######## block 1 ########
Fig. 1: block 1, clock wires, drivers and flops
Scale: 6 px per micron.
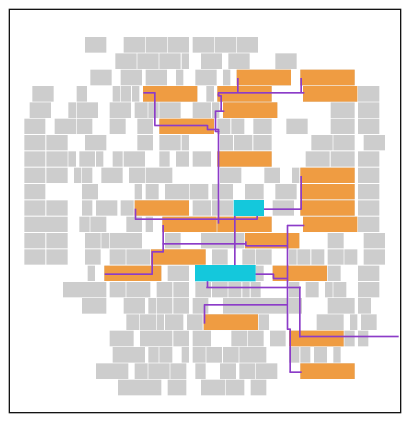

$ cat src/rtl/dtree_rr_sched.sv
// -----------------------------------------------------------------------------
// dtree_rr_sched
//
// Round-robin scheduler that time-shares one combinational decision-tree
// classifier core among NREQ requesters. A granted feature word is registered
// onto core_x. The core is given CORE_LAT cycles to settle, then its class code
// is captured and returned together with the requester id.
//
// Optional feature macro: DTREE_SCHED_OVERLAP_EN
//   When defined, a response handshake and the next grant can share one cycle,
//   so RESP goes straight to EVAL and the back-to-back period drops from
//   CORE_LAT+2 to CORE_LAT+1 cycles.
//
// Handshakes: a transfer happens on a rising clk edge where valid and ready
// are both high. req_ready is a one-cycle one-hot grant and depends
// combinationally on req_valid. rsp_valid stays high, with rsp_id and
// rsp_class stable, until rsp_ready is seen high.
//
// Ports:
//   clk        in   clock
//   rst        in   asynchronous active-high reset
//   req_valid  in   [NREQ]         per-requester request valid
//   req_feat   in   [NREQ*FEAT_W]  requester i feature at [i*FEAT_W +: FEAT_W]
//   req_ready  out  [NREQ]         one-hot grant/accept
//   core_x     out  [FEAT_W]       registered feature to the tree core
//   core_out   in   [CLS_W]        class code from the tree core
//   rsp_valid  out                 response valid
//   rsp_id     out  [ID_W]         index of the served requester
//   rsp_class  out  [CLS_W]        captured class
//   rsp_ready  in                  response sink ready
//   busy       out                 high in EVAL or RESP
//   dbg_state  out  [2]            FSM state (0=IDLE, 1=EVAL, 2=RESP)
// -----------------------------------------------------------------------------
module dtree_rr_sched #(
  parameter int NREQ     = 4,
  parameter int FEAT_W   = 8,
  parameter int CLS_W    = 4,
  parameter int CORE_LAT = 1,
  parameter int ID_W     = (NREQ > 1) ? $clog2(NREQ) : 1
) (
  input  logic                     clk,
  input  logic                     rst,
  input  logic [NREQ-1:0]          req_valid,
  input  logic [NREQ*FEAT_W-1:0]   req_feat,
  output logic [NREQ-1:0]          req_ready,
  output logic [FEAT_W-1:0]        core_x,
  input  logic [CLS_W-1:0]         core_out,
  output logic                     rsp_valid,
  output logic [ID_W-1:0]          rsp_id,
  output logic [CLS_W-1:0]         rsp_class,
  input  logic                     rsp_ready,
  output logic                     busy,
  output logic [1:0]               dbg_state
);

  generate
    if (CORE_LAT < 1 || CORE_LAT > 7) begin : g_bad_core_lat
      $error("dtree_rr_sched: CORE_LAT must be in 1..7");
    end
    if (NREQ < 1 || NREQ > 16) begin : g_bad_nreq
      $error("dtree_rr_sched: NREQ must be in 1..16");
    end
  endgenerate

  typedef enum logic [1:0] {
    ST_IDLE = 2'd0,
    ST_EVAL = 2'd1,
    ST_RESP = 2'd2
  } state_t;

  state_t            r_state;
  logic [ID_W-1:0]   r_ptr;
  logic [2:0]        r_cnt;
  logic [FEAT_W-1:0] r_core_x;
  logic              r_rsp_valid;
  logic [ID_W-1:0]   r_rsp_id;
  logic [CLS_W-1:0]  r_rsp_class;

  logic              w_found;
  logic [ID_W-1:0]   w_gnt_id;
  logic [31:0]       w_idx;
  logic [NREQ-1:0]   w_onehot;
  logic [FEAT_W-1:0] w_gnt_feat;
  logic              w_grant;
  logic [ID_W-1:0]   w_ptr_next;

  // Round-robin search: first valid requester at or after r_ptr, wrapping.
  always_comb begin
    w_found  = 1'b0;
    w_gnt_id = '0;
    w_idx    = '0;
    for (int i = 0; i < NREQ; i++) begin
      w_idx = (32'(r_ptr) + 32'(i)) % 32'(NREQ);
      if (!w_found && req_valid[w_idx[ID_W-1:0]]) begin
        w_found  = 1'b1;
        w_gnt_id = w_idx[ID_W-1:0];
      end
    end
  end

  // Feature mux and one-hot decode of the winning index.
  always_comb begin
    w_gnt_feat = '0;
    w_onehot   = '0;
    for (int j = 0; j < NREQ; j++) begin
      if (w_gnt_id == ID_W'(j)) begin
        w_gnt_feat  = req_feat[j*FEAT_W +: FEAT_W];
        w_onehot[j] = 1'b1;
      end
    end
  end

`ifdef DTREE_SCHED_OVERLAP_EN
  // A grant may also be issued in the cycle the response is consumed.
  assign w_grant = w_found &&
                   ((r_state == ST_IDLE) || ((r_state == ST_RESP) && rsp_ready));
`else
  assign w_grant = w_found && (r_state == ST_IDLE);
`endif

  assign w_ptr_next = (w_gnt_id == ID_W'(NREQ - 1)) ? '0 : (w_gnt_id + 1'b1);

  // Gated by rst so no grant is advertised while reset is held.
  assign req_ready = (w_grant && !rst) ? w_onehot : '0;

  always_ff @(posedge clk or posedge rst) begin
    if (rst) begin
      r_state     <= ST_IDLE;
      r_ptr       <= '0;
      r_cnt       <= '0;
      r_core_x    <= '0;
      r_rsp_valid <= 1'b0;
      r_rsp_id    <= '0;
      r_rsp_class <= '0;
    end else begin
      case (r_state)
        ST_IDLE: ;
        ST_EVAL: begin
          if (r_cnt != 3'd0) begin
            r_cnt <= r_cnt - 3'd1;
          end else begin
            r_rsp_class <= core_out;
            r_rsp_valid <= 1'b1;
            r_state     <= ST_RESP;
          end
        end
        ST_RESP: begin
          if (rsp_ready) begin
            r_rsp_valid <= 1'b0;
            r_state     <= ST_IDLE;
          end
        end
        default: r_state <= ST_IDLE;
      endcase

      // Grant load; w_grant is only ever true in IDLE or in a consumed RESP,
      // so this overrides the RESP->IDLE move when the cycles overlap.
      if (w_grant) begin
        r_core_x <= w_gnt_feat;
        r_rsp_id <= w_gnt_id;
        r_ptr    <= w_ptr_next;
        r_cnt    <= 3'(CORE_LAT - 1);
        r_state  <= ST_EVAL;
      end
    end
  end

  assign core_x    = r_core_x;
  assign rsp_valid = r_rsp_valid;
  assign rsp_id    = r_rsp_id;
  assign rsp_class = r_rsp_class;
  assign busy      = (r_state != ST_IDLE);
  assign dbg_state = r_state;

endmodule

$ cat config.mk
export PLATFORM = sky130hd
export DESIGN_NAME = dtree_rr_sched
export DESIGN_NICKNAME = d
export VERILOG_FILES = /design/src/rtl/dtree_rr_sched.sv
export SDC_FILE = /design/constraint.sdc
export NUM_CORES = 1
export LEC_CHECK = 0
export CORE_AREA = 2 2 63 65
export CTS_CLUSTER_SIZE = 28
export DETAILED_ROUTE_END_ITERATION = 10
export DIE_AREA = 0 0 65 67
export GPL_ROUTABILITY_DRIVEN = 0
export PLACE_DENSITY = 0.76
export SLEW_MARGIN = 20
export SYNTH_ARGS = -nofsm -noshare
export SYNTH_HDL_FRONTEND = slang
export SYNTH_SLANG_ARGS = --single-unit
$ cat constraint.sdc
create_clock -name clk -period 2.3 [get_ports clk]
set_input_delay 0.46 -clock clk [delete_from_list [all_inputs] [get_ports clk]]
set_output_delay 0.46 -clock clk [all_outputs]
set_load 0.05 [all_outputs]
######## block 2 ########
## src/rtl/clique_pkg.sv

```systemverilog
// rtl/clique_pkg.sv - shared constants and types for the CLIQUE memory arbiter
package clique_pkg;

  localparam int MEM_DEPTH  = 1024;
  localparam int ADDR_W     = 10;
  localparam int MEM_WIDTH  = 8;
  localparam int WORD_WIDTH = 16;

  // requester roles
  localparam int REQ_SINK   = 0;
  localparam int REQ_COST   = 1;
  localparam int REQ_REWARD = 2;

  typedef enum logic [1:0] {
    ST_IDLE = 2'd0,
    ST_HI   = 2'd1,
    ST_LO   = 2'd2,
    ST_ACK  = 2'd3
  } arb_state_t;

  // width of a requester index; a single requester still needs one bit
  function automatic int ptr_w(input int n);
    return (n > 1) ? $clog2(n) : 1;
  endfunction

endpackage

```

## src/rtl/clique_rr_pick.sv

```systemverilog
// rtl/clique_rr_pick.sv - combinational round-robin priority picker
module clique_rr_pick
  import clique_pkg::*;
#(
  parameter int N_REQ = 3,
  parameter int PTR_W = ptr_w(N_REQ)
) (
  input  logic [N_REQ-1:0] req,
  input  logic [PTR_W-1:0] rr_ptr,
  output logic [N_REQ-1:0] winner,
  output logic [PTR_W-1:0] winner_idx,
  output logic             valid
);

  logic [PTR_W-1:0] cand;

  // first set request searching upward from rr_ptr, wrapping past N_REQ-1
  always_comb begin
    winner     = '0;
    winner_idx = '0;
    valid      = 1'b0;
    cand       = '0;
    for (int i = 0; i < N_REQ; i++) begin
      cand = PTR_W'((int'(rr_ptr) + i) % N_REQ);
      if (!valid && req[cand]) begin
        winner[cand] = 1'b1;
        winner_idx   = cand;
        valid        = 1'b1;
      end
    end
  end

endmodule

```

## src/rtl/clique_mem_arbiter.sv

```systemverilog
// rtl/clique_mem_arbiter.sv - round-robin word-to-byte arbiter for the CLIQUE node memory
module clique_mem_arbiter
  import clique_pkg::*;
#(
  parameter int N_REQ = 3
) (
  input  logic                        clock,
  input  logic                        reset,
  input  logic [N_REQ-1:0]            req,
  input  logic [N_REQ-1:0]            req_we,
  input  logic [N_REQ*WORD_WIDTH-1:0] req_addr,
  input  logic [N_REQ*WORD_WIDTH-1:0] req_wdata,
  output logic [N_REQ-1:0]            grant,
  output logic [N_REQ-1:0]            ack,
  output logic [WORD_WIDTH-1:0]       rdata,
  output logic [ADDR_W-1:0]           mem_addr,
  output logic                        mem_we,
  output logic [MEM_WIDTH-1:0]        mem_wdata,
  input  logic [MEM_WIDTH-1:0]        mem_rdata
);

  localparam int PTR_W = ptr_w(N_REQ);

  arb_state_t             state_q, state_d;
  logic [N_REQ-1:0]       grant_q;
  logic [PTR_W-1:0]       rr_ptr_q;
  logic                   we_q;
  logic [ADDR_W-1:0]      addr_q;
  logic [WORD_WIDTH-1:0]  wdata_q;
  logic [MEM_WIDTH-1:0]   rdata_hi_q, rdata_lo_q;

  logic [N_REQ-1:0]       pick_onehot;
  logic [PTR_W-1:0]       pick_idx;
  logic                   pick_valid;
  logic                   accept;
  logic [WORD_WIDTH-1:0]  addr_arr  [N_REQ];
  logic [WORD_WIDTH-1:0]  wdata_arr [N_REQ];
  logic                   unused_addr_bits;

  clique_rr_pick #(.N_REQ(N_REQ), .PTR_W(PTR_W)) u_pick (
    .req        (req),
    .rr_ptr     (rr_ptr_q),
    .winner     (pick_onehot),
    .winner_idx (pick_idx),
    .valid      (pick_valid)
  );

  // unpack the per-requester address and data words
  always_comb begin
    for (int i = 0; i < N_REQ; i++) begin
      addr_arr[i]  = req_addr[i*WORD_WIDTH +: WORD_WIDTH];
      wdata_arr[i] = req_wdata[i*WORD_WIDTH +: WORD_WIDTH];
    end
  end

  // only the low ADDR_W address bits reach the memory
  assign unused_addr_bits = ^req_addr;

  assign accept = (state_q == ST_IDLE) && pick_valid;

  // state register
  always_ff @(posedge clock) begin
    if (reset) state_q <= ST_IDLE;
    else       state_q <= state_d;
  end

  // next state and byte-cycle memory outputs, decoded from state and latched fields
  always_comb begin
    state_d   = state_q;
    mem_addr  = '0;
    mem_we    = 1'b0;
    mem_wdata = '0;
    ack       = '0;
    case (state_q)
      ST_IDLE: if (pick_valid) state_d = ST_HI;
      ST_HI: begin
        mem_addr  = addr_q;
        mem_we    = we_q;
        mem_wdata = wdata_q[WORD_WIDTH-1 -: MEM_WIDTH];
        state_d   = ST_LO;
      end
      ST_LO: begin
        mem_addr  = addr_q + ADDR_W'(1);
        mem_we    = we_q;
        mem_wdata = wdata_q[MEM_WIDTH-1:0];
        state_d   = ST_ACK;
      end
      ST_ACK: begin
        ack     = grant_q;
        state_d = ST_IDLE;
      end
      default: state_d = ST_IDLE;
    endcase
  end

  // latch the winner's request, advance the pointer, collect read bytes
  always_ff @(posedge clock) begin
    if (reset) begin
      grant_q    <= '0;
      rr_ptr_q   <= '0;
      we_q       <= 1'b0;
      addr_q     <= '0;
      wdata_q    <= '0;
      rdata_hi_q <= '0;
      rdata_lo_q <= '0;
    end else begin
      if (accept) begin
        grant_q  <= pick_onehot;
        rr_ptr_q <= (pick_idx == PTR_W'(N_REQ - 1)) ? '0 : pick_idx + PTR_W'(1);
        we_q     <= req_we[pick_idx];
        addr_q   <= addr_arr[pick_idx][ADDR_W-1:0];
        wdata_q  <= wdata_arr[pick_idx];
      end
      if (state_q == ST_LO && !we_q) rdata_hi_q <= mem_rdata;
      if (state_q == ST_ACK) begin
        grant_q <= '0;
        if (!we_q) rdata_lo_q <= mem_rdata;
      end
    end
  end

  assign grant = grant_q;
  // low byte is bypassed during the read ack so the word is whole while ack is high
  assign rdata = {rdata_hi_q, (state_q == ST_ACK && !we_q) ? mem_rdata : rdata_lo_q};

endmodule

```

## config.mk

```make
export PLATFORM = sky130hd
export DESIGN_NAME = clique_mem_arbiter
export DESIGN_NICKNAME = d
export VERILOG_FILES = /design/src/rtl/clique_pkg.sv /design/src/rtl/clique_rr_pick.sv /design/src/rtl/clique_mem_arbiter.sv
export SDC_FILE = /design/constraint.sdc
export NUM_CORES = 1
export LEC_CHECK = 0
export CAP_MARGIN = 10
export CELL_PAD_IN_SITES_DETAIL_PLACEMENT = 1
export CELL_PAD_IN_SITES_GLOBAL_PLACEMENT = 1
export CORE_ASPECT_RATIO = 0.8
export CORE_MARGIN = 5
export CORE_UTILIZATION = 31
export CTS_CLUSTER_SIZE = 24
export DETAILED_ROUTE_END_ITERATION = 16
export HOLD_SLACK_MARGIN = 0.1
export PLACE_DENSITY_LB_ADDON = 0.08
export RECOVER_POWER = 50
export SYNTH_ARGS = -nofsm -noshare
export SYNTH_HDL_FRONTEND = slang
export SYNTH_SLANG_ARGS = --single-unit
```

## constraint.sdc

```tcl
create_clock -name clock -period 3.2 [get_ports clock]
set_input_delay 0.32 -clock clock [delete_from_list [all_inputs] [get_ports clock]]
set_output_delay 0.32 -clock clock [all_outputs]
set_load 0.02 [all_outputs]
```

######## block 3 ########
## config.mk

```make
export PLATFORM = sky130hd
export DESIGN_NAME = dcp_cmd_dispatch
export DESIGN_NICKNAME = d
export VERILOG_FILES = /design/src/rtl/dcp_cmd_dispatch.sv
export SDC_FILE = /design/constraint.sdc
export NUM_CORES = 1
export LEC_CHECK = 0
export CAP_MARGIN = 30
export CORE_AREA = 5 5 276 278
export CTS_BUF_LIST = sky130_fd_sc_hd__clkbuf_4
export DETAILED_ROUTE_END_ITERATION = 10
export DIE_AREA = 0 0 281 283
export GPL_TIMING_DRIVEN = 0
export SYNTH_ARGS = -nofsm -noshare
export SYNTH_HDL_FRONTEND = slang
export SYNTH_SLANG_ARGS = --single-unit
```

## constraint.sdc

```tcl
create_clock -name clk -period 2.6 [get_ports clk]
set_input_delay 0.65 -clock clk [delete_from_list [all_inputs] [get_ports clk]]
set_output_delay 0.65 -clock clk [all_outputs]
set_load 0.02 [all_outputs]
```

## src/rtl/dcp_cmd_dispatch.sv

```systemverilog
// Debug control panel command dispatcher: reads one command character, looks it up in a packed
// opcode table and lends the SCAN/PRINT/addr/clk_cpu path to the matching child unit until it finishes.
module dcp_cmd_dispatch #(
    parameter int              N_CH       = 8,
    parameter int              DW         = 32,
    parameter int              AW         = 32,
    parameter logic [N_CH*8-1:0] CMD_LIST = 64'h58475447_4D445752,
    parameter bit              CASE_FOLD  = 1'b1,
    parameter logic [31:0]     TIMEOUT    = 32'd1000000,
    parameter logic [N_CH-1:0] NO_TO_MASK = '0,
    parameter logic [7:0]      ERR_CHAR   = 8'h3F
) (
    input  logic                 clk,
    input  logic                 rstn,
    output logic                 req_rx,
    output logic                 type_rx,
    input  logic                 ack_rx,
    input  logic                 flag_rx,
    input  logic [31:0]          din_rx,
    output logic                 req_tx,
    output logic                 type_tx,
    output logic [DW-1:0]        dout_tx,
    input  logic                 ack_tx,
    output logic [N_CH-1:0]      ch_start,
    output logic [N_CH-1:0]      ch_abort,
    input  logic [N_CH-1:0]      ch_req_rx,
    input  logic [N_CH-1:0]      ch_type_rx,
    input  logic [N_CH-1:0]      ch_req_tx,
    input  logic [N_CH-1:0]      ch_type_tx,
    input  logic [N_CH*DW-1:0]   ch_dout,
    input  logic [N_CH*AW-1:0]   ch_addr,
    input  logic [N_CH-1:0]      ch_clk_cpu,
    input  logic [N_CH-1:0]      ch_finish,
    output logic [AW-1:0]        addr,
    output logic                 clk_cpu,
    output logic [N_CH-1:0]      active_ch,
    output logic                 busy,
    output logic [15:0]          cmd_cnt,
    output logic [15:0]          err_cnt
);
    localparam int SW = (N_CH > 1) ? $clog2(N_CH) : 1;

    typedef enum logic [1:0] {IDLE, GET, RUN, ERR} state_t;

    state_t          state_q, state_d;
    logic [SW-1:0]   sel_q, sel_d;
    logic [N_CH-1:0] ch_start_q, ch_start_d;
    logic [N_CH-1:0] ch_abort_q, ch_abort_d;
    logic [31:0]     wd_q, wd_d;
    logic [15:0]     cmd_cnt_q, cmd_cnt_d;
    logic [15:0]     err_cnt_q, err_cnt_d;

    logic [DW-1:0]   dout_arr [N_CH];
    logic [AW-1:0]   addr_arr [N_CH];

    for (genvar gi = 0; gi < N_CH; gi++) begin : g_unpack
        assign dout_arr[gi] = ch_dout[gi*DW +: DW];
        assign addr_arr[gi] = ch_addr[gi*AW +: AW];
    end

    // Only the low byte carries the command character.
    wire unused_din = &{1'b0, din_rx[31:8]};

    logic [7:0]    cmd_char;
    logic          hit;
    logic [SW-1:0] hit_idx;

    // Descending scan so the lowest matching channel is the one left standing.
    always_comb begin
        cmd_char = din_rx[7:0];
        if (CASE_FOLD && cmd_char >= 8'h61 && cmd_char <= 8'h7A)
            cmd_char = cmd_char - 8'h20;
        hit     = 1'b0;
        hit_idx = '0;
        for (int i = N_CH - 1; i >= 0; i--) begin
            if (CMD_LIST[8*i +: 8] == cmd_char) begin
                hit     = 1'b1;
                hit_idx = SW'(i);
            end
        end
    end

    logic wd_expire;
    assign wd_expire = (TIMEOUT != 32'd0) && !NO_TO_MASK[sel_q] && !ack_rx && !ack_tx
                       && (wd_q == TIMEOUT - 32'd1);

    always_comb begin
        state_d    = state_q;
        sel_d      = sel_q;
        ch_start_d = '0;
        ch_abort_d = '0;
        wd_d       = wd_q;
        cmd_cnt_d  = cmd_cnt_q;
        err_cnt_d  = err_cnt_q;
        case (state_q)
            IDLE: begin
                wd_d    = '0;
                state_d = GET;
            end
            GET: begin
                if (ack_rx) begin
                    if (!flag_rx && hit) begin
                        sel_d      = hit_idx;
                        ch_start_d = N_CH'(1) << hit_idx;
                        cmd_cnt_d  = cmd_cnt_q + 16'd1;
                        state_d    = RUN;
                    end else begin
                        if (err_cnt_q != 16'hFFFF) err_cnt_d = err_cnt_q + 16'd1;
                        state_d = ERR;
                    end
                end
            end
            RUN: begin
                // A finishing channel is never aborted, even if the watchdog fires in the same cycle.
                if (ch_finish[sel_q]) begin
                    state_d = IDLE;
                end else if (wd_expire) begin
                    ch_abort_d = N_CH'(1) << sel_q;
                    if (err_cnt_q != 16'hFFFF) err_cnt_d = err_cnt_q + 16'd1;
                    state_d = IDLE;
                end else begin
                    wd_d = (ack_rx || ack_tx) ? 32'd0 : wd_q + 32'd1;
                end
            end
            ERR: begin
                if (ack_tx) state_d = IDLE;
            end
            default: state_d = IDLE;
        endcase
    end

    always_ff @(posedge clk or negedge rstn) begin
        if (!rstn) begin
            state_q    <= IDLE;
            sel_q      <= '0;
            ch_start_q <= '0;
            ch_abort_q <= '0;
            wd_q       <= '0;
            cmd_cnt_q  <= '0;
            err_cnt_q  <= '0;
        end else begin
            state_q    <= state_d;
            sel_q      <= sel_d;
            ch_start_q <= ch_start_d;
            ch_abort_q <= ch_abort_d;
            wd_q       <= wd_d;
            cmd_cnt_q  <= cmd_cnt_d;
            err_cnt_q  <= err_cnt_d;
        end
    end

    // Output path depends only on registered state/sel plus the owning child's signals.
    always_comb begin
        req_rx    = 1'b0;
        type_rx   = 1'b0;
        req_tx    = 1'b0;
        type_tx   = 1'b0;
        dout_tx   = '0;
        addr      = '0;
        clk_cpu   = 1'b0;
        active_ch = '0;
        case (state_q)
            GET: req_rx = 1'b1;
            RUN: begin
                req_rx    = ch_req_rx[sel_q];
                type_rx   = ch_type_rx[sel_q];
                req_tx    = ch_req_tx[sel_q];
                type_tx   = ch_type_tx[sel_q];
                dout_tx   = dout_arr[sel_q];
                addr      = addr_arr[sel_q];
                clk_cpu   = ch_clk_cpu[sel_q];
                active_ch = N_CH'(1) << sel_q;
            end
            ERR: begin
                req_tx  = 1'b1;
                dout_tx = DW'(ERR_CHAR);
            end
            default: ;
        endcase
    end

    assign busy     = (state_q == RUN) || (state_q == ERR);
    assign ch_start = ch_start_q;
    assign ch_abort = ch_abort_q;
    assign cmd_cnt  = cmd_cnt_q;
    assign err_cnt  = err_cnt_q;

endmodule

```


==> gallery <==
Track usage over the die.
picture 1
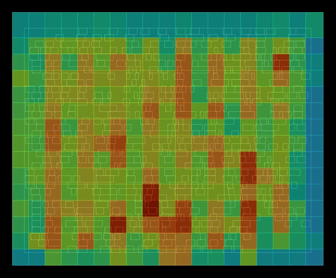
picture 2
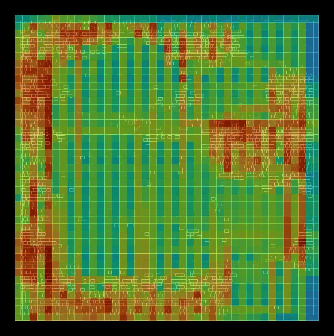
picture 3
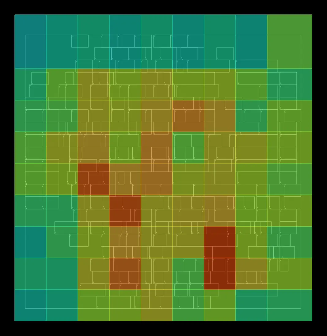
picture 1 -> block 2
picture 3 -> block 1
picture 2 -> block 3

Fig. 2: block 3, sequential cells grouped by signal name
Scale: 1 px per micron. Other sequential cells in the stronger grey, the rest of the logic in the fainter grey.
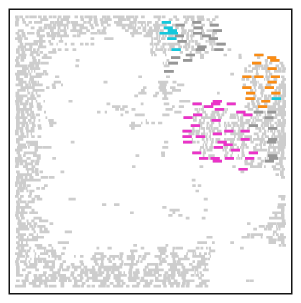
| name in the netlist | colour | flops | where |
|---|---|---|---|
| err_cnt | orange | 16 | top right |
| wd_q | magenta | 32 | right middle |
| ch_start | cyan | 8 | top middle |

==> flow_summary.yaml, block 3 <==
# implementation run metrics
worst_setup_path:
  worstRegToRegCells: 9
  required_ps: 1950
  r2r_setup_slack_ps: 30
  category_of_the_worst_setup_path_capture_point: "output port"
  path_delay_family: "multiplexers"
power:
  leakage_nw: 7.073
  p_total_w: 0.006907
synth:
  xor_area_frac: 0.03316
  ys_cells: 884
  mux_area_frac: 0.3736
  netlist.top_cell.by_instances: "sky130_fd_sc_hd__nand2_1"
  yosys_warns: 0
  post_synth_num_cell_types: 57
  syn_nets: 1489
clock_tree:
  cts_num_sinks: 85
  reg_clk_slew_reported_paths_ps: 140
  insertion_delay_ps: 470
sta:
  timing.final.crit_share: 1.211
  timing.final.setup_violations: 75
  setup-tns-final_ps: -27230
  timing.final.ws_setup_ps: -547.8
worst_hold_path:
  hold_path_class: "input port to async pin"
detailed_routing:
  drtPass1Iterations: 6
  detailedRoute.firstIterationViolations: 819
  postRouteWirelength_microns: 74180
run_status:
  run_status: "finished with violations"
  violated_checks: "negative setup slack"
global_routing:
  antenna_found_initial: 40
  grt_use_total: 0.1743
## block 3: where the power goes
group          total [W]  internal, W  switching (W)
registers        0.00151      0.00140       0.000104
clock network   0.000769     0.000280       0.000489
logic            0.00463      0.00210        0.00253
total            0.00691      0.00378        0.00312
## block 3: layer usage
layer	track usage	routed length [microns]	up-vias
met5	0	62	-
met4	0.03048	1782	10
met3	0.05912	7635	108
met2	0.3028	36180	679
met1	0.2119	28530	5615
li1	-	-	5026
## block 3: sequential cells by signal, indices dropped and copies added, names as in the netlist
register,count
state_q,2
cmd_cnt,16
wd_q,32
ch_start,8
err_cnt,16
sel_q,3
ch_abort,8
## block 3: layout make-up
| class | count | area [sq um] | share of cell area |
|---|---|---|---|
| Sequential cell | 85 | 2130 | 0.1109 |
| Timing Repair Buffer | 795 | 8094 | 0.4215 |
| Clock inverter | 4 | 52.55 | 0.002737 |
| Antenna cell | 8 | 20.02 | 0.001042 |
| Inverter | 13 | 80.08 | 0.004170 |
| Multi-Input combinational cell | 708 | 6799 | 0.3541 |
| Tap cell | 969 | 1212 | 0.06314 |
| Buffer | 73 | 748.2 | 0.03896 |
| Clock buffer | 9 | 67.56 | 0.003518 |
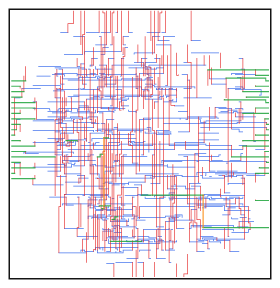
Fig. 3. Wiring by layer (block 1).
Scale: 4 px per micron.
| layer | colour | wire length |
|---|---|---|
| met4 | orange | 25.8 microns |
| met1 | blue | 1750 microns |
| met3 | green | 224 microns |
| met2 | red | 1870 microns |

Fig. 4: block 1, metal 3
Scale: 4 px per micron.
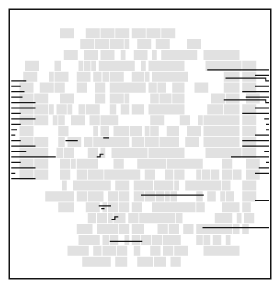
nets with wire on the layer: 47
share of all routed wire: 5.8%
wire length on this layer: 224 microns

Notes on Fig. 1 above:
[cells driving clock nets] cyan | count: 3
[clock wires] purple | length: 248 microns
[flip-flops] orange | count: 22
routed clock nets: 4

==> flow_summary.yaml, block 1 <==
# implementation run metrics
global_routing:
  grt_use_met3: 0.02703
clock_tree:
  cts_inserted_buffers: 3
  cts_hold_buf: 0
  cts_tree: "built"
worst_setup_path:
  r2r_start: "r_ptr[0]"
  worstRegToRegCells: 9
  category_of_the_worst_setup_path_capture_point: "output port"
  r2r_setup_slack_ps: 190
synth:
  syn_area_sq_um: 1405
  ys_sh_adder: 0.05343
  synth.cellmix.compoundShare: 0.2449
  synthesis.instances: 151
  flop_cell: "sky130_fd_sc_hd__dfrtp_1"
  topCellsByArea: "sky130_fd_sc_hd__dfrtp_1 (39%), sky130_fd_sc_hd__a221o_1 (5.7%), sky130_fd_sc_hd__ha_1 (5.3%)"
sta:
  timing.final.ws_setup_ps: -27.94
  hold-worst-slack_ps: 447.5
  setup-tns-final_ps: -47.77
  timing.final.setup_violations: 3
  hold_violations: 0
  relSlewSlack: 0.6430
run_status:
  violated_checks: "negative setup slack"
  run_status: "finished with violations"
floorplan:
  nWellTaps: 48
  floorplan.io_pins: 65
power:
  p_total_w: 0.003276
  p_per_area_nw_per_um2: 1380
final_layout:
  area_delta_synth_final_pct: 69.01
  non_clock_inverter_count: 14
  final-clk-cell-share: 0.03003
  diodes: 0
job:
  max-cap-violations: 0
placement:
  place_inst: 272
block 1: routing by layer:
metal	up-vias	wire (microns)
met3	4	224
met5	-	0
li1	707	-
met4	0	25
met1	675	1745
met2	53	1869
block 1: timing repair:
action / in CTS / in global routing
gates resized: 14 / 6
endpoints found under the setup margin: 12 / 11
buffers inserted: 2 / 2
pin swaps: 5 / 3
cloned: 0 / 0
block 1: sequential cells by signal, summed over array words and instances, names as in the netlist:
name and cells:
rsp_class 4, rsp_id 2, core_x 8, dbg_state 2, r_cnt 3, r_ptr 2, rsp_valid 1
block 1: power breakdown:
group / internal (W) / switching, W
Combinational: 0.000917 / 0.00129
Clock: 0.000232 / 0.000122
Sequential: 0.000580 / 0.000132
block 1: worst max-delay path: stages:
cell and delay [ps]:
sky130_fd_sc_hd__clkdlybuf4s15_2 210, sky130_fd_sc_hd__nor2b_1 140, sky130_fd_sc_hd__a311oi_2 320, sky130_fd_sc_hd__or2_1 200, sky130_fd_sc_hd__ha_2 190, sky130_fd_sc_hd__and3_2 200
sky130_fd_sc_hd__buf_12 140
Fig. 5: block 2, clock wires, drivers and flops
Scale: 3 px per micron.
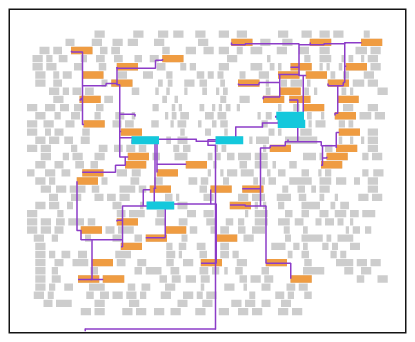
[flip-flops] orange | count: 50
[clock wires] purple | length: 777 microns
[cells driving clock nets] cyan | count: 5
routed clock nets: 6

==> flow_summary.yaml, block 2 <==
# implementation run metrics
sta:
  finalMaxSlewViolations: 0
  setup-tns-final_ps: 0
  timing.final.crit_share: 0.9021
  tightestPinTransition_ps: 1054
final_layout:
  lay_top_count: "sky130_fd_sc_hd__clkdlybuf4s50_1"
  fin_nets: 647
  layout.filler_cells: 1364
power:
  p_clk_w: 0.000604
  seq_power_share: 0.235
  pwr-share-clk: 0.153
placement:
  portBuffers: 134
  gp_congestion: 0.8551
synth:
  synth.cellmix.compoundShare: 0.3231
  mux_area_frac: 0.05044
worst_setup_path:
  critical_path.reg2reg.endpoint: "wdata_q[15]"
  path_max_fanout: 13
  path_delay_family: "buffers and inverters"
  required_ps: 2880
  crit_chain: "inv_1 -> ha_1 -> inv_1 -> a311oi_1 -> clkdlybuf4s50_1"
  r2r_setup_slack_ps: 450
detailed_routing:
  vias_per_cell: 5.678
run_status:
  run_status: "completed"
-- block 2: logic make-up (layout without fill, tap and decap cells) --
| logic type | Yosys count | in the layout |
|---|---|---|
| mux | 16 | 16 |
| fa+ha+maj | 10 | 10 |
| flops | 50 | 50 |
| compound gates | 142 | 142 |
| simple gates | 146 | 146 |
| buf+inv | 56 | 162 |
-- block 2: through the flow --
stage          total power, W  cells  instance area (sq um)
2_1_floorplan        0.002655    420                   3671
3_3_place_gp         0.003333    666                   5036
3_5_place_dp         0.003369    666                   5036
4_1_cts              0.003991    674                   5199
5_1_grt              0.004215    674                   5199
6_report             0.003938    674                   5199
-- block 2: layout make-up --
type                            instances  area share
Clock buffer                            7     0.02551
Clock inverter                          1    0.005776
Inverter                                9    0.006498
Multi-Input combinational cell        314      0.4590
Sequential cell                        50      0.1925
Tap cell                              148     0.03562
Timing Repair Buffer                  145      0.2751
-- block 2: routing by layer --
metal | part of all wire | vias up | track usage
met1 | 0.48 | 1891 | 0.2478
li1 | - | 1830 | -
met5 | 0 | - | 0
met2 | 0.46 | 98 | 0.2975
met3 | 0.052 | 8 | 0.04019
met4 | 0.0093 | 0 | 0.03598

######## block 4 ########
Fig. 6: block 4, metal 3
Scale: 3 px per micron.
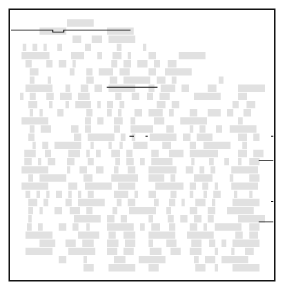

===== src/rtl/gate_store_clear_seq.sv =====
// gate_store_clear_seq: store/clear sequencer for the freq/period meter.
// Optional outputs range_up/range_dir are built when RANGE_REQ_EN is defined.
module gate_store_clear_seq #(
  parameter int STORE_W     = 5000000,
  parameter int CLEAR_W     = 20,
  parameter int SEL_W       = 2,
  parameter int SYNC_STAGES = 2
) (
  input  logic             CLK_50,
  input  logic             RST,
  input  logic             Enable,
  input  logic             OF,
  input  logic             measure_mode,
  input  logic [SEL_W-1:0] F_sel,
  input  logic [SEL_W-1:0] T_sel,
  input  logic             inhibit,
  output logic             Store,
  output logic             Clear,
  output logic [1:0]       Status_Value,
  output logic             missed,
  output logic             done
`ifdef RANGE_REQ_EN
  ,
  output logic             range_up,
  output logic             range_dir
`endif
);

  localparam int SCW = $clog2(STORE_W + 1);
  localparam int CCW = $clog2(CLEAR_W + 1);
  localparam logic [SCW-1:0] S_TC = SCW'(STORE_W - 1);
  localparam logic [CCW-1:0] C_TC = CCW'(CLEAR_W - 1);
  localparam logic [SEL_W-1:0] SEL_ONES = '1;
  localparam logic [SEL_W-1:0] SEL_ZERO = '0;

  localparam logic [1:0] ST_READY = 2'b11;
  localparam logic [1:0] ST_STORE = 2'b01;
  localparam logic [1:0] ST_CLEAR = 2'b10;

  typedef enum logic [1:0] {
    S_IDLE,
    S_GATE,
    S_STORE,
    S_CLEAR
  } state_t;

  state_t r_state;

  logic [SYNC_STAGES-1:0] r_sync;
  logic                   r_en_d;
  logic                   w_en_s;
  logic                   w_rise;
  logic                   w_fall;

  logic [SCW-1:0]   r_scnt;
  logic [CCW-1:0]   r_ccnt;
  logic [SEL_W-1:0] r_fsel_l;
  logic [SEL_W-1:0] r_tsel_l;
  logic             r_mode_l;
  logic             r_inh_l;
  logic             r_ovf_l;
  logic             r_first;
  logic             w_skip;

  logic       r_store;
  logic       r_clear;
  logic [1:0] r_status;
  logic       r_missed;
  logic       r_done;

  assign w_en_s = r_sync[SYNC_STAGES-1];
  assign w_rise = w_en_s & ~r_en_d;
  assign w_fall = ~w_en_s & r_en_d;

  // Overflowed window whose range can still be moved -> discard counts.
  assign w_skip = r_ovf_l &
                  ((~r_mode_l & (r_fsel_l != SEL_ONES)) |
                   ( r_mode_l & (r_tsel_l != SEL_ZERO)));

  // Bring the asynchronous gate into the clock domain and keep one delayed copy.
  always_ff @(posedge CLK_50 or posedge RST) begin
    if (RST) begin
      r_sync <= '0;
      r_en_d <= 1'b0;
    end else begin
      r_sync <= {r_sync[SYNC_STAGES-2:0], Enable};
      r_en_d <= w_en_s;
    end
  end

`ifdef RANGE_REQ_EN
  logic r_range_up;
  logic r_range_dir;

  // Ask the range logic to step when an overflowed window was discarded.
  always_ff @(posedge CLK_50 or posedge RST) begin
    if (RST) begin
      r_range_up  <= 1'b0;
      r_range_dir <= 1'b0;
    end else begin
      r_range_up <= 1'b0;
      if (r_state == S_GATE && w_fall && !r_inh_l &&
          !r_first && w_skip) begin
        r_range_up  <= 1'b1;
        r_range_dir <= r_mode_l;
      end
    end
  end

  assign range_up  = r_range_up;
  assign range_dir = r_range_dir;
`endif

  // Main sequencer: gate tracking, store pulse, clear pulse, strobes.
  always_ff @(posedge CLK_50 or posedge RST) begin
    if (RST) begin
      r_state  <= S_IDLE;
      r_scnt   <= '0;
      r_ccnt   <= '0;
      r_fsel_l <= '0;
      r_tsel_l <= '0;
      r_mode_l <= 1'b0;
      r_inh_l  <= 1'b0;
      r_ovf_l  <= 1'b0;
      r_first  <= 1'b1;
      r_store  <= 1'b0;
      r_clear  <= 1'b0;
      r_status <= ST_READY;
      r_missed <= 1'b0;
      r_done   <= 1'b0;
    end else begin
      r_missed <= 1'b0;
      r_done   <= 1'b0;
      case (r_state)
        S_IDLE: begin
          if (w_rise) begin
            r_fsel_l <= F_sel;
            r_tsel_l <= T_sel;
            r_mode_l <= measure_mode;
            r_inh_l  <= inhibit;
            r_ovf_l  <= 1'b0;
            r_state  <= S_GATE;
          end
        end
        S_GATE: begin
          r_ovf_l <= r_ovf_l | OF;
          if (w_fall) begin
            if (r_inh_l) begin
              r_state <= S_IDLE;
            end else if (r_first || w_skip) begin
              r_first  <= 1'b0;
              r_ccnt   <= '0;
              r_clear  <= 1'b1;
              r_status <= ST_CLEAR;
              r_state  <= S_CLEAR;
            end else begin
              r_first  <= 1'b0;
              r_scnt   <= '0;
              r_store  <= 1'b1;
              r_status <= ST_STORE;
              r_state  <= S_STORE;
            end
          end
        end
        S_STORE: begin
          r_missed <= w_rise;
          if (r_scnt == S_TC) begin
            r_store  <= 1'b0;
            r_ccnt   <= '0;
            r_clear  <= 1'b1;
            r_status <= ST_CLEAR;
            r_state  <= S_CLEAR;
          end else begin
            r_scnt <= r_scnt + 1'b1;
          end
        end
        S_CLEAR: begin
          r_missed <= w_rise;
          if (r_ccnt == C_TC) begin
            r_clear  <= 1'b0;
            r_done   <= 1'b1;
            r_status <= ST_READY;
            r_state  <= S_IDLE;
          end else begin
            r_ccnt <= r_ccnt + 1'b1;
          end
        end
        default: begin
          r_state  <= S_IDLE;
          r_store  <= 1'b0;
          r_clear  <= 1'b0;
          r_status <= ST_READY;
        end
      endcase
    end
  end

  assign Store        = r_store;
  assign Clear        = r_clear;
  assign Status_Value = r_status;
  assign missed       = r_missed;
  assign done         = r_done;

endmodule


===== config.mk =====
export PLATFORM = sky130hd
export DESIGN_NAME = gate_store_clear_seq
export DESIGN_NICKNAME = d
export VERILOG_FILES = /design/src/rtl/gate_store_clear_seq.sv
export SDC_FILE = /design/constraint.sdc
export NUM_CORES = 1
export LEC_CHECK = 0
export CELL_PAD_IN_SITES_DETAIL_PLACEMENT = 2
export CELL_PAD_IN_SITES_GLOBAL_PLACEMENT = 2
export CORE_AREA = 2 2 86 88
export CTS_BUF_LIST = sky130_fd_sc_hd__clkbuf_8
export DETAILED_ROUTE_END_ITERATION = 8
export DIE_AREA = 0 0 88 90
export PLACE_DENSITY = 0.76
export SYNTH_ARGS = -nofsm -noshare
export SYNTH_HDL_FRONTEND = slang
export SYNTH_SLANG_ARGS = --single-unit
export TNS_END_PERCENT = 30

===== constraint.sdc =====
create_clock -name CLK_50 -period 2.2 [get_ports CLK_50]
set_input_delay 0.44 -clock CLK_50 [delete_from_list [all_inputs] [get_ports CLK_50]]
set_output_delay 0.44 -clock CLK_50 [all_outputs]
set_load 0.02 [all_outputs]

######## block 5 ########
$ cat src/rtl/cpu_types_pkg.sv
// Shared CPU type definitions used by the ALU datapath and the board front end.
// Only the opcode type is needed by the operand entry logic.
package cpu_types_pkg;

    typedef logic [3:0] aluop_t;

endpackage

$ cat src/rtl/fpga_entry_pkg.sv
// Types and constants shared by the operand entry front end and its key debouncers.
// Holds the entry state encoding, button roles and the operand widening helper.
package fpga_entry_pkg;

    typedef enum logic [1:0] {
        ENTER_A  = 2'd0,
        ENTER_B  = 2'd1,
        ENTER_OP = 2'd2,
        SHOW     = 2'd3
    } entry_state_t;

    localparam int KEY_ENTER = 0;
    localparam int KEY_BACK  = 1;
    localparam int KEY_CLEAR = 3;

    localparam int DEBOUNCE_DEFAULT = 1000000;

    localparam int NUM_KEYS  = 4;
    localparam int NUM_SW    = 18;
    localparam int OPERAND_W = 17;
    localparam int WORD_W    = 32;

    // Switches carry a 17-bit unsigned operand; the upper word bits are zero.
    function automatic logic [WORD_W-1:0] operand_from_sw(input logic [OPERAND_W-1:0] sw);
        return {{(WORD_W-OPERAND_W){1'b0}}, sw};
    endfunction

endpackage

$ cat src/rtl/key_debouncer.sv
// One pushbutton: two-flop synchronizer, stability counter, debounced level
// and a single-cycle pulse when the debounced level falls (button pressed).
module key_debouncer
    import fpga_entry_pkg::*;
#(
    parameter int DEBOUNCE_CYCLES = DEBOUNCE_DEFAULT
) (
    input  logic clk,
    input  logic rst_n,
    input  logic key_raw,
    output logic key_press
);

    localparam int CNT_W = (DEBOUNCE_CYCLES > 1) ? $clog2(DEBOUNCE_CYCLES) : 1;
    localparam logic [CNT_W-1:0] CNT_LAST = CNT_W'(DEBOUNCE_CYCLES - 1);

    logic             meta_q,  meta_d;
    logic             sync_q,  sync_d;
    logic             level_q, level_d;
    logic [CNT_W-1:0] cnt_q,   cnt_d;
    logic             press_q, press_d;

    // Any sample matching the accepted level restarts the stability count.
    always_comb begin
        meta_d  = key_raw;
        sync_d  = meta_q;
        level_d = level_q;
        cnt_d   = '0;
        press_d = 1'b0;
        if (sync_q != level_q) begin
            if (cnt_q == CNT_LAST) begin
                level_d = sync_q;
                press_d = level_q & ~sync_q;
            end else begin
                cnt_d = cnt_q + CNT_W'(1);
            end
        end
    end

    always_ff @(posedge clk or negedge rst_n) begin
        if (!rst_n) begin
            meta_q  <= 1'b1;
            sync_q  <= 1'b1;
            level_q <= 1'b1;
            cnt_q   <= '0;
            press_q <= 1'b0;
        end else begin
            meta_q  <= meta_d;
            sync_q  <= sync_d;
            level_q <= level_d;
            cnt_q   <= cnt_d;
            press_q <= press_d;
        end
    end

    assign key_press = press_q;

endmodule

$ cat src/rtl/fpga_operand_entry.sv
// Board input front end: synchronizes switches, debounces keys and walks the
// user through entering operand A, operand B and an ALU opcode.
module fpga_operand_entry
    import fpga_entry_pkg::*;
    import cpu_types_pkg::*;
#(
    parameter int DEBOUNCE_CYCLES = DEBOUNCE_DEFAULT
) (
    input  logic                CLOCK_50,
    input  logic                nRST,
    input  logic [NUM_KEYS-1:0] KEY,
    input  logic [NUM_SW-1:0]   SW,
    output logic [NUM_KEYS-1:0] key_press,
    output logic [WORD_W-1:0]   port_a,
    output logic [WORD_W-1:0]   port_b,
    output aluop_t              aluop,
    output logic                exec_valid,
    output logic [1:0]          entry_state
);

    logic [NUM_KEYS-1:0] press;

    logic [NUM_SW-1:0] sw_meta_q, sw_meta_d;
    logic [NUM_SW-1:0] sw_sync_q, sw_sync_d;

    entry_state_t      state_q,      state_d;
    logic [WORD_W-1:0] port_a_q,     port_a_d;
    logic [WORD_W-1:0] port_b_q,     port_b_d;
    aluop_t            aluop_q,      aluop_d;
    logic              exec_valid_q, exec_valid_d;

    logic sw_unused;

    genvar k;
    generate
        for (k = 0; k < NUM_KEYS; k++) begin : g_key
            key_debouncer #(
                .DEBOUNCE_CYCLES(DEBOUNCE_CYCLES)
            ) u_key_debouncer (
                .clk      (CLOCK_50),
                .rst_n    (nRST),
                .key_raw  (KEY[k]),
                .key_press(press[k])
            );
        end
    endgenerate

    // SW[17] is kept for the future register-load mode.
    assign sw_unused = sw_sync_q[NUM_SW-1];

    always_comb begin
        sw_meta_d = SW;
        sw_sync_d = sw_meta_q;
    end

    always_ff @(posedge CLOCK_50 or negedge nRST) begin
        if (!nRST) begin
            sw_meta_q <= '0;
            sw_sync_q <= '0;
        end else begin
            sw_meta_q <= sw_meta_d;
            sw_sync_q <= sw_sync_d;
        end
    end

    // Clear outranks enter, which outranks back; only one action per cycle.
    always_comb begin
        state_d      = state_q;
        port_a_d     = port_a_q;
        port_b_d     = port_b_q;
        aluop_d      = aluop_q;
        exec_valid_d = 1'b0;
        if (press[KEY_CLEAR]) begin
            port_a_d = '0;
            port_b_d = '0;
            aluop_d  = '0;
            state_d  = ENTER_A;
        end else if (press[KEY_ENTER]) begin
            case (state_q)
                ENTER_A: begin
                    port_a_d = operand_from_sw(sw_sync_q[OPERAND_W-1:0]);
                    state_d  = ENTER_B;
                end
                ENTER_B: begin
                    port_b_d = operand_from_sw(sw_sync_q[OPERAND_W-1:0]);
                    state_d  = ENTER_OP;
                end
                ENTER_OP: begin
                    aluop_d      = aluop_t'(sw_sync_q[3:0]);
                    exec_valid_d = 1'b1;
                    state_d      = SHOW;
                end
                SHOW:    state_d = ENTER_A;
                default: state_d = ENTER_A;
            endcase
        end else if (press[KEY_BACK]) begin
            case (state_q)
                SHOW:     state_d = ENTER_OP;
                ENTER_OP: state_d = ENTER_B;
                ENTER_B:  state_d = ENTER_A;
                default:  state_d = ENTER_A;
            endcase
        end
    end

    always_ff @(posedge CLOCK_50 or negedge nRST) begin
        if (!nRST) begin
            state_q      <= ENTER_A;
            port_a_q     <= '0;
            port_b_q     <= '0;
            aluop_q      <= '0;
            exec_valid_q <= 1'b0;
        end else begin
            state_q      <= state_d;
            port_a_q     <= port_a_d;
            port_b_q     <= port_b_d;
            aluop_q      <= aluop_d;
            exec_valid_q <= exec_valid_d;
        end
    end

    assign key_press   = press;
    assign port_a      = port_a_q;
    assign port_b      = port_b_q;
    assign aluop       = aluop_q;
    assign exec_valid  = exec_valid_q;
    assign entry_state = state_q;

endmodule

$ cat config.mk
export PLATFORM = sky130hd
export DESIGN_NAME = fpga_operand_entry
export DESIGN_NICKNAME = d
export VERILOG_FILES = /design/src/rtl/cpu_types_pkg.sv /design/src/rtl/fpga_entry_pkg.sv /design/src/rtl/key_debouncer.sv /design/src/rtl/fpga_operand_entry.sv
export SDC_FILE = /design/constraint.sdc
export NUM_CORES = 1
export LEC_CHECK = 0
export CORE_MARGIN = 8
export CORE_UTILIZATION = 50
export DETAILED_ROUTE_END_ITERATION = 6
export GPL_TIMING_DRIVEN = 0
export PLACE_DENSITY = 0.76
export SLEW_MARGIN = 20
export SYNTH_ARGS = -nofsm -noshare
export SYNTH_HDL_FRONTEND = slang
export SYNTH_SLANG_ARGS = --single-unit
export TNS_END_PERCENT = 100
$ cat constraint.sdc
create_clock -name CLOCK_50 -period 1.9 [get_ports CLOCK_50]
set_input_delay 0.38 -clock CLOCK_50 [delete_from_list [all_inputs] [get_ports CLOCK_50]]
set_output_delay 0.38 -clock CLOCK_50 [all_outputs]
set_load 0.02 [all_outputs]
######## block 6 ########
$ cat src/rtl/rv32i_types.sv
// Shared type definitions for the RV32I memory subsystem.
// Holds the cache arbiter state and grant encodings.
// Other files pull these in with import rv32i_types::*.
package rv32i_types;

  typedef enum logic [1:0] {
    IDLE    = 2'd0,
    SERVE_I = 2'd1,
    SERVE_D = 2'd2
  } arb_state_t;

  typedef enum logic {
    GRANT_I = 1'b0,
    GRANT_D = 1'b1
  } grant_t;

endpackage

$ cat src/rtl/cache_arbiter_req_latch.sv
// Purpose: captures address, write data and op of the granted request.
// Latency: value visible the cycle after load is asserted.
// Backpressure: none; load is driven only when the arbiter accepts a grant.
module arb_req_latch #(
  parameter int ADDR_W = 32,
  parameter int LINE_W = 256
) (
  input  logic              clk,
  input  logic              rst,
  input  logic              load,
  input  logic [ADDR_W-1:0] addr_d,
  input  logic [LINE_W-1:0] wdata_d,
  input  logic              op_write_d,
  output logic [ADDR_W-1:0] addr_q,
  output logic [LINE_W-1:0] wdata_q,
  output logic              op_write_q
);

  // Load-enabled capture register, cleared asynchronously.
  always_ff @(posedge clk or negedge rst) begin
    if (!rst) begin
      addr_q     <= '0;
      wdata_q    <= '0;
      op_write_q <= 1'b0;
    end else if (load) begin
      addr_q     <= addr_d;
      wdata_q    <= wdata_d;
      op_write_q <= op_write_d;
    end
  end

endmodule

$ cat src/rtl/cache_arbiter.sv
// Purpose: round-robin share of one physical-memory port between I-cache and D-cache.
// Latency: command on pmem_* the cycle after the grant edge; resp is combinational with pmem_resp.
// Backpressure: one outstanding transaction; requesters hold their request until their resp.
module cache_arbiter
  import rv32i_types::*;
#(
  parameter int ADDR_W = 32,
  parameter int LINE_W = 256
) (
  input  logic              clk,
  input  logic              rst,
  input  logic              i_read,
  input  logic [ADDR_W-1:0] i_address,
  output logic [LINE_W-1:0] i_rdata,
  output logic              i_resp,
  input  logic              d_read,
  input  logic              d_write,
  input  logic [ADDR_W-1:0] d_address,
  input  logic [LINE_W-1:0] d_wdata,
  output logic [LINE_W-1:0] d_rdata,
  output logic              d_resp,
  output logic              pmem_read,
  output logic              pmem_write,
  output logic [ADDR_W-1:0] pmem_address,
  output logic [LINE_W-1:0] pmem_wdata,
  input  logic [LINE_W-1:0] pmem_rdata,
  input  logic              pmem_resp
);

  arb_state_t        state;
  grant_t            last_grant;
  logic              d_req;
  logic              pick_d;
  logic              load;
  logic              serving;
  logic [ADDR_W-1:0] lat_addr;
  logic [LINE_W-1:0] lat_wdata;
  logic              lat_write;

  // Grant decision: D wins if alone, or if both ask and I was served last.
  always_comb begin
    d_req  = d_read | d_write;
    pick_d = d_req & (~i_read | (last_grant == GRANT_I));
    load   = (state == IDLE) & (i_read | d_req);
  end

  // A D request with both read and write set is treated as a write-back.
  arb_req_latch #(
    .ADDR_W (ADDR_W),
    .LINE_W (LINE_W)
  ) u_req_latch (
    .clk        (clk),
    .rst        (rst),
    .load       (load),
    .addr_d     (pick_d ? d_address : i_address),
    .wdata_d    (pick_d ? d_wdata : '0),
    .op_write_d (pick_d & d_write),
    .addr_q     (lat_addr),
    .wdata_q    (lat_wdata),
    .op_write_q (lat_write)
  );

  // FSM: grant from IDLE, return to IDLE on the memory completion pulse.
  always_ff @(posedge clk or negedge rst) begin
    if (!rst) begin
      state      <= IDLE;
      last_grant <= GRANT_I;
    end else begin
      unique case (state)
        IDLE: begin
          if (pick_d) begin
            state      <= SERVE_D;
            last_grant <= GRANT_D;
          end else if (i_read) begin
            state      <= SERVE_I;
            last_grant <= GRANT_I;
          end
        end
        SERVE_I, SERVE_D: begin
          if (pmem_resp) state <= IDLE;
        end
        default: state <= IDLE;
      endcase
    end
  end

  // Output mux: everything is gated by state so reset drops the command at once.
  always_comb begin
    serving      = (state != IDLE);
    pmem_read    = serving & ~lat_write;
    pmem_write   = (state == SERVE_D) & lat_write;
    pmem_address = serving ? lat_addr : '0;
    pmem_wdata   = serving ? lat_wdata : '0;
    i_resp       = (state == SERVE_I) & pmem_resp;
    d_resp       = (state == SERVE_D) & pmem_resp;
    i_rdata      = i_resp ? pmem_rdata : '0;
    d_rdata      = d_resp ? pmem_rdata : '0;
  end

endmodule

$ cat config.mk
export PLATFORM = sky130hd
export DESIGN_NAME = cache_arbiter
export DESIGN_NICKNAME = d
export VERILOG_FILES = /design/src/rtl/rv32i_types.sv /design/src/rtl/cache_arbiter_req_latch.sv /design/src/rtl/cache_arbiter.sv
export SDC_FILE = /design/constraint.sdc
export NUM_CORES = 1
export LEC_CHECK = 0
export ABC_AREA = 1
export CORE_AREA = 2 2 545 547
export DETAILED_ROUTE_END_ITERATION = 10
export DIE_AREA = 0 0 547 549
export PLACE_DENSITY = 0.3
export SLEW_MARGIN = 20
export SYNTH_ARGS = -nofsm -noshare
export SYNTH_HDL_FRONTEND = slang
export SYNTH_SLANG_ARGS = --single-unit
$ cat constraint.sdc
create_clock -name clk -period 3.9 [get_ports clk]
set_input_delay 0.39 -clock clk [delete_from_list [all_inputs] [get_ports clk]]
set_output_delay 0.39 -clock clk [all_outputs]
set_load 0.02 [all_outputs]
######## block 7 ########
### src/rtl/ksk_rd_pkg.sv
// Shared types and constants for the KSK buffer read sequencer.
package ksk_rd_pkg;

    localparam int unsigned KSK_WORDS   = 12;
    localparam int unsigned KSK_ADDR_W  = 12;
    localparam int unsigned KSK_STAGE_W = 4;
    localparam int unsigned LEN_W       = 13;

    typedef enum logic [1:0] {
        S_IDLE,
        S_ISSUE,
        S_DRAIN
    } seq_state_e;

endpackage

### src/rtl/ksk_rd_fifo.sv
// Synchronous first-word-fall-through FIFO with occupancy count.
module ksk_rd_fifo #(
    parameter int unsigned WIDTH = 8,
    parameter int unsigned DEPTH = 8,
    localparam int unsigned PTR_W = (DEPTH > 1) ? $clog2(DEPTH) : 1,
    localparam int unsigned CNT_W = $clog2(DEPTH + 1)
) (
    input  logic             clk,
    input  logic             rst_n,
    input  logic             i_push,
    input  logic [WIDTH-1:0] i_din,
    input  logic             i_pop,
    output logic [WIDTH-1:0] o_dout,
    output logic             o_valid,
    output logic [CNT_W-1:0] o_count
);

    logic [WIDTH-1:0] mem_q [DEPTH];
    logic [PTR_W-1:0] wr_ptr_q, wr_ptr_d;
    logic [PTR_W-1:0] rd_ptr_q, rd_ptr_d;
    logic [CNT_W-1:0] count_q, count_d;
    logic             do_pop;

    // Pointer and occupancy next-state; pointers wrap at DEPTH so any depth works.
    always_comb begin
        do_pop   = i_pop && (count_q != '0);
        wr_ptr_d = wr_ptr_q;
        rd_ptr_d = rd_ptr_q;
        count_d  = count_q;
        if (i_push) begin
            wr_ptr_d = (wr_ptr_q == PTR_W'(DEPTH - 1)) ? '0 : wr_ptr_q + PTR_W'(1);
        end
        if (do_pop) begin
            rd_ptr_d = (rd_ptr_q == PTR_W'(DEPTH - 1)) ? '0 : rd_ptr_q + PTR_W'(1);
        end
        if (i_push && !do_pop) begin
            count_d = count_q + CNT_W'(1);
        end else if (!i_push && do_pop) begin
            count_d = count_q - CNT_W'(1);
        end
    end

    // Control state registers.
    always_ff @(posedge clk or negedge rst_n) begin
        if (!rst_n) begin
            wr_ptr_q <= '0;
            rd_ptr_q <= '0;
            count_q  <= '0;
        end else begin
            wr_ptr_q <= wr_ptr_d;
            rd_ptr_q <= rd_ptr_d;
            count_q  <= count_d;
        end
    end

    // Storage array; contents are don't-care while empty.
    always_ff @(posedge clk) begin
        if (i_push) begin
            mem_q[wr_ptr_q] <= i_din;
        end
    end

    assign o_valid = (count_q != '0);
    assign o_dout  = o_valid ? mem_q[rd_ptr_q] : '0;
    assign o_count = count_q;

    a_no_overflow: assert property (@(posedge clk) disable iff (!rst_n)
        !(i_push && !do_pop && (count_q == CNT_W'(DEPTH))));

endmodule

### src/rtl/ksk_rd_sequencer.sv
// KSK stage read sequencer: issues buffer addresses under credit control,
// tracks the fixed read latency and presents beats through a FWFT FIFO.
// Optional feature macro: KSK_RD_STALL_CNT_EN adds o_stall_cnt.
module ksk_rd_sequencer
    import ksk_rd_pkg::*;
#(
    parameter int unsigned KSK_DATA_WIDTH = 39,
    parameter int unsigned RAM_DELAY      = 3,
    parameter int unsigned FIFO_DEPTH     = 8
) (
    input  logic                                clk,
    input  logic                                rst_n,
`ifdef KSK_RD_STALL_CNT_EN
    output logic [31:0]                         o_stall_cnt,
`endif
    input  logic                                i_seq_start,
    input  logic [KSK_STAGE_W-1:0]              i_seq_stage,
    input  logic [LEN_W-1:0]                    i_seq_len,
    output logic                                o_seq_busy,
    output logic                                o_seq_done,
    output logic [KSK_STAGE_W-1:0]              o_ksk_stage,
    output logic [KSK_ADDR_W-1:0]               o_ksk_rdaddr,
    input  logic [KSK_WORDS*KSK_DATA_WIDTH-1:0] i_ksk_rddata,
    output logic                                o_seq_valid,
    input  logic                                i_seq_ready,
    output logic [KSK_WORDS*KSK_DATA_WIDTH-1:0] o_seq_data,
    output logic                                o_seq_last
);

    localparam int unsigned BEAT_W = KSK_WORDS * KSK_DATA_WIDTH;
    localparam int unsigned CNT_W  = $clog2(FIFO_DEPTH + 1);

    if (FIFO_DEPTH < RAM_DELAY + 2) begin : g_depth_check
        $error("ksk_rd_sequencer: FIFO_DEPTH must be at least RAM_DELAY+2");
    end

    seq_state_e              state_q, state_d;
    logic                    busy_q, busy_d;
    logic                    done_q, done_d;
    logic [KSK_STAGE_W-1:0]  stage_q, stage_d;
    logic [KSK_ADDR_W-1:0]   addr_q, addr_d;
    logic [LEN_W-1:0]        len_q, len_d;
    logic [LEN_W-1:0]        nxt_q, nxt_d;
    logic                    issue_v_q, issue_v_d;
    logic                    issue_l_q, issue_l_d;
    logic [RAM_DELAY-1:0]    pipe_v_q, pipe_v_d;
    logic [RAM_DELAY-1:0]    pipe_l_q, pipe_l_d;

    logic                    start_ok;
    logic                    credit_ok;
    int unsigned             inflight;
    logic                    fifo_valid;
    logic                    fifo_pop;
    logic [BEAT_W:0]         fifo_dout;
    logic [CNT_W-1:0]        fifo_count;

    assign fifo_pop = fifo_valid && i_seq_ready;

    // FSM, address issue, credit check and latency pipeline next-state.
    // The issue flop holds the address currently on the bus, so it counts as in flight.
    always_comb begin
        start_ok = i_seq_start && !busy_q && !done_q;
        inflight = 32'(issue_v_q);
        for (int unsigned i = 0; i < RAM_DELAY; i++) begin
            inflight = inflight + 32'(pipe_v_q[i]);
        end
        credit_ok = (inflight + 32'(fifo_count)) < FIFO_DEPTH;

        state_d   = state_q;
        busy_d    = busy_q;
        done_d    = 1'b0;
        stage_d   = stage_q;
        addr_d    = addr_q;
        len_d     = len_q;
        nxt_d     = nxt_q;
        issue_v_d = 1'b0;
        issue_l_d = 1'b0;

        pipe_v_d[0] = issue_v_q;
        pipe_l_d[0] = issue_l_q;
        for (int unsigned i = 1; i < RAM_DELAY; i++) begin
            pipe_v_d[i] = pipe_v_q[i-1];
            pipe_l_d[i] = pipe_l_q[i-1];
        end

        case (state_q)
            S_IDLE: begin
                if (start_ok) begin
                    stage_d = i_seq_stage;
                    len_d   = i_seq_len;
                    if (i_seq_len == '0) begin
                        done_d = 1'b1;
                    end else begin
                        busy_d    = 1'b1;
                        addr_d    = '0;
                        nxt_d     = LEN_W'(1);
                        issue_v_d = 1'b1;
                        issue_l_d = (i_seq_len == LEN_W'(1));
                        state_d   = issue_l_d ? S_DRAIN : S_ISSUE;
                    end
                end
            end
            S_ISSUE: begin
                if (credit_ok) begin
                    addr_d    = nxt_q[KSK_ADDR_W-1:0];
                    nxt_d     = nxt_q + LEN_W'(1);
                    issue_v_d = 1'b1;
                    issue_l_d = (nxt_q == len_q - LEN_W'(1));
                    if (issue_l_d) begin
                        state_d = S_DRAIN;
                    end
                end
            end
            S_DRAIN: begin
                if (fifo_pop && fifo_dout[BEAT_W]) begin
                    done_d  = 1'b1;
                    busy_d  = 1'b0;
                    state_d = S_IDLE;
                end
            end
            default: state_d = S_IDLE;
        endcase
    end

    // Sequencer state and registered outputs.
    always_ff @(posedge clk or negedge rst_n) begin
        if (!rst_n) begin
            state_q   <= S_IDLE;
            busy_q    <= 1'b0;
            done_q    <= 1'b0;
            stage_q   <= '0;
            addr_q    <= '0;
            len_q     <= '0;
            nxt_q     <= '0;
            issue_v_q <= 1'b0;
            issue_l_q <= 1'b0;
            pipe_v_q  <= '0;
            pipe_l_q  <= '0;
        end else begin
            state_q   <= state_d;
            busy_q    <= busy_d;
            done_q    <= done_d;
            stage_q   <= stage_d;
            addr_q    <= addr_d;
            len_q     <= len_d;
            nxt_q     <= nxt_d;
            issue_v_q <= issue_v_d;
            issue_l_q <= issue_l_d;
            pipe_v_q  <= pipe_v_d;
            pipe_l_q  <= pipe_l_d;
        end
    end

    ksk_rd_fifo #(
        .WIDTH (BEAT_W + 1),
        .DEPTH (FIFO_DEPTH)
    ) u_fifo (
        .clk     (clk),
        .rst_n   (rst_n),
        .i_push  (pipe_v_q[RAM_DELAY-1]),
        .i_din   ({pipe_l_q[RAM_DELAY-1], i_ksk_rddata}),
        .i_pop   (fifo_pop),
        .o_dout  (fifo_dout),
        .o_valid (fifo_valid),
        .o_count (fifo_count)
    );

    assign o_seq_busy   = busy_q;
    assign o_seq_done   = done_q;
    assign o_ksk_stage  = stage_q;
    assign o_ksk_rdaddr = addr_q;
    assign o_seq_valid  = fifo_valid;
    assign o_seq_data   = fifo_dout[BEAT_W-1:0];
    assign o_seq_last   = fifo_dout[BEAT_W];

`ifdef KSK_RD_STALL_CNT_EN
    logic [31:0] stall_cnt_q, stall_cnt_d;

    // Saturating count of cycles where a beat waits on downstream.
    always_comb begin
        stall_cnt_d = stall_cnt_q;
        if (start_ok) begin
            stall_cnt_d = '0;
        end else if (fifo_valid && !i_seq_ready && (stall_cnt_q != '1)) begin
            stall_cnt_d = stall_cnt_q + 32'd1;
        end
    end

    // Stall counter register.
    always_ff @(posedge clk or negedge rst_n) begin
        if (!rst_n) begin
            stall_cnt_q <= '0;
        end else begin
            stall_cnt_q <= stall_cnt_d;
        end
    end

    assign o_stall_cnt = stall_cnt_q;
`endif

endmodule

### config.mk
export PLATFORM = sky130hd
export DESIGN_NAME = ksk_rd_sequencer
export DESIGN_NICKNAME = d
export VERILOG_FILES = /design/src/rtl/ksk_rd_pkg.sv /design/src/rtl/ksk_rd_fifo.sv /design/src/rtl/ksk_rd_sequencer.sv
export SDC_FILE = /design/constraint.sdc
export NUM_CORES = 2
export LEC_CHECK = 0
export CORE_UTILIZATION = 49
export CTS_CLUSTER_SIZE = 28
export DETAILED_ROUTE_END_ITERATION = 7
export PLACE_DENSITY_LB_ADDON = 0.15
export SKIP_CTS_REPAIR_TIMING = 1
export SYNTH_ARGS = -nofsm -noshare
export SYNTH_HDL_FRONTEND = slang
export SYNTH_SLANG_ARGS = --single-unit
### constraint.sdc
create_clock -name clk -period 40.3 [get_ports clk]
set_input_delay 8.06 -clock clk [delete_from_list [all_inputs] [get_ports clk]]
set_output_delay 8.06 -clock clk [all_outputs]
set_load 0.05 [all_outputs]
Fig. 7: block 7, clock wires, drivers and flops
Scale: 1 px per micron.
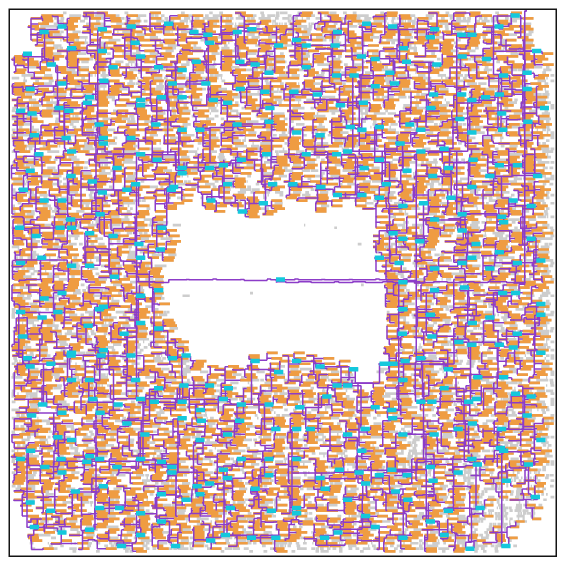
[cells driving clock nets] cyan | count: 390
[flip-flops] orange | count: 3816
[clock wires] purple | length: 41.9 mm
routed clock nets: 391

==> flow_summary.yaml, block 7 <==
# implementation run metrics
run_status:
  run_status: "finished with violations"
  violated_checks: "design-rule violations"
global_routing:
  grt_use_met3: 0.06353
synth:
  ys_sh_adder: 0.001227
  synth_area_leader_cell: "sky130_fd_sc_hd__edfxtp_1"
worst_setup_path:
  critical_path.n_buffers_inverters: 7
  type_of_the_worst_setup_path: "register to output port"
  crit_chain: "buf_4 -> buf_4 -> buf_12 -> buf_4 -> buf_4 -> buf_4 -> mux4_2 -> mux2i_1 -> nor2_1 -> clkdlybuf4s50_1"
power:
  power_frac_comb: 0.404
  pg_comb_w: 0.00585
sta:
  final_period_minus_worst_setup_slack_ps: 17060
  setup-tns-final_ps: 0
  hold_violations: 0
  finalMaxSlewViolations: 0
final_layout:
  comb_area_frac: 0.1701
  final-clk-cell-share: 0.07243
  biggestCellCategory: "registers"
  lay_top_count: "sky130_fd_sc_hd__edfxtp_1"
  register_area_sq_um: 114300
  instances_no_fill: 11700
  drive_above_1_share: 0.2086
job:
  openroad.warnings: 60
  max-cap-violations: 0
detailed_routing:
  drt-met1-wl_microns: 135100
  met3_length_microns: 26520
  drcViolationCount: 240
worst_hold_path:
  hold_path_end: "pipe_l_q[1]"
  hold_path_stages: 0
clock_tree:
  clock_tree.htree_level_count: 5
placement:
  portBuffers: 976
==> block 7: Yosys cell counts (13+ instances only) <==
| master | n |
|---|---|
| sky130_fd_sc_hd__inv_1 | 13 |
| sky130_fd_sc_hd__nand2_1 | 42 |
| sky130_fd_sc_hd__nor2_1 | 480 |
| sky130_fd_sc_hd__mux4_2 | 938 |
| sky130_fd_sc_hd__dfrtp_1 | 64 |
| sky130_fd_sc_hd__mux2i_1 | 472 |
| sky130_fd_sc_hd__clkbuf_1 | 186 |
| sky130_fd_sc_hd__buf_1 | 140 |
| sky130_fd_sc_hd__edfxtp_1 | 3752 |
| sky130_fd_sc_hd__nand3_1 | 19 |
| sky130_fd_sc_hd__mux2_2 | 18 |
| sky130_fd_sc_hd__o21ai_0 | 14 |
==> block 7: through the flow <==
step / setup slack, ps / hold WS (ps) / utilization
global route: 22190 / 369.6 / 0.5852
global placement: 23890 / 350.2 / 0.5426
floorplan: 6275 / 331.2 / -
CTS: 22800 / 369.0 / 0.5850
finish: 23240 / 361.6 / 0.5854
detailed placement: 23820 / 347.1 / 0.5426
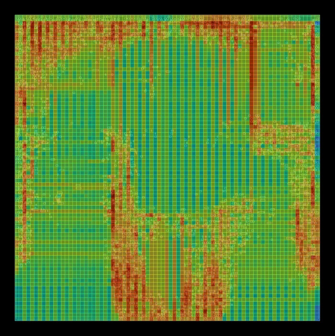
Fig. 8. Track usage over the die (block 6).
average wire per cell in the routed design: 30.03 microns
final core area utilization: 0.1235

==> flow_summary.yaml, block 6 <==
# implementation run metrics
final_layout:
  area_delta_synth_final_pct: 121.9
  lay_top_count: "sky130_fd_sc_hd__clkdlybuf4s50_1"
  seq_area_frac: 0.2006
  final-clk-cell-share: 0.04009
  area_share_nonclk_buffers: 0.3900
  mostFrequentLayoutCells: "sky130_fd_sc_hd__clkdlybuf4s50_1 (1286), sky130_fd_sc_hd__nor2_1 (802), sky130_fd_sc_hd__inv_1 (618)"
  final.clkbuf_count: 62
  signal_buffers: 1438
  layout.filler_cells: 34280
  combGateArea_sq_um: 6146
  register_area_sq_um: 7307
synth:
  simple_gate_share: 0.2887
  flop_cell: "sky130_fd_sc_hd__dfrtp_1"
  synth_chip_area_sq_um: 16420
  xor_area_frac: 0
  yosys_warns: 0
  postSynth.asyncResetShare: 1.000
worst_setup_path:
  setup.worst_path.start_class: "register"
  type_of_the_worst_setup_path: "register to output port"
  category_of_the_worst_setup_path_capture_point: "output port"
run_status:
  run_status: "completed"
clock_tree:
  cts_resized: 0
  buffer_depth_of_the_longest_clock_path: 3
  insertion_delay_ps: 650
sta:
  setup-tns-final_ps: 0
  timing.final.crit_share: 0.9454
  setup_repair_after_global_routing_missed_its_margin: "no"
  clock-skew-final_ps: 23.08
  hold-worst-slack_ps: 275.7
detailed_routing:
  route.met2.wl_microns: 106200
  vias_per_cell: 2.848
  drtPass1Iterations: 5
  vias: 22470
job:
  max-cap-violations: 0
  openroad.warnings: 36
worst_hold_path:
  hold_path_class: "input port to async pin"
global_routing:
  grt-busiest-layer: "met2"
power:
  leakage_nw: 15.69
  p_total_w: 0.02565
placement:
  place_inst: 7787
floorplan:
  core_util_floorplan: 0.05564
  coreArea_sq_um: 295000
  floorplan.io_pins: 1386
## block 6: flip-flops by register name (all words and copies together), names as in the netlist
signal and flops:
state 2, u_req_latch.addr_q 32, last_grant 1, u_req_latch.wdata_q 256
u_req_latch.op_write_q 1
## block 6: metrics by stage
stage          setup WS [ps]  instance area [sq um]
6_report               212.8                  36430
5_1_grt                65.54                  36400
4_1_cts                51.07                  36350
3_5_place_dp           433.5                  34880
3_3_place_gp           432.9                  34880
2_1_floorplan           2043                  16420
## block 6: power breakdown
group	switching, W	internal [W]
Clock	0.00173	0.00252
Sequential	0.000371	0.00435
Combinational	0.0115	0.00521
Total	0.0136	0.0121
## block 6: path summary, 6_finish.rpt
path,startpoint,to,slack (ps),cells past startpoint
max in group asynchronous,rst,u_req_latch.wdata_q[31],2570,3
min in group clk,d_wdata[247],u_req_latch.wdata_q[247],310,3
worst max register to register,state[0],u_req_latch.wdata_q[167],1390,7
worst min-delay path,rst,u_req_latch.wdata_q[135],280,2
worst min register to register,u_req_latch.addr_q[27],u_req_latch.addr_q[27],480,2
worst max-delay path,state[1],i_rdata[124],210,7
Fig. 9: block 4, clock wires, drivers and flops
Scale: 4 px per micron.
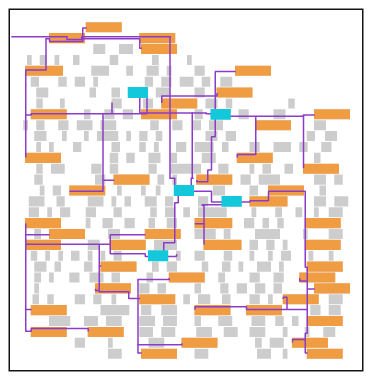
[cells driving clock nets] cyan | count: 5
[clock wires] purple | length: 697 microns
[flip-flops] orange | count: 47
routed clock nets: 6

Fig. 10: block 4, sequential cells grouped by signal name
Scale: 3 px per micron. Other sequential cells in the stronger grey, the rest of the logic in the fainter grey.
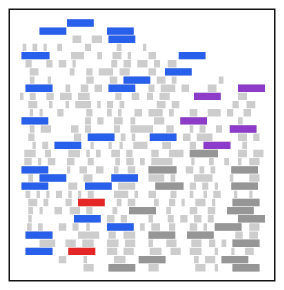
| name in the netlist | colour | flops |
|---|---|---|
| r_fsel_l | red | 2 |
| r_scnt | blue | 23 |
| r_ccnt | purple | 5 |

Notes on Fig. 6 above:
main direction: horizontal
longest straight run: 22.1 microns
nets with wire on the layer: 6
share of all routed wire: 0.95%

==> flow_summary.yaml, block 4 <==
# implementation run metrics
worst_setup_path:
  path_max_fanout: 5
  worst_path_largest_cell_delay_ps: 540
  worstPathArrival_ps: 2320
  critical_path.n_buffers_inverters: 1
floorplan:
  die_height_microns: 90
  nWellTaps: 99
  num_rows: 31
synth:
  xor_area_frac: 0.01065
  ys_ff: 47
  synthesis.instances: 245
  postSynth.asyncResetShare: 1.000
  yosys-dominant-comb-family: "simple AND/OR/NAND/NOR gates"
  flop_cell: "sky130_fd_sc_hd__dfrtp_1"
final_layout:
  seq_area_frac: 0.3877
  comb_area_frac: 0.4012
  register_area_sq_um: 1181
  layout.comb_gates.multi_input: 181
  design_area_sq_um: 3047
  drive_above_1_share: 0.2361
placement:
  dp_slack_ps: -129.4
job:
  openroad.warnings: 27
run_status:
  run_status: "completed"
power:
  ir_drop_mv: 0.3697
clock_tree:
  cts_hold_buf: 0
detailed_routing:
  postRouteWirelength_microns: 7226
sta:
  finalMaxSlewViolations: 0
  clock-skew-final_ps: 10.84
  timing.final.crit_share: 0.9648
  fmax_ghz: 0.4711
  timing.final.setup_violations: 0
[block 4: registers in the layout (all words and copies together) (netlist names), 2 cells and up, named ones only]
signal,count
r_scnt,23
Status_Value,2
r_tsel_l,2
r_sync,2
r_ccnt,5
r_fsel_l,2
[block 4: through the flow]
stage	std cells	utilization
global route	387	0.4340
CTS	382	0.4258
floorplan	245	-
detailed placement	374	0.4117
finish	387	0.4340
global placement	374	0.4117
[block 4: routing by layer]
layer,routed length [microns],global-route usage
met1,3424,0.2573
met2,3681,0.3308
met3,68,0.03030
met4,51,0.04231
met5,0,0
[block 4: final timing paths]
path | endpoint | cells after the start | from | slack, ps
worst max-delay path | r_ccnt[1] | 6 | r_scnt[17] | 80
worst min-delay path | r_sync[1] | 0 | r_sync[0] | 370
worst max register to register | r_ccnt[1] | 6 | r_scnt[17] | 80
worst min register to register | r_sync[1] | 0 | r_sync[0] | 370
max in group asynchronous | r_scnt[17] | 3 | RST | 1170
min in group asynchronous | r_fsel_l[1] | 2 | RST | 480
[block 4: where the power goes]
part           switching [W]  leakage, nW  total [W]  internal (W)
Clock               0.000323       0.0460   0.000547      0.000225
Sequential          0.000152        0.594    0.00119       0.00104
Combinational       0.000742        0.630    0.00135      0.000609
Fig. 11: block 5, sequential cells grouped by signal name
Scale: 2 px per micron. Other sequential cells in the stronger grey, the rest of the logic in the fainter grey.
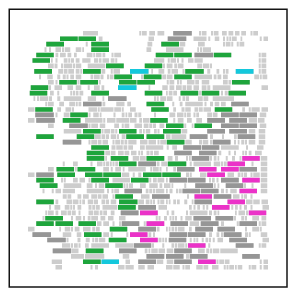
| name in the netlist | colour | flops |
|---|---|---|
| port_b | magenta | 17 |
| g_key.u_key_debouncer.cnt_q | green | 80 |
| g_key.u_key_debouncer.key_press | cyan | 4 |
not coloured: 70

==> flow_summary.yaml, block 5 <==
# implementation run metrics
power:
  switching_power_w: 0.001705
  pg_comb_w: 0.000340
  power_of_the_sequential_group_w: 0.00376
synth:
  ys_cells: 721
  netlist.top_cell.by_instances: "sky130_fd_sc_hd__dfrtp_1"
  flop_cell: "sky130_fd_sc_hd__dfrtp_1"
  yosys_warns: 0
  netlist.area_leader.share: 0.5336
final_layout:
  final-clk-cell-share: 0.06081
  area_delta_synth_final_pct: 26.64
  signal_buffers: 141
  lay_top_count: "sky130_fd_sc_hd__dfrtp_1"
  final.clkbuf_count: 19
  combGateArea_sq_um: 3005
  fin_nets: 897
  design.seq.count: 171
  biggestCellCategory: "registers"
  diodes: 0
floorplan:
  floorplan.io_pins: 99
  num_rows: 44
job:
  max-cap-violations: 0
sta:
  tightestPinTransition_ps: 609.3
  timing.final.setup_violations: 0
  setup_repair_after_global_routing_missed_its_margin: "yes"
placement:
  gp_congestion: 0.8193
clock_tree:
  insertion_delay_ps: 430
  buffer_depth_of_the_longest_clock_path: 2
  cts_tree: "built"
worst_setup_path:
  cp-endpoint: "g_key[1].u_key_debouncer.cnt_q[19]"
  category_of_the_worst_setup_path_capture_point: "register"
  required_ps: 2210
  type_of_the_worst_setup_path: "register to register"
worst_hold_path:
  hold_path_end: "sw_sync_q[15]"
  hold_path_stages: 0
detailed_routing:
  postRouteWirelength_microns: 15610
global_routing:
  grt_use_total: 0.1647
  antenna_found_initial: 0
run_status:
  run_status: "completed"
==> block 5: worst register-to-register path, cell delays in order, from the launching register on <==
cell and delay (ps):
sky130_fd_sc_hd__dfrtp_1 440, sky130_fd_sc_hd__or3b_1 420, sky130_fd_sc_hd__or4_4 470, sky130_fd_sc_hd__o21bai_4 180
sky130_fd_sc_hd__buf_4 190, sky130_fd_sc_hd__a21oi_1 50
==> block 5: routing by layer <==
layer  track usage  part of all wire
met4       0.06350             0.017
met2        0.2519              0.48
met1        0.2193              0.46
met5             0                 0
met3       0.04384             0.046
==> block 5: timing repair <==
action / CTS / global route
hold buffers: 1 / 0
endpoints found under the setup margin: 92 / 95
endpoints found under the hold margin: 60 / 0
pin swaps: 6 / 6
resized: 27 / 28
setup buffers: 11 / 12
==> block 5: through the flow <==
step	cells	setup slack (ps)	hold slack, ps	instance area (sq um)
6_report	1054	21.92	346.7	9444
3_5_place_dp	1002	-412.8	335.8	8507
2_1_floorplan	750	2.307	84.41	7574
4_1_cts	1046	-16.58	333.2	9249
3_3_place_gp	1001	-6467	333.0	8474
5_1_grt	1054	-57.83	342.7	9444

######## block 8 ########
**src/rtl/refill_seq_pkg.sv**
```systemverilog
// refill_seq_pkg: shared widths, beat-address packing and sequencer states
package refill_seq_pkg;
   localparam int WAY_W_DEF  = 3;
   localparam int SET_W_DEF  = 10;
   localparam int BEAT_W_DEF = 3;
   typedef struct packed {
      logic                  mask;
      logic [BEAT_W_DEF-1:0] beat;
      logic [SET_W_DEF-1:0]  set;
      logic [WAY_W_DEF-1:0]  way;
      logic                  noop;
   } beat_addr_t;
   typedef enum logic {IDLE, ISSUE} seq_state_e;
endpackage

```
**src/rtl/refill_beat_sequencer.sv**
```systemverilog
// refill_beat_sequencer: expands one refill request into in-order per-beat bank addresses
// Ports: req_* request handshake and fields; out_* beat address to the bank-address queue;
// done pulses on the final-beat handshake. Define REFILL_SEQ_NOOP_COLLAPSE_EN to issue
// noop requests as a single beat.
module refill_beat_sequencer
   import refill_seq_pkg::*;
#(
   parameter int WAY_W  = WAY_W_DEF,
   parameter int SET_W  = SET_W_DEF,
   parameter int BEAT_W = BEAT_W_DEF
) (
   input  logic              clock,
   input  logic              reset,
   input  logic              req_valid,
   output logic              req_ready,
   input  logic              req_noop,
   input  logic [WAY_W-1:0]  req_way,
   input  logic [SET_W-1:0]  req_set,
   input  logic [BEAT_W-1:0] req_last_beat,
   output logic              out_valid,
   input  logic              out_ready,
   output logic              out_noop,
   output logic [WAY_W-1:0]  out_way,
   output logic [SET_W-1:0]  out_set,
   output logic [BEAT_W-1:0] out_beat,
   output logic              out_mask,
   output logic              out_last,
   output logic              done
);
   seq_state_e        state, state_nxt;
   logic              noop, noop_nxt;
   logic [WAY_W-1:0]  way, way_nxt;
   logic [SET_W-1:0]  set, set_nxt;
   logic [BEAT_W-1:0] last, last_nxt;
   logic [BEAT_W-1:0] cnt, cnt_nxt;
   always_ff @(posedge clock) begin
      if (reset) begin
         state <= IDLE;
         noop  <= 1'b0;
         way   <= '0;
         set   <= '0;
         last  <= '0;
         cnt   <= '0;
      end else begin
         state <= state_nxt;
         noop  <= noop_nxt;
         way   <= way_nxt;
         set   <= set_nxt;
         last  <= last_nxt;
         cnt   <= cnt_nxt;
      end
   end
   always_comb begin
      state_nxt = state;
      noop_nxt  = noop;
      way_nxt   = way;
      set_nxt   = set;
      last_nxt  = last;
      cnt_nxt   = cnt;
      out_valid = state == ISSUE;
      out_last  = out_valid && cnt == last;
      out_beat  = out_valid ? cnt : '0;
      out_mask  = out_valid;
      out_noop  = noop;
      out_way   = way;
      out_set   = set;
      done      = out_valid && out_ready && out_last;
      req_ready = !out_valid || (out_ready && out_last);
      if (out_valid && out_ready && !out_last) cnt_nxt = cnt + 1'b1;
      if (done) state_nxt = IDLE;
      // a request accepted on the final-beat handshake overrides the return to IDLE
      if (req_valid && req_ready) begin
         state_nxt = ISSUE;
         noop_nxt  = req_noop;
         way_nxt   = req_way;
         set_nxt   = req_set;
         cnt_nxt   = '0;
`ifdef REFILL_SEQ_NOOP_COLLAPSE_EN
         last_nxt  = req_noop ? '0 : req_last_beat;
`else
         last_nxt  = req_last_beat;
`endif
      end
   end
endmodule

```
**config.mk**
```make
export PLATFORM = sky130hd
export DESIGN_NAME = refill_beat_sequencer
export DESIGN_NICKNAME = d
export VERILOG_FILES = /design/src/rtl/refill_seq_pkg.sv /design/src/rtl/refill_beat_sequencer.sv
export SDC_FILE = /design/constraint.sdc
export NUM_CORES = 1
export LEC_CHECK = 0
export CAP_MARGIN = 20
export CORE_MARGIN = 3
export CORE_UTILIZATION = 30
export DETAILED_ROUTE_END_ITERATION = 10
export GPL_TIMING_DRIVEN = 0
export PLACE_DENSITY = 0.67
export SYNTH_ARGS = -nofsm -noshare
export SYNTH_HDL_FRONTEND = slang
export SYNTH_SLANG_ARGS = --single-unit
```
**constraint.sdc**
```tcl
create_clock -name clock -period 1.86 [get_ports clock]
set_input_delay 0.372 -clock clock [delete_from_list [all_inputs] [get_ports clock]]
set_output_delay 0.372 -clock clock [all_outputs]
set_load 0.01 [all_outputs]
```
######## block 9 ########
--- config.mk ---
export PLATFORM = sky130hd
export DESIGN_NAME = syscall_unit
export DESIGN_NICKNAME = d
export VERILOG_FILES = /design/src/rtl/syscall_unit.sv
export SDC_FILE = /design/constraint.sdc
export NUM_CORES = 1
export LEC_CHECK = 0
export CELL_PAD_IN_SITES_DETAIL_PLACEMENT = 0
export CELL_PAD_IN_SITES_GLOBAL_PLACEMENT = 1
export CORE_MARGIN = 10
export CORE_UTILIZATION = 30
export CTS_CLUSTER_SIZE = 25
export DETAILED_ROUTE_END_ITERATION = 12
export GPL_TIMING_DRIVEN = 0
export PLACE_DENSITY_LB_ADDON = 0.1
export SYNTH_ARGS = -nofsm -noshare
export SYNTH_HDL_FRONTEND = slang
export SYNTH_SLANG_ARGS = --single-unit
--- constraint.sdc ---
create_clock -name clk -period 3 [get_ports clk]
set_input_delay 0.3 -clock clk [delete_from_list [all_inputs] [get_ports clk]]
set_output_delay 0.3 -clock clk [all_outputs]
set_load 0.005 [all_outputs]
--- src/rtl/syscall_unit.sv ---
// MIPS syscall service unit: stalls the core while print_int/print_char/print_string
// run, streams characters/integers to stdout, and latches exit into a sticky halt.
module syscall_unit #(
  parameter int unsigned MAX_STR = 256
) (
  input  logic        clk,
  input  logic        rst_n,
  input  logic        syscall,
  input  logic [31:0] sys_call_reg,
  input  logic [31:0] std_out_address,
  output logic        stall,
  output logic        mem_req,
  output logic [31:0] mem_addr,
  input  logic [31:0] mem_rdata,
  input  logic        mem_ack,
  output logic        out_valid,
  output logic        out_kind,
  output logic [31:0] out_data,
  input  logic        out_ready,
  output logic        halted,
  output logic        err
);

  localparam int unsigned CW = $clog2(MAX_STR + 1);

  typedef enum logic [2:0] {IDLE, EMIT, STR_REQ, STR_EMIT, HALTED} state_t;

  state_t        state, state_d;
  logic [31:0]   addr;
  logic          int_kind;
  logic [7:0]    chr;
  logic [CW-1:0] count;
  logic [CW-1:0] count_inc;
  logic [7:0]    sel_byte;
  logic          latch, load_chr, advance, set_err, set_halt;

  assign count_inc = count + CW'(1);

  // Big-endian byte lane within the fetched word.
  always_comb begin
    case (addr[1:0])
      2'd0:    sel_byte = mem_rdata[31:24];
      2'd1:    sel_byte = mem_rdata[23:16];
      2'd2:    sel_byte = mem_rdata[15:8];
      default: sel_byte = mem_rdata[7:0];
    endcase
  end

  always_comb begin
    state_d   = state;
    latch     = 1'b0;
    load_chr  = 1'b0;
    advance   = 1'b0;
    set_err   = 1'b0;
    set_halt  = 1'b0;
    stall     = 1'b0;
    mem_req   = 1'b0;
    mem_addr  = '0;
    out_valid = 1'b0;
    out_kind  = 1'b0;
    out_data  = '0;
    case (state)
      IDLE: begin
        if (syscall) begin
          stall = 1'b1;
          latch = 1'b1;
          case (sys_call_reg)
            32'd1, 32'd11: state_d = EMIT;
            32'd4:         state_d = STR_REQ;
            32'd10: begin
              state_d  = HALTED;
              set_halt = 1'b1;
            end
            default:       set_err = 1'b1;
          endcase
        end
      end
      EMIT: begin
        stall     = 1'b1;
        out_valid = 1'b1;
        out_kind  = int_kind;
        out_data  = int_kind ? addr : {24'b0, addr[7:0]};
        if (out_ready) state_d = IDLE;
      end
      STR_REQ: begin
        stall    = 1'b1;
        mem_req  = 1'b1;
        mem_addr = {addr[31:2], 2'b00};
        if (mem_ack) begin
          if (sel_byte == 8'h00) begin
            state_d = IDLE;
          end else begin
            load_chr = 1'b1;
            state_d  = STR_EMIT;
          end
        end
      end
      STR_EMIT: begin
        stall     = 1'b1;
        out_valid = 1'b1;
        out_data  = {24'b0, chr};
        if (out_ready) begin
          advance = 1'b1;
          if (count_inc == CW'(MAX_STR)) begin
            set_err = 1'b1;
            state_d = IDLE;
          end else begin
            state_d = STR_REQ;
          end
        end
      end
      HALTED:  stall = 1'b1;
      default: state_d = IDLE;
    endcase
  end

  always_ff @(posedge clk or negedge rst_n) begin
    if (!rst_n) begin
      state    <= IDLE;
      addr     <= '0;
      int_kind <= 1'b0;
      chr      <= '0;
      count    <= '0;
      halted   <= 1'b0;
      err      <= 1'b0;
    end else begin
      state <= state_d;
      if (latch) begin
        addr     <= std_out_address;
        int_kind <= (sys_call_reg == 32'd1);
        count    <= '0;
      end
      if (load_chr) chr <= sel_byte;
      if (advance) begin
        addr  <= addr + 32'd1;
        count <= count_inc;
      end
      if (set_err)  err    <= 1'b1;
      if (set_halt) halted <= 1'b1;
    end
  end

endmodule

######## block 10 ########
$ cat config.mk
export PLATFORM = sky130hd
export DESIGN_NAME = simd_op_sched
export DESIGN_NICKNAME = d
export VERILOG_FILES = /design/src/rtl/simd_op_sched.sv
export SDC_FILE = /design/constraint.sdc
export NUM_CORES = 1
export LEC_CHECK = 0
export CAP_MARGIN = 10
export CORE_MARGIN = 1
export CORE_UTILIZATION = 45
export CTS_BUF_LIST = sky130_fd_sc_hd__clkbuf_16
export DETAILED_ROUTE_END_ITERATION = 6
export DONT_BUFFER_PORTS = 1
export PLACE_DENSITY = 0.68
export SLEW_MARGIN = 40
export SYNTH_ARGS = -nofsm -noshare
export SYNTH_HDL_FRONTEND = slang
export SYNTH_SLANG_ARGS = --single-unit
$ cat constraint.sdc
create_clock -name clk -period 3.5 [get_ports clk]
set_input_delay 0.7 -clock clk [delete_from_list [all_inputs] [get_ports clk]]
set_output_delay 0.7 -clock clk [all_outputs]
set_load 0.01 [all_outputs]
$ cat src/rtl/simd_op_sched.sv
// simd_op_sched: command sequencer for the 64-lane SIMD array.
// Commands (mode, run length) are queued in a small FIFO and each one is
// walked through CLEAR -> RUN -> DRAIN -> DONE. The mux select, clear pulse,
// compute enable and result-valid are all registered, decoded from the
// next state, so they never glitch.
//
// Handshakes: a transfer happens on a rising edge where valid && ready are
// both high. cmd_ready depends only on the registered FIFO count.
// res_valid stays high, with res_mode stable, until res_ready is seen.
module simd_op_sched #(
    parameter int CNT_BW     = 8,
    parameter int FIFO_DEPTH = 4,
    parameter int DRAIN_CYC  = 2
) (
    input  logic              clk,
    input  logic              rst_n,
    input  logic              flush,
    input  logic              cmd_valid,
    output logic              cmd_ready,
    input  logic [1:0]        cmd_mode,
    input  logic [CNT_BW-1:0] cmd_len,
    output logic [1:0]        mode,
    output logic              clr,
    output logic              en,
    output logic              res_valid,
    input  logic              res_ready,
    output logic [1:0]        res_mode,
    output logic              busy,
    output logic [2:0]        dbg_state
);

    localparam int PTR_W = $clog2(FIFO_DEPTH);
    localparam int CNT_W = PTR_W + 1;
    localparam int DC_W  = $clog2(DRAIN_CYC + 1);

    typedef enum logic [2:0] {
        S_IDLE  = 3'd0,
        S_CLEAR = 3'd1,
        S_RUN   = 3'd2,
        S_DRAIN = 3'd3,
        S_DONE  = 3'd4
    } state_e;

    state_e            state_q, state_d;

    // Command FIFO storage and bookkeeping.
    logic [CNT_BW+1:0] mem_q [FIFO_DEPTH];
    logic [PTR_W-1:0]  wr_ptr_q, rd_ptr_q;
    logic [CNT_W-1:0]  count_q;
    logic              fifo_empty, fifo_full;
    logic              push, pop;
    logic [1:0]        head_mode;
    logic [CNT_BW-1:0] head_len;

    // Latched command and sequencing counters.
    logic [1:0]        mode_q;
    logic [CNT_BW-1:0] len_q;
    logic [CNT_BW-1:0] cnt_q;
    logic [DC_W-1:0]   dcnt_q;

    // Registered outputs and their next-state values.
    logic              clr_q, clr_d;
    logic              en_q, en_d;
    logic              res_valid_q, res_valid_d;
    logic [1:0]        res_mode_q, res_mode_d;

    assign fifo_empty = (count_q == '0);
    assign fifo_full  = (count_q == CNT_W'(FIFO_DEPTH));
    assign cmd_ready  = !fifo_full;
    // A push coinciding with flush is dropped; pops only happen from IDLE.
    assign push       = cmd_valid && cmd_ready && !flush;
    assign pop        = (state_q == S_IDLE) && !fifo_empty && !flush;
    assign head_mode  = mem_q[rd_ptr_q][CNT_BW+1:CNT_BW];
    assign head_len   = mem_q[rd_ptr_q][CNT_BW-1:0];

    // FIFO payload write; storage needs no reset since count gates reads.
    always_ff @(posedge clk) begin
        if (push) begin
            mem_q[wr_ptr_q] <= {cmd_mode, cmd_len};
        end
    end

    // FIFO pointers and occupancy; flush empties the queue in one cycle.
    always_ff @(posedge clk or negedge rst_n) begin
        if (!rst_n) begin
            wr_ptr_q <= '0;
            rd_ptr_q <= '0;
            count_q  <= '0;
        end else if (flush) begin
            wr_ptr_q <= '0;
            rd_ptr_q <= '0;
            count_q  <= '0;
        end else begin
            if (push) wr_ptr_q <= wr_ptr_q + PTR_W'(1);
            if (pop)  rd_ptr_q <= rd_ptr_q + PTR_W'(1);
            count_q <= count_q + CNT_W'(push) - CNT_W'(pop);
        end
    end

    // FSM state register.
    always_ff @(posedge clk or negedge rst_n) begin
        if (!rst_n) state_q <= S_IDLE;
        else        state_q <= state_d;
    end

    // FSM next-state logic; flush overrides every transition.
    always_comb begin
        state_d = state_q;
        if (flush) begin
            state_d = S_IDLE;
        end else begin
            case (state_q)
                S_IDLE:  if (!fifo_empty) state_d = S_CLEAR;
                S_CLEAR: state_d = (len_q != '0) ? S_RUN : S_DRAIN;
                S_RUN:   if (cnt_q == len_q - CNT_BW'(1)) state_d = S_DRAIN;
                S_DRAIN: if (dcnt_q == DC_W'(DRAIN_CYC - 1)) state_d = S_DONE;
                S_DONE:  if (res_ready) state_d = S_IDLE;
                default: state_d = S_IDLE;
            endcase
        end
    end

    // FSM output decode from the next state, so the registered outputs line up with it.
    always_comb begin
        clr_d       = (state_d == S_CLEAR);
        en_d        = (state_d == S_RUN);
        res_valid_d = (state_d == S_DONE);
        res_mode_d  = (state_d == S_DONE) ? mode_q : res_mode_q;
    end

    // Output registers.
    always_ff @(posedge clk or negedge rst_n) begin
        if (!rst_n) begin
            clr_q       <= 1'b0;
            en_q        <= 1'b0;
            res_valid_q <= 1'b0;
            res_mode_q  <= 2'd0;
        end else begin
            clr_q       <= clr_d;
            en_q        <= en_d;
            res_valid_q <= res_valid_d;
            res_mode_q  <= res_mode_d;
        end
    end

    // Command latch and cycle counters; mode only changes when a new command starts.
    always_ff @(posedge clk or negedge rst_n) begin
        if (!rst_n) begin
            mode_q <= 2'd0;
            len_q  <= '0;
            cnt_q  <= '0;
            dcnt_q <= '0;
        end else begin
            if (pop) begin
                mode_q <= head_mode;
                len_q  <= head_len;
            end
            if (flush || state_q == S_CLEAR) cnt_q <= '0;
            else if (state_q == S_RUN)       cnt_q <= cnt_q + CNT_BW'(1);
            if (!flush && state_q == S_DRAIN) dcnt_q <= dcnt_q + DC_W'(1);
            else                              dcnt_q <= '0;
        end
    end

    assign mode      = mode_q;
    assign clr       = clr_q;
    assign en        = en_q;
    assign res_valid = res_valid_q;
    assign res_mode  = res_mode_q;
    assign busy      = (state_q != S_IDLE) || !fifo_empty;
    assign dbg_state = state_q;

endmodule
Fig. 12: block 10, clock wires, drivers and flops
Scale: 4 px per micron.
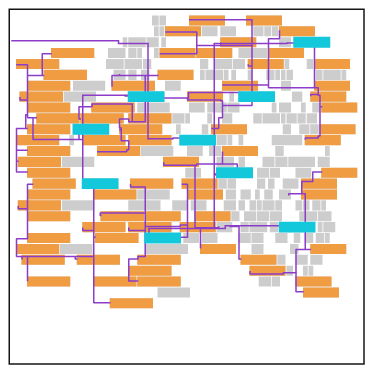
[cells driving clock nets] cyan | count: 9
[clock wires] purple | length: 870 microns
[flip-flops] orange | count: 75
flops lie: widely spread
routed clock nets: 10

==> flow_summary.yaml, block 10 <==
# implementation run metrics
power:
  p_per_area_nw_per_um2: 756.6
  seq_power_share: 0.449
  intPower_w: 0.001973
  pwr-share-clk: 0.326
  pg_comb_w: 0.000633
worst_setup_path:
  cp-endpoint: "count_q[1]"
  required_ps: 3720
  category_of_the_worst_setup_path_capture_point: "register"
  worst_path_largest_cell_delay_ps: 520
  setup.worst_path.start_class: "register"
  crit_path_start: "dbg_state[1]"
  type_of_the_worst_setup_path: "register to register"
clock_tree:
  clock_tree.htree_level_count: 3
  cts_setup_buffers: 0
final_layout:
  area_delta_synth_final_pct: 11.05
  final_core_util: 0.5158
  layout.filler_cells: 616
  largest_reg_flops: 40
  lay_top_count: "sky130_fd_sc_hd__edfxtp_1"
sta:
  fmax_ghz: 0.3963
  timing.final.crit_share: 0.7210
  setup_repair_after_global_routing_missed_its_margin: "no"
  setup-tns-final_ps: 0
synth:
  synth_chip_area_sq_um: 3351
  yosys-dominant-comb-family: "simple AND/OR/NAND/NOR gates"
  synth_area_leader_cell: "sky130_fd_sc_hd__edfxtp_1"
  xor_area_frac: 0.05228
  netlist.area_leader.share: 0.3585
  ys_ff: 75
detailed_routing:
  drcViolationCount: 0
  vias_per_cell: 5.110
  met3_length_microns: 257
  drtPass1Iterations: 4
placement:
  portBuffers: 0
run_status:
  run_status: "completed"
floorplan:
  die_height_microns: 88.29
  floorplan.io_pins: 27
  coreArea_sq_um: 7214
  core_util_floorplan: 0.4644
  num_rows: 31
global_routing:
  grt_first_pass_wirelength_microns: 8542
  grt_use_total: 0.1528
block 10: per-stage QoR:
stage                     instance area, sq um  power [W]  std cells  hold slack, ps  setup slack, ps
final                                     3721   0.002815        335           62.75            976.4
after global routing                      3721   0.002969        335           45.67            807.8
after CTS                                 3721   0.002841        335           50.32            974.5
after detailed placement                  3418   0.001918        319           405.4            981.5
after floorplan                           3351   0.001806        227           404.4             1173
after global placement                    3418   0.001904        319           405.2             1059
block 10: logic make-up after synthesis:
group | count (synthesis)
compound gates | 13
buf+inv | 16
xor+xnor | 20
fa+ha+maj | 10
mux | 21
flops | 75
simple gates | 72
block 10: worst max-delay path, delay by kind of cell, from the launching register on:
kind,cells,cell delay (ps)
adder cells (fa/ha/maj),3,840
AND/OR/NAND/NOR,3,990
buffers and inverters,1,60
flip-flops,1,520
block 10: area by class of cell:
| class | instances | area (sq um) | share of cell area |
|---|---|---|---|
| Clock buffer | 9 | 225.2 | 0.06052 |
| Sequential cell | 75 | 2077 | 0.5582 |
| Tap cell | 99 | 123.9 | 0.03329 |
| Clock inverter | 7 | 77.57 | 0.02085 |
| Multi-Input combinational cell | 136 | 1184 | 0.3181 |
| Inverter | 9 | 33.78 | 0.009079 |
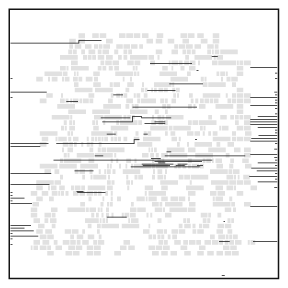
Fig. 13. Metal 3 (block 9).
Scale: 2 px per micron.
main direction: horizontal
share of all routed wire: 5.9%
longest straight run: 79.1 microns

==> flow_summary.yaml, block 9 <==
# implementation run metrics
final_layout:
  design.seq.count: 55
  layout.filler_cells: 1282
  instances_no_fill: 818
  drive_above_1_share: 0.06811
  final-clk-cell-share: 0.02897
clock_tree:
  cts_setup_buffers: 0
  cts_resized: 5
  cts_num_sinks: 55
  cts_inserted_buffers: 5
  buffer_depth_of_the_longest_clock_path: 2
worst_setup_path:
  r2r_setup_slack_ps: 390
  type_of_the_worst_setup_path: "register to output port"
  crit_chain: "inv_1 -> nand2_1 -> clkbuf_2 -> nor3b_4 -> buf_2 -> and2_1 -> clkdlybuf4s50_1"
  worst_path_largest_cell_delay_ps: 510
  critical_path.reg2reg.endpoint: "state[0]"
  path_delay_family: "buffers and inverters"
  critPathSlowestCell: "sky130_fd_sc_hd__clkdlybuf4s50_1"
  worstRegToRegCells: 8
power:
  leakage_nw: 2.477
  power_switching_share: 0.2088
  power_frac_comb: 0.109
  ir_drop_mv: 0.2570
sta:
  setup-tns-final_ps: 0
  fmax_ghz: 0.3599
  hold-worst-slack_ps: 29.76
  timing.final.ws_setup_ps: 221.3
  finalMaxSlewViolations: 0
placement:
  dp_slack_ps: -232.3
detailed_routing:
  drt.antenna.violating_nets: 0
  detailedRoute.firstIterationViolations: 269
  drt-met1-wl_microns: 6785
  postRouteWirelength_microns: 15770
synth:
  ys_cells: 467
  seq_area_frac_synth: 0.3539
  postSynthAreaPerCell_sq_um: 8.327
  post_synth_num_cell_types: 58
  synth_chip_area_sq_um: 3889
  yosys_warns: 0
floorplan:
  num_rows: 41
run_status:
  run_status: "completed"
global_routing:
  grt_use_met3: 0.03622
job:
  openroad.warnings: 29
[block 9: cell families after synthesis]
logic type | Yosys count | share of synthesized area
buffers and inverters | 45 | 0.04794
multiplexers | 17 | 0.04633
adder cells (fa/ha/maj) | 5 | 0.01609
AND/OR/NAND/NOR | 222 | 0.3192
flip-flops | 55 | 0.3539
XOR/XNOR | 5 | 0.01126
AND-OR/OR-AND | 117 | 0.2043
other | 1 | 0.0009643
[block 9: registers in the layout, indices dropped and copies added (netlist names)]
name and cells:
state 3, err 1, int_kind 1, count 9
halted 1, chr 8, addr 32
[block 9: power by group through the flow]
stage / Combinational (W) / Clock (W) / Sequential (W)
floorplan: 0.0000175 / 0 / 0.000756
global placement: 0.000174 / 0 / 0.000756
detailed placement: 0.000178 / 0 / 0.000755
CTS: 0.000179 / 0.000712 / 0.000740
global route: 0.000191 / 0.000739 / 0.000741
finish: 0.000177 / 0.000703 / 0.000740
[block 9: worst max-delay path by stage]
stage	from	to	slack, ps	cells past startpoint
floorplan	addr[0]	state[0]	880	8
global placement	rst_n	addr[20]	-300	1
detailed placement	state[2]	out_data[10]	-230	7
CTS	state[2]	out_data[10]	10	7
global route	state[2]	out_data[10]	80	7
finish	state[2]	out_data[10]	220	7
Fig. 14: block 8, wiring by layer
Scale: 4 px per micron.
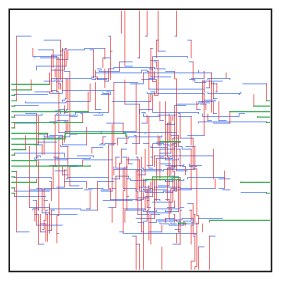
| layer | colour | wire length |
|---|---|---|
| met1 | blue | 1140 microns |
| met2 | red | 1250 microns |
| met3 | green | 204 microns |

Fig. 15: block 8, clock wires, drivers and flops
Scale: 6 px per micron.
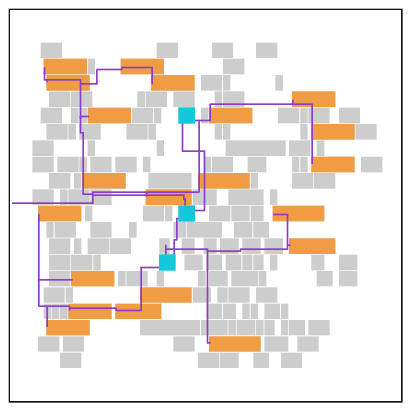
[clock wires] purple | length: 279 microns
[cells driving clock nets] cyan | count: 3
[flip-flops] orange | count: 21
routed clock nets: 4

==> flow_summary.yaml, block 8 <==
# implementation run metrics
synth:
  postSynthAreaPerCell_sq_um: 8.758
  synth_area_leader_cell: "sky130_fd_sc_hd__dfxtp_1"
floorplan:
  core_util_floorplan: 0.3281
  die_width_microns: 65.19
power:
  power_of_the_sequential_group_w: 0.000517
  power_switching_share: 0.2952
  seq_power_share: 0.481
  leakage_nw: 0.6863
  ir_drop_mv: 0.3141
detailed_routing:
  drtPass1Iterations: 4
  postRouteWirelength_microns: 2589
  vias_per_cell: 4.751
  drt.antenna.violating_nets: 0
  vias: 1012
worst_setup_path:
  worst_path_largest_cell_delay_ps: 400
  r2r_setup_slack_ps: 270
  critical_path.n_buffers_inverters: 1
  category_of_the_worst_setup_path_capture_point: "output port"
  crit_path_start: "cnt[2]"
  setup.worst_path.start_class: "register"
sta:
  hold_violations: 0
  relSlewSlack: 0.6837
  finalMaxSlewViolations: 0
global_routing:
  grt_max_degree: 13
  number_of_global_route_vias_before_repair: 1018
  global_route.usage.met1: 0.1532
  grt_use_total: 0.1306
  grt-busiest-layer: "met2"
  grt_first_pass_wirelength_microns: 4491
job:
  max-cap-violations: 0
clock_tree:
  insertion_delay_ps: 310
  cts_tree: "built"
  clock_tree.htree_level_count: 1
worst_hold_path:
  worst_hold_startpoint: "out_way[0]"
placement:
  gp_congestion: 0.7887
  place_inst: 206
run_status:
  run_status: "completed"
final_layout:
  final.clkbuf_count: 3
## block 8: logic make-up (layout without fill, tap and decap cells)
kind of cell	after synthesis	count (layout)	synth area share
and+or+nand+nor	55	55	0.2309
DFF	21	21	0.4000
muxes	17	17	0.1619
AOI/OAI and AO/OA	10	10	0.08334
buffers and inverters	10	59	0.06190
xor gates and xnor gates	6	6	0.05001
adders and majority gates	1	1	0.01190
## block 8: cell usage in the layout (no fill, tap or decap), types with 3 or more instances in the layout
cell type,instances
sky130_fd_sc_hd__xor2_1,3
sky130_fd_sc_hd__buf_4,4
sky130_fd_sc_hd__clkdlybuf4s50_1,35
sky130_fd_sc_hd__clkbuf_4,4
sky130_fd_sc_hd__dlygate4sd2_1,3
sky130_fd_sc_hd__mux2i_1,17
sky130_fd_sc_hd__dfxtp_4,4
sky130_fd_sc_hd__nor2_1,4
sky130_fd_sc_hd__dfxtp_1,14
sky130_fd_sc_hd__nand2_1,38
sky130_fd_sc_hd__clkbuf_1,3
sky130_fd_sc_hd__dfxtp_2,3
## block 8: timing repair
action,in CTS,in global routing
gates resized,24,7
setup endpoints to repair,6,3
pin swaps,2,2
buffers inserted,2,1

######## block 11 ########
Fig. 16: block 11, track usage over the die
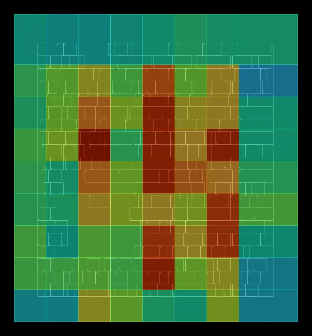

## config.mk

```make
export PLATFORM = sky130hd
export DESIGN_NAME = mc_control
export DESIGN_NICKNAME = d
export VERILOG_FILES = /design/src/rtl/mc_pkg.sv /design/src/rtl/mc_alu_decoder.sv /design/src/rtl/mc_control.sv
export SDC_FILE = /design/constraint.sdc
export NUM_CORES = 1
export LEC_CHECK = 0
export CORE_ASPECT_RATIO = 1.1
export CORE_MARGIN = 5
export CORE_UTILIZATION = 37
export DETAILED_ROUTE_END_ITERATION = 6
export GPL_TIMING_DRIVEN = 0
export PLACE_DENSITY = 0.8
export SYNTH_ARGS = -nofsm -noshare
export SYNTH_HDL_FRONTEND = slang
export SYNTH_HIERARCHICAL = 1
export SYNTH_SLANG_ARGS = --single-unit
```

## constraint.sdc

```tcl
create_clock -name clk -period 1.88 [get_ports clk]
set_clock_uncertainty 0.2 [all_clocks]
set_input_delay 0.376 -clock clk [delete_from_list [all_inputs] [get_ports clk]]
set_output_delay 0.376 -clock clk [all_outputs]
set_load 0.1 [all_outputs]
```

## src/rtl/mc_pkg.sv

```systemverilog
// mc_pkg: shared constants for the multicycle control unit.
//   - state_t    : FSM state encoding
//   - OP_*/F3_*  : opcode and funct3 encodings recognised by the decoder
//   - ALU_*      : ALU operation codes driven on alu_control
//   - SRC_B_*    : ALU B operand selects
package mc_pkg;

  typedef enum logic [2:0] {
    ST_FETCH  = 3'd0,
    ST_DECODE = 3'd1,
    ST_EXEC   = 3'd2,
    ST_MEM    = 3'd3,
    ST_WB     = 3'd4,
    ST_TRAP   = 3'd5
  } state_t;

  localparam logic [6:0] OP_R      = 7'b0110011;
  localparam logic [6:0] OP_I      = 7'b0010011;
  localparam logic [6:0] OP_LOAD   = 7'b0000011;
  localparam logic [6:0] OP_STORE  = 7'b0100011;
  localparam logic [6:0] OP_BRANCH = 7'b1100011;

  localparam logic [2:0] F3_ADD  = 3'b000;
  localparam logic [2:0] F3_SLL  = 3'b001;
  localparam logic [2:0] F3_OR   = 3'b110;
  localparam logic [2:0] F3_AND  = 3'b111;
  localparam logic [2:0] F3_WORD = 3'b010;
  localparam logic [2:0] F3_BNE  = 3'b001;

  localparam logic [3:0] ALU_ADD = 4'b0000;
  localparam logic [3:0] ALU_OR  = 4'b0001;
  localparam logic [3:0] ALU_AND = 4'b0010;
  localparam logic [3:0] ALU_SLL = 4'b0011;
  localparam logic [3:0] ALU_BNE = 4'b0100;

  localparam logic [1:0] SRC_B_REG  = 2'd0;
  localparam logic [1:0] SRC_B_FOUR = 2'd1;
  localparam logic [1:0] SRC_B_IMM  = 2'd2;

endpackage

```

## src/rtl/mc_alu_decoder.sv

```systemverilog
// mc_alu_decoder: purely combinational instruction decoder.
//   in : opcode[6:0], funct3[2:0], funct7_5
//   out: alu_control[3:0] (operation used in EXEC), illegal (unsupported encoding)
module mc_alu_decoder
  import mc_pkg::*;
(
  input  logic [6:0] opcode,
  input  logic [2:0] funct3,
  input  logic       funct7_5,
  output logic [3:0] alu_control,
  output logic       illegal
);

  // Everything is illegal unless a supported encoding matches below.
  always_comb begin
    alu_control = ALU_ADD;
    illegal     = 1'b1;
    case (opcode)
      OP_R: begin
        case (funct3)
          F3_ADD: if (!funct7_5) begin alu_control = ALU_ADD; illegal = 1'b0; end
          F3_OR:  begin alu_control = ALU_OR;  illegal = 1'b0; end
          F3_SLL: begin alu_control = ALU_SLL; illegal = 1'b0; end
          default: ;
        endcase
      end
      OP_I: begin
        case (funct3)
          F3_ADD: begin alu_control = ALU_ADD; illegal = 1'b0; end
          F3_OR:  begin alu_control = ALU_OR;  illegal = 1'b0; end
          F3_AND: begin alu_control = ALU_AND; illegal = 1'b0; end
          default: ;
        endcase
      end
      OP_LOAD, OP_STORE: begin
        if (funct3 == F3_WORD) begin alu_control = ALU_ADD; illegal = 1'b0; end
      end
      OP_BRANCH: begin
        if (funct3 == F3_BNE) begin alu_control = ALU_BNE; illegal = 1'b0; end
      end
      default: ;
    endcase
  end

endmodule

```

## src/rtl/mc_control.sv

```systemverilog
// mc_control: multicycle RISC-V-subset control unit.
//   in : clk, rst_n (async active-low), opcode/funct3/funct7_5 (from IR),
//        alu_zero, mem_ready
//   out: mem_req, mem_we, iord, ir_write, pc_write, pc_src, alu_src_a,
//        reg_write, mem_to_reg, alu_src_b[1:0], alu_control[3:0],
//        halted, illegal, instret[31:0]
// Optional feature: define MC_CONTROL_INSTRET_EN to build the saturating
// retired-instruction counter; otherwise instret is tied to 0.
// Outputs are decoded from the state register (plus alu_zero in a branch
// EXEC and mem_ready for the fetch write pulses) and forced to 0 while
// rst_n is low, so a reset mid-access drops mem_req without a clock edge.
module mc_control
  import mc_pkg::*;
#(
  parameter int unsigned MEM_WAIT_MAX = 15
) (
  input  logic        clk,
  input  logic        rst_n,
  input  logic [6:0]  opcode,
  input  logic [2:0]  funct3,
  input  logic        funct7_5,
  input  logic        alu_zero,
  input  logic        mem_ready,
  output logic        mem_req,
  output logic        mem_we,
  output logic        iord,
  output logic        ir_write,
  output logic        pc_write,
  output logic        pc_src,
  output logic        alu_src_a,
  output logic        reg_write,
  output logic        mem_to_reg,
  output logic [1:0]  alu_src_b,
  output logic [3:0]  alu_control,
  output logic        halted,
  output logic        illegal,
  output logic [31:0] instret
);

  localparam int unsigned WAIT_W = $clog2(MEM_WAIT_MAX + 1);

  state_t            state;
  logic [WAIT_W-1:0] wait_cnt;
  logic              trap_illegal;
  logic [3:0]        dec_alu;
  logic              dec_illegal;
  logic              is_load;
  logic              is_store;
  logic              is_branch;
  logic              is_r;
  logic              wait_expired;

  mc_alu_decoder u_dec (
    .opcode      (opcode),
    .funct3      (funct3),
    .funct7_5    (funct7_5),
    .alu_control (dec_alu),
    .illegal     (dec_illegal)
  );

  assign is_load   = (opcode == OP_LOAD);
  assign is_store  = (opcode == OP_STORE);
  assign is_branch = (opcode == OP_BRANCH);
  assign is_r      = (opcode == OP_R);

  // True when this wait cycle would be the MEM_WAIT_MAX-th without mem_ready.
  assign wait_expired = ((32'(wait_cnt) + 32'd1) >= 32'(MEM_WAIT_MAX));

  // State, wait counter and trap cause. The counter clears on every
  // transition and only counts while stalled in FETCH or MEM; mem_ready
  // wins over an expiring counter.
  always_ff @(posedge clk or negedge rst_n) begin
    if (!rst_n) begin
      state        <= ST_FETCH;
      wait_cnt     <= '0;
      trap_illegal <= 1'b0;
    end else begin
      wait_cnt <= '0;
      case (state)
        ST_FETCH: begin
          if (mem_ready)         state <= ST_DECODE;
          else if (wait_expired) state <= ST_TRAP;
          else                   wait_cnt <= wait_cnt + WAIT_W'(1);
        end
        ST_DECODE: begin
          if (dec_illegal) begin
            state        <= ST_TRAP;
            trap_illegal <= 1'b1;
          end else begin
            state <= ST_EXEC;
          end
        end
        ST_EXEC: begin
          if (is_load || is_store) state <= ST_MEM;
          else if (is_branch)      state <= ST_FETCH;
          else                     state <= ST_WB;
        end
        ST_MEM: begin
          if (mem_ready)         state <= is_store ? ST_FETCH : ST_WB;
          else if (wait_expired) state <= ST_TRAP;
          else                   wait_cnt <= wait_cnt + WAIT_W'(1);
        end
        ST_WB:   state <= ST_FETCH;
        ST_TRAP: state <= ST_TRAP;
        default: state <= ST_FETCH;
      endcase
    end
  end

  // Output decode; everything stays 0 while reset is asserted.
  always_comb begin
    mem_req     = 1'b0;
    mem_we      = 1'b0;
    iord        = 1'b0;
    ir_write    = 1'b0;
    pc_write    = 1'b0;
    pc_src      = 1'b0;
    alu_src_a   = 1'b0;
    reg_write   = 1'b0;
    mem_to_reg  = 1'b0;
    alu_src_b   = SRC_B_REG;
    alu_control = ALU_ADD;
    halted      = 1'b0;
    illegal     = 1'b0;
    if (rst_n) begin
      case (state)
        ST_FETCH: begin
          mem_req   = 1'b1;
          alu_src_b = SRC_B_FOUR;
          // IR and PC update only on the completing cycle of the fetch.
          ir_write  = mem_ready;
          pc_write  = mem_ready;
        end
        ST_DECODE: alu_src_b = SRC_B_IMM;
        ST_EXEC: begin
          alu_src_a   = 1'b1;
          alu_control = dec_alu;
          if (is_branch) begin
            alu_src_b = SRC_B_REG;
            pc_write  = !alu_zero;
            pc_src    = 1'b1;
          end else if (is_r) begin
            alu_src_b = SRC_B_REG;
          end else begin
            alu_src_b = SRC_B_IMM;
          end
        end
        ST_MEM: begin
          mem_req = 1'b1;
          iord    = 1'b1;
          mem_we  = is_store;
        end
        ST_WB: begin
          reg_write  = 1'b1;
          mem_to_reg = is_load;
        end
        ST_TRAP: begin
          halted  = 1'b1;
          illegal = trap_illegal;
        end
        default: ;
      endcase
    end
  end

`ifdef MC_CONTROL_INSTRET_EN
  logic        retire;
  logic [31:0] instret_q;

  // An instruction retires on its final transition back into FETCH.
  assign retire = (state == ST_WB)
               || ((state == ST_EXEC) && is_branch)
               || ((state == ST_MEM) && is_store && mem_ready);

  always_ff @(posedge clk or negedge rst_n) begin
    if (!rst_n)                          instret_q <= '0;
    else if (retire && (instret_q != '1)) instret_q <= instret_q + 32'd1;
  end

  assign instret = instret_q;
`else
  assign instret = '0;
`endif

endmodule

```

######## block 12 ########
$ cat config.mk
export PLATFORM = sky130hd
export DESIGN_NAME = uart_cmd_parser
export DESIGN_NICKNAME = d
export VERILOG_FILES = /design/src/rtl/uart_cmd_pkg.sv /design/src/rtl/uart_cmd_parser.sv
export SDC_FILE = /design/constraint.sdc
export NUM_CORES = 1
export LEC_CHECK = 0
export CELL_PAD_IN_SITES_DETAIL_PLACEMENT = 1
export CELL_PAD_IN_SITES_GLOBAL_PLACEMENT = 1
export CORE_ASPECT_RATIO = 0.5
export CORE_UTILIZATION = 41
export CTS_CLUSTER_DIAMETER = 200
export DETAILED_ROUTE_END_ITERATION = 10
export GPL_ROUTABILITY_DRIVEN = 0
export MAX_ROUTING_LAYER = met4
export PLACE_DENSITY_LB_ADDON = 0.1
export SLEW_MARGIN = 20
export SYNTH_ARGS = -nofsm -noshare
export SYNTH_HDL_FRONTEND = slang
export SYNTH_SLANG_ARGS = --single-unit
$ cat constraint.sdc
create_clock -name sys_clk -period 2.15 [get_ports sys_clk]
set_clock_uncertainty 0.2 [all_clocks]
set_input_delay 0.3225 -clock sys_clk [delete_from_list [all_inputs] [get_ports sys_clk]]
set_output_delay 0.3225 -clock sys_clk [all_outputs]
set_load 0.02 [all_outputs]
$ cat src/rtl/uart_cmd_pkg.sv
// Shared definitions for the UART command frame parser.
//   state_e       : one-hot parser states
//   DefaultHeader : frame start byte used unless overridden
//   FrameLen      : bytes per frame (header, cmd, param_hi, param_lo, chk)
package uart_cmd_pkg;

   typedef enum logic [4:0] {
      StIdle = 5'b00001,
      StCmd  = 5'b00010,
      StPh   = 5'b00100,
      StPl   = 5'b01000,
      StChk  = 5'b10000
   } state_e;

   localparam logic [7:0]  DefaultHeader = 8'hA5;
   localparam int unsigned FrameLen      = 5;

endpackage

$ cat src/rtl/uart_cmd_parser.sv
// Parses five-byte command frames from a UART byte stream:
//   HEADER, cmd, param_hi, param_lo, chk   with chk = cmd ^ param_hi ^ param_lo
// A frame is abandoned if the gap between bytes exceeds TIMEOUT_US.
//
// Ports
//   sys_clk    : system clock, rising edge
//   sys_rst_n  : asynchronous active-low reset
//   byte_valid : one-cycle strobe qualifying byte_data
//   byte_data  : received byte
//   cmd_valid  : one-cycle strobe for a frame with a good checksum
//   cmd_code   : command byte of the last good frame
//   cmd_param  : {param_hi, param_lo} of the last good frame
//   frame_err  : one-cycle strobe on checksum error or inter-byte timeout
//   busy       : high while a frame is in progress
module uart_cmd_parser
   import uart_cmd_pkg::*;
#(
   parameter int unsigned CLK_FRE    = 50,
   parameter int unsigned TIMEOUT_US = 1000,
   parameter logic [7:0]  HEADER     = DefaultHeader
) (
   input  logic        sys_clk,
   input  logic        sys_rst_n,
   input  logic        byte_valid,
   input  logic [7:0]  byte_data,
   output logic        cmd_valid,
   output logic [7:0]  cmd_code,
   output logic [15:0] cmd_param,
   output logic        frame_err,
   output logic        busy
);

   localparam int unsigned GapLimitInt = CLK_FRE * TIMEOUT_US - 1;
   localparam logic [15:0] GapLimit    = 16'(GapLimitInt);

   state_e      state_q;
   logic [15:0] gap_cnt_q;
   logic [7:0]  cmd_q;
   logic [7:0]  ph_q;
   logic [7:0]  pl_q;
   logic [7:0]  xor_q;

   logic timeout;

   // A byte arriving on the limit cycle takes priority over the timeout.
   assign timeout = (state_q != StIdle) && !byte_valid && (gap_cnt_q == GapLimit);
   assign busy    = (state_q != StIdle);

   always_ff @(posedge sys_clk or negedge sys_rst_n) begin
      if (!sys_rst_n) begin
         state_q   <= StIdle;
         gap_cnt_q <= '0;
         cmd_q     <= '0;
         ph_q      <= '0;
         pl_q      <= '0;
         xor_q     <= '0;
         cmd_valid <= 1'b0;
         frame_err <= 1'b0;
         cmd_code  <= '0;
         cmd_param <= '0;
      end else begin
         cmd_valid <= 1'b0;
         frame_err <= 1'b0;

         // Gap counter: cleared by every byte, held at zero in IDLE, saturating.
         if (byte_valid || (state_q == StIdle)) begin
            gap_cnt_q <= '0;
         end else if (gap_cnt_q != GapLimit) begin
            gap_cnt_q <= gap_cnt_q + 16'd1;
         end

         if (timeout) begin
            state_q   <= StIdle;
            gap_cnt_q <= '0;
            frame_err <= 1'b1;
         end else if (byte_valid) begin
            unique case (state_q)
               StIdle: begin
                  if (byte_data == HEADER) begin
                     state_q <= StCmd;
                  end
               end
               StCmd: begin
                  cmd_q   <= byte_data;
                  xor_q   <= byte_data;
                  state_q <= StPh;
               end
               StPh: begin
                  ph_q    <= byte_data;
                  xor_q   <= xor_q ^ byte_data;
                  state_q <= StPl;
               end
               StPl: begin
                  pl_q    <= byte_data;
                  xor_q   <= xor_q ^ byte_data;
                  state_q <= StChk;
               end
               StChk: begin
                  if (byte_data == xor_q) begin
                     cmd_valid <= 1'b1;
                     cmd_code  <= cmd_q;
                     cmd_param <= {ph_q, pl_q};
                  end else begin
                     frame_err <= 1'b1;
                  end
                  state_q <= StIdle;
               end
               default: state_q <= StIdle;
            endcase
         end
      end
   end

endmodule

######## block 13 ########
$ cat src/rtl/seg_scan_pkg.sv
// Shared constants and helpers for the two-digit segment scanner.
// Segment codes are common-anode (active-low): 8'hFF is all segments off.
package seg_scan_pkg;

    localparam logic [7:0] SEG_BLANK = 8'hFF;
    localparam logic [7:0] SEG_ZERO  = 8'hC0;

    localparam logic [1:0] DIG_OFF = 2'b11;
    localparam logic [1:0] DIG_LO  = 2'b10;
    localparam logic [1:0] DIG_HI  = 2'b01;

    typedef enum logic {
        SLOT_LO = 1'b0,
        SLOT_HI = 1'b1
    } slot_t;

    // Width of the in-slot cycle counter; never narrower than one bit.
    function automatic int cnt_width(input int div);
        return (div > 2) ? $clog2(div) : 1;
    endfunction

endpackage

$ cat src/rtl/scan_slot_ctr.sv
// Slot timing for the scanner: counts DIV cycles per digit slot and
// alternates between the low and high digit slot.
module scan_slot_ctr
    import seg_scan_pkg::*;
#(
    parameter int DIV = 4,
    localparam int CW = cnt_width(DIV)
) (
    input  logic          ck,
    input  logic          rs,
    output logic [CW-1:0] cnt,
    output slot_t         slot,
    output logic          wrap,
    output logic          frame_end
);

    localparam logic [CW-1:0] LAST = CW'(DIV - 1);

    assign wrap      = (cnt == LAST);
    assign frame_end = wrap && (slot == SLOT_HI);

    // Advance the in-slot counter; on the last cycle of a slot wrap and swap digits.
    always_ff @(posedge ck or negedge rs) begin
        if (!rs) begin
            cnt  <= '0;
            slot <= SLOT_LO;
        end else if (wrap) begin
            cnt  <= '0;
            slot <= (slot == SLOT_LO) ? SLOT_HI : SLOT_LO;
        end else begin
            cnt <= cnt + 1'b1;
        end
    end

endmodule

$ cat src/rtl/seg_scan_mux.sv
// Two-digit display scanner: snapshots both segment codes at every slot
// boundary, blanks the first BLANK cycles of each slot to stop ghosting,
// and drives one shared segment bus with active-low digit enables.
// Optional build macro SEG_SCAN_LZB_EN: suppress a leading '0' on the
// high digit (low digit and frame_tick are unaffected).
module seg_scan_mux
    import seg_scan_pkg::*;
#(
    parameter int DIV   = 4,
    parameter int BLANK = 1
) (
    input  logic       ck,
    input  logic       rs,
    input  logic [7:0] seg_lo,
    input  logic [7:0] seg_hi,
    output logic [7:0] seg_out,
    output logic [1:0] dig_en,
    output logic       frame_tick
);

    localparam int CW = cnt_width(DIV);

    logic [CW-1:0] cnt;
    slot_t         slot;
    logic          wrap;
    logic          frame_end;
    logic [7:0]    snap_lo;
    logic [7:0]    snap_hi;
    logic          in_blank;
    logic [7:0]    seg_nxt;
    logic [1:0]    dig_nxt;

    scan_slot_ctr #(.DIV(DIV)) u_ctr (
        .ck        (ck),
        .rs        (rs),
        .cnt       (cnt),
        .slot      (slot),
        .wrap      (wrap),
        .frame_end (frame_end)
    );

    generate
        if (BLANK == 0) begin : g_nogap
            assign in_blank = 1'b0;
        end else begin : g_gap
            localparam logic [CW-1:0] BLANK_C = CW'(BLANK);
            assign in_blank = (cnt < BLANK_C);
        end
    endgenerate

    // Select what the pins show next cycle from the current slot state and snapshots.
    always_comb begin
        seg_nxt = SEG_BLANK;
        dig_nxt = DIG_OFF;
        if (!in_blank) begin
            if (slot == SLOT_LO) begin
                seg_nxt = snap_lo;
                dig_nxt = DIG_LO;
            end else begin
`ifdef SEG_SCAN_LZB_EN
                if (snap_hi != SEG_ZERO) begin
                    seg_nxt = snap_hi;
                    dig_nxt = DIG_HI;
                end
`else
                seg_nxt = snap_hi;
                dig_nxt = DIG_HI;
`endif
            end
        end
    end

    // Capture inputs only at slot boundaries so a digit never tears, and register the pins.
    always_ff @(posedge ck or negedge rs) begin
        if (!rs) begin
            snap_lo    <= SEG_BLANK;
            snap_hi    <= SEG_BLANK;
            seg_out    <= SEG_BLANK;
            dig_en     <= DIG_OFF;
            frame_tick <= 1'b0;
        end else begin
            if (wrap) begin
                snap_lo <= seg_lo;
                snap_hi <= seg_hi;
            end
            seg_out    <= seg_nxt;
            dig_en     <= dig_nxt;
            frame_tick <= frame_end;
        end
    end

endmodule

$ cat config.mk
export PLATFORM = sky130hd
export DESIGN_NAME = seg_scan_mux
export DESIGN_NICKNAME = d
export VERILOG_FILES = /design/src/rtl/seg_scan_pkg.sv /design/src/rtl/scan_slot_ctr.sv /design/src/rtl/seg_scan_mux.sv
export SDC_FILE = /design/constraint.sdc
export NUM_CORES = 1
export LEC_CHECK = 0
export CAP_MARGIN = 25
export CORE_ASPECT_RATIO = 1.2
export CORE_MARGIN = 10
export CORE_UTILIZATION = 37
export CTS_CLUSTER_SIZE = 10
export DETAILED_ROUTE_END_ITERATION = 16
export GPL_TIMING_DRIVEN = 1
export HOLD_SLACK_MARGIN = 0.1
export RECOVER_POWER = 25
export SYNTH_ARGS = -nofsm -noshare
export SYNTH_HDL_FRONTEND = slang
export SYNTH_SLANG_ARGS = --single-unit
$ cat constraint.sdc
create_clock -name ck -period 1.47 [get_ports ck]
set_input_delay 0.2205 -clock ck [delete_from_list [all_inputs] [get_ports ck]]
set_output_delay 0.2205 -clock ck [all_outputs]
set_load 0.005 [all_outputs]
######## block 14 ########
==> src/rtl/uart_pkg.sv <==
// uart_pkg: shared types and helpers for the UART blocks.
//   uart_rx_state_t : receiver FSM state encoding
//   UART_DATA_W     : payload width of one character
//   uart_div()      : rounded clock divider for one oversample tick
package uart_pkg;

    localparam int UART_DATA_W = 8;

    typedef enum logic [2:0] {
        ST_IDLE,
        ST_START,
        ST_DATA,
        ST_PARITY,
        ST_STOP,
        ST_BREAK
    } uart_rx_state_t;

    // Cycles per oversample tick, rounded to nearest.
    function automatic int uart_div(input int clk_freq, input int baud, input int os);
        return (clk_freq + (baud * os) / 2) / (baud * os);
    endfunction

endpackage

==> src/rtl/uart_baud_tick.sv <==
// uart_baud_tick: free-running divider emitting a one-cycle tick every DIV
// clocks. clr restarts the period so the next tick lands DIV cycles later.
// Ports:
//   clk   in  clock
//   rst_n in  asynchronous active-low reset
//   clr   in  restart the divider this cycle (suppresses tick)
//   tick  out one-cycle pulse every DIV cycles
module uart_baud_tick #(
    parameter int DIV = 27
) (
    input  logic clk,
    input  logic rst_n,
    input  logic clr,
    output logic tick
);

    localparam int            CW   = (DIV > 1) ? $clog2(DIV) : 1;
    localparam logic [CW-1:0] LAST = CW'(DIV - 1);

    logic [CW-1:0] cnt_q, cnt_d;

    assign tick = (cnt_q == LAST) && !clr;

    always_comb begin
        cnt_d = cnt_q + 1'b1;
        if (clr || cnt_q == LAST) cnt_d = '0;
    end

    always_ff @(posedge clk or negedge rst_n) begin
        if (!rst_n) cnt_q <= '0;
        else        cnt_q <= cnt_d;
    end

endmodule

==> src/rtl/uart_rx_os.sv <==
// uart_rx_os: oversampling UART receiver (8 data bits, LSB first).
// Each bit is decided by a 2-of-3 majority of samples around mid-bit.
// Optional even parity is compiled in with macro UART_RX_PARITY_EN
// (11-bit frames); without it frames are 8N1 and parity_err is 0.
// Ports:
//   clk        in  clock, rising edge
//   rst_n      in  asynchronous active-low reset
//   rx         in  serial line, idle high, asynchronous
//   data       out last good byte
//   data_valid out one-cycle strobe, data is new
//   frame_err  out one-cycle strobe, stop bit sampled low
//   parity_err out one-cycle strobe with data_valid on parity mismatch
//   busy       out receiver is inside a frame
module uart_rx_os
    import uart_pkg::*;
#(
    parameter int CLK_FREQ   = 50_000_000,
    parameter int BAUD       = 115200,
    parameter int OVERSAMPLE = 16
) (
    input  logic                   clk,
    input  logic                   rst_n,
    input  logic                   rx,
    output logic [UART_DATA_W-1:0] data,
    output logic                   data_valid,
    output logic                   frame_err,
    output logic                   parity_err,
    output logic                   busy
);

    localparam int DIV = uart_div(CLK_FREQ, BAUD, OVERSAMPLE);
    localparam int SW  = $clog2(OVERSAMPLE);

    // Sample points straddle mid-bit; the decision follows one tick later.
    localparam logic [SW-1:0] S_A   = SW'(OVERSAMPLE / 2 - 1);
    localparam logic [SW-1:0] S_B   = SW'(OVERSAMPLE / 2);
    localparam logic [SW-1:0] S_C   = SW'(OVERSAMPLE / 2 + 1);
    localparam logic [SW-1:0] S_DEC = SW'(OVERSAMPLE / 2 + 2);
    localparam logic [SW-1:0] S_END = SW'(OVERSAMPLE - 1);

    uart_rx_state_t         state_q;
    logic                   rx_meta_q, rxs_q, rxs_prev_q;
    logic [SW-1:0]          scnt_q;
    logic [2:0]             bcnt_q;
    logic [2:0]             smp_q;
    logic [UART_DATA_W-1:0] shreg_q, data_q;
    logic                   dv_q, fe_q, busy_q;
    logic                   tick, start_edge, decide, bit_end, maj;

    assign start_edge = (state_q == ST_IDLE) && rxs_prev_q && !rxs_q;
    assign decide     = tick && (scnt_q == S_DEC);
    assign bit_end    = tick && (scnt_q == S_END);
    assign maj        = (smp_q[0] & smp_q[1]) | (smp_q[0] & smp_q[2]) | (smp_q[1] & smp_q[2]);

    // Divider restarts on the start edge so ticks are phase-aligned to it.
    uart_baud_tick #(.DIV(DIV)) u_tick (
        .clk   (clk),
        .rst_n (rst_n),
        .clr   (start_edge),
        .tick  (tick)
    );

`ifdef UART_RX_PARITY_EN
    logic par_mis_q, pe_q;
    assign parity_err = pe_q;
`else
    assign parity_err = 1'b0;
`endif

    always_ff @(posedge clk or negedge rst_n) begin
        if (!rst_n) begin
            state_q    <= ST_IDLE;
            rx_meta_q  <= 1'b1;
            rxs_q      <= 1'b1;
            rxs_prev_q <= 1'b1;
            scnt_q     <= '0;
            bcnt_q     <= '0;
            smp_q      <= '0;
            shreg_q    <= '0;
            data_q     <= '0;
            dv_q       <= 1'b0;
            fe_q       <= 1'b0;
            busy_q     <= 1'b0;
`ifdef UART_RX_PARITY_EN
            par_mis_q  <= 1'b0;
            pe_q       <= 1'b0;
`endif
        end else begin
            rx_meta_q  <= rx;
            rxs_q      <= rx_meta_q;
            rxs_prev_q <= rxs_q;
            dv_q       <= 1'b0;
            fe_q       <= 1'b0;
`ifdef UART_RX_PARITY_EN
            pe_q       <= 1'b0;
`endif
            if (state_q != ST_IDLE && tick) begin
                scnt_q <= (scnt_q == S_END) ? '0 : scnt_q + 1'b1;
                if (scnt_q == S_A) smp_q[0] <= rxs_q;
                if (scnt_q == S_B) smp_q[1] <= rxs_q;
                if (scnt_q == S_C) smp_q[2] <= rxs_q;
            end

            case (state_q)
                ST_IDLE: begin
                    if (start_edge) begin
                        state_q <= ST_START;
                        scnt_q  <= '0;
                        busy_q  <= 1'b1;
                    end
                end
                ST_START: begin
                    if (decide && maj) begin
                        state_q <= ST_IDLE;   // glitch, not a real start bit
                        busy_q  <= 1'b0;
                    end else if (bit_end) begin
                        state_q <= ST_DATA;
                        bcnt_q  <= '0;
                    end
                end
                ST_DATA: begin
                    if (decide) shreg_q <= {maj, shreg_q[UART_DATA_W-1:1]};
                    if (bit_end) begin
                        if (bcnt_q == 3'd7) begin
`ifdef UART_RX_PARITY_EN
                            state_q <= ST_PARITY;
`else
                            state_q <= ST_STOP;
`endif
                        end else begin
                            bcnt_q <= bcnt_q + 1'b1;
                        end
                    end
                end
`ifdef UART_RX_PARITY_EN
                ST_PARITY: begin
                    if (decide)  par_mis_q <= maj ^ (^shreg_q);
                    if (bit_end) state_q   <= ST_STOP;
                end
`endif
                ST_STOP: begin
                    // Resolve at mid-bit so a back-to-back start edge is seen.
                    if (decide) begin
                        if (maj) begin
                            data_q  <= shreg_q;
                            dv_q    <= 1'b1;
`ifdef UART_RX_PARITY_EN
                            pe_q    <= par_mis_q;
`endif
                            state_q <= ST_IDLE;
                            busy_q  <= 1'b0;
                        end else begin
                            fe_q    <= 1'b1;
                            state_q <= ST_BREAK;
                        end
                    end
                end
                ST_BREAK: begin
                    // Line held low: wait for idle before re-arming.
                    if (rxs_q) begin
                        state_q <= ST_IDLE;
                        busy_q  <= 1'b0;
                    end
                end
                default: begin
                    state_q <= ST_IDLE;
                    busy_q  <= 1'b0;
                end
            endcase
        end
    end

    assign data       = data_q;
    assign data_valid = dv_q;
    assign frame_err  = fe_q;
    assign busy       = busy_q;

endmodule

==> config.mk <==
export PLATFORM = sky130hd
export DESIGN_NAME = uart_rx_os
export DESIGN_NICKNAME = d
export VERILOG_FILES = /design/src/rtl/uart_pkg.sv /design/src/rtl/uart_baud_tick.sv /design/src/rtl/uart_rx_os.sv
export SDC_FILE = /design/constraint.sdc
export NUM_CORES = 1
export LEC_CHECK = 0
export CORE_ASPECT_RATIO = 1.1
export CORE_MARGIN = 3
export CORE_UTILIZATION = 35
export DETAILED_ROUTE_END_ITERATION = 12
export HOLD_SLACK_MARGIN = 0.02
export PLACE_DENSITY_LB_ADDON = 0.08
export SLEW_MARGIN = 10
export SYNTH_ARGS = -nofsm -noshare
export SYNTH_HDL_FRONTEND = slang
export SYNTH_HIERARCHICAL = 1
export SYNTH_SLANG_ARGS = --single-unit
export TNS_END_PERCENT = 50
==> constraint.sdc <==
create_clock -name clk -period 7.3 [get_ports clk]
set_input_delay 1.46 -clock clk [delete_from_list [all_inputs] [get_ports clk]]
set_output_delay 1.46 -clock clk [all_outputs]
set_load 0.02 [all_outputs]
Fig. 17: block 12, track usage over the die
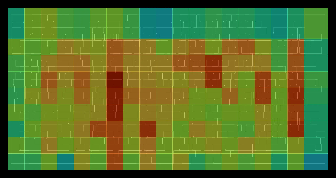
fraction of met2 tracks used by global routing: 0.3789
busiest metal layer after global routing: met2

==> flow_summary.yaml, block 12 <==
# implementation run metrics
synth:
  netlist.area_leader.share: 0.5449
  topCellsByArea: "sky130_fd_sc_hd__dfrtp_1 (54%), sky130_fd_sc_hd__mux2_2 (9.1%), sky130_fd_sc_hd__mux2_1 (6.0%)"
  postSynthAreaPerCell_sq_um: 12.31
  netlist.top_cell.by_instances: "sky130_fd_sc_hd__dfrtp_1"
floorplan:
  coreArea_sq_um: 8230
  floorplan.io_pins: 38
  core_util_floorplan: 0.4352
power:
  power_frac_comb: 0.250
  power_switching_share: 0.3034
  leakage_nw: 2.188
  seq_power_share: 0.430
final_layout:
  fin_nets: 376
  layout.filler_cells: 866
  design_area_sq_um: 4693
  drive_above_1_share: 0.2745
global_routing:
  grt_use_total: 0.2291
worst_setup_path:
  path_max_fanout: 12
  critical_path.n_buffers_inverters: 3
  crit_path_start: "byte_valid"
  r2r_start: "state_q[3]"
  r2r_setup_slack_ps: 50
  required_ps: 2160
  path_delay_family: "buffers and inverters"
clock_tree:
  cts_inserted_buffers: 9
run_status:
  run_status: "completed"
detailed_routing:
  drt.antenna.violating_nets: 0
  vias: 2582
[block 12: cells by family after synthesis]
group	count (synthesis)
flops	79
mux	56
fa+ha+maj	1
compound gates	31
buf+inv	29
xor+xnor	24
simple gates	71
[block 12: state kept, by name (all words and copies together) (netlist names)]
name,count
pl_q,8
state_q,5
cmd_code,8
frame_err,1
xor_q,8
cmd_param,16
ph_q,8
cmd_q,8
gap_cnt_q,16
cmd_valid,1
[block 12: repair_timing]
item	in CTS	in global routing
endpoints found under the hold margin	79	0
resized	3	13
setup endpoints to repair	25	25
gates cloned	1	0
setup buffers	5	4
hold buffers	1	0
pin swaps	2	5
[block 12: layout make-up]
cell class | count | area [sq um] | share of cell area
multi-input cells | 183 | 1498 | 0.3191
inverters | 9 | 33.78 | 0.007198
clock inverters | 4 | 47.55 | 0.01013
clock buffers | 11 | 232.7 | 0.04959
flip-flops and latches | 79 | 1978 | 0.4215
well taps | 112 | 140.1 | 0.02986
repair buffers | 82 | 763.2 | 0.1626
[block 12: per-layer routing]
metal	vias to the layer above	wire, microns	GRT usage
met4	0	39	0.03090
met3	7	278	0.06815
met5	-	0	-
li1	1185	-	-
met1	1349	4477	0.2889
met2	41	4294	0.3789
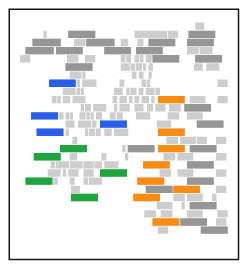
Fig. 18. Sequential cells grouped by signal name (block 14).
Scale: 3 px per micron. Other sequential cells in the stronger grey, the rest of the logic in the fainter grey.
| name in the netlist | colour | flops |
|---|---|---|
| u_tick/cnt_q | green | 5 |
| shreg_q | orange | 8 |
| scnt_q | blue | 4 |

Fig. 19: block 14, wiring by layer
Scale: 3 px per micron.
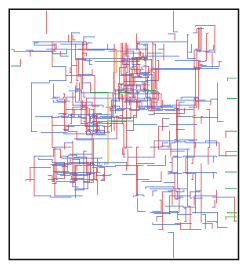
| layer | colour | wire length |
|---|---|---|
| met1 | blue | 1580 microns |
| met3 | green | 105 microns |
| met4 | orange | 47.2 microns |
| met2 | red | 1420 microns |

==> flow_summary.yaml, block 14 <==
# implementation run metrics
run_status:
  run_status: "completed"
synth:
  edf_count: 0
  simple_gate_share: 0.1370
  seq_area_frac_synth: 0.5339
  syn_area_sq_um: 1882
worst_setup_path:
  crit_path_start: "u_tick/cnt_q[0]"
  r2r_setup_slack_ps: 4220
  cp-endpoint: "data[6]"
final_layout:
  combGateArea_sq_um: 798.3
  non_clock_inverter_count: 9
  layout.comb_gates.multi_input: 99
  biggestCellCategory: "registers"
  area_delta_synth_final_pct: 14.76
  area_share_nonclk_buffers: 0.05794
sta:
  hold_violations: 0
  final_period_minus_worst_setup_slack_ps: 3077
clock_tree:
  cts_inserted_buffers: 5
floorplan:
  core_util_floorplan: 0.3689
  coreArea_sq_um: 5101
power:
  ir_drop_mv: 0.09371
worst_hold_path:
  hold_path_end: "rxs_q"
==> block 14: registers in the layout (all words and copies together), names as in the netlist <==
signal and count:
rxs_prev_q 1, state_q 3, shreg_q 8, scnt_q 4, bcnt_q 3, smp_q 3, data 8, frame_err 1
data_valid 1, u_tick/cnt_q 5, rxs_q 1, busy 1, rx_meta_q 1
==> block 14: worst max-delay path, delay by kind of cell, from the launching register on <==
family / cells / cell delay (ps)
multiplexers: 1 / 390
buffers and inverters: 1 / 70
adder cells (fa/ha/maj): 1 / 140
flip-flops: 1 / 420
AND/OR/NAND/NOR: 5 / 1920
==> block 14: power breakdown <==
| part | internal [W] | switching [W] |
|---|---|---|
| sequential | 0.000238 | 0.0000204 |
| combinational | 0.0000276 | 0.0000334 |
| clock | 0.000101 | 0.0000729 |
| total | 0.000367 | 0.000127 |
==> block 14: through the flow <==
| stage | instances | total power [W] |
|---|---|---|
| floorplan | 155 | 0.0003031 |
| global placement | 233 | 0.0003197 |
| detailed placement | 233 | 0.0003233 |
| CTS | 241 | 0.0005025 |
| global route | 241 | 0.0005223 |
| finish | 241 | 0.0004942 |
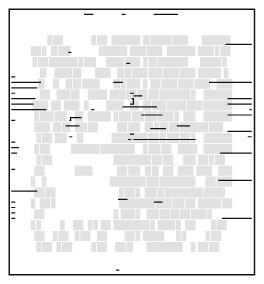
Fig. 20. Metal 3 (block 11).
Scale: 4 px per micron.
longest straight run: 15.2 microns
share of all routed wire: 4.9%
wire length on this layer: 175 microns
nets with wire on the layer: 44
main direction: horizontal

## Picture notes: Fig. 16
fraction of met2 tracks used by global routing: 0.2914
GR Util met1: 0.1920
global-route usage over all layers: 0.1629
busiest metal layer after global routing: met2

==> flow_summary.yaml, block 11 <==
# implementation run metrics
run_status:
  run_status: "finished with violations"
  violated_checks: "negative setup slack"
synth:
  postSynth.asyncResetShare: 1.000
  yosys-dominant-comb-family: "simple AND/OR/NAND/NOR gates"
  synth.top_cells.by_count: "sky130_fd_sc_hd__buf_4 (33), sky130_fd_sc_hd__nor2_1 (14), sky130_fd_sc_hd__dfrtp_1 (8)"
  ys_ff: 8
worst_setup_path:
  setup.worst_path.start_class: "register"
  r2r_setup_slack_ps: 30
  required_ps: 1300
  worst_path_largest_cell_delay_ps: 440
floorplan:
  core_util_floorplan: 0.3836
placement:
  hpwlAfterDp_microns: 2346
global_routing:
  global_route.overflow_total: 0
  antenna_found_initial: 0
final_layout:
  layout.filler_cells: 195
  lay_top_count: "sky130_fd_sc_hd__buf_4"
sta:
  timing.final.setup_violations: 16
  hold_violations: 0
  final_period_minus_worst_setup_slack_ps: 2153
  timing.final.ws_setup_ps: -272.6
  timing.final.crit_share: 1.145
clock_tree:
  cts_setup_buffers: 11
  cts_inserted_buffers: 3
detailed_routing:
  vias: 1218
  drtPass1Iterations: 4
power:
  seq_power_share: 0.149
worst_hold_path:
  hold_path_class: "register to register"
[block 11: critical path: cells and delay by family, from the launching register on]
kind | cells | cell delay [ps]
simple gates | 3 | 620
compound gates | 1 | 100
flops | 1 | 440
buf+inv | 1 | 160
[block 11: metal layers]
metal / wire (microns) / up-vias
met5: 0 / -
met4: 136 / 0
met3: 175 / 14
met2: 1973 / 62
met1: 1266 / 567
li1: - / 575
[block 11: final cells by class]
| type | count | area (sq um) | area share |
|---|---|---|---|
| inverter | 7 | 26.28 | 0.01301 |
| multi-input combinational | 118 | 908.4 | 0.4498 |
| sequential | 8 | 202.7 | 0.1004 |
| tap | 33 | 41.29 | 0.02045 |
| buffer | 34 | 259.0 | 0.1283 |
| timing repair buffer | 48 | 555.5 | 0.2751 |
| clock buffer | 4 | 26.28 | 0.01301 |
[block 11: per-stage QoR]
step	hold slack (ps)	TNS, ps
after floorplan	-119.6	-6011
after global placement	277.7	-26140
after detailed placement	275.5	-27090
after CTS	288.6	-2263
after global routing	324.8	-3702
final	293.9	-2624
[block 11: registers in the layout (all words and copies together), names as in the netlist]
name          cells
state             3
trap_illegal      1
wait_cnt          4
Fig. 21: block 13, wiring by layer
Scale: 3 px per micron.
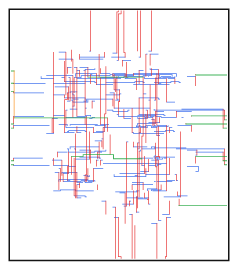
| layer | colour | wire length |
|---|---|---|
| met4 | orange | 15.6 microns |
| met2 | red | 1020 microns |
| met3 | green | 146 microns |
| met1 | blue | 984 microns |

==> flow_summary.yaml, block 13 <==
# implementation run metrics
run_status:
  run_status: "completed"
synth:
  netlist.area_leader.share: 0.5543
  simple_gate_share: 0.05990
  seq_area_frac_synth: 0.6355
sta:
  tightestPinTransition_ps: 717.9
  hold_violations: 0
  fmax_ghz: 0.7330
  final_period_minus_worst_setup_slack_ps: 1364
  finalMaxSlewViolations: 0
floorplan:
  num_rows: 22
  die_width_microns: 72.69
  nWellTaps: 36
worst_hold_path:
  hold_path_class: "register to register"
  hold_path_stages: 1
  worst_hold_startpoint: "u_ctr.cnt[0]"
global_routing:
  grt-busiest-layer: "met2"
  grt_use_total: 0.07882
worst_setup_path:
  crit_path_start: "frame_tick"
  path_max_fanout: 1
detailed_routing:
  route.met2.wl_microns: 1023
power:
  ir_drop_mv: 0.5702
final_layout:
  combGateArea_sq_um: 384.1
  area_delta_synth_final_pct: 27.51
job:
  max-cap-violations: 0
block 13: synth_stat cells:
library cell / instances
sky130_fd_sc_hd__a211o_1: 8
sky130_fd_sc_hd__ha_1: 2
sky130_fd_sc_hd__and2_2: 1
sky130_fd_sc_hd__buf_6: 3
sky130_fd_sc_hd__nand2b_1: 1
sky130_fd_sc_hd__inv_1: 2
sky130_fd_sc_hd__xor2_1: 1
sky130_fd_sc_hd__buf_12: 1
sky130_fd_sc_hd__mux2_2: 9
sky130_fd_sc_hd__nor2b_1: 8
sky130_fd_sc_hd__mux2_4: 7
sky130_fd_sc_hd__nor2_1: 1
sky130_fd_sc_hd__dfrtp_1: 4
sky130_fd_sc_hd__clkbuf_1: 1
sky130_fd_sc_hd__dfstp_2: 26
sky130_fd_sc_hd__or2_2: 1
block 13: registers in the layout, summed over array words and instances (netlist names):
register	flops
frame_tick	1
seg_out	8
snap_hi	8
u_ctr.slot	1
dig_en	2
u_ctr.cnt	2
snap_lo	8
block 13: kinds of logic after synthesis:
logic type               count (synthesis)
flip-flops                              30
multiplexers                            16
AND/OR/NAND/NOR                         12
AND-OR/OR-AND                            8
buffers and inverters                    7
adder cells (fa/ha/maj)                  2
XOR/XNOR                                 1

######## block 15 ########
Fig. 22: block 15, wiring by layer
Scale: 4 px per micron.
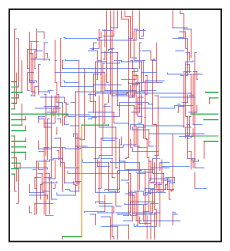

==> src/rtl/sub_result_stage_if.sv <==
// Handshake bundle between the subtractor, the result stage and the next ALU consumer.
// slave is the result-stage view; master is the producer/consumer view that drives it.
interface sub_result_stage_if #(
  parameter int WIDTH = 8
);
  logic             in_valid;
  logic             in_ready;
  logic [WIDTH-1:0] A;
  logic [WIDTH-1:0] B;
  logic [WIDTH-1:0] Y;
  logic             out_valid;
  logic             out_ready;
  logic [WIDTH-1:0] out_Y;
  logic [3:0]       out_flags;

  modport slave (
    input  in_valid, A, B, Y, out_ready,
    output in_ready, out_valid, out_Y, out_flags
  );

  modport master (
    output in_valid, A, B, Y, out_ready,
    input  in_ready, out_valid, out_Y, out_flags
  );
endinterface

==> src/rtl/sub_result_stage.sv <==
// Registered result stage after the A - B subtractor: derives {N,Z,C,V} and buffers {Y, flags} in a FIFO.
// Optional sticky C/V accumulator is built only when SUB_STICKY_FLAGS_EN is defined.
module sub_result_stage #(
  parameter int WIDTH = 8,
  parameter int DEPTH = 2
) (
  input  logic                  clk,
  input  logic                  rst,
  sub_result_stage_if.slave     bus
`ifdef SUB_STICKY_FLAGS_EN
  ,
  input  logic                  sticky_clr,
  output logic [1:0]            sticky_flags
`endif
);

  localparam int PTR_W = $clog2(DEPTH);
  localparam int CNT_W = PTR_W + 1;
  localparam int ENT_W = WIDTH + 4;

  logic [ENT_W-1:0] mem [DEPTH];
  logic [PTR_W-1:0] wr_ptr;
  logic [PTR_W-1:0] rd_ptr;
  logic [CNT_W-1:0] count;

  logic       full;
  logic       empty;
  logic       push;
  logic       pop;
  logic [3:0] flags;

  assign full  = (count == CNT_W'(DEPTH));
  assign empty = (count == '0);

  // Both handshakes depend only on registered occupancy, so out_ready never reaches in_ready.
  assign push = bus.in_valid && !full;
  assign pop  = bus.out_ready && !empty;

  always_comb begin
    flags    = '0;
    flags[3] = bus.Y[WIDTH-1];
    flags[2] = (bus.Y == '0);
    flags[1] = (bus.A < bus.B);
    flags[0] = (bus.A[WIDTH-1] != bus.B[WIDTH-1]) && (bus.Y[WIDTH-1] != bus.A[WIDTH-1]);
  end

  always_ff @(posedge clk or posedge rst) begin
    if (rst) begin
      wr_ptr <= '0;
      rd_ptr <= '0;
      count  <= '0;
    end else begin
      if (push) wr_ptr <= wr_ptr + PTR_W'(1);
      if (pop)  rd_ptr <= rd_ptr + PTR_W'(1);
      case ({push, pop})
        2'b10:   count <= count + CNT_W'(1);
        2'b01:   count <= count - CNT_W'(1);
        default: count <= count;
      endcase
    end
  end

  // NOTE: storage is deliberately not reset; an entry is only observable once count covers it.
  always_ff @(posedge clk) begin
    if (push) mem[wr_ptr] <= {bus.Y, flags};
  end

  assign bus.in_ready  = !full;
  assign bus.out_valid = !empty;
  assign bus.out_Y     = empty ? '0 : mem[rd_ptr][ENT_W-1:4];
  assign bus.out_flags = empty ? '0 : mem[rd_ptr][3:0];

`ifdef SUB_STICKY_FLAGS_EN
  // A set from this cycle's push overrides a simultaneous clear.
  always_ff @(posedge clk or posedge rst) begin
    if (rst) begin
      sticky_flags <= 2'b00;
    end else begin
      sticky_flags <= (sticky_clr ? 2'b00 : sticky_flags)
                    | ({2{push}} & {flags[1], flags[0]});
    end
  end
`endif

endmodule

==> src/flat_wrapper.sv <==
// flat-port wrapper written by rule: the top's interface ports become plain ports
module sub_result_stage_flat 
#(
  parameter int WIDTH = 8,
  parameter int DEPTH = 2
)
  (clk, rst, bus_in_valid, bus_A, bus_B, bus_Y, bus_out_ready, bus_in_ready, bus_out_valid, bus_out_Y, bus_out_flags);
  sub_result_stage_if #(.WIDTH(WIDTH)) bus_i ();
  input  logic clk;
  input  logic rst;
  input wire logic [$bits(bus_i.in_valid)-1:0] bus_in_valid;
  input wire logic [$bits(bus_i.A)-1:0] bus_A;
  input wire logic [$bits(bus_i.B)-1:0] bus_B;
  input wire logic [$bits(bus_i.Y)-1:0] bus_Y;
  input wire logic [$bits(bus_i.out_ready)-1:0] bus_out_ready;
  output wire logic [$bits(bus_i.in_ready)-1:0] bus_in_ready;
  output wire logic [$bits(bus_i.out_valid)-1:0] bus_out_valid;
  output wire logic [$bits(bus_i.out_Y)-1:0] bus_out_Y;
  output wire logic [$bits(bus_i.out_flags)-1:0] bus_out_flags;
  assign bus_i.in_valid = bus_in_valid;
  assign bus_i.A = bus_A;
  assign bus_i.B = bus_B;
  assign bus_i.Y = bus_Y;
  assign bus_i.out_ready = bus_out_ready;
  assign bus_in_ready = bus_i.in_ready;
  assign bus_out_valid = bus_i.out_valid;
  assign bus_out_Y = bus_i.out_Y;
  assign bus_out_flags = bus_i.out_flags;
  sub_result_stage #(.WIDTH(WIDTH), .DEPTH(DEPTH)) u_core (.clk(clk), .rst(rst), .bus(bus_i));
endmodule
==> config.mk <==
export PLATFORM = sky130hd
export DESIGN_NAME = sub_result_stage_flat
export DESIGN_NICKNAME = d
export VERILOG_FILES = /design/src/rtl/sub_result_stage_if.sv /design/src/rtl/sub_result_stage.sv /design/src/flat_wrapper.sv
export SDC_FILE = /design/constraint.sdc
export NUM_CORES = 1
export LEC_CHECK = 0
export CORE_ASPECT_RATIO = 1.1
export CORE_MARGIN = 1
export CORE_UTILIZATION = 44
export DETAILED_ROUTE_END_ITERATION = 8
export GPL_ROUTABILITY_DRIVEN = 1
export GPL_TIMING_DRIVEN = 0
export PLACE_DENSITY = 0.78
export SLEW_MARGIN = 0
export SYNTH_ARGS = -nofsm -noshare
export SYNTH_HDL_FRONTEND = slang
export SYNTH_SLANG_ARGS = --single-unit
export TNS_END_PERCENT = 20
==> constraint.sdc <==
create_clock -name clk -period 2 [get_ports clk]
set_clock_uncertainty 0.2 [all_clocks]
set_input_delay 0.4 -clock clk [delete_from_list [all_inputs] [get_ports clk]]
set_output_delay 0.4 -clock clk [all_outputs]
set_load 0.03 [all_outputs]
######## block 16 ########
`src/rtl/mem_stage_ctrl.sv`:
```
// mem_stage_ctrl: MEM stage with req/ready data-memory handshake, branch resolve and MEM/WB registers
module mem_stage_ctrl #(
    parameter int DATA_W  = 32,
    parameter int REG_AW  = 5,
    parameter int TIMEOUT = 255
) (
    input  logic              CLOCK,
    input  logic              RESET,
    input  logic              RegWriteEN_In,
    input  logic              Mem2RegSEL_In,
    input  logic              MemWriteEN_In,
    input  logic              Beq_In,
    input  logic              Bne_In,
    input  logic              ZeroFlag_In,
    input  logic [DATA_W-1:0] ALUResult_In,
    input  logic [DATA_W-1:0] WriteData_In,
    input  logic [REG_AW-1:0] WriteBackRegAddr_In,
    input  logic [DATA_W-1:0] PC_In,
    output logic              MemReq,
    output logic              MemWE,
    output logic [DATA_W-1:0] MemAddr,
    output logic [DATA_W-1:0] MemWData,
    input  logic [DATA_W-1:0] MemRData,
    input  logic              MemReady,
    output logic              Stall_Out,
    output logic              BranchTaken_Out,
    output logic [DATA_W-1:0] BranchTarget_Out,
    output logic              Flush_Out,
    output logic              RegWriteEN_Out,
    output logic [DATA_W-1:0] WriteBackData_Out,
    output logic [REG_AW-1:0] WriteBackRegAddr_Out,
    output logic              Error_Out
);
    typedef enum logic {IDLE, WAIT} state_t;
    state_t            state, state_nxt;
    logic [7:0]        cnt, cnt_nxt;
    logic [DATA_W-1:0] h_addr, h_wdata;
    logic [REG_AW-1:0] h_dest;
    logic              h_we, h_load, h_regwe;
    logic              memop, misaligned, abort;
    always_comb begin
        memop            = Mem2RegSEL_In | MemWriteEN_In;
        misaligned       = memop & (ALUResult_In[1:0] != 2'b00);
        abort            = (state == WAIT) & !MemReady & (cnt == 8'(TIMEOUT));
        BranchTaken_Out  = (state == IDLE) & ((Beq_In & ZeroFlag_In) | (Bne_In & !ZeroFlag_In));
        Flush_Out        = BranchTaken_Out;
        BranchTarget_Out = PC_In;
        MemReq           = (state == IDLE) ? memop & !misaligned : !abort;
        MemWE            = (state == IDLE) ? MemWriteEN_In : h_we;
        MemAddr          = (state == IDLE) ? ALUResult_In : h_addr;
        MemWData         = (state == IDLE) ? WriteData_In : h_wdata;
        Stall_Out        = MemReq & !MemReady;
        state_nxt        = Stall_Out ? WAIT : IDLE;
        // counter starts at 1 on entry so it equals the number of WAIT cycles seen
        cnt_nxt          = !Stall_Out ? 8'd0 : (state == IDLE) ? 8'd1 : cnt + 8'd1;
    end
    always_ff @(posedge CLOCK) begin
        if (RESET) begin
            state                <= IDLE;
            cnt                  <= '0;
            h_addr               <= '0;
            h_wdata              <= '0;
            h_dest               <= '0;
            h_we                 <= 1'b0;
            h_load               <= 1'b0;
            h_regwe              <= 1'b0;
            RegWriteEN_Out       <= 1'b0;
            WriteBackData_Out    <= '0;
            WriteBackRegAddr_Out <= '0;
            Error_Out            <= 1'b0;
        end else begin
            state <= state_nxt;
            cnt   <= cnt_nxt;
            if (state == IDLE && Stall_Out) begin
                h_addr  <= ALUResult_In;
                h_wdata <= WriteData_In;
                h_dest  <= WriteBackRegAddr_In;
                h_we    <= MemWriteEN_In;
                h_load  <= Mem2RegSEL_In;
                h_regwe <= RegWriteEN_In;
            end
            if (Stall_Out) begin
                RegWriteEN_Out       <= 1'b0;
                WriteBackData_Out    <= '0;
                WriteBackRegAddr_Out <= '0;
            end else if (state == WAIT) begin
                // completion or abort of a held access; an abort retires nothing
                RegWriteEN_Out       <= MemReady & h_load & h_regwe;
                WriteBackData_Out    <= (MemReady & h_load) ? MemRData : '0;
                WriteBackRegAddr_Out <= h_dest;
            end else if (Mem2RegSEL_In) begin
                RegWriteEN_Out       <= RegWriteEN_In & !misaligned;
                WriteBackData_Out    <= MemRData;
                WriteBackRegAddr_Out <= WriteBackRegAddr_In;
            end else begin
                RegWriteEN_Out       <= RegWriteEN_In & !MemWriteEN_In;
                WriteBackData_Out    <= ALUResult_In;
                WriteBackRegAddr_Out <= WriteBackRegAddr_In;
            end
            if ((state == IDLE && misaligned) || abort)
                Error_Out <= 1'b1;
        end
    end
endmodule

```
`config.mk`:
```
export PLATFORM = sky130hd
export DESIGN_NAME = mem_stage_ctrl
export DESIGN_NICKNAME = d
export VERILOG_FILES = /design/src/rtl/mem_stage_ctrl.sv
export SDC_FILE = /design/constraint.sdc
export NUM_CORES = 1
export LEC_CHECK = 0
export CAP_MARGIN = 25
export CORE_UTILIZATION = 34
export DETAILED_ROUTE_END_ITERATION = 6
export DONT_BUFFER_PORTS = 1
export HOLD_SLACK_MARGIN = 0.15
export SYNTH_ARGS = -nofsm -noshare
export SYNTH_HDL_FRONTEND = slang
export SYNTH_SLANG_ARGS = --single-unit
```
`constraint.sdc`:
```
create_clock -name CLOCK -period 5.3 [get_ports CLOCK]
set_clock_uncertainty 0.2 [all_clocks]
set_input_delay 1.325 -clock CLOCK [delete_from_list [all_inputs] [get_ports CLOCK]]
set_output_delay 1.325 -clock CLOCK [all_outputs]
set_load 0.05 [all_outputs]
```
######## block 17 ########
--- config.mk ---
export PLATFORM = sky130hd
export DESIGN_NAME = bcd_to_bin
export DESIGN_NICKNAME = d
export VERILOG_FILES = /design/src/rtl/bcd_to_bin.sv
export SDC_FILE = /design/constraint.sdc
export NUM_CORES = 1
export LEC_CHECK = 0
export ABC_AREA = 1
export CAP_MARGIN = 10
export CORE_MARGIN = 10
export CORE_UTILIZATION = 42
export CTS_CLUSTER_DIAMETER = 60
export DETAILED_ROUTE_END_ITERATION = 10
export GPL_ROUTABILITY_DRIVEN = 0
export GPL_TIMING_DRIVEN = 0
export PLACE_DENSITY = 0.8
export SKIP_LAST_GASP = 1
export SLEW_MARGIN = 20
export SYNTH_ARGS = -nofsm -noshare
export SYNTH_HDL_FRONTEND = slang
export SYNTH_SLANG_ARGS = --single-unit
--- constraint.sdc ---
create_clock -name clk -period 2.5 [get_ports clk]
set_input_delay 0.375 -clock clk [delete_from_list [all_inputs] [get_ports clk]]
set_output_delay 0.375 -clock clk [all_outputs]
set_load 0.005 [all_outputs]
--- src/rtl/bcd_to_bin.sv ---
// Two-digit packed BCD (00..99) to 7-bit binary converter.
// One registered stage: a sample taken on one clock edge is presented on the
// outputs after that edge, with outValid marking the cycle it is new.
// A tens or ones nibble above 9 returns binOut=0 with err=1.
module bcd_to_bin (
  input  logic       clk,
  input  logic       rst,
  input  logic       inValid,
  input  logic [7:0] bcdIn,
  output logic       outValid,
  output logic [6:0] binOut,
  output logic       err
);

  logic [3:0] tensDigit;
  logic [3:0] onesDigit;
  logic       tensBad;
  logic       onesBad;
  logic       digitErr;
  logic [6:0] tensWide;
  logic [6:0] tensTimesTen;
  logic [6:0] sumBin;
  logic [6:0] binNext;

  // Split the digits, range-check them and form tens*10 + ones with shifts and adds.
  always_comb begin
    tensDigit    = bcdIn[7:4];
    onesDigit    = bcdIn[3:0];
    tensBad      = (tensDigit > 4'd9);
    onesBad      = (onesDigit > 4'd9);
    digitErr     = tensBad | onesBad;
    tensWide     = {3'b000, tensDigit};
    // tens*10 = tens*8 + tens*2; at most 90, so 7 bits are enough for legal digits.
    tensTimesTen = (tensWide << 3) + (tensWide << 1);
    sumBin       = tensTimesTen + {3'b000, onesDigit};
    binNext      = digitErr ? 7'd0 : sumBin;
  end

  // Output register: reset clears everything, otherwise capture valid samples and hold.
  always_ff @(posedge clk) begin
    if (rst) begin
      outValid <= 1'b0;
      binOut   <= 7'd0;
      err      <= 1'b0;
    end else begin
      outValid <= inValid;
      if (inValid) begin
        binOut <= binNext;
        err    <= digitErr;
      end
    end
  end

endmodule

######## block 18 ########
`config.mk`:
```
export PLATFORM = sky130hd
export DESIGN_NAME = score_ctrl_flat
export DESIGN_NICKNAME = d
export VERILOG_FILES = /design/src/rtl/crossy_pkg.sv /design/src/rtl/score_ctrl_if.sv /design/src/rtl/bcd2_counter.sv /design/src/rtl/score_ctrl.sv /design/src/flat_wrapper.sv
export SDC_FILE = /design/constraint.sdc
export NUM_CORES = 1
export LEC_CHECK = 0
export CAP_MARGIN = 20
export CORE_ASPECT_RATIO = 1.25
export CORE_MARGIN = 4
export CORE_UTILIZATION = 51
export CTS_BUF_LIST = sky130_fd_sc_hd__clkbuf_8
export CTS_CLUSTER_SIZE = 12
export DETAILED_ROUTE_END_ITERATION = 16
export HOLD_SLACK_MARGIN = 0.12
export PLACE_DENSITY = 0.85
export RECOVER_POWER = 25
export SYNTH_ARGS = -nofsm -noshare
export SYNTH_HDL_FRONTEND = slang
export SYNTH_HIERARCHICAL = 1
export SYNTH_SLANG_ARGS = --single-unit
```
`constraint.sdc`:
```
create_clock -name i_clk -period 2.15 [get_ports i_clk]
set_input_delay 0.43 -clock i_clk [delete_from_list [all_inputs] [get_ports i_clk]]
set_output_delay 0.43 -clock i_clk [all_outputs]
set_load 0.005 [all_outputs]
```
`src/rtl/crossy_pkg.sv`:
```
// Shared definitions for the score sequencer and the score banner renderer:
// state encodings, score width and the BCD digit ceiling.
package crossy_pkg;

  localparam int unsigned SCORE_W = 7;
  localparam int unsigned DIGIT_W = 4;

  localparam logic [DIGIT_W-1:0] BCD_MAX = 4'd9;

  typedef enum logic [1:0] {
    ST_IDLE = 2'b00,
    ST_PLAY = 2'b01,
    ST_DEAD = 2'b10
  } state_t;

endpackage

```
`src/rtl/score_ctrl_if.sv`:
```
// Control/status bundle between the game logic and score_ctrl.
//   i_frame_tick, i_move, i_collision, i_restart : game events into score_ctrl
//   o_score, o_tens, o_ones, o_high_score        : committed and best score
//   o_state, o_digit_en                          : game state and digit visibility
// master = game/renderer side, slave = score_ctrl.
interface score_ctrl_if;
  import crossy_pkg::*;

  logic               i_frame_tick;
  logic               i_move;
  logic               i_collision;
  logic               i_restart;
  logic [SCORE_W-1:0] o_score;
  logic [DIGIT_W-1:0] o_tens;
  logic [DIGIT_W-1:0] o_ones;
  logic [SCORE_W-1:0] o_high_score;
  logic [1:0]         o_state;
  logic               o_digit_en;

  modport master (
    output i_frame_tick, i_move, i_collision, i_restart,
    input  o_score, o_tens, o_ones, o_high_score, o_state, o_digit_en
  );

  modport slave (
    input  i_frame_tick, i_move, i_collision, i_restart,
    output o_score, o_tens, o_ones, o_high_score, o_state, o_digit_en
  );

endinterface

```
`src/rtl/bcd2_counter.sv`:
```
// Two-digit saturating BCD up-counter with a binary shadow of the same value.
//   i_clk, i_rst : clock, async active-high reset
//   i_clr        : synchronous clear to 00 (wins over i_inc)
//   i_inc        : count up by one unless the value has reached i_limit
//   i_limit      : saturation value (binary, <= 99)
//   o_tens/o_ones: BCD digits; o_value: same value in binary
module bcd2_counter
  import crossy_pkg::*;
(
  input  logic               i_clk,
  input  logic               i_rst,
  input  logic               i_clr,
  input  logic               i_inc,
  input  logic [SCORE_W-1:0] i_limit,
  output logic [DIGIT_W-1:0] o_tens,
  output logic [DIGIT_W-1:0] o_ones,
  output logic [SCORE_W-1:0] o_value
);

  logic [DIGIT_W-1:0] r_tens;
  logic [DIGIT_W-1:0] r_ones;
  logic [SCORE_W-1:0] r_value;
  logic               w_step;

  // Binary shadow provides the saturation compare without decoding the digits.
  assign w_step = i_inc && (r_value < i_limit);

  always_ff @(posedge i_clk or posedge i_rst) begin
    if (i_rst) begin
      r_tens  <= '0;
      r_ones  <= '0;
      r_value <= '0;
    end else if (i_clr) begin
      r_tens  <= '0;
      r_ones  <= '0;
      r_value <= '0;
    end else if (w_step) begin
      r_value <= r_value + SCORE_W'(1);
      if (r_ones == BCD_MAX) begin
        r_ones <= '0;
        r_tens <= r_tens + DIGIT_W'(1);
      end else begin
        r_ones <= r_ones + DIGIT_W'(1);
      end
    end
  end

  assign o_tens  = r_tens;
  assign o_ones  = r_ones;
  assign o_value = r_value;

endmodule

```
`src/rtl/score_ctrl.sv`:
```
// Game-score sequencer: frame-paced hold-repeat scoring in BCD, high-score
// tracking, freeze on collision and a timed digit flash before returning to idle.
//   i_clk, i_rst : pixel clock, async active-high reset
//   io (slave)   : frame tick / move / collision / restart in;
//                  score, digits, high score, state, digit enable out
module score_ctrl
  import crossy_pkg::*;
#(
  parameter int unsigned HOLD_FRAMES  = 8,
  parameter int unsigned MAX_SCORE    = 99,
  parameter int unsigned FLASH_FRAMES = 60,
  parameter int unsigned FLASH_PERIOD = 8
) (
  input  logic         i_clk,
  input  logic         i_rst,
  score_ctrl_if.slave  io
);

  localparam int unsigned HOLD_W  = (HOLD_FRAMES > 1) ? $clog2(HOLD_FRAMES) : 1;
  localparam int unsigned FLASH_W = $clog2(FLASH_FRAMES + 1);

  state_t             r_state, w_state_nxt;
  logic [HOLD_W-1:0]  r_hold, w_hold_nxt;
  logic [FLASH_W-1:0] r_flash, w_flash_nxt;
  logic [SCORE_W-1:0] r_high, w_high_nxt;
  logic               r_digit_en, w_digit_en_nxt;

  logic [FLASH_W-1:0] w_flash_inc;
  logic               w_flash_odd;
  logic               w_clr;
  logic               w_inc;
  logic [SCORE_W-1:0] w_score;
  logic [DIGIT_W-1:0] w_tens;
  logic [DIGIT_W-1:0] w_ones;

  bcd2_counter u_score (
    .i_clk   (i_clk),
    .i_rst   (i_rst),
    .i_clr   (w_clr),
    .i_inc   (w_inc),
    .i_limit (SCORE_W'(MAX_SCORE)),
    .o_tens  (w_tens),
    .o_ones  (w_ones),
    .o_value (w_score)
  );

  // Flash phase is judged on the count this tick produces, so the enable
  // register lines up with the counter value it belongs to.
  assign w_flash_inc = r_flash + FLASH_W'(1);
  assign w_flash_odd = 1'((32'(w_flash_inc) / FLASH_PERIOD) & 32'd1);

  // State and counter registers.
  always_ff @(posedge i_clk or posedge i_rst) begin
    if (i_rst) begin
      r_state    <= ST_IDLE;
      r_hold     <= '0;
      r_flash    <= '0;
      r_high     <= '0;
      r_digit_en <= 1'b1;
    end else begin
      r_state    <= w_state_nxt;
      r_hold     <= w_hold_nxt;
      r_flash    <= w_flash_nxt;
      r_high     <= w_high_nxt;
      r_digit_en <= w_digit_en_nxt;
    end
  end

  // Next-state and datapath control; restart outranks collision outranks tick.
  always_comb begin
    w_state_nxt    = r_state;
    w_hold_nxt     = r_hold;
    w_flash_nxt    = r_flash;
    w_high_nxt     = r_high;
    w_digit_en_nxt = r_digit_en;
    w_clr          = 1'b0;
    w_inc          = 1'b0;

    if (io.i_restart) begin
      w_state_nxt    = ST_PLAY;
      w_clr          = 1'b1;
      w_hold_nxt     = '0;
      w_flash_nxt    = '0;
      w_digit_en_nxt = 1'b1;
    end else begin
      case (r_state)
        ST_IDLE: begin
        end
        ST_PLAY: begin
          if (io.i_collision) begin
            w_state_nxt    = ST_DEAD;
            w_flash_nxt    = '0;
            w_digit_en_nxt = 1'b1;
            if (w_score > r_high) begin
              w_high_nxt = w_score;
            end
          end else if (io.i_frame_tick) begin
            if (!io.i_move) begin
              w_hold_nxt = '0;
            end else if (r_hold != '0) begin
              w_hold_nxt = r_hold - HOLD_W'(1);
            end else begin
              // Counter drops the step itself once saturated.
              w_inc      = 1'b1;
              w_hold_nxt = HOLD_W'(HOLD_FRAMES - 1);
            end
          end
        end
        ST_DEAD: begin
          if (io.i_frame_tick) begin
            if (w_flash_inc == FLASH_W'(FLASH_FRAMES)) begin
              w_state_nxt    = ST_IDLE;
              w_flash_nxt    = '0;
              w_digit_en_nxt = 1'b1;
            end else begin
              w_flash_nxt    = w_flash_inc;
              w_digit_en_nxt = ~w_flash_odd;
            end
          end
        end
        default: begin
          w_state_nxt    = ST_IDLE;
          w_digit_en_nxt = 1'b1;
        end
      endcase
    end
  end

  assign io.o_score      = w_score;
  assign io.o_tens       = w_tens;
  assign io.o_ones       = w_ones;
  assign io.o_high_score = r_high;
  assign io.o_state      = r_state;
  assign io.o_digit_en   = r_digit_en;

endmodule

```
`src/flat_wrapper.sv`:
```
// flat-port wrapper written by rule: the top's interface ports become plain ports
module score_ctrl_flat import crossy_pkg::*;
#(
  parameter int unsigned HOLD_FRAMES  = 8,
  parameter int unsigned MAX_SCORE    = 99,
  parameter int unsigned FLASH_FRAMES = 60,
  parameter int unsigned FLASH_PERIOD = 8
)
  (i_clk, i_rst, io_i_frame_tick, io_i_move, io_i_collision, io_i_restart, io_o_score, io_o_tens, io_o_ones, io_o_high_score, io_o_state, io_o_digit_en);
  score_ctrl_if io_i ();
  input  logic i_clk;
  input  logic i_rst;
  input wire logic [$bits(io_i.i_frame_tick)-1:0] io_i_frame_tick;
  input wire logic [$bits(io_i.i_move)-1:0] io_i_move;
  input wire logic [$bits(io_i.i_collision)-1:0] io_i_collision;
  input wire logic [$bits(io_i.i_restart)-1:0] io_i_restart;
  output wire logic [$bits(io_i.o_score)-1:0] io_o_score;
  output wire logic [$bits(io_i.o_tens)-1:0] io_o_tens;
  output wire logic [$bits(io_i.o_ones)-1:0] io_o_ones;
  output wire logic [$bits(io_i.o_high_score)-1:0] io_o_high_score;
  output wire logic [$bits(io_i.o_state)-1:0] io_o_state;
  output wire logic [$bits(io_i.o_digit_en)-1:0] io_o_digit_en;
  assign io_i.i_frame_tick = io_i_frame_tick;
  assign io_i.i_move = io_i_move;
  assign io_i.i_collision = io_i_collision;
  assign io_i.i_restart = io_i_restart;
  assign io_o_score = io_i.o_score;
  assign io_o_tens = io_i.o_tens;
  assign io_o_ones = io_i.o_ones;
  assign io_o_high_score = io_i.o_high_score;
  assign io_o_state = io_i.o_state;
  assign io_o_digit_en = io_i.o_digit_en;
  score_ctrl #(.HOLD_FRAMES(HOLD_FRAMES), .MAX_SCORE(MAX_SCORE), .FLASH_FRAMES(FLASH_FRAMES), .FLASH_PERIOD(FLASH_PERIOD)) u_core (.i_clk(i_clk), .i_rst(i_rst), .io(io_i));
endmodule
```

==> screenshots <==
Track usage over the die.
panel A
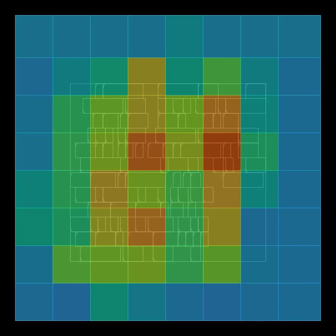
panel B
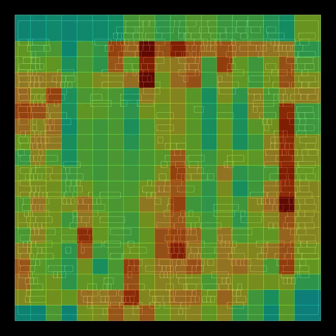
panel C
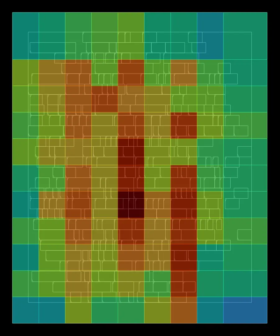
panel D
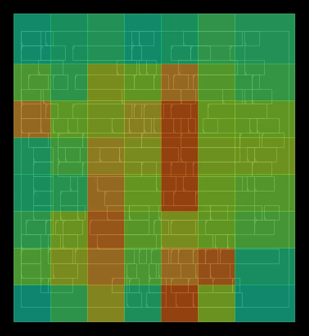
The one with the least wire per cell is panel A.
The one with the most wire per cell is panel B.
panel C: block 18
panel B: block 16
panel D: block 15
panel A: block 17

Fig. 23: block 18, clock wires, drivers and flops
Scale: 4 px per micron.
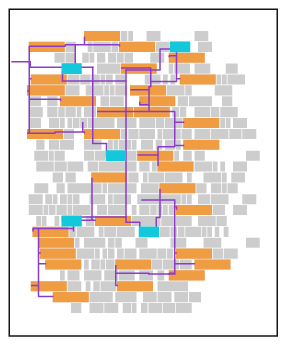
[flip-flops] orange | count: 34
[cells driving clock nets] cyan | count: 5
[clock wires] purple | length: 438 microns
routed clock nets: 6

Fig. 24: block 18, sequential cells grouped by signal name
Scale: 3 px per micron. Other sequential cells in the stronger grey, the rest of the logic in the fainter grey.
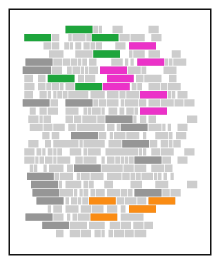
| name in the netlist | colour | flops |
|---|---|---|
| u_core/io.o_high_score | magenta | 7 |
| u_core/r_flash | green | 6 |
| u_core/u_score/o_tens | orange | 4 |

==> flow_summary.yaml, block 18 <==
# implementation run metrics
run_status:
  run_status: "finished with violations"
  violated_checks: "negative setup slack"
worst_setup_path:
  category_of_the_worst_setup_path_capture_point: "register"
  cp.depth: 7
  crit_chain: "and4bb_2 -> nand2_2 -> nor4b_4 -> o2111ai_4 -> buf_12 -> or4_4 -> a21oi_2"
clock_tree:
  cts_hold_buf: 0
  insertion_delay_ps: 290
detailed_routing:
  vias: 1886
  drtPass1Iterations: 4
  drt.antenna.violating_nets: 0
worst_hold_path:
  hold_path_end: "u_core/r_flash[4]"
global_routing:
  grt_max_degree: 28
  global_route.overflow_total: 0
synth:
  xor_area_frac: 0.01199
sta:
  relSlewSlack: 0.3058
  timing.final.ws_setup_ps: -3.211
  timing.final.setup_violations: 1
==> block 18: final cells by class <==
cell class / instances / area (sq um) / share of cell area
flip-flops and latches: 34 / 852.1 / 0.2857
well taps: 56 / 70.07 / 0.02349
repair buffers: 60 / 543.0 / 0.1820
inverters: 22 / 82.58 / 0.02768
clock buffers: 5 / 68.82 / 0.02307
multi-input cells: 162 / 1326 / 0.4446
clock inverters: 3 / 40.04 / 0.01342
==> block 18: power by group <==
group,internal [W],switching [W],leakage [nW]
combinational,0.0000677,0.0000775,0.852
sequential,0.000647,0.00000580,0.467
clock,0.000341,0.000236,0.0579
==> block 18: metrics by stage <==
step                        util  std cells  TNS (ps)  power (W)  setup slack, ps
after detailed placement  0.6629        328     -5880  0.0008032           -526.4
final                     0.7220        342    -3.211   0.001375           -3.211
after global placement    0.6629        328     -5084  0.0007987           -497.8
after CTS                 0.7047        339    -75.18   0.001383           -41.50
after global routing      0.7220        342    -362.9   0.001435           -103.2
after floorplan                -        225         0  0.0007493            33.70
==> block 18: repair_timing <==
action,CTS,global route
pin swaps,9,10
endpoints found under the setup margin,10,12
gates resized,15,14
setup buffers,3,3
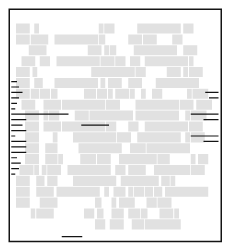
Fig. 25. Metal 3 (block 15).
Scale: 4 px per micron.
main direction: horizontal
longest straight run: 14.0 microns
share of all routed wire: 3.6%

Fig. 26: block 15, sequential cells grouped by signal name
Scale: 4 px per micron. Other sequential cells in the stronger grey, the rest of the logic in the fainter grey.
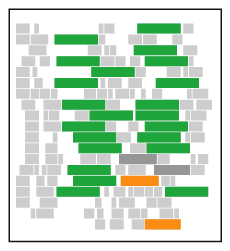
| name in the netlist | colour | flops |
|---|---|---|
| u_core.count | orange | 2 |
| u_core.mem | green | 22 |
not coloured: 2

About Fig. 22:
| layer | colour | wire length |
|---|---|---|
| met4 | orange | 27.9 microns |
| met1 | blue | 838 microns |
| met2 | red | 1410 microns |
| met3 | green | 85.6 microns |

==> flow_summary.yaml, block 15 <==
# implementation run metrics
run_status:
  run_status: "finished with violations"
  violated_checks: "negative setup slack"
sta:
  finalMaxSlewViolations: 0
  timing.final.ws_setup_ps: -13.86
  timing.final.setup_violations: 1
clock_tree:
  ctsRootBufferMaster: "sky130_fd_sc_hd__clkbuf_4"
  cts_tree: "built"
synth:
  syn_nets: 130
  netlist.top_cell.by_instances: "sky130_fd_sc_hd__edfxtp_1"
placement:
  dp_slack_ps: -309.2
final_layout:
  layout.comb_gates.multi_input: 56
  final-clk-cell-share: 0.01517
  seq_area_frac: 0.4408
  register_area_sq_um: 763.2
  layout.filler_cells: 216
  design_area_sq_um: 1732
  fin_nets: 180
job:
  max-cap-violations: 0
floorplan:
  die_height_microns: 57.68
worst_setup_path:
  critPathSlowestCell: "sky130_fd_sc_hd__dfrtp_2"
  worstRegToRegCells: 4
global_routing:
  grt_first_pass_wirelength_microns: 3795
power:
  p_per_area_nw_per_um2: 1340
detailed_routing:
  detailedRoute.firstIterationViolations: 7
block 15: cell families after synthesis:
group	Yosys count	synth area share
simple gates	25	0.09484
xor+xnor	6	0.04238
flops	26	0.6135
mux	11	0.08880
fa+ha+maj	8	0.08073
buf+inv	12	0.04338
compound gates	6	0.03633
block 15: where the power goes:
part           total [W]  internal, W  switching (W)
Combinational    0.00126     0.000526       0.000738
Sequential      0.000843     0.000761      0.0000820
Clock           0.000215    0.0000777       0.000137
block 15: routing by layer:
metal | vias up | track usage | share of wire
li1 | 431 | - | -
met1 | 425 | 0.1817 | 0.35
met2 | 26 | 0.3454 | 0.60
met3 | 2 | 0.02100 | 0.036
met4 | 0 | 0.07895 | 0.011
met5 | - | 0 | 0
block 15: sequential cells by signal, summed over array words and instances (netlist names):
register and cells:
u_core.mem 22, u_core.count 2, u_core.rd_ptr 1, u_core.wr_ptr 1
block 15: stage by stage:
stage                     cells  hold WS, ps  power [W]    util
final                       174        58.25   0.002321  0.6683
after global routing        174        95.60   0.002445  0.6683
after CTS                   173        53.09   0.002350  0.6808
after detailed placement    166        290.2   0.002101  0.6519
after global placement      166        278.7   0.002066  0.6519
after floorplan              94       -33.92   0.001618       -
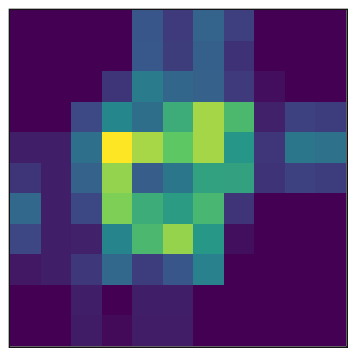
Fig. 27. Signal metal coverage by tile (block 17).
Scale: 6 px per micron. The die is cut into 11 by 11 equal tiles; dark purple is low, yellow is high, scaled to the fullest tile. Values are wire area over tile area, all layers added.
fullest tile: 0.30
mean over tiles: 0.061
densest ninth of the die: middle
nearly empty tiles: 38%
emptiest ninth of the die: bottom right

Fig. 28: block 17, metal 3
Scale: 4 px per micron.
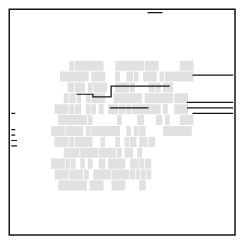
wire length on this layer: 86.0 microns
main direction: horizontal
share of all routed wire: 7.3%

==> flow_summary.yaml, block 17 <==
# implementation run metrics
run_status:
  run_status: "completed"
final_layout:
  instances_no_fill: 109
  area_delta_synth_final_pct: 40.96
  drive_above_1_share: 0.05263
  diodes: 0
  comb_area_frac: 0.4269
  mostFrequentLayoutCells: "sky130_fd_sc_hd__nand2_1 (20), sky130_fd_sc_hd__clkdlybuf4s50_1 (18), sky130_fd_sc_hd__inv_1 (9), sky130_fd_sc_hd__dfxtp_1 (9)"
  layout.comb_gates.multi_input: 54
  final.clkbuf_count: 4
  final_core_util: 0.6581
  combGateArea_sq_um: 329.1
  design_area_sq_um: 770.7
synth:
  seq_area_frac_synth: 0.3295
  synth_area_leader_cell: "sky130_fd_sc_hd__dfxtp_1"
  synthesis.instances: 73
  synth_chip_area_sq_um: 546.8
  mux_area_frac: 0
worst_hold_path:
  worst_hold_startpoint: "rst"
  hold_path_class: "input port to register"
detailed_routing:
  routedWlPerCell_microns: 10.78
  drcViolationCount: 0
  vias_per_cell: 4.835
  vias: 527
clock_tree:
  cts_resized: 0
  insertion_delay_ps: 260
power:
  p_per_area_nw_per_um2: 474.5
  pwr-share-clk: 0.300
  switching_power_w: 0.00009970
  power_frac_comb: 0.276
  leakage_nw: 0.3521
job:
  openroad.warnings: 26
worst_setup_path:
  r2r_setup_slack_ps: 1820
  worst_path_largest_cell_delay_ps: 510
  category_of_the_worst_setup_path_capture_point: "register"
sta:
  timing.final.crit_share: 0.8942
  timing.final.ws_setup_ps: 264.6
  relSlewSlack: 0.7610
  tightestPinTransition_ps: 358.4
  hold-worst-slack_ps: 457.9
  hold_violations: 0
floorplan:
  chipArea_sq_um: 3145
  num_rows: 12
global_routing:
  antenna_found_initial: 0
  number_of_global_route_vias_before_repair: 514
placement:
  portBuffers: 18
[block 17: layer usage]
layer / routed length, microns / global-route usage
met1: 456 / 0.07625
met5: 0 / 0
met4: 23 / 0.04096
met3: 85 / 0.04328
met2: 608 / 0.1386
[block 17: cells by family after synthesis]
family	Yosys count
DFF	9
and+or+nand+nor	36
AOI/OAI and AO/OA	9
adders and majority gates	9
buffers and inverters	10
[block 17: cells in the mapped netlist]
cell / count
sky130_fd_sc_hd__ha_1: 7
sky130_fd_sc_hd__nor2_4: 1
sky130_fd_sc_hd__or2_2: 1
sky130_fd_sc_hd__o21ai_1: 1
sky130_fd_sc_hd__nand3_1: 5
sky130_fd_sc_hd__clkbuf_1: 1
sky130_fd_sc_hd__dfxtp_1: 9
sky130_fd_sc_hd__inv_1: 9
sky130_fd_sc_hd__nor2_1: 7
sky130_fd_sc_hd__or2_1: 2
sky130_fd_sc_hd__fa_1: 2
sky130_fd_sc_hd__o21ai_0: 1
sky130_fd_sc_hd__a21oi_1: 7
sky130_fd_sc_hd__nand2_1: 20
Fig. 29: block 16, sequential cells grouped by signal name
Scale: 2 px per micron. Other sequential cells in the stronger grey, the rest of the logic in the fainter grey.
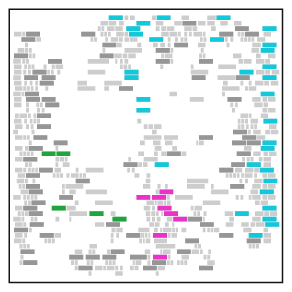
| name in the netlist | colour | flops |
|---|---|---|
| WriteBackData_Out | cyan | 32 |
| WriteBackRegAddr_Out | green | 5 |
| cnt | magenta | 8 |

==> flow_summary.yaml, block 16 <==
# implementation run metrics
final_layout:
  final_core_util: 0.3796
  lay_top_count: "sky130_fd_sc_hd__dfxtp_1"
  area_delta_synth_final_pct: 8.590
job:
  max-cap-violations: 0
synth:
  netlist.top_cell.by_instances: "sky130_fd_sc_hd__dfxtp_1"
  postSynthAreaPerCell_sq_um: 9.225
  seq_area_frac_synth: 0.3946
  postSynth.asyncResetShare: 0
  xor_area_frac: 0.004316
  simple_gate_share: 0.09083
sta:
  setup_repair_after_global_routing_missed_its_margin: "no"
  timing.final.crit_share: 0.7594
worst_setup_path:
  worstPathArrival_ps: 2500
  category_of_the_worst_setup_path_capture_point: "output port"
  r2r_setup_slack_ps: 3040
detailed_routing:
  vias: 4916
global_routing:
  global_route.usage.met1: 0.2134
  grt_first_pass_wirelength_microns: 26800
  grt-busiest-layer: "met2"
  number_of_global_route_vias_before_repair: 4841
  grt_use_total: 0.1933
run_status:
  run_status: "completed"
floorplan:
  die_width_microns: 135.8
power:
  p_per_area_nw_per_um2: 391.0
  ir_drop_mv: 0.2217
clock_tree:
  buffer_depth_of_the_longest_clock_path: 2
  cts_tree: "built"
  reg_clk_slew_reported_paths_ps: 60
placement:
  dp_slack_ps: 1274
  portBuffers: 0
block 16: critical path: stages:
cell	delay, ps
sky130_fd_sc_hd__or2_2	340
sky130_fd_sc_hd__o21ai_0	300
sky130_fd_sc_hd__and3b_1	530
block 16: flip-flops by register name, indices dropped and copies added (netlist names), 5 cells and up:
name,count
WriteBackRegAddr_Out,5
h_dest,5
h_wdata,32
WriteBackData_Out,32
cnt,8
h_addr,32
block 16: where the power goes:
| part | internal (W) | leakage [nW] | switching [W] |
|---|---|---|---|
| Sequential | 0.000945 | 0.982 | 0.000114 |
| Clock | 0.000772 | 0.289 | 0.000414 |
| Combinational | 0.000101 | 0.916 | 0.000239 |
block 16: layout make-up:
| type | instances | area, sq um |
|---|---|---|
| Clock buffer | 23 | 478.0 |
| Clock inverter | 8 | 120.1 |
| Fill cell | 1704 | 10810 |
| Inverter | 2 | 7.507 |
| Multi-Input combinational cell | 436 | 3167 |
| Sequential cell | 120 | 2406 |
| Tap cell | 225 | 281.5 |
| Timing Repair Buffer | 12 | 151.4 |
block 16: per-layer routing:
layer	vias up	routed length [microns]
li1	2264	-
met1	2369	7198
met2	257	9079
met3	26	1534
met4	0	276
met5	-	0

######## block 19 ########
Fig. 30: block 19, track usage over the die
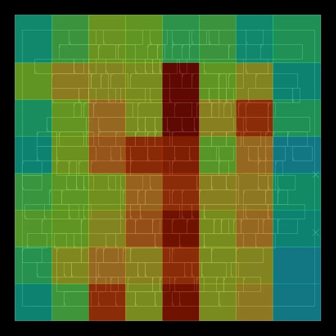

File: src/rtl/sub_serial_pkg.sv
// Shared types and helpers for the bit-serial subtractor.
// Provides the FSM state encoding and the bit-counter width helper.
package sub_serial_pkg;

    typedef enum logic [1:0] {
        IDLE = 2'd0,
        RUN  = 2'd1,
        DONE = 2'd2
    } sub_state_t;

    // Counter must hold values 0..width, hence width+1 codes.
    function automatic int sub_cnt_w(input int width);
        return $clog2(width + 1);
    endfunction

endpackage

File: src/rtl/sub_1_bit.sv
// Gate-level 1-bit full subtractor: dif = in1 - in2 - bin.
// Ports: in1/in2 operand bits, bin borrow-in; dif difference, bout borrow-out.
module sub_1_bit (
    input  logic in1,
    input  logic in2,
    input  logic bin,
    output logic dif,
    output logic bout
);

    wire w_x;
    wire w_dif;
    wire w_n1;
    wire w_nx;
    wire w_p;
    wire w_q;
    wire w_bout;

    xor g_x1 (w_x, in1, in2);
    xor g_x2 (w_dif, w_x, bin);

    // Borrow when in1=0,in2=1, or when the bits are equal and a borrow arrives.
    not g_n1 (w_n1, in1);
    and g_a1 (w_p, w_n1, in2);
    not g_n2 (w_nx, w_x);
    and g_a2 (w_q, w_nx, bin);
    or  g_o1 (w_bout, w_p, w_q);

    assign dif  = w_dif;
    assign bout = w_bout;

endmodule

File: src/rtl/sub_serial.sv
// Bit-serial unsigned subtractor: o_diff = i_a - i_b - i_bin, LSB first.
// Ports: i_clk, i_rst (sync, active-high), i_start/o_ready/o_done handshake,
//        i_a/i_b/i_bin operands, o_diff result, o_borrow_out final borrow.
module sub_serial #(
    parameter int WIDTH = 8
) (
    input  logic             i_clk,
    input  logic             i_rst,
    input  logic             i_start,
    input  logic [WIDTH-1:0] i_a,
    input  logic [WIDTH-1:0] i_b,
    input  logic             i_bin,
    output logic             o_ready,
    output logic             o_done,
    output logic [WIDTH-1:0] o_diff,
    output logic             o_borrow_out
);

    import sub_serial_pkg::*;

    localparam int CW = sub_cnt_w(WIDTH);

    sub_state_t       r_state;
    sub_state_t       w_state_nxt;
    logic [WIDTH-1:0] r_sa;
    logic [WIDTH-1:0] r_sb;
    logic [WIDTH-1:0] r_diff;
    logic [WIDTH-1:0] w_diff_nxt;
    logic [CW-1:0]    r_cnt;
    logic             r_br;
    logic             r_bo;
    logic             w_d;
    logic             w_bo;
    logic             w_last;
    logic             w_accept;

    sub_1_bit u_cell (
        .in1  (r_sa[0]),
        .in2  (r_sb[0]),
        .bin  (r_br),
        .dif  (w_d),
        .bout (w_bo)
    );

    assign w_last = (r_cnt == CW'(WIDTH - 1));

    always_ff @(posedge i_clk) begin
        if (i_rst) begin
            r_state <= IDLE;
        end else begin
            r_state <= w_state_nxt;
        end
    end

    always_comb begin
        w_state_nxt = r_state;
        o_ready     = 1'b0;
        o_done      = 1'b0;
        w_accept    = 1'b0;
        unique case (r_state)
            IDLE: begin
                o_ready = 1'b1;
                if (i_start) begin
                    w_accept    = 1'b1;
                    w_state_nxt = RUN;
                end
            end
            RUN: begin
                if (w_last) begin
                    w_state_nxt = DONE;
                end
            end
            DONE: begin
                o_done      = 1'b1;
                w_state_nxt = IDLE;
            end
            default: begin
                w_state_nxt = IDLE;
            end
        endcase
    end

    // New result bit enters at the MSB; after WIDTH shifts the LSB sits at bit 0.
    always_comb begin
        w_diff_nxt            = r_diff >> 1;
        w_diff_nxt[WIDTH-1]   = w_d;
    end

    always_ff @(posedge i_clk) begin
        if (i_rst) begin
            r_sa   <= '0;
            r_sb   <= '0;
            r_diff <= '0;
            r_cnt  <= '0;
            r_br   <= 1'b0;
            r_bo   <= 1'b0;
        end else if (w_accept) begin
            r_sa  <= i_a;
            r_sb  <= i_b;
            r_br  <= i_bin;
            r_cnt <= '0;
        end else if (r_state == RUN) begin
            r_sa   <= r_sa >> 1;
            r_sb   <= r_sb >> 1;
            r_br   <= w_bo;
            r_diff <= w_diff_nxt;
            r_cnt  <= r_cnt + CW'(1);
            if (w_last) begin
                r_bo <= w_bo;
            end
        end
    end

    assign o_diff       = r_diff;
    assign o_borrow_out = r_bo;

endmodule

File: config.mk
export PLATFORM = sky130hd
export DESIGN_NAME = sub_serial
export DESIGN_NICKNAME = d
export VERILOG_FILES = /design/src/rtl/sub_serial_pkg.sv /design/src/rtl/sub_1_bit.sv /design/src/rtl/sub_serial.sv
export SDC_FILE = /design/constraint.sdc
export NUM_CORES = 1
export LEC_CHECK = 0
export CAP_MARGIN = 15
export CORE_UTILIZATION = 47
export CTS_BUF_LIST = sky130_fd_sc_hd__clkbuf_8
export DETAILED_ROUTE_END_ITERATION = 10
export GPL_ROUTABILITY_DRIVEN = 0
export PLACE_DENSITY = 0.85
export SLEW_MARGIN = 20
export SYNTH_ARGS = -nofsm -noshare
export SYNTH_HDL_FRONTEND = slang
export SYNTH_HIERARCHICAL = 1
export SYNTH_SLANG_ARGS = --single-unit
File: constraint.sdc
create_clock -name i_clk -period 1.3 [get_ports i_clk]
set_input_delay 0.13 -clock i_clk [delete_from_list [all_inputs] [get_ports i_clk]]
set_output_delay 0.13 -clock i_clk [all_outputs]
set_load 0.02 [all_outputs]
######## block 20 ########
<file path="config.mk">
export PLATFORM = sky130hd
export DESIGN_NAME = rx_lane_fifo_flat
export DESIGN_NICKNAME = d
export VERILOG_FILES = /design/src/rtl/rx_lane_fifo_if.sv /design/src/rtl/rx_lane_fifo.sv /design/src/flat_wrapper.sv
export SDC_FILE = /design/constraint.sdc
export NUM_CORES = 1
export LEC_CHECK = 0
export CAP_MARGIN = 40
export CORE_ASPECT_RATIO = 1.2
export CORE_UTILIZATION = 42
export CTS_CLUSTER_DIAMETER = 200
export CTS_CLUSTER_SIZE = 10
export DETAILED_ROUTE_END_ITERATION = 12
export PLACE_DENSITY_LB_ADDON = 0.1
export SYNTH_ARGS = -nofsm -noshare
export SYNTH_HDL_FRONTEND = slang
export SYNTH_SLANG_ARGS = --single-unit
</file>
<file path="constraint.sdc">
create_clock -name clk -period 2.8 [get_ports clk]
set_clock_uncertainty 0.2 [all_clocks]
set_input_delay 0.56 -clock clk [delete_from_list [all_inputs] [get_ports clk]]
set_output_delay 0.56 -clock clk [all_outputs]
set_load 0.02 [all_outputs]
</file>
<file path="src/rtl/rx_lane_fifo_if.sv">
// Link/consumer bundle for rx_lane_fifo.
// serial_in    : LANES-wide serial link data (lane 0 carries header/parity)
// item_read    : consumer pops the head item
// valid        : FIFO non-empty
// parallel_out : head item, 0 when empty
// channel_busy : sender must not start a frame
// parity_err   : one-cycle pulse, frame dropped on parity mismatch
// overflow     : one-cycle pulse, frame dropped because FIFO was full at header
interface rx_lane_fifo_if #(
  parameter int unsigned WIDTH = 8,
  parameter int unsigned LANES = 1
);
  logic [LANES-1:0] serial_in;
  logic             item_read;
  logic             valid;
  logic [WIDTH-1:0] parallel_out;
  logic             channel_busy;
  logic             parity_err;
  logic             overflow;

  // Sender/consumer side
  modport master (
    output serial_in, item_read,
    input  valid, parallel_out, channel_busy, parity_err, overflow
  );

  // Receiver side
  modport slave (
    input  serial_in, item_read,
    output valid, parallel_out, channel_busy, parity_err, overflow
  );
endinterface

</file>
<file path="src/rtl/rx_lane_fifo.sv">
// Serial-to-parallel flit receiver with optional even parity and a DEPTH-entry FIFO.
// Ports:
//   clk   : clock, all state on rising edge
//   reset : asynchronous active-low reset
//   bus   : rx_lane_fifo_if.slave (serial link in, FIFO head out, flow control and error pulses)
module rx_lane_fifo #(
  parameter int unsigned WIDTH    = 8,
  parameter int unsigned LANES    = 1,
  parameter int unsigned DEPTH    = 2,
  parameter bit          PARITY   = 1'b0,
  parameter int          routerid = -1,
  parameter string       port     = "unknown"
) (
  input logic           clk,
  input logic           reset,
  rx_lane_fifo_if.slave bus
);

  localparam int unsigned BEATS = (WIDTH + LANES - 1) / LANES;
  localparam int unsigned SW    = BEATS * LANES;
  localparam int unsigned BW    = (BEATS > 1) ? $clog2(BEATS) : 1;
  localparam int unsigned PW    = (DEPTH > 1) ? $clog2(DEPTH) : 1;
  localparam int unsigned CW    = $clog2(DEPTH + 1);

  localparam logic [BW-1:0] LAST_BEAT = BW'(BEATS - 1);
  localparam logic [CW-1:0] FULL_CNT  = CW'(DEPTH);
  localparam logic [PW-1:0] LAST_PTR  = PW'(DEPTH - 1);

  localparam logic [1:0] IDLE = 2'd0;
  localparam logic [1:0] DATA = 2'd1;
  localparam logic [1:0] PAR  = 2'd2;

  logic [1:0]       state_q, state_d;
  logic [BW-1:0]    beat_q, beat_d;
  logic [SW-1:0]    shift_q, shift_d;
  logic             drop_q, drop_d;
  logic [WIDTH-1:0] mem_q [DEPTH];
  logic [PW-1:0]    head_q, head_d;
  logic [PW-1:0]    tail_q, tail_d;
  logic [CW-1:0]    count_q, count_d;
  logic             valid_q, valid_d;
  logic [WIDTH-1:0] out_q, out_d;
  logic             busy_q, busy_d;
  logic             perr_q, perr_d;
  logic             ovf_q, ovf_d;

  logic             complete;
  logic             par_bad;
  logic             wr_en;
  logic             pop;
  logic [WIDTH-1:0] wdata;
  logic [CW-1:0]    remain;

  function automatic logic [PW-1:0] ptr_inc(input logic [PW-1:0] p);
    return (p == LAST_PTR) ? '0 : p + PW'(1);
  endfunction

  // Frame FSM: header detect, beat assembly, parity check, completion decision
  always_comb begin
    state_d  = state_q;
    beat_d   = beat_q;
    shift_d  = shift_q;
    drop_d   = drop_q;
    complete = 1'b0;
    par_bad  = 1'b0;
    case (state_q)
      IDLE: begin
        if (bus.serial_in[0]) begin
          state_d = DATA;
          beat_d  = '0;
          shift_d = '0;
          // Only this block writes the FIFO, so fullness at header time is final
          drop_d  = (count_q == FULL_CNT);
        end
      end
      DATA: begin
        for (int unsigned b = 0; b < BEATS; b++) begin
          if (beat_q == BW'(b)) shift_d[b*LANES +: LANES] = bus.serial_in;
        end
        if (beat_q == LAST_BEAT) begin
          if (PARITY) begin
            state_d = PAR;
          end else begin
            state_d  = IDLE;
            complete = 1'b1;
          end
        end else begin
          beat_d = beat_q + BW'(1);
        end
      end
      PAR: begin
        state_d  = IDLE;
        complete = 1'b1;
        par_bad  = (^shift_q[WIDTH-1:0]) ^ bus.serial_in[0];
      end
      default: state_d = IDLE;
    endcase
    // Last data beat is merged combinationally so the write lands on that edge
    wdata  = shift_d[WIDTH-1:0];
    wr_en  = complete & ~drop_q & ~par_bad;
    ovf_d  = complete & drop_q;
    perr_d = complete & ~drop_q & par_bad;
  end

  // FIFO pointers/count and registered view of the next head item
  always_comb begin
    pop     = bus.item_read & valid_q;
    head_d  = pop ? ptr_inc(head_q) : head_q;
    tail_d  = wr_en ? ptr_inc(tail_q) : tail_q;
    count_d = count_q + CW'(wr_en) - CW'(pop);
    remain  = count_q - CW'(pop);
    if (remain != '0) begin
      out_d = mem_q[head_d];
    end else if (wr_en) begin
      out_d = wdata;
    end else begin
      out_d = '0;
    end
    valid_d = (count_d != '0);
    busy_d  = (state_d != IDLE) | (count_d == FULL_CNT);
  end

  // State and output registers
  always_ff @(posedge clk or negedge reset) begin
    if (!reset) begin
      state_q <= IDLE;
      beat_q  <= '0;
      shift_q <= '0;
      drop_q  <= 1'b0;
      head_q  <= '0;
      tail_q  <= '0;
      count_q <= '0;
      valid_q <= 1'b0;
      out_q   <= '0;
      busy_q  <= 1'b0;
      perr_q  <= 1'b0;
      ovf_q   <= 1'b0;
      for (int unsigned i = 0; i < DEPTH; i++) mem_q[i] <= '0;
    end else begin
      state_q <= state_d;
      beat_q  <= beat_d;
      shift_q <= shift_d;
      drop_q  <= drop_d;
      head_q  <= head_d;
      tail_q  <= tail_d;
      count_q <= count_d;
      valid_q <= valid_d;
      out_q   <= out_d;
      busy_q  <= busy_d;
      perr_q  <= perr_d;
      ovf_q   <= ovf_d;
      if (wr_en) mem_q[tail_q] <= wdata;
    end
  end

  assign bus.valid        = valid_q;
  assign bus.parallel_out = out_q;
  assign bus.channel_busy = busy_q;
  assign bus.parity_err   = perr_q;
  assign bus.overflow     = ovf_q;

`ifndef SYNTHESIS
  // Simulation trace of accepted items
  if (routerid > -1) begin : g_dbg
    always_ff @(posedge clk) begin
      if (reset && wr_en) $display("router %0d %s rx : %0h", routerid, port, wdata);
    end
  end
`endif

endmodule
</file>
<file path="src/flat_wrapper.sv">
// flat-port wrapper written by rule: the top's interface ports become plain ports
module rx_lane_fifo_flat 
#(
  parameter int unsigned WIDTH    = 8,
  parameter int unsigned LANES    = 1,
  parameter int unsigned DEPTH    = 2,
  parameter bit          PARITY   = 1'b0,
  parameter int          routerid = -1,
  parameter string       port     = "       "
)
  (clk, reset, bus_serial_in, bus_item_read, bus_valid, bus_parallel_out, bus_channel_busy, bus_parity_err, bus_overflow);
  rx_lane_fifo_if #(.WIDTH(WIDTH), .LANES(LANES)) bus_i ();
  input logic clk;
  input logic reset;
  input wire logic [$bits(bus_i.serial_in)-1:0] bus_serial_in;
  input wire logic [$bits(bus_i.item_read)-1:0] bus_item_read;
  output wire logic [$bits(bus_i.valid)-1:0] bus_valid;
  output wire logic [$bits(bus_i.parallel_out)-1:0] bus_parallel_out;
  output wire logic [$bits(bus_i.channel_busy)-1:0] bus_channel_busy;
  output wire logic [$bits(bus_i.parity_err)-1:0] bus_parity_err;
  output wire logic [$bits(bus_i.overflow)-1:0] bus_overflow;
  assign bus_i.serial_in = bus_serial_in;
  assign bus_i.item_read = bus_item_read;
  assign bus_valid = bus_i.valid;
  assign bus_parallel_out = bus_i.parallel_out;
  assign bus_channel_busy = bus_i.channel_busy;
  assign bus_parity_err = bus_i.parity_err;
  assign bus_overflow = bus_i.overflow;
  rx_lane_fifo #(.WIDTH(WIDTH), .LANES(LANES), .DEPTH(DEPTH), .PARITY(PARITY), .routerid(routerid), .port(port)) u_core (.clk(clk), .reset(reset), .bus(bus_i));
endmodule
</file>
######## block 21 ########
**src/rtl/trap_pkg.sv**
```systemverilog
// rtl/trap_pkg.sv - CSR addresses, trap cause codes, mstatus bit positions and sequencer states.
package trap_pkg;

   localparam logic [11:0] ADDR_MSTATUS = 12'h300;
   localparam logic [11:0] ADDR_MTVEC   = 12'h305;
   localparam logic [11:0] ADDR_MEPC    = 12'h341;
   localparam logic [11:0] ADDR_MCAUSE  = 12'h342;
   localparam logic [11:0] ADDR_MTVAL   = 12'h343;

   localparam logic [31:0] CAUSE_ILLEGAL   = 32'd2;
   localparam logic [31:0] CAUSE_ECALL_M   = 32'd11;
   localparam logic [31:0] CAUSE_S_FAULT   = 32'd7;
   localparam logic [31:0] CAUSE_L_FAULT   = 32'd5;
   localparam logic [31:0] CAUSE_M_EXT_INT = 32'h8000_000B;

   localparam int MSTATUS_MIE    = 3;
   localparam int MSTATUS_MPIE   = 7;
   localparam int MSTATUS_MPP_LO = 11;
   localparam int MSTATUS_MPP_HI = 12;

   localparam logic [1:0] WSC_WRITE = 2'b01;

   localparam logic [3:0] S_IDLE     = 4'd0;
   localparam logic [3:0] S_W_EPC    = 4'd1;
   localparam logic [3:0] S_W_CAUSE  = 4'd2;
   localparam logic [3:0] S_W_TVAL   = 4'd3;
   localparam logic [3:0] S_W_STATUS = 4'd4;
   localparam logic [3:0] S_RD_VEC   = 4'd5;
   localparam logic [3:0] S_REDIR    = 4'd6;
   localparam logic [3:0] S_R_STATUS = 4'd7;
   localparam logic [3:0] S_RD_EPC   = 4'd8;

   function automatic logic [31:0] mstatus_on_trap(input logic [31:0] ms);
      logic [31:0] r;
      r = ms;
      r[MSTATUS_MPIE] = ms[MSTATUS_MIE];
      r[MSTATUS_MIE] = 1'b0;
      r[MSTATUS_MPP_HI:MSTATUS_MPP_LO] = 2'b11;
      return r;
   endfunction

   function automatic logic [31:0] mstatus_on_mret(input logic [31:0] ms);
      logic [31:0] r;
      r = ms;
      r[MSTATUS_MIE] = ms[MSTATUS_MPIE];
      r[MSTATUS_MPIE] = 1'b1;
      return r;
   endfunction

endpackage

```
**src/rtl/trap_prio_enc.sv**
```systemverilog
// rtl/trap_prio_enc.sv - picks the highest-priority trap cause of the WB instruction.
module trap_prio_enc
   import trap_pkg::*;
(
   input  logic        illegal_inst,
   input  logic        ecall_m,
   input  logic        s_access_fault,
   input  logic        l_access_fault,
   input  logic        interrupt,
   input  logic        mie,
   input  logic        mret,
   output logic        take_trap,
   output logic        is_intr,
   output logic [31:0] cause
);

   always_comb begin
      take_trap = 1'b1;
      is_intr   = 1'b0;
      cause     = '0;
      if (illegal_inst) begin
         cause = CAUSE_ILLEGAL;
      end else if (ecall_m) begin
         cause = CAUSE_ECALL_M;
      end else if (s_access_fault) begin
         cause = CAUSE_S_FAULT;
      end else if (l_access_fault) begin
         cause = CAUSE_L_FAULT;
      end else if (interrupt && mie && !mret) begin
         // an MRET in WB outranks a pending interrupt; it is re-sampled afterwards
         is_intr = 1'b1;
         cause   = CAUSE_M_EXT_INT;
      end else begin
         take_trap = 1'b0;
      end
   end

endmodule

```
**src/rtl/trap_sequencer.sv**
```systemverilog
// rtl/trap_sequencer.sv - owns the CSR write port; sequences trap entry and MRET return.
// Optional TRAP_VECTORED_EN: vectored mtvec mode for interrupts.
module trap_sequencer
   import trap_pkg::*;
(
   input  logic        clk,
   input  logic        rst,
   input  logic        interrupt,
   input  logic        illegal_inst,
   input  logic        ecall_m,
   input  logic        s_access_fault,
   input  logic        l_access_fault,
   input  logic        mret,
   input  logic [31:0] epc_cur,
   input  logic [31:0] epc_next,
   input  logic [31:0] tval_in,
   input  logic [31:0] mstatus,
   input  logic [31:0] csr_rdata,
   input  logic        csr_req,
   input  logic [11:0] csr_req_addr,
   input  logic [31:0] csr_req_wdata,
   input  logic [1:0]  csr_req_wsc,
   output logic        csr_gnt,
   output logic        csr_w,
   output logic [11:0] csr_waddr,
   output logic [11:0] csr_raddr,
   output logic [31:0] csr_wdata,
   output logic [1:0]  csr_wsc,
   output logic [31:0] PC_redirect,
   output logic        redirect_mux,
   output logic        reg_FD_flush,
   output logic        reg_DE_flush,
   output logic        reg_EM_flush,
   output logic        reg_MW_flush,
   output logic        RegWrite_cancel,
   output logic        stall_pipe
);

   logic [3:0]  state_q, state_d;
   logic [31:0] epc_q, epc_d, cause_q, cause_d, tval_q, tval_d, target_q, target_d;
   logic [31:0] cause, vec_base;
   logic        take_trap, is_intr, idle, do_trap, do_mret;

   trap_prio_enc u_prio (
      .illegal_inst   (illegal_inst),
      .ecall_m        (ecall_m),
      .s_access_fault (s_access_fault),
      .l_access_fault (l_access_fault),
      .interrupt      (interrupt),
      .mie            (mstatus[MSTATUS_MIE]),
      .mret           (mret),
      .take_trap      (take_trap),
      .is_intr        (is_intr),
      .cause          (cause)
   );

   // gating with rst keeps every output low while reset is held
   assign idle     = rst && (state_q == S_IDLE);
   assign do_trap  = idle && take_trap;
   assign do_mret  = idle && mret && !take_trap;
   assign vec_base = {csr_rdata[31:2], 2'b00};

   always_comb begin
      state_d         = state_q;
      epc_d           = epc_q;
      cause_d         = cause_q;
      tval_d          = tval_q;
      target_d        = target_q;
      csr_gnt         = 1'b0;
      csr_w           = 1'b0;
      csr_waddr       = '0;
      csr_raddr       = '0;
      csr_wdata       = '0;
      csr_wsc         = '0;
      PC_redirect     = '0;
      redirect_mux    = 1'b0;
      reg_FD_flush    = 1'b0;
      reg_DE_flush    = 1'b0;
      reg_EM_flush    = 1'b0;
      reg_MW_flush    = 1'b0;
      RegWrite_cancel = 1'b0;
      stall_pipe      = 1'b0;
      case (state_q)
         S_IDLE: begin
            if (do_trap || do_mret) begin
               reg_FD_flush = 1'b1;
               reg_DE_flush = 1'b1;
               reg_EM_flush = 1'b1;
               reg_MW_flush = 1'b1;
               stall_pipe   = 1'b1;
            end
            if (do_trap) begin
               RegWrite_cancel = 1'b1;
               epc_d   = is_intr ? epc_next : epc_cur;
               cause_d = cause;
               tval_d  = (is_intr || cause == CAUSE_ECALL_M) ? '0 : tval_in;
               state_d = S_W_EPC;
            end else if (do_mret) begin
               state_d = S_R_STATUS;
            end else if (idle && csr_req) begin
               csr_gnt   = 1'b1;
               csr_w     = 1'b1;
               csr_waddr = csr_req_addr;
               csr_raddr = csr_req_addr;
               csr_wdata = csr_req_wdata;
               csr_wsc   = csr_req_wsc;
            end
         end
         S_W_EPC, S_W_CAUSE, S_W_TVAL, S_W_STATUS, S_R_STATUS: begin
            stall_pipe = 1'b1;
            csr_w      = 1'b1;
            csr_wsc    = WSC_WRITE;
            case (state_q)
               S_W_EPC: begin
                  csr_waddr = ADDR_MEPC;
                  csr_wdata = epc_q;
                  state_d   = S_W_CAUSE;
               end
               S_W_CAUSE: begin
                  csr_waddr = ADDR_MCAUSE;
                  csr_wdata = cause_q;
                  state_d   = S_W_TVAL;
               end
               S_W_TVAL: begin
                  csr_waddr = ADDR_MTVAL;
                  csr_wdata = tval_q;
                  state_d   = S_W_STATUS;
               end
               S_W_STATUS: begin
                  csr_waddr = ADDR_MSTATUS;
                  csr_wdata = mstatus_on_trap(mstatus);
                  state_d   = S_RD_VEC;
               end
               default: begin
                  csr_waddr = ADDR_MSTATUS;
                  csr_wdata = mstatus_on_mret(mstatus);
                  state_d   = S_RD_EPC;
               end
            endcase
         end
         S_RD_VEC: begin
            stall_pipe = 1'b1;
            csr_raddr  = ADDR_MTVEC;
            target_d   = vec_base;
`ifdef TRAP_VECTORED_EN
            if (csr_rdata[1:0] == 2'b01 && cause_q[31])
               target_d = vec_base + {cause_q[29:0], 2'b00};
`endif
            state_d = S_REDIR;
         end
         S_RD_EPC: begin
            stall_pipe = 1'b1;
            csr_raddr  = ADDR_MEPC;
            target_d   = csr_rdata;
            state_d    = S_REDIR;
         end
         S_REDIR: begin
            stall_pipe   = 1'b1;
            redirect_mux = 1'b1;
            PC_redirect  = target_q;
            reg_FD_flush = 1'b1;
            reg_DE_flush = 1'b1;
            state_d      = S_IDLE;
         end
         default: state_d = S_IDLE;
      endcase
   end

   always_ff @(posedge clk or negedge rst) begin
      if (!rst) begin
         state_q  <= S_IDLE;
         epc_q    <= '0;
         cause_q  <= '0;
         tval_q   <= '0;
         target_q <= '0;
      end else begin
         state_q  <= state_d;
         epc_q    <= epc_d;
         cause_q  <= cause_d;
         tval_q   <= tval_d;
         target_q <= target_d;
      end
   end

endmodule
```
**config.mk**
```make
export PLATFORM = sky130hd
export DESIGN_NAME = trap_sequencer
export DESIGN_NICKNAME = d
export VERILOG_FILES = /design/src/rtl/trap_pkg.sv /design/src/rtl/trap_prio_enc.sv /design/src/rtl/trap_sequencer.sv
export SDC_FILE = /design/constraint.sdc
export NUM_CORES = 1
export LEC_CHECK = 0
export CORE_MARGIN = 4
export CORE_UTILIZATION = 42
export CTS_CLUSTER_DIAMETER = 80
export CTS_CLUSTER_SIZE = 16
export DETAILED_ROUTE_END_ITERATION = 12
export PLACE_DENSITY = 0.89
export SYNTH_ARGS = -nofsm -noshare
export SYNTH_HDL_FRONTEND = slang
export SYNTH_SLANG_ARGS = --single-unit
export TNS_END_PERCENT = 50
```
**constraint.sdc**
```tcl
create_clock -name clk -period 4.05 [get_ports clk]
set_input_delay 0.6075 -clock clk [delete_from_list [all_inputs] [get_ports clk]]
set_output_delay 0.6075 -clock clk [all_outputs]
set_load 0.05 [all_outputs]
```
Fig. 31: block 21, sequential cells grouped by signal name
Scale: 2 px per micron. Other sequential cells in the stronger grey, the rest of the logic in the fainter grey.
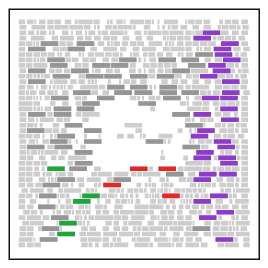
| name in the netlist | colour | flops |
|---|---|---|
| cause_q | green | 5 |
| target_q | purple | 32 |
| state_q | red | 4 |
not coloured: 64

==> flow_summary.yaml, block 21 <==
# implementation run metrics
final_layout:
  instances_no_fill: 1031
  lay_top_count: "sky130_fd_sc_hd__clkdlybuf4s50_1"
  area_delta_synth_final_pct: 72.84
  fin_nets: 1065
  layout.filler_cells: 923
global_routing:
  global_route.overflow_total: 0
  grt_max_degree: 103
power:
  leakage_nw: 4.367
  ir_drop_mv: 0.6093
  power_switching_share: 0.4442
placement:
  placement.cell_area_sq_um: 9512
  place_inst: 1015
worst_setup_path:
  path_delay_family: "buffers and inverters"
  worst_path_largest_cell_delay_ps: 690
  r2r_setup_slack_ps: 1720
  setup.worst_path.start_class: "register"
detailed_routing:
  route.met2.wl_microns: 10460
  vias_per_cell: 5.432
floorplan:
  die_height_microns: 124.2
  chipArea_sq_um: 15440
  coreArea_sq_um: 13240
sta:
  timing.final.ws_setup_ps: 429.7
  clock-skew-final_ps: 11.03
synth:
  topCellsByArea: "sky130_fd_sc_hd__dfrtp_1 (46%), sky130_fd_sc_hd__mux2_2 (7.1%), sky130_fd_sc_hd__mux2i_1 (5.6%)"
  yosys-dominant-comb-family: "AND-OR/OR-AND gates"
  post_synth_num_cell_types: 48
  synth.cellmix.compoundShare: 0.2138
clock_tree:
  insertion_delay_ps: 350
  reg_clk_slew_reported_paths_ps: 80
run_status:
  run_status: "completed"
block 21: power groups by stage:
stage	clock, W	sequential, W	combinational, W
2_1_floorplan	0	0.00171	0.00271
3_3_place_gp	0	0.00180	0.00454
3_5_place_dp	0	0.00184	0.00462
4_1_cts	0.000882	0.00182	0.00463
5_1_grt	0.000918	0.00188	0.00484
6_report	0.000867	0.00183	0.00461
block 21: layout make-up:
class	instances	area, sq um	share of cell area
flip-flops and latches	105	2628	0.2679
multi-input cells	369	2669	0.2721
clock buffers	11	252.7	0.02577
repair buffers	331	3866	0.3941
well taps	176	220.2	0.02245
clock inverters	5	45.04	0.004592
inverters	34	128.9	0.01314
block 21: synthesized netlist by cell type, drive strengths merged (4+ instances only):
cell type / instances
a22o: 34
mux2: 36
mux2i: 32
inv: 33
o22ai: 7
o21ai: 66
nand2b: 4
nand3: 6
clkbuf: 14
nand2: 42
and2: 46
buf: 35
a221o: 5
dfrtp: 105
a222oi: 24
a21oi: 10
nor2: 18
a22oi: 6
block 21: registers in the layout, indices dropped and copies added (netlist names):
| name | flops |
|---|---|
| cause_q | 5 |
| epc_q | 32 |
| state_q | 4 |
| target_q | 32 |
| tval_q | 32 |
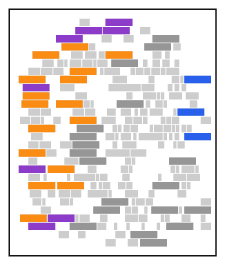
Fig. 32. Sequential cells grouped by signal name (block 20).
Scale: 3 px per micron. Other sequential cells in the stronger grey, the rest of the logic in the fainter grey.
| name in the netlist | colour | flops |
|---|---|---|
| u_core.mem_q | orange | 16 |
| u_core.beat_q | blue | 3 |
| u_core.bus.parallel_out | purple | 8 |

==> flow_summary.yaml, block 20 <==
# implementation run metrics
final_layout:
  comb_area_frac: 0.3709
  seq_area_frac: 0.4336
  diodes: 0
worst_setup_path:
  type_of_the_worst_setup_path: "input port to register"
placement:
  portBuffers: 15
power:
  pwr-share-clk: 0.195
  seq_power_share: 0.373
floorplan:
  chipArea_sq_um: 5584
clock_tree:
  cts_num_sinks: 46
  cts_inserted_buffers: 5
  cts_tree: "built"
sta:
  timing.final.setup_violations: 0
  final_period_minus_worst_setup_slack_ps: 2672
synth:
  postSynthAreaPerCell_sq_um: 11.57
run_status:
  run_status: "completed"
-- block 20: what timing repair did --
action,in CTS,in global routing
hold buffers,0,0
buffers inserted,0,0
endpoints found under the setup margin,0,1
-- block 20: layout by cell type, fill, tap and decap left out, drive strengths merged, types with 2 or more instances in the layout --
| cell | n |
|---|---|
| a21boi | 2 |
| ha | 11 |
| a21oi | 10 |
| a211oi | 3 |
| nor2 | 11 |
| o21ai | 7 |
| a31oi | 3 |
| clkdlybuf4s50 | 14 |
| clkbuf | 6 |
| xor2 | 3 |
| buf | 16 |
| nand2 | 14 |
| o2bb2ai | 2 |
| dfrtp | 46 |
| inv | 17 |
| nor3 | 3 |
| xnor2 | 4 |
| xnor3 | 2 |
| mux2i | 10 |
| a31o | 4 |
| nor2b | 3 |
| o22ai | 4 |
| mux2 | 17 |
-- block 20: cell families after synthesis --
group,share of synthesized area
flops,0.5183
simple gates,0.08959
compound gates,0.1093
mux,0.1346
buf+inv,0.03831
fa+ha+maj,0.06197
xor+xnor,0.04789
Fig. 33: block 19, clock wires, drivers and flops
Scale: 6 px per micron.
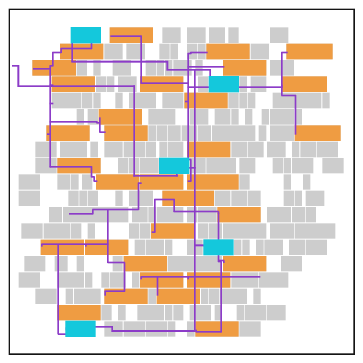
[clock wires] purple | length: 430 microns
[flip-flops] orange | count: 32
[cells driving clock nets] cyan | count: 5
routed clock nets: 6

Fig. 34: block 19, metal 3
Scale: 4 px per micron.
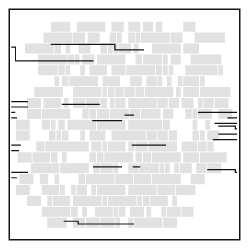
share of all routed wire: 4.7%
wire length on this layer: 159 microns

About Fig. 30:
global-route usage over all layers: 0.2222
final core area utilization: 0.7103
busiest metal layer after global routing: met2
GR Util met1: 0.2493

==> flow_summary.yaml, block 19 <==
# implementation run metrics
run_status:
  violated_checks: "design-rule violations, negative setup slack"
  run_status: "finished with violations"
detailed_routing:
  vias_per_cell: 5.534
  postRouteWirelength_microns: 3379
  drt.antenna.violating_nets: 0
  drcViolationCount: 2
synth:
  netlist.area_leader.share: 0.4468
  synth_chip_area_sq_um: 1434
  yosys_warns: 6
  edf_count: 0
  synth.top_cells.by_count: "sky130_fd_sc_hd__dfxtp_1 (32), sky130_fd_sc_hd__nand2_1 (30), sky130_fd_sc_hd__a21oi_1 (27)"
job:
  openroad.warnings: 28
power:
  ir_drop_mv: 0.8250
  power_of_the_sequential_group_w: 0.00108
  p_per_area_nw_per_um2: 1264
  power_frac_comb: 0.160
  leakage_nw: 0.7793
  power_switching_share: 0.2441
  intPower_w: 0.001919
placement:
  dp_slack_ps: -140.5
  place_inst: 228
final_layout:
  area_delta_synth_final_pct: 40.14
  instances_no_fill: 238
  combGateArea_sq_um: 745.7
  fin_nets: 228
  design_area_sq_um: 2009
  mostFrequentLayoutCells: "sky130_fd_sc_hd__nand2_1 (30), sky130_fd_sc_hd__dfxtp_1 (27), sky130_fd_sc_hd__a21oi_1 (21)"
floorplan:
  coreArea_sq_um: 2829
  die_height_microns: 57.24
clock_tree:
  cts_inserted_buffers: 5
  cts_setup_buffers: 0
  cts_num_sinks: 32
  ctsRootBufferMaster: "sky130_fd_sc_hd__clkbuf_8"
  cts_tree: "built"
  insertion_delay_ps: 290
  buffer_depth_of_the_longest_clock_path: 2
sta:
  setup-tns-final_ps: -25.99
  timing.final.ws_setup_ps: -25.99
  clock-skew-final_ps: 6.899
  timing.final.setup_violations: 1
  setup_repair_after_global_routing_missed_its_margin: "yes"
worst_setup_path:
  required_ps: 1530
global_routing:
  antenna_found_initial: 0
==> block 19: final timing paths <==
path                       end  slack (ps)  cells after the start
setup reg to reg  o_borrow_out         -30                      6
setup / recovery  o_borrow_out         -30                      6
hold reg to reg      o_diff[1]         470                      2
hold / removal         r_sa[7]         400                      3
==> block 19: cell type report <==
cell class | count | area share
multi-input combinational | 117 | 0.3711
sequential | 32 | 0.3244
timing repair buffer | 45 | 0.2130
clock buffer | 7 | 0.04795
tap | 31 | 0.01930
clock inverter | 1 | 0.01494
inverter | 5 | 0.009340
==> block 19: critical path: stages (launching register included) <==
cell                      delay (ps)
sky130_fd_sc_hd__dfxtp_2         340
sky130_fd_sc_hd__inv_2            40
sky130_fd_sc_hd__fa_2            340
sky130_fd_sc_hd__inv_2            60
sky130_fd_sc_hd__inv_2            30
sky130_fd_sc_hd__or3_1           350
sky130_fd_sc_hd__a21oi_2         110
==> block 19: sequential cells by signal (all words and copies together), names as in the netlist <==
signal,cells
r_cnt,4
o_borrow_out,1
r_sb,8
r_state,2
o_diff,8
r_sa,8
r_br,1

######## block 22 ########
Fig. 35: block 22, clock wires, drivers and flops
Scale: 8 px per micron.
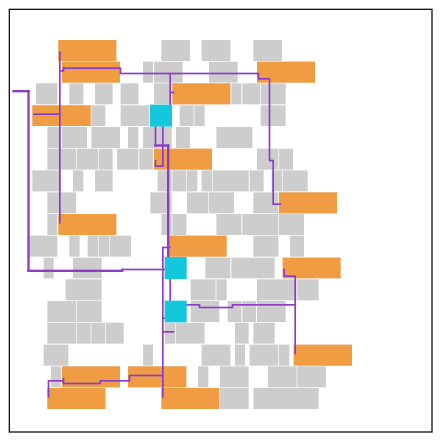

[config.mk]
export PLATFORM = sky130hd
export DESIGN_NAME = buffer_ctrl_flat
export DESIGN_NICKNAME = d
export VERILOG_FILES = /design/src/rtl/buffer_ctrl_pkg.sv /design/src/rtl/buffer_ctrl_if.sv /design/src/rtl/buffer_reuse_cnt.sv /design/src/rtl/buffer_ctrl.sv /design/src/flat_wrapper.sv
export SDC_FILE = /design/constraint.sdc
export NUM_CORES = 1
export LEC_CHECK = 0
export CAP_MARGIN = 5
export CELL_PAD_IN_SITES_DETAIL_PLACEMENT = 0
export CELL_PAD_IN_SITES_GLOBAL_PLACEMENT = 1
export CORE_MARGIN = 2
export CORE_UTILIZATION = 36
export DETAILED_ROUTE_END_ITERATION = 16
export PLACE_DENSITY = 0.86
export SLEW_MARGIN = 10
export SYNTH_ARGS = -nofsm -noshare
export SYNTH_HDL_FRONTEND = slang
export SYNTH_SLANG_ARGS = --single-unit
export TNS_END_PERCENT = 50
[constraint.sdc]
create_clock -name clk -period 3.85 [get_ports clk]
set_input_delay 0.385 -clock clk [delete_from_list [all_inputs] [get_ports clk]]
set_output_delay 0.385 -clock clk [all_outputs]
set_load 0.03 [all_outputs]
[src/rtl/buffer_ctrl_pkg.sv]
// buffer_ctrl shared definitions
// defaults and read-side FSM encoding
package buffer_ctrl_pkg;

  localparam int DEF_DEPTH = 2;
  localparam int DEF_AW    = 1;
  localparam int DEF_RW    = 4;

  typedef enum logic {
    IDLE  = 1'b0,
    SERVE = 1'b1
  } rd_state_e;

endpackage

[src/rtl/buffer_ctrl_if.sv]
// buffer_ctrl handshake and buffer-port bundle
// slave = sequencer side, master = environment
interface buffer_ctrl_if #(
  parameter int ADDR_WIDTH = 1
) ();

  logic                  in_valid;
  logic                  in_ready;
  logic                  out_valid;
  logic                  out_ready;
  logic                  out_last;
  logic                  buf_wr_en;
  logic [ADDR_WIDTH-1:0] buf_wr_addr;
  logic                  buf_rd_en;
  logic [ADDR_WIDTH-1:0] buf_rd_addr;

  modport slave (
    input  in_valid,
    input  out_ready,
    output in_ready,
    output out_valid,
    output out_last,
    output buf_wr_en,
    output buf_wr_addr,
    output buf_rd_en,
    output buf_rd_addr
  );

  modport master (
    output in_valid,
    output out_ready,
    input  in_ready,
    input  out_valid,
    input  out_last,
    input  buf_wr_en,
    input  buf_wr_addr,
    input  buf_rd_en,
    input  buf_rd_addr
  );

endinterface

[src/rtl/buffer_reuse_cnt.sv]
// buffer_ctrl reuse counter
// counts read beats per tile, flags the last
module buffer_reuse_cnt
  import buffer_ctrl_pkg::*;
#(
  parameter int REUSE_WIDTH = DEF_RW
) (
  input  logic                   clk,
  input  logic                   clear,
  input  logic                   beat,
  input  logic [REUSE_WIDTH-1:0] cfg_reuse,
  output logic                   last,
  output logic                   busy
);

  rd_state_e              state_q, state_d;
  logic [REUSE_WIDTH-1:0] rcnt_q, rcnt_d;
  logic [REUSE_WIDTH-1:0] reuse_q, reuse_d;
  logic [REUSE_WIDTH-1:0] eff;

  // state, count and latched target
  always_ff @(posedge clk) begin
    if (clear) begin
      state_q <= IDLE;
      rcnt_q  <= '0;
      reuse_q <= REUSE_WIDTH'(1);
    end else begin
      state_q <= state_d;
      rcnt_q  <= rcnt_d;
      reuse_q <= reuse_d;
    end
  end

  // target selection and beat accounting
  always_comb begin
    state_d = state_q;
    rcnt_d  = rcnt_q;
    reuse_d = reuse_q;
    eff     = reuse_q;
    if (state_q == IDLE) begin
      eff = (cfg_reuse == '0) ?
            REUSE_WIDTH'(1) : cfg_reuse;
    end
    last = (rcnt_q == eff - REUSE_WIDTH'(1));
    busy = (state_q == SERVE);
    if (beat) begin
      if (state_q == IDLE) reuse_d = eff;
      if (last) begin
        rcnt_d  = '0;
        state_d = IDLE;
      end else begin
        rcnt_d  = rcnt_q + REUSE_WIDTH'(1);
        state_d = SERVE;
      end
    end
  end

endmodule

[src/rtl/buffer_ctrl.sv]
// buffer_ctrl ping-pong operand sequencer
// entry flags, pointers and occupancy
module buffer_ctrl
  import buffer_ctrl_pkg::*;
#(
  parameter int BUFFER_DEPTH = DEF_DEPTH,
  parameter int ADDR_WIDTH   = DEF_AW,
  parameter int REUSE_WIDTH  = DEF_RW
) (
  input  logic                   clk,
  input  logic                   rst,
  input  logic                   flush,
  input  logic [REUSE_WIDTH-1:0] cfg_reuse,
  buffer_ctrl_if.slave           bus,
  output logic [ADDR_WIDTH:0]    occupancy
);

  localparam logic [ADDR_WIDTH-1:0] LAST_IDX =
    ADDR_WIDTH'(BUFFER_DEPTH - 1);

  logic                    clr;
  logic [BUFFER_DEPTH-1:0] full_q, full_d;
  logic [ADDR_WIDTH-1:0]   wr_ptr_q, wr_ptr_d;
  logic [ADDR_WIDTH-1:0]   rd_ptr_q, rd_ptr_d;
  logic [ADDR_WIDTH:0]     occ_q, occ_d;
  logic                    wr_fire;
  logic                    rd_fire;
  logic                    rel;
  logic                    last;
  logic                    busy;

  function automatic logic [ADDR_WIDTH-1:0]
    nxt(input logic [ADDR_WIDTH-1:0] p);
    return (p == LAST_IDX) ? '0 : p + 1'b1;
  endfunction

  assign clr = rst | flush;

  buffer_reuse_cnt #(
    .REUSE_WIDTH(REUSE_WIDTH)
  ) u_reuse (
    .clk      (clk),
    .clear    (clr),
    .beat     (rd_fire),
    .cfg_reuse(cfg_reuse),
    .last     (last),
    .busy     (busy)
  );

  // handshake outputs, gated off while clearing
  always_comb begin
    bus.in_ready    = !full_q[wr_ptr_q] && !clr;
    bus.out_valid   = full_q[rd_ptr_q] && !clr;
    bus.out_last    = bus.out_valid && last;
    bus.buf_wr_en   = bus.in_valid && bus.in_ready;
    bus.buf_rd_en   = bus.out_valid;
    bus.buf_wr_addr = clr ? '0 : wr_ptr_q;
    bus.buf_rd_addr = clr ? '0 : rd_ptr_q;
    wr_fire         = bus.buf_wr_en;
    rd_fire         = bus.out_valid && bus.out_ready;
    rel             = rd_fire && last;
  end

  // next flags, pointers and occupancy
  always_comb begin
    full_d   = full_q;
    wr_ptr_d = wr_ptr_q;
    rd_ptr_d = rd_ptr_q;
    occ_d    = occ_q;
    if (wr_fire) begin
      full_d[wr_ptr_q] = 1'b1;
      wr_ptr_d         = nxt(wr_ptr_q);
    end
    if (rel) begin
      full_d[rd_ptr_q] = 1'b0;
      rd_ptr_d         = nxt(rd_ptr_q);
    end
    unique case ({wr_fire, rel})
      2'b10:   occ_d = occ_q + 1'b1;
      2'b01:   occ_d = occ_q - 1'b1;
      default: occ_d = occ_q;
    endcase
  end

  // state registers
  always_ff @(posedge clk) begin
    if (clr) begin
      full_q   <= '0;
      wr_ptr_q <= '0;
      rd_ptr_q <= '0;
      occ_q    <= '0;
    end else begin
      full_q   <= full_d;
      wr_ptr_q <= wr_ptr_d;
      rd_ptr_q <= rd_ptr_d;
      occ_q    <= occ_d;
    end
  end

  assign occupancy = occ_q;

endmodule

[src/flat_wrapper.sv]
// flat-port wrapper written by rule: the top's interface ports become plain ports
module buffer_ctrl_flat import buffer_ctrl_pkg::*;
#(
  parameter int BUFFER_DEPTH = DEF_DEPTH,
  parameter int ADDR_WIDTH   = DEF_AW,
  parameter int REUSE_WIDTH  = DEF_RW
)
  (clk, rst, flush, cfg_reuse, occupancy, bus_in_valid, bus_out_ready, bus_in_ready, bus_out_valid, bus_out_last, bus_buf_wr_en, bus_buf_wr_addr, bus_buf_rd_en, bus_buf_rd_addr);
  buffer_ctrl_if #(.ADDR_WIDTH(ADDR_WIDTH)) bus_i ();
  input  logic clk;
  input  logic rst;
  input  logic flush;
  input  logic [REUSE_WIDTH-1:0] cfg_reuse;
  output logic [ADDR_WIDTH:0] occupancy;
  input wire logic [$bits(bus_i.in_valid)-1:0] bus_in_valid;
  input wire logic [$bits(bus_i.out_ready)-1:0] bus_out_ready;
  output wire logic [$bits(bus_i.in_ready)-1:0] bus_in_ready;
  output wire logic [$bits(bus_i.out_valid)-1:0] bus_out_valid;
  output wire logic [$bits(bus_i.out_last)-1:0] bus_out_last;
  output wire logic [$bits(bus_i.buf_wr_en)-1:0] bus_buf_wr_en;
  output wire logic [$bits(bus_i.buf_wr_addr)-1:0] bus_buf_wr_addr;
  output wire logic [$bits(bus_i.buf_rd_en)-1:0] bus_buf_rd_en;
  output wire logic [$bits(bus_i.buf_rd_addr)-1:0] bus_buf_rd_addr;
  assign bus_i.in_valid = bus_in_valid;
  assign bus_i.out_ready = bus_out_ready;
  assign bus_in_ready = bus_i.in_ready;
  assign bus_out_valid = bus_i.out_valid;
  assign bus_out_last = bus_i.out_last;
  assign bus_buf_wr_en = bus_i.buf_wr_en;
  assign bus_buf_wr_addr = bus_i.buf_wr_addr;
  assign bus_buf_rd_en = bus_i.buf_rd_en;
  assign bus_buf_rd_addr = bus_i.buf_rd_addr;
  buffer_ctrl #(.BUFFER_DEPTH(BUFFER_DEPTH), .ADDR_WIDTH(ADDR_WIDTH), .REUSE_WIDTH(REUSE_WIDTH)) u_core (.clk(clk), .rst(rst), .flush(flush), .cfg_reuse(cfg_reuse), .bus(bus_i), .occupancy(occupancy));
endmodule
######## block 23 ########
### src/rtl/iram_fetch_arbiter.sv
// iram_fetch_arbiter
// Round-robin arbiter sharing one single-port, 1-cycle-latency instruction
// RAM between NUM_CORES fetch units. At most one fetch is issued per cycle.
// The returned word comes back on a shared bus, tagged by a one-hot
// core_rvalid pulse exactly one cycle after the matching core_gnt pulse.
//
// Handshake (per core): core_req is a level. The core holds core_req and
// its address slice stable until it sees core_gnt. If core_req is still high
// at the edge that ends the gnt cycle, that edge takes it as a new request
// for whatever address is then presented. This lets a single core stream one
// word per cycle. core_rdata is meaningful only while core_rvalid is set.
module iram_fetch_arbiter #(
  parameter int NUM_CORES = 4,
  parameter int ADDR_W    = 16,
  parameter int DATA_W    = 16
) (
  input  logic                        clk,
  input  logic                        rst_n,
  input  logic                        stall,
  input  logic [NUM_CORES-1:0]        core_req,
  input  logic [NUM_CORES*ADDR_W-1:0] core_addr,
  output logic [NUM_CORES-1:0]        core_gnt,
  output logic [NUM_CORES-1:0]        core_rvalid,
  output logic [DATA_W-1:0]           core_rdata,
  output logic [ADDR_W-1:0]           iram_addr,
  output logic [DATA_W-1:0]           iram_data_in,
  input  logic [DATA_W-1:0]           iram_rdata
);

  localparam int PTR_W = (NUM_CORES > 1) ? $clog2(NUM_CORES) : 1;

  // Per-core address view of the flat address bus.
  logic [ADDR_W-1:0] addr_arr [NUM_CORES];

  for (genvar i = 0; i < NUM_CORES; i++) begin : g_addr
    assign addr_arr[i] = core_addr[i*ADDR_W +: ADDR_W];
  end

  // Arbitration state and the single in-flight fetch slot.
  logic [PTR_W-1:0]     rr_ptr;
  logic                 issue_vld;
  logic [PTR_W-1:0]     issue_tag;

  // Combinational search results.
  int                   cand;
  logic [PTR_W-1:0]     cand_idx;
  logic                 win_found;
  logic [PTR_W-1:0]     win_idx;
  logic                 do_grant;
  logic [NUM_CORES-1:0] gnt_onehot;
  logic [NUM_CORES-1:0] rvalid_onehot;

  // IRAM is only read through this block; the write data port is tied off.
  assign iram_data_in = '0;

  // The IRAM output is already registered, so it is forwarded as-is.
  assign core_rdata = iram_rdata;

  // Round-robin search: start just after the last winner and take the first
  // requesting core, wrapping around the core index range.
  always_comb begin
    cand      = 0;
    cand_idx  = '0;
    win_found = 1'b0;
    win_idx   = '0;
    for (int k = 1; k <= NUM_CORES; k++) begin
      cand     = (int'(rr_ptr) + k) % NUM_CORES;
      cand_idx = PTR_W'(cand);
      if (!win_found && core_req[cand_idx]) begin
        win_found = 1'b1;
        win_idx   = cand_idx;
      end
    end
  end

  // A grant happens only when someone is asking and the pipeline is not stalled.
  always_comb begin
    do_grant      = win_found && !stall;
    gnt_onehot    = NUM_CORES'(1) << win_idx;
    rvalid_onehot = issue_vld ? (NUM_CORES'(1) << issue_tag) : '0;
  end

  // Issue and response pipeline. A reset drops any fetch still in flight.
  always_ff @(posedge clk or negedge rst_n) begin
    if (!rst_n) begin
      rr_ptr      <= '0;
      core_gnt    <= '0;
      core_rvalid <= '0;
      iram_addr   <= '0;
      issue_vld   <= 1'b0;
      issue_tag   <= '0;
    end else begin
      // A response always completes one cycle after its grant, stall or not.
      core_rvalid <= rvalid_onehot;
      if (do_grant) begin
        core_gnt  <= gnt_onehot;
        iram_addr <= addr_arr[win_idx];
        issue_vld <= 1'b1;
        issue_tag <= win_idx;
        rr_ptr    <= win_idx;
      end else begin
        // iram_addr and rr_ptr deliberately hold their values here.
        core_gnt  <= '0;
        issue_vld <= 1'b0;
      end
    end
  end

  // At most one grant and one response tag per cycle.
  a_gnt_onehot0 : assert property (@(posedge clk) disable iff (!rst_n)
    $onehot0(core_gnt));

  a_rvalid_onehot0 : assert property (@(posedge clk) disable iff (!rst_n)
    $onehot0(core_rvalid));

  // Every grant is answered on the very next cycle, for the same core.
  a_gnt_then_rvalid : assert property (@(posedge clk) disable iff (!rst_n)
    (core_gnt != '0) |=> (core_rvalid == $past(core_gnt)));

endmodule

### config.mk
export PLATFORM = sky130hd
export DESIGN_NAME = iram_fetch_arbiter
export DESIGN_NICKNAME = d
export VERILOG_FILES = /design/src/rtl/iram_fetch_arbiter.sv
export SDC_FILE = /design/constraint.sdc
export NUM_CORES = 1
export LEC_CHECK = 0
export ABC_CLOCK_PERIOD_IN_PS = 4700
export CAP_MARGIN = 20
export CORE_MARGIN = 4
export CORE_UTILIZATION = 38
export DETAILED_ROUTE_END_ITERATION = 8
export GPL_TIMING_DRIVEN = 0
export PLACE_DENSITY = 0.91
export SLEW_MARGIN = 25
export SYNTH_ARGS = -nofsm -noshare
export SYNTH_HDL_FRONTEND = slang
export SYNTH_SLANG_ARGS = --single-unit
### constraint.sdc
create_clock -name clk -period 4.7 [get_ports clk]
set_clock_uncertainty 0.15 [all_clocks]
set_input_delay 1.41 -clock clk [delete_from_list [all_inputs] [get_ports clk]]
set_output_delay 1.41 -clock clk [all_outputs]
set_load 0.05 [all_outputs]
######## block 24 ########
## src/rtl/mxn_elastic_pipeline.sv

```systemverilog
// M-bit, N-stage valid/ready pipeline with bubble collapse, synchronous flush and occupancy count.
// The ready chain runs combinationally from out_ready back to in_ready.
module mxn_elastic_pipeline #(
    parameter  int unsigned M  = 3,
    parameter  int unsigned N  = 4,
    localparam int unsigned CW = $clog2(N + 1)
) (
    input  logic          clk,
    input  logic          rst,
    input  logic          flush,
    input  logic          in_valid,
    output logic          in_ready,
    input  logic [M-1:0]  in_data,
    output logic          out_valid,
    input  logic          out_ready,
    output logic [M-1:0]  out_data,
    output logic [CW-1:0] count
);

    logic [M-1:0]  data_q [N];
    logic [M-1:0]  data_d [N];
    logic [N-1:0]  vld_q;
    logic [N-1:0]  vld_d;
    logic [N-1:0]  adv;
    logic [CW-1:0] count_q;
    logic [CW-1:0] count_d;
    logic          in_fire;
    logic          out_fire;

    // A stage advances if it is empty or everything downstream of it advances.
    always_comb begin : p_adv
        logic chain;
        chain    = !vld_q[N-1] || out_ready;
        adv      = '0;
        adv[N-1] = chain;
        for (int i = int'(N) - 2; i >= 0; i--) begin
            chain  = !vld_q[i] || chain;
            adv[i] = chain;
        end
    end

    assign in_ready  = adv[0] && !flush && !rst;
    assign in_fire   = in_valid && in_ready;
    assign out_fire  = vld_q[N-1] && out_ready;
    assign out_valid = vld_q[N-1];
    assign out_data  = data_q[N-1];
    assign count     = count_q;

    always_comb begin
        data_d = data_q;
        vld_d  = vld_q;
        if (adv[0]) begin
            data_d[0] = in_data;
            vld_d[0]  = in_fire;
        end
        for (int i = 1; i < int'(N); i++) begin
            if (adv[i]) begin
                data_d[i] = data_q[i-1];
                vld_d[i]  = vld_q[i-1];
            end
        end
        count_d = count_q + CW'(in_fire) - CW'(out_fire);
        // Flush drops valids only; the head word may still transfer this cycle.
        if (flush) begin
            vld_d   = '0;
            count_d = '0;
        end
    end

    always_ff @(posedge clk) begin
        if (rst) begin
            vld_q   <= '0;
            count_q <= '0;
            for (int i = 0; i < int'(N); i++) begin
                data_q[i] <= '0;
            end
        end else begin
            vld_q   <= vld_d;
            count_q <= count_d;
            data_q  <= data_d;
        end
    end

endmodule

```

## config.mk

```make
export PLATFORM = sky130hd
export DESIGN_NAME = mxn_elastic_pipeline
export DESIGN_NICKNAME = d
export VERILOG_FILES = /design/src/rtl/mxn_elastic_pipeline.sv
export SDC_FILE = /design/constraint.sdc
export NUM_CORES = 1
export LEC_CHECK = 0
export CORE_MARGIN = 4
export CORE_UTILIZATION = 45
export DETAILED_ROUTE_END_ITERATION = 12
export PLACE_DENSITY = 0.71
export SYNTH_ARGS = -nofsm -noshare
export SYNTH_HDL_FRONTEND = slang
export SYNTH_SLANG_ARGS = --single-unit
```

## constraint.sdc

```tcl
create_clock -name clk -period 2.8 [get_ports clk]
set_clock_uncertainty 0.1 [all_clocks]
set_input_delay 0.56 -clock clk [delete_from_list [all_inputs] [get_ports clk]]
set_output_delay 0.56 -clock clk [all_outputs]
set_load 0.05 [all_outputs]
```

######## block 25 ########
[config.mk]
export PLATFORM = sky130hd
export DESIGN_NAME = stream_bubble_sorter
export DESIGN_NICKNAME = d
export VERILOG_FILES = /design/src/rtl/sort_pkg.sv /design/src/rtl/sort_cswap.sv /design/src/rtl/stream_bubble_sorter.sv
export SDC_FILE = /design/constraint.sdc
export NUM_CORES = 1
export LEC_CHECK = 0
export CAP_MARGIN = 0
export CORE_MARGIN = 8
export CORE_UTILIZATION = 40
export CTS_BUF_LIST = sky130_fd_sc_hd__clkbuf_8
export DETAILED_ROUTE_END_ITERATION = 7
export PLACE_DENSITY = 0.58
export SLEW_MARGIN = 20
export SYNTH_ARGS = -nofsm -noshare
export SYNTH_HDL_FRONTEND = slang
export SYNTH_SLANG_ARGS = --single-unit
export TNS_END_PERCENT = 100
[constraint.sdc]
create_clock -name clk -period 3.42 [get_ports clk]
set_input_delay 0.342 -clock clk [delete_from_list [all_inputs] [get_ports clk]]
set_output_delay 0.342 -clock clk [all_outputs]
set_load 0.02 [all_outputs]
[src/rtl/sort_pkg.sv]
// Shared types and sizing helpers for the streaming bubble sorter.
package sort_pkg;

  typedef enum logic [1:0] {
    S_LOAD  = 2'd0,
    S_SORT  = 2'd1,
    S_DRAIN = 2'd2
  } sort_state_e;

  localparam int DEF_DATA_W = 4;
  localparam int DEF_DATA_N = 8;

  // The shared counter must hold 0..DATA_N.
  function automatic int cnt_width(input int n);
    return $clog2(n + 1);
  endfunction

endpackage

[src/rtl/sort_cswap.sv]
// Combinational compare-swap: o_lo/o_hi are the pair in output order for one network slot.
module sort_cswap #(
  parameter int DATA_W  = 4,
  parameter bit DESCEND = 1'b0
) (
  input  logic [DATA_W-1:0] i_a,
  input  logic [DATA_W-1:0] i_b,
  output logic [DATA_W-1:0] o_lo,
  output logic [DATA_W-1:0] o_hi
);

  logic w_swap;

  // Strict compares so equal words stay in place.
  assign w_swap = DESCEND ? (i_a < i_b) : (i_a > i_b);
  assign o_lo   = w_swap ? i_b : i_a;
  assign o_hi   = w_swap ? i_a : i_b;

endmodule

[src/rtl/stream_bubble_sorter.sv]
// Streaming sorter: loads DATA_N words, runs DATA_N odd-even transposition passes,
// then drains the sorted frame one word per handshake with a last flag.
module stream_bubble_sorter
  import sort_pkg::*;
#(
  parameter int DATA_W  = DEF_DATA_W,
  parameter int DATA_N  = DEF_DATA_N,
  parameter bit DESCEND = 1'b0
) (
  input  logic              clk,
  input  logic              rst,
  input  logic              in_valid,
  output logic              in_ready,
  input  logic [DATA_W-1:0] in_data,
  output logic              out_valid,
  input  logic              out_ready,
  output logic [DATA_W-1:0] out_data,
  output logic              out_last,
  output logic              busy
);

  localparam int CNT_W = cnt_width(DATA_N);
  localparam logic [CNT_W-1:0] LAST_IDX = CNT_W'(DATA_N - 1);

  sort_state_e       r_state, w_state_nxt;
  logic [CNT_W-1:0]  r_cnt, w_cnt_nxt, w_rd_idx;
  logic [DATA_W-1:0] r_buf     [DATA_N];
  logic [DATA_W-1:0] w_buf_nxt [DATA_N];
  logic [DATA_W-1:0] w_lo      [DATA_N-1];
  logic [DATA_W-1:0] w_hi      [DATA_N-1];
  logic [DATA_N-2:0] w_pair_en;
  logic [DATA_W-1:0] r_out_data, w_out_data_nxt, w_rd_data;
  logic              r_in_ready, r_out_valid, r_out_last, r_busy;
  logic              w_out_valid_nxt, w_out_last_nxt;
  logic              w_in_fire, w_out_fire;

  assign w_in_fire  = in_valid && r_in_ready;
  assign w_out_fire = r_out_valid && out_ready;

  // Pass parity (low counter bit) selects the even or odd pairs.
  for (genvar k = 0; k < DATA_N - 1; k++) begin : g_pair
    sort_cswap #(.DATA_W(DATA_W), .DESCEND(DESCEND)) u_cswap (
      .i_a (r_buf[k]),
      .i_b (r_buf[k+1]),
      .o_lo(w_lo[k]),
      .o_hi(w_hi[k])
    );
    assign w_pair_en[k] = (r_state == S_SORT) && (r_cnt[0] == 1'(k % 2));
  end

  always_comb begin
    w_buf_nxt = r_buf;
    if (r_state == S_LOAD && w_in_fire) begin
      for (int j = 0; j < DATA_N; j++) begin
        if (r_cnt == CNT_W'(j)) begin
          w_buf_nxt[j] = in_data;
        end else begin
          w_buf_nxt[j] = r_buf[j];
        end
      end
    end else begin
      for (int k = 0; k < DATA_N - 1; k++) begin
        if (w_pair_en[k]) begin
          w_buf_nxt[k]   = w_lo[k];
          w_buf_nxt[k+1] = w_hi[k];
        end
      end
    end
  end

  // Next drained word: slot 0 when priming, otherwise the slot after the current one.
  always_comb begin
    w_rd_idx  = r_out_valid ? (r_cnt + CNT_W'(1)) : CNT_W'(0);
    w_rd_data = r_buf[0];
    for (int j = 0; j < DATA_N; j++) begin
      if (w_rd_idx == CNT_W'(j)) begin
        w_rd_data = r_buf[j];
      end else begin
        w_rd_data = w_rd_data;
      end
    end
  end

  always_comb begin
    w_state_nxt     = r_state;
    w_cnt_nxt       = r_cnt;
    w_out_valid_nxt = r_out_valid;
    w_out_data_nxt  = r_out_data;
    w_out_last_nxt  = r_out_last;
    case (r_state)
      S_LOAD: begin
        if (w_in_fire) begin
          if (r_cnt == LAST_IDX) begin
            w_state_nxt = S_SORT;
            w_cnt_nxt   = CNT_W'(0);
          end else begin
            w_cnt_nxt = r_cnt + CNT_W'(1);
          end
        end else begin
          w_cnt_nxt = r_cnt;
        end
      end
      S_SORT: begin
        if (r_cnt == LAST_IDX) begin
          w_state_nxt = S_DRAIN;
          w_cnt_nxt   = CNT_W'(0);
        end else begin
          w_cnt_nxt = r_cnt + CNT_W'(1);
        end
      end
      S_DRAIN: begin
        // First DRAIN cycle registers word 0 before out_valid rises.
        if (!r_out_valid) begin
          w_out_valid_nxt = 1'b1;
          w_out_data_nxt  = w_rd_data;
          w_out_last_nxt  = 1'b0;
        end else if (w_out_fire) begin
          if (r_out_last) begin
            w_state_nxt     = S_LOAD;
            w_cnt_nxt       = CNT_W'(0);
            w_out_valid_nxt = 1'b0;
            w_out_data_nxt  = {DATA_W{1'b0}};
            w_out_last_nxt  = 1'b0;
          end else begin
            w_cnt_nxt      = r_cnt + CNT_W'(1);
            w_out_data_nxt = w_rd_data;
            w_out_last_nxt = ((r_cnt + CNT_W'(1)) == LAST_IDX);
          end
        end else begin
          w_cnt_nxt = r_cnt;
        end
      end
      default: begin
        w_state_nxt     = S_LOAD;
        w_cnt_nxt       = CNT_W'(0);
        w_out_valid_nxt = 1'b0;
        w_out_data_nxt  = {DATA_W{1'b0}};
        w_out_last_nxt  = 1'b0;
      end
    endcase
  end

  always_ff @(posedge clk or posedge rst) begin
    if (rst) begin
      r_state     <= S_LOAD;
      r_cnt       <= CNT_W'(0);
      for (int j = 0; j < DATA_N; j++) begin
        r_buf[j] <= {DATA_W{1'b0}};
      end
      r_in_ready  <= 1'b1;
      r_out_valid <= 1'b0;
      r_out_data  <= {DATA_W{1'b0}};
      r_out_last  <= 1'b0;
      r_busy      <= 1'b0;
    end else begin
      r_state     <= w_state_nxt;
      r_cnt       <= w_cnt_nxt;
      r_buf       <= w_buf_nxt;
      r_in_ready  <= (w_state_nxt == S_LOAD);
      r_out_valid <= w_out_valid_nxt;
      r_out_data  <= w_out_data_nxt;
      r_out_last  <= w_out_last_nxt;
      r_busy      <= (w_state_nxt != S_LOAD);
    end
  end

  assign in_ready  = r_in_ready;
  assign out_valid = r_out_valid;
  assign out_data  = r_out_data;
  assign out_last  = r_out_last;
  assign busy      = r_busy;

endmodule


## Gallery

Wiring by layer.
(a)
Scale: 6 px per micron.
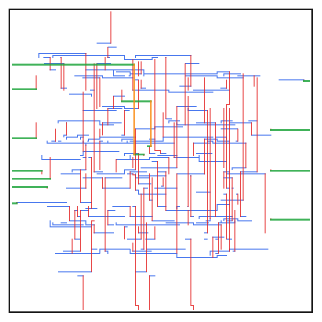
(b)
Scale: 6 px per micron.
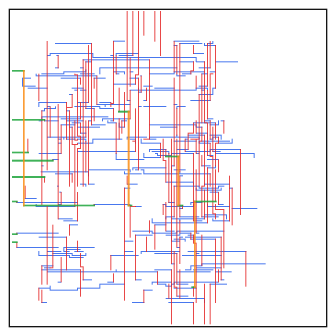
(c)
Scale: 2 px per micron.
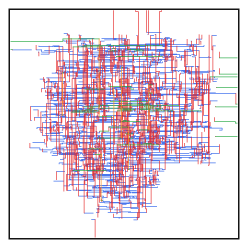
(d)
Scale: 3 px per micron.
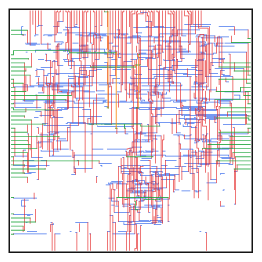
The one with the most wire is (c).
The one with the least wire is (a).
- block 22 = (b)
- block 23 = (d)
- block 24 = (a)
- block 25 = (c)

Fig. 36: block 25, track usage over the die
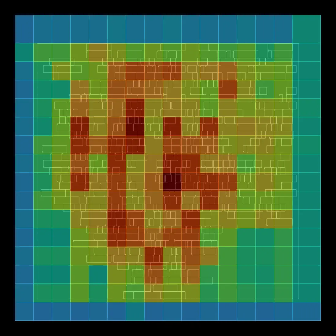
global-route usage over all layers: 0.1755
met3 Use GR: 0.02483

Fig. 37: block 25, clock wires, drivers and flops
Scale: 3 px per micron.
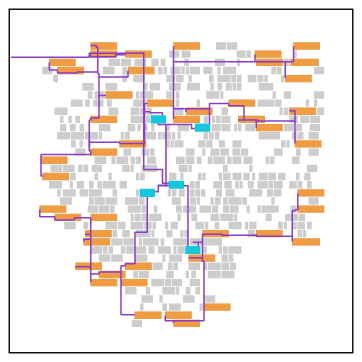
[cells driving clock nets] cyan | count: 5
[clock wires] purple | length: 711 microns
[flip-flops] orange | count: 46
routed clock nets: 6

==> flow_summary.yaml, block 25 <==
# implementation run metrics
run_status:
  run_status: "completed"
power:
  intPower_w: 0.002120
  seq_power_share: 0.273
  leakage_nw: 1.789
  power_of_the_sequential_group_w: 0.00115
synth:
  ys_sh_adder: 0.1075
  synthesis.instances: 428
  post_synth_num_cell_types: 73
final_layout:
  signal_buffers: 20
  non_clock_inverter_count: 36
  design_area_sq_um: 4193
  comb_area_frac: 0.5813
  layout.filler_cells: 939
  final.clkbuf_count: 6
sta:
  tightestPinTransition_ps: 832.7
  setup_repair_after_global_routing_missed_its_margin: "no"
worst_setup_path:
  critical_path.reg2reg.endpoint: "r_buf[8]"
  cp-endpoint: "r_buf[8]"
  type_of_the_worst_setup_path: "register to register"
  r2r_start: "r_buf[10]"
  path_max_fanout: 4
  category_of_the_worst_setup_path_capture_point: "register"
global_routing:
  global_route.overflow_total: 0
detailed_routing:
  routedWlPerCell_microns: 19.51
  drcViolationCount: 0
floorplan:
  die_width_microns: 114.0
job:
  openroad.warnings: 30
## block 25: registers in the layout (all words and copies together), names as in the netlist
name	cells
busy	1
in_ready	1
out_data	4
out_last	1
out_valid	1
r_buf	32
r_cnt	4
r_state	2
## block 25: per-layer routing
metal / part of all wire / track usage / wire length (microns)
met4: 0.017 / 0.05146 / 182
met2: 0.45 / 0.2709 / 4967
met1: 0.48 / 0.2467 / 5340
met5: 0 / 0 / 0
met3: 0.048 / 0.02483 / 531
## block 25: critical path: stages (launching register included)
cell and delay [ps]:
sky130_fd_sc_hd__dfrtp_1 430, sky130_fd_sc_hd__inv_1 180, sky130_fd_sc_hd__ha_1 270, sky130_fd_sc_hd__o21ai_0 200, sky130_fd_sc_hd__a21oi_1 60, sky130_fd_sc_hd__o21ai_0 380, sky130_fd_sc_hd__a21oi_1 140, sky130_fd_sc_hd__o221ai_1 460
sky130_fd_sc_hd__mux2_2 400
## block 25: layout by cell type, fill, tap and decap left out, drive strengths merged, types with 6 or more instances in the layout
master,count
a21oi,29
nor2b,12
dfrtp,45
nand2,33
nand3,8
inv,36
clkdlybuf4s50,15
nor2,20
o211ai,6
mux2i,15
mux2,28
ha,33
clkbuf,6
a22oi,6
o21ai,48
Fig. 38: block 23, track usage over the die
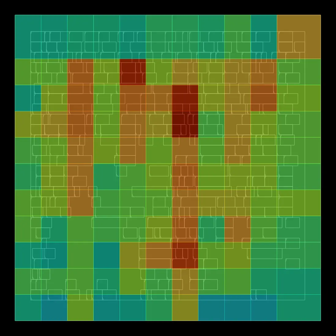
average wire per cell in the routed design: 15.88 microns
final core area utilization: 0.6418
fraction of met2 tracks used by global routing: 0.3212

==> flow_summary.yaml, block 23 <==
# implementation run metrics
power:
  p_total_w: 0.002244
  p_per_area_nw_per_um2: 684.4
synth:
  synth_chip_area_sq_um: 1999
  postSynth.asyncResetShare: 1.000
  yosys_warns: 0
  postSynthAreaPerCell_sq_um: 11.11
  synthesis.instances: 180
  ys_cells: 180
  netlist.top_cell.by_instances: "sky130_fd_sc_hd__mux2i_1"
floorplan:
  core_util_floorplan: 0.3915
  coreArea_sq_um: 5107
sta:
  finalMaxSlewViolations: 0
  tightestPinTransition_ps: 595.4
final_layout:
  instances_no_fill: 378
  register_area_sq_um: 675.6
  signal_buffers: 150
  combGateArea_sq_um: 1040
  final-clk-cell-share: 0.01489
  final.clkbuf_count: 3
  seq_area_frac: 0.2061
  non_clock_inverter_count: 3
  diodes: 0
clock_tree:
  insertion_delay_ps: 270
  ctsRootBufferMaster: "sky130_fd_sc_hd__clkbuf_8"
  cts_inserted_buffers: 3
worst_hold_path:
  hold_path_stages: 1
worst_setup_path:
  critPathSlowestCell: "sky130_fd_sc_hd__mux4_1"
  required_ps: 4700
  path_max_fanout: 10
detailed_routing:
  drt-met1-wl_microns: 2126
  route.top_layer_used: "met4"
global_routing:
  grt_max_degree: 28
  grt-busiest-layer: "met2"
run_status:
  run_status: "completed"
placement:
  portBuffers: 109
==> block 23: critical path: cells and delay by family <==
family	cells	cell delay [ps]
AND/OR/NAND/NOR	2	640
AND-OR/OR-AND	3	400
multiplexers	1	590
buffers and inverters	2	830
==> block 23: kinds of logic after synthesis <==
group	synth area share
XOR/XNOR	0.008763
flip-flops	0.3379
adder cells (fa/ha/maj)	0.02503
buffers and inverters	0.1702
AND-OR/OR-AND	0.1458
other	0.001876
AND/OR/NAND/NOR	0.08323
multiplexers	0.2272
==> block 23: sequential cells by signal, indices dropped and copies added (netlist names) <==
| signal | cells |
|---|---|
| issue_vld | 1 |
| core_rvalid | 4 |
| iram_addr | 16 |
| core_gnt | 4 |
| issue_tag | 2 |
==> block 23: worst paths after layout <==
kind,startpoint,end
worst min-delay path,issue_vld,core_rvalid[0]
min in group asynchronous,rst_n,iram_addr[2]
worst max-delay path,core_req[3],iram_addr[9]
max in group asynchronous,rst_n,core_gnt[2]
worst max register to register,issue_tag[0],iram_addr[9]
worst min register to register,issue_vld,core_rvalid[0]
==> block 23: power by group <==
part / internal [W] / switching (W)
registers: 0.000337 / 0.0000610
clock network: 0.0000601 / 0.0000710
logic: 0.000734 / 0.000980
total: 0.00113 / 0.00111
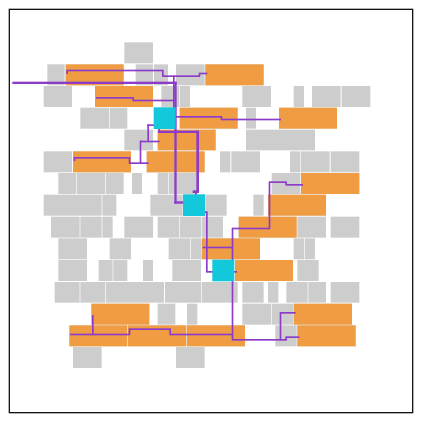
Fig. 39. Clock wires, drivers and flops (block 24).
Scale: 8 px per micron.
[clock wires] purple | length: 201 microns
[flip-flops] orange | count: 19
[cells driving clock nets] cyan | count: 3
routed clock nets: 4

==> flow_summary.yaml, block 24 <==
# implementation run metrics
synth:
  edf_count: 0
  netlist.area_leader.share: 0.4735
floorplan:
  core_util_floorplan: 0.4703
  coreArea_sq_um: 1708
final_layout:
  comb_area_frac: 0.3625
  biggestCellCategory: "registers"
clock_tree:
  cts_resized: 0
worst_setup_path:
  critical_path.n_buffers_inverters: 3
  type_of_the_worst_setup_path: "input port to output port"
run_status:
  run_status: "completed"
detailed_routing:
  drtPass1Iterations: 2
global_routing:
  antenna_found_initial: 0
power:
  intPower_w: 0.0003562
  power_frac_comb: 0.101
sta:
  finalMaxSlewViolations: 0
[block 24: cells in the mapped netlist (2+ instances only)]
library cell               number
sky130_fd_sc_hd__nor3_1         3
sky130_fd_sc_hd__mux2i_1       12
sky130_fd_sc_hd__buf_4          3
sky130_fd_sc_hd__dfxtp_1       19
sky130_fd_sc_hd__nand2b_1       7
sky130_fd_sc_hd__inv_1          5
sky130_fd_sc_hd__a21boi_0       3
sky130_fd_sc_hd__nor2_1        10
sky130_fd_sc_hd__ha_1           2
[block 24: metrics by stage]
step / setup slack, ps / util / instances
global placement: 34.03 / 0.5861 / 116
detailed placement: -64.31 / 0.5861 / 116
floorplan: 165.0 / - / 76
CTS: 224.5 / 0.6022 / 120
finish: 249.1 / 0.6022 / 120
global route: 183.9 / 0.6022 / 120
[block 24: layer usage]
metal / routed length, microns / share of wire / global-route usage / vias up
met2: 641 / 0.47 / 0.1978 / 13
met4: 22 / 0.016 / 0.06912 / 0
met3: 72 / 0.053 / 0.03561 / 4
met1: 616 / 0.46 / 0.1429 / 243
met5: 0 / 0 / 0 / -
li1: - / - / - / 287
[block 24: flip-flops by register name, indices dropped and copies added, names as in the netlist]
register / count
data_q: 9
vld_q: 4
count: 3
out_data: 3
Fig. 40: block 22, track usage over the die
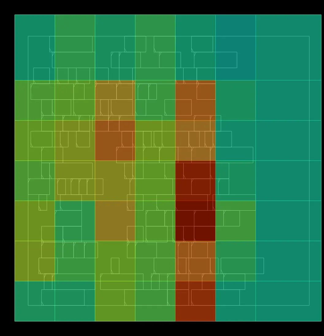
fraction of met2 tracks used by global routing: 0.2542
met3 Use GR: 0.02286
final core area utilization: 0.4868
GR Util met1: 0.1804
average wire per cell in the routed design: 12.64 microns

Fig. 41: block 22, metal 3
Scale: 6 px per micron.
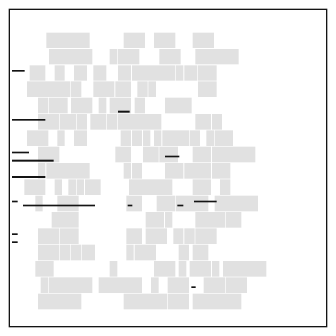
nets with wire on the layer: 11
main direction: horizontal
longest straight run: 11.7 microns
wire length on this layer: 43.7 microns

About Fig. 35:
[cells driving clock nets] cyan | count: 3
[flip-flops] orange | count: 15
[clock wires] purple | length: 221 microns
routed clock nets: 4

==> flow_summary.yaml, block 22 <==
# implementation run metrics
run_status:
  run_status: "completed"
power:
  leakage_nw: 0.3550
clock_tree:
  cts_num_sinks: 15
  insertion_delay_ps: 280
  cts_hold_buf: 0
  reg_clk_slew_reported_paths_ps: 90
worst_setup_path:
  category_of_the_worst_setup_path_capture_point: "output port"
  critPathSlowestCell: "sky130_fd_sc_hd__clkdlybuf4s50_1"
  setup.worst_path.start_class: "input port"
  required_ps: 3460
placement:
  dp_slack_ps: 133.6
  gp_congestion: 0.7588
  place_inst: 140
synth:
  seq_area_frac_synth: 0.3524
  yosys_warns: 0
  topCellsByArea: "sky130_fd_sc_hd__dfxtp_1 (35%), sky130_fd_sc_hd__mux2i_1 (7.0%), sky130_fd_sc_hd__xnor2_1 (6.2%)"
  postSynth.asyncResetShare: 0
job:
  max-cap-violations: 0
  openroad.warnings: 26
detailed_routing:
  route.met2.wl_microns: 914
  drt.antenna.violating_nets: 0
  met3_length_microns: 43
global_routing:
  grt_first_pass_wirelength_microns: 3070
  grt_max_degree: 18
  global_route.overflow_total: 0
floorplan:
  core_util_floorplan: 0.3815
sta:
  clock-skew-final_ps: 4.698
final_layout:
  mostFrequentLayoutCells: "sky130_fd_sc_hd__clkdlybuf4s50_1 (17), sky130_fd_sc_hd__dfxtp_1 (15), sky130_fd_sc_hd__nor2_1 (12)"
[block 22: registers in the layout (all words and copies together), names as in the netlist]
signal,flops
u_core.u_reuse.rcnt_q,4
u_core.u_reuse.reuse_q,4
u_core.full_q,2
u_core.occupancy,2
u_core.rd_ptr_q,1
u_core.u_reuse.busy,1
u_core.wr_ptr_q,1
[block 22: worst paths after layout]
path	start	to	slack, ps	cells past startpoint
worst min register to register	u_core.occupancy[1]	u_core.occupancy[1]	500	2
worst min-delay path	u_core.occupancy[1]	u_core.occupancy[1]	500	2
worst max-delay path	cfg_reuse[1]	bus_out_last	270	10
worst max register to register	u_core.u_reuse.busy	u_core.occupancy[1]	680	11
[block 22: layout make-up]
| cell class | instances | share of cell area |
|---|---|---|
| repair buffers | 20 | 0.1772 |
| flip-flops and latches | 15 | 0.2762 |
| well taps | 28 | 0.03222 |
| inverters | 3 | 0.01036 |
| clock buffers | 4 | 0.02417 |
| multi-input cells | 74 | 0.4799 |
[block 22: report_power, final]
part	switching, W	leakage, nW	total (W)	internal [W]
sequential	0.00000134	0.121	0.000158	0.000156
combinational	0.0000225	0.219	0.0000452	0.0000227
clock	0.0000512	0.0150	0.0000914	0.0000402
total	0.0000750	0.355	0.000294	0.000219


==> gallery <==
Clock wires, drivers and flops.
shot_01.png
Scale: 3 px per micron.
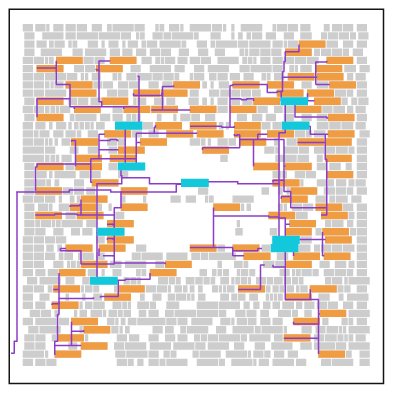
shot_02.png
Scale: 6 px per micron.
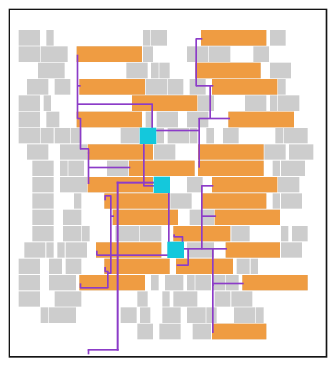
shot_03.png
Scale: 6 px per micron.
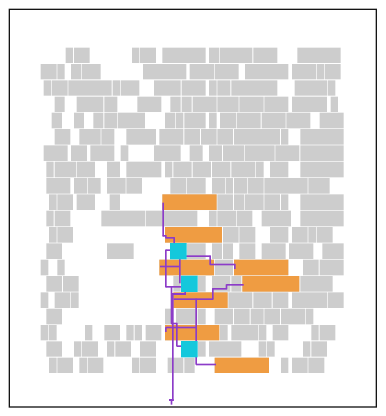
shot_04.png
Scale: 4 px per micron.
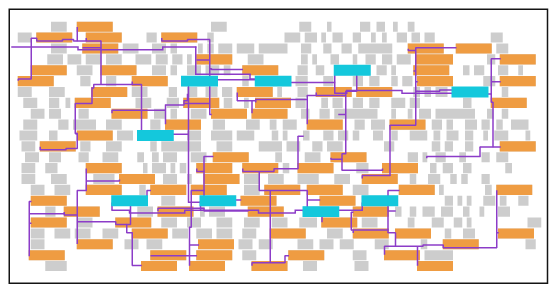
shot_05.png
Scale: 6 px per micron.
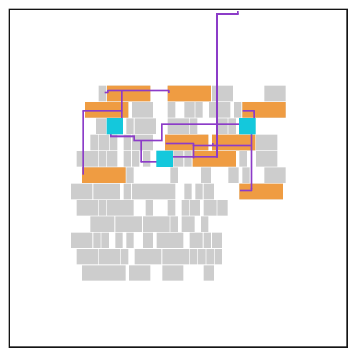
shot_06.png
Scale: 4 px per micron.
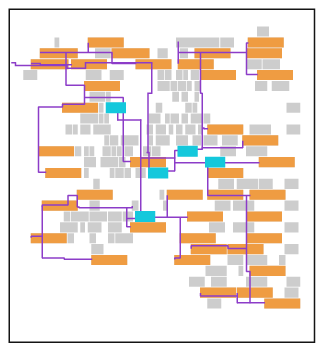
- shot_04.png = block 12
- shot_01.png = block 21
- shot_03.png = block 11
- shot_02.png = block 15
- shot_05.png = block 17
- shot_06.png = block 14
Of these, most sequential cells: shot_01.png
Of these, largest die: shot_01.png


## Gallery

Track usage over the die.
Plate I
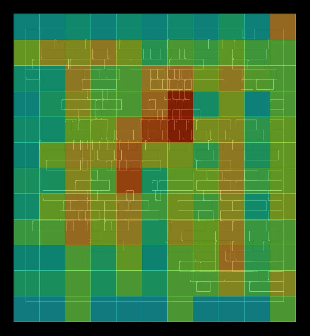
Plate II
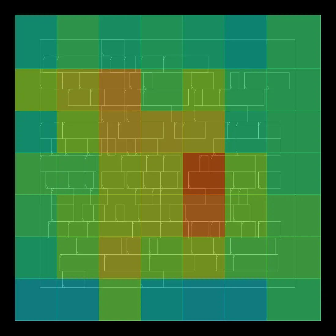
Plate III
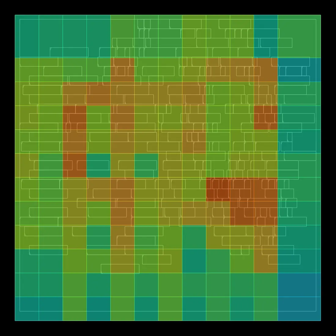
Plate IV
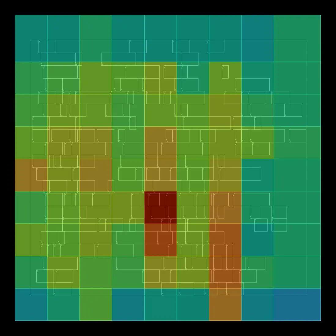
Plate V
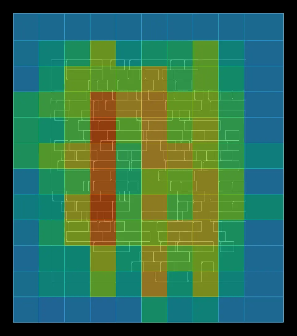
Plate VI
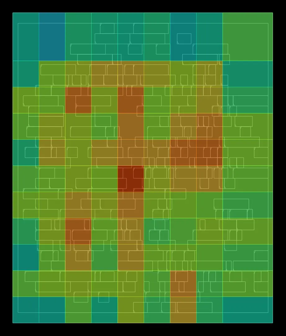
- block 20 = Plate VI
- block 14 = Plate I
- block 13 = Plate V
- block 24 = Plate II
- block 8 = Plate IV
- block 10 = Plate III
The one with the lowest track usage is Plate V.
The one with the lowest utilization is Plate I.

Power is estimated from default activity; no workload was simulated.
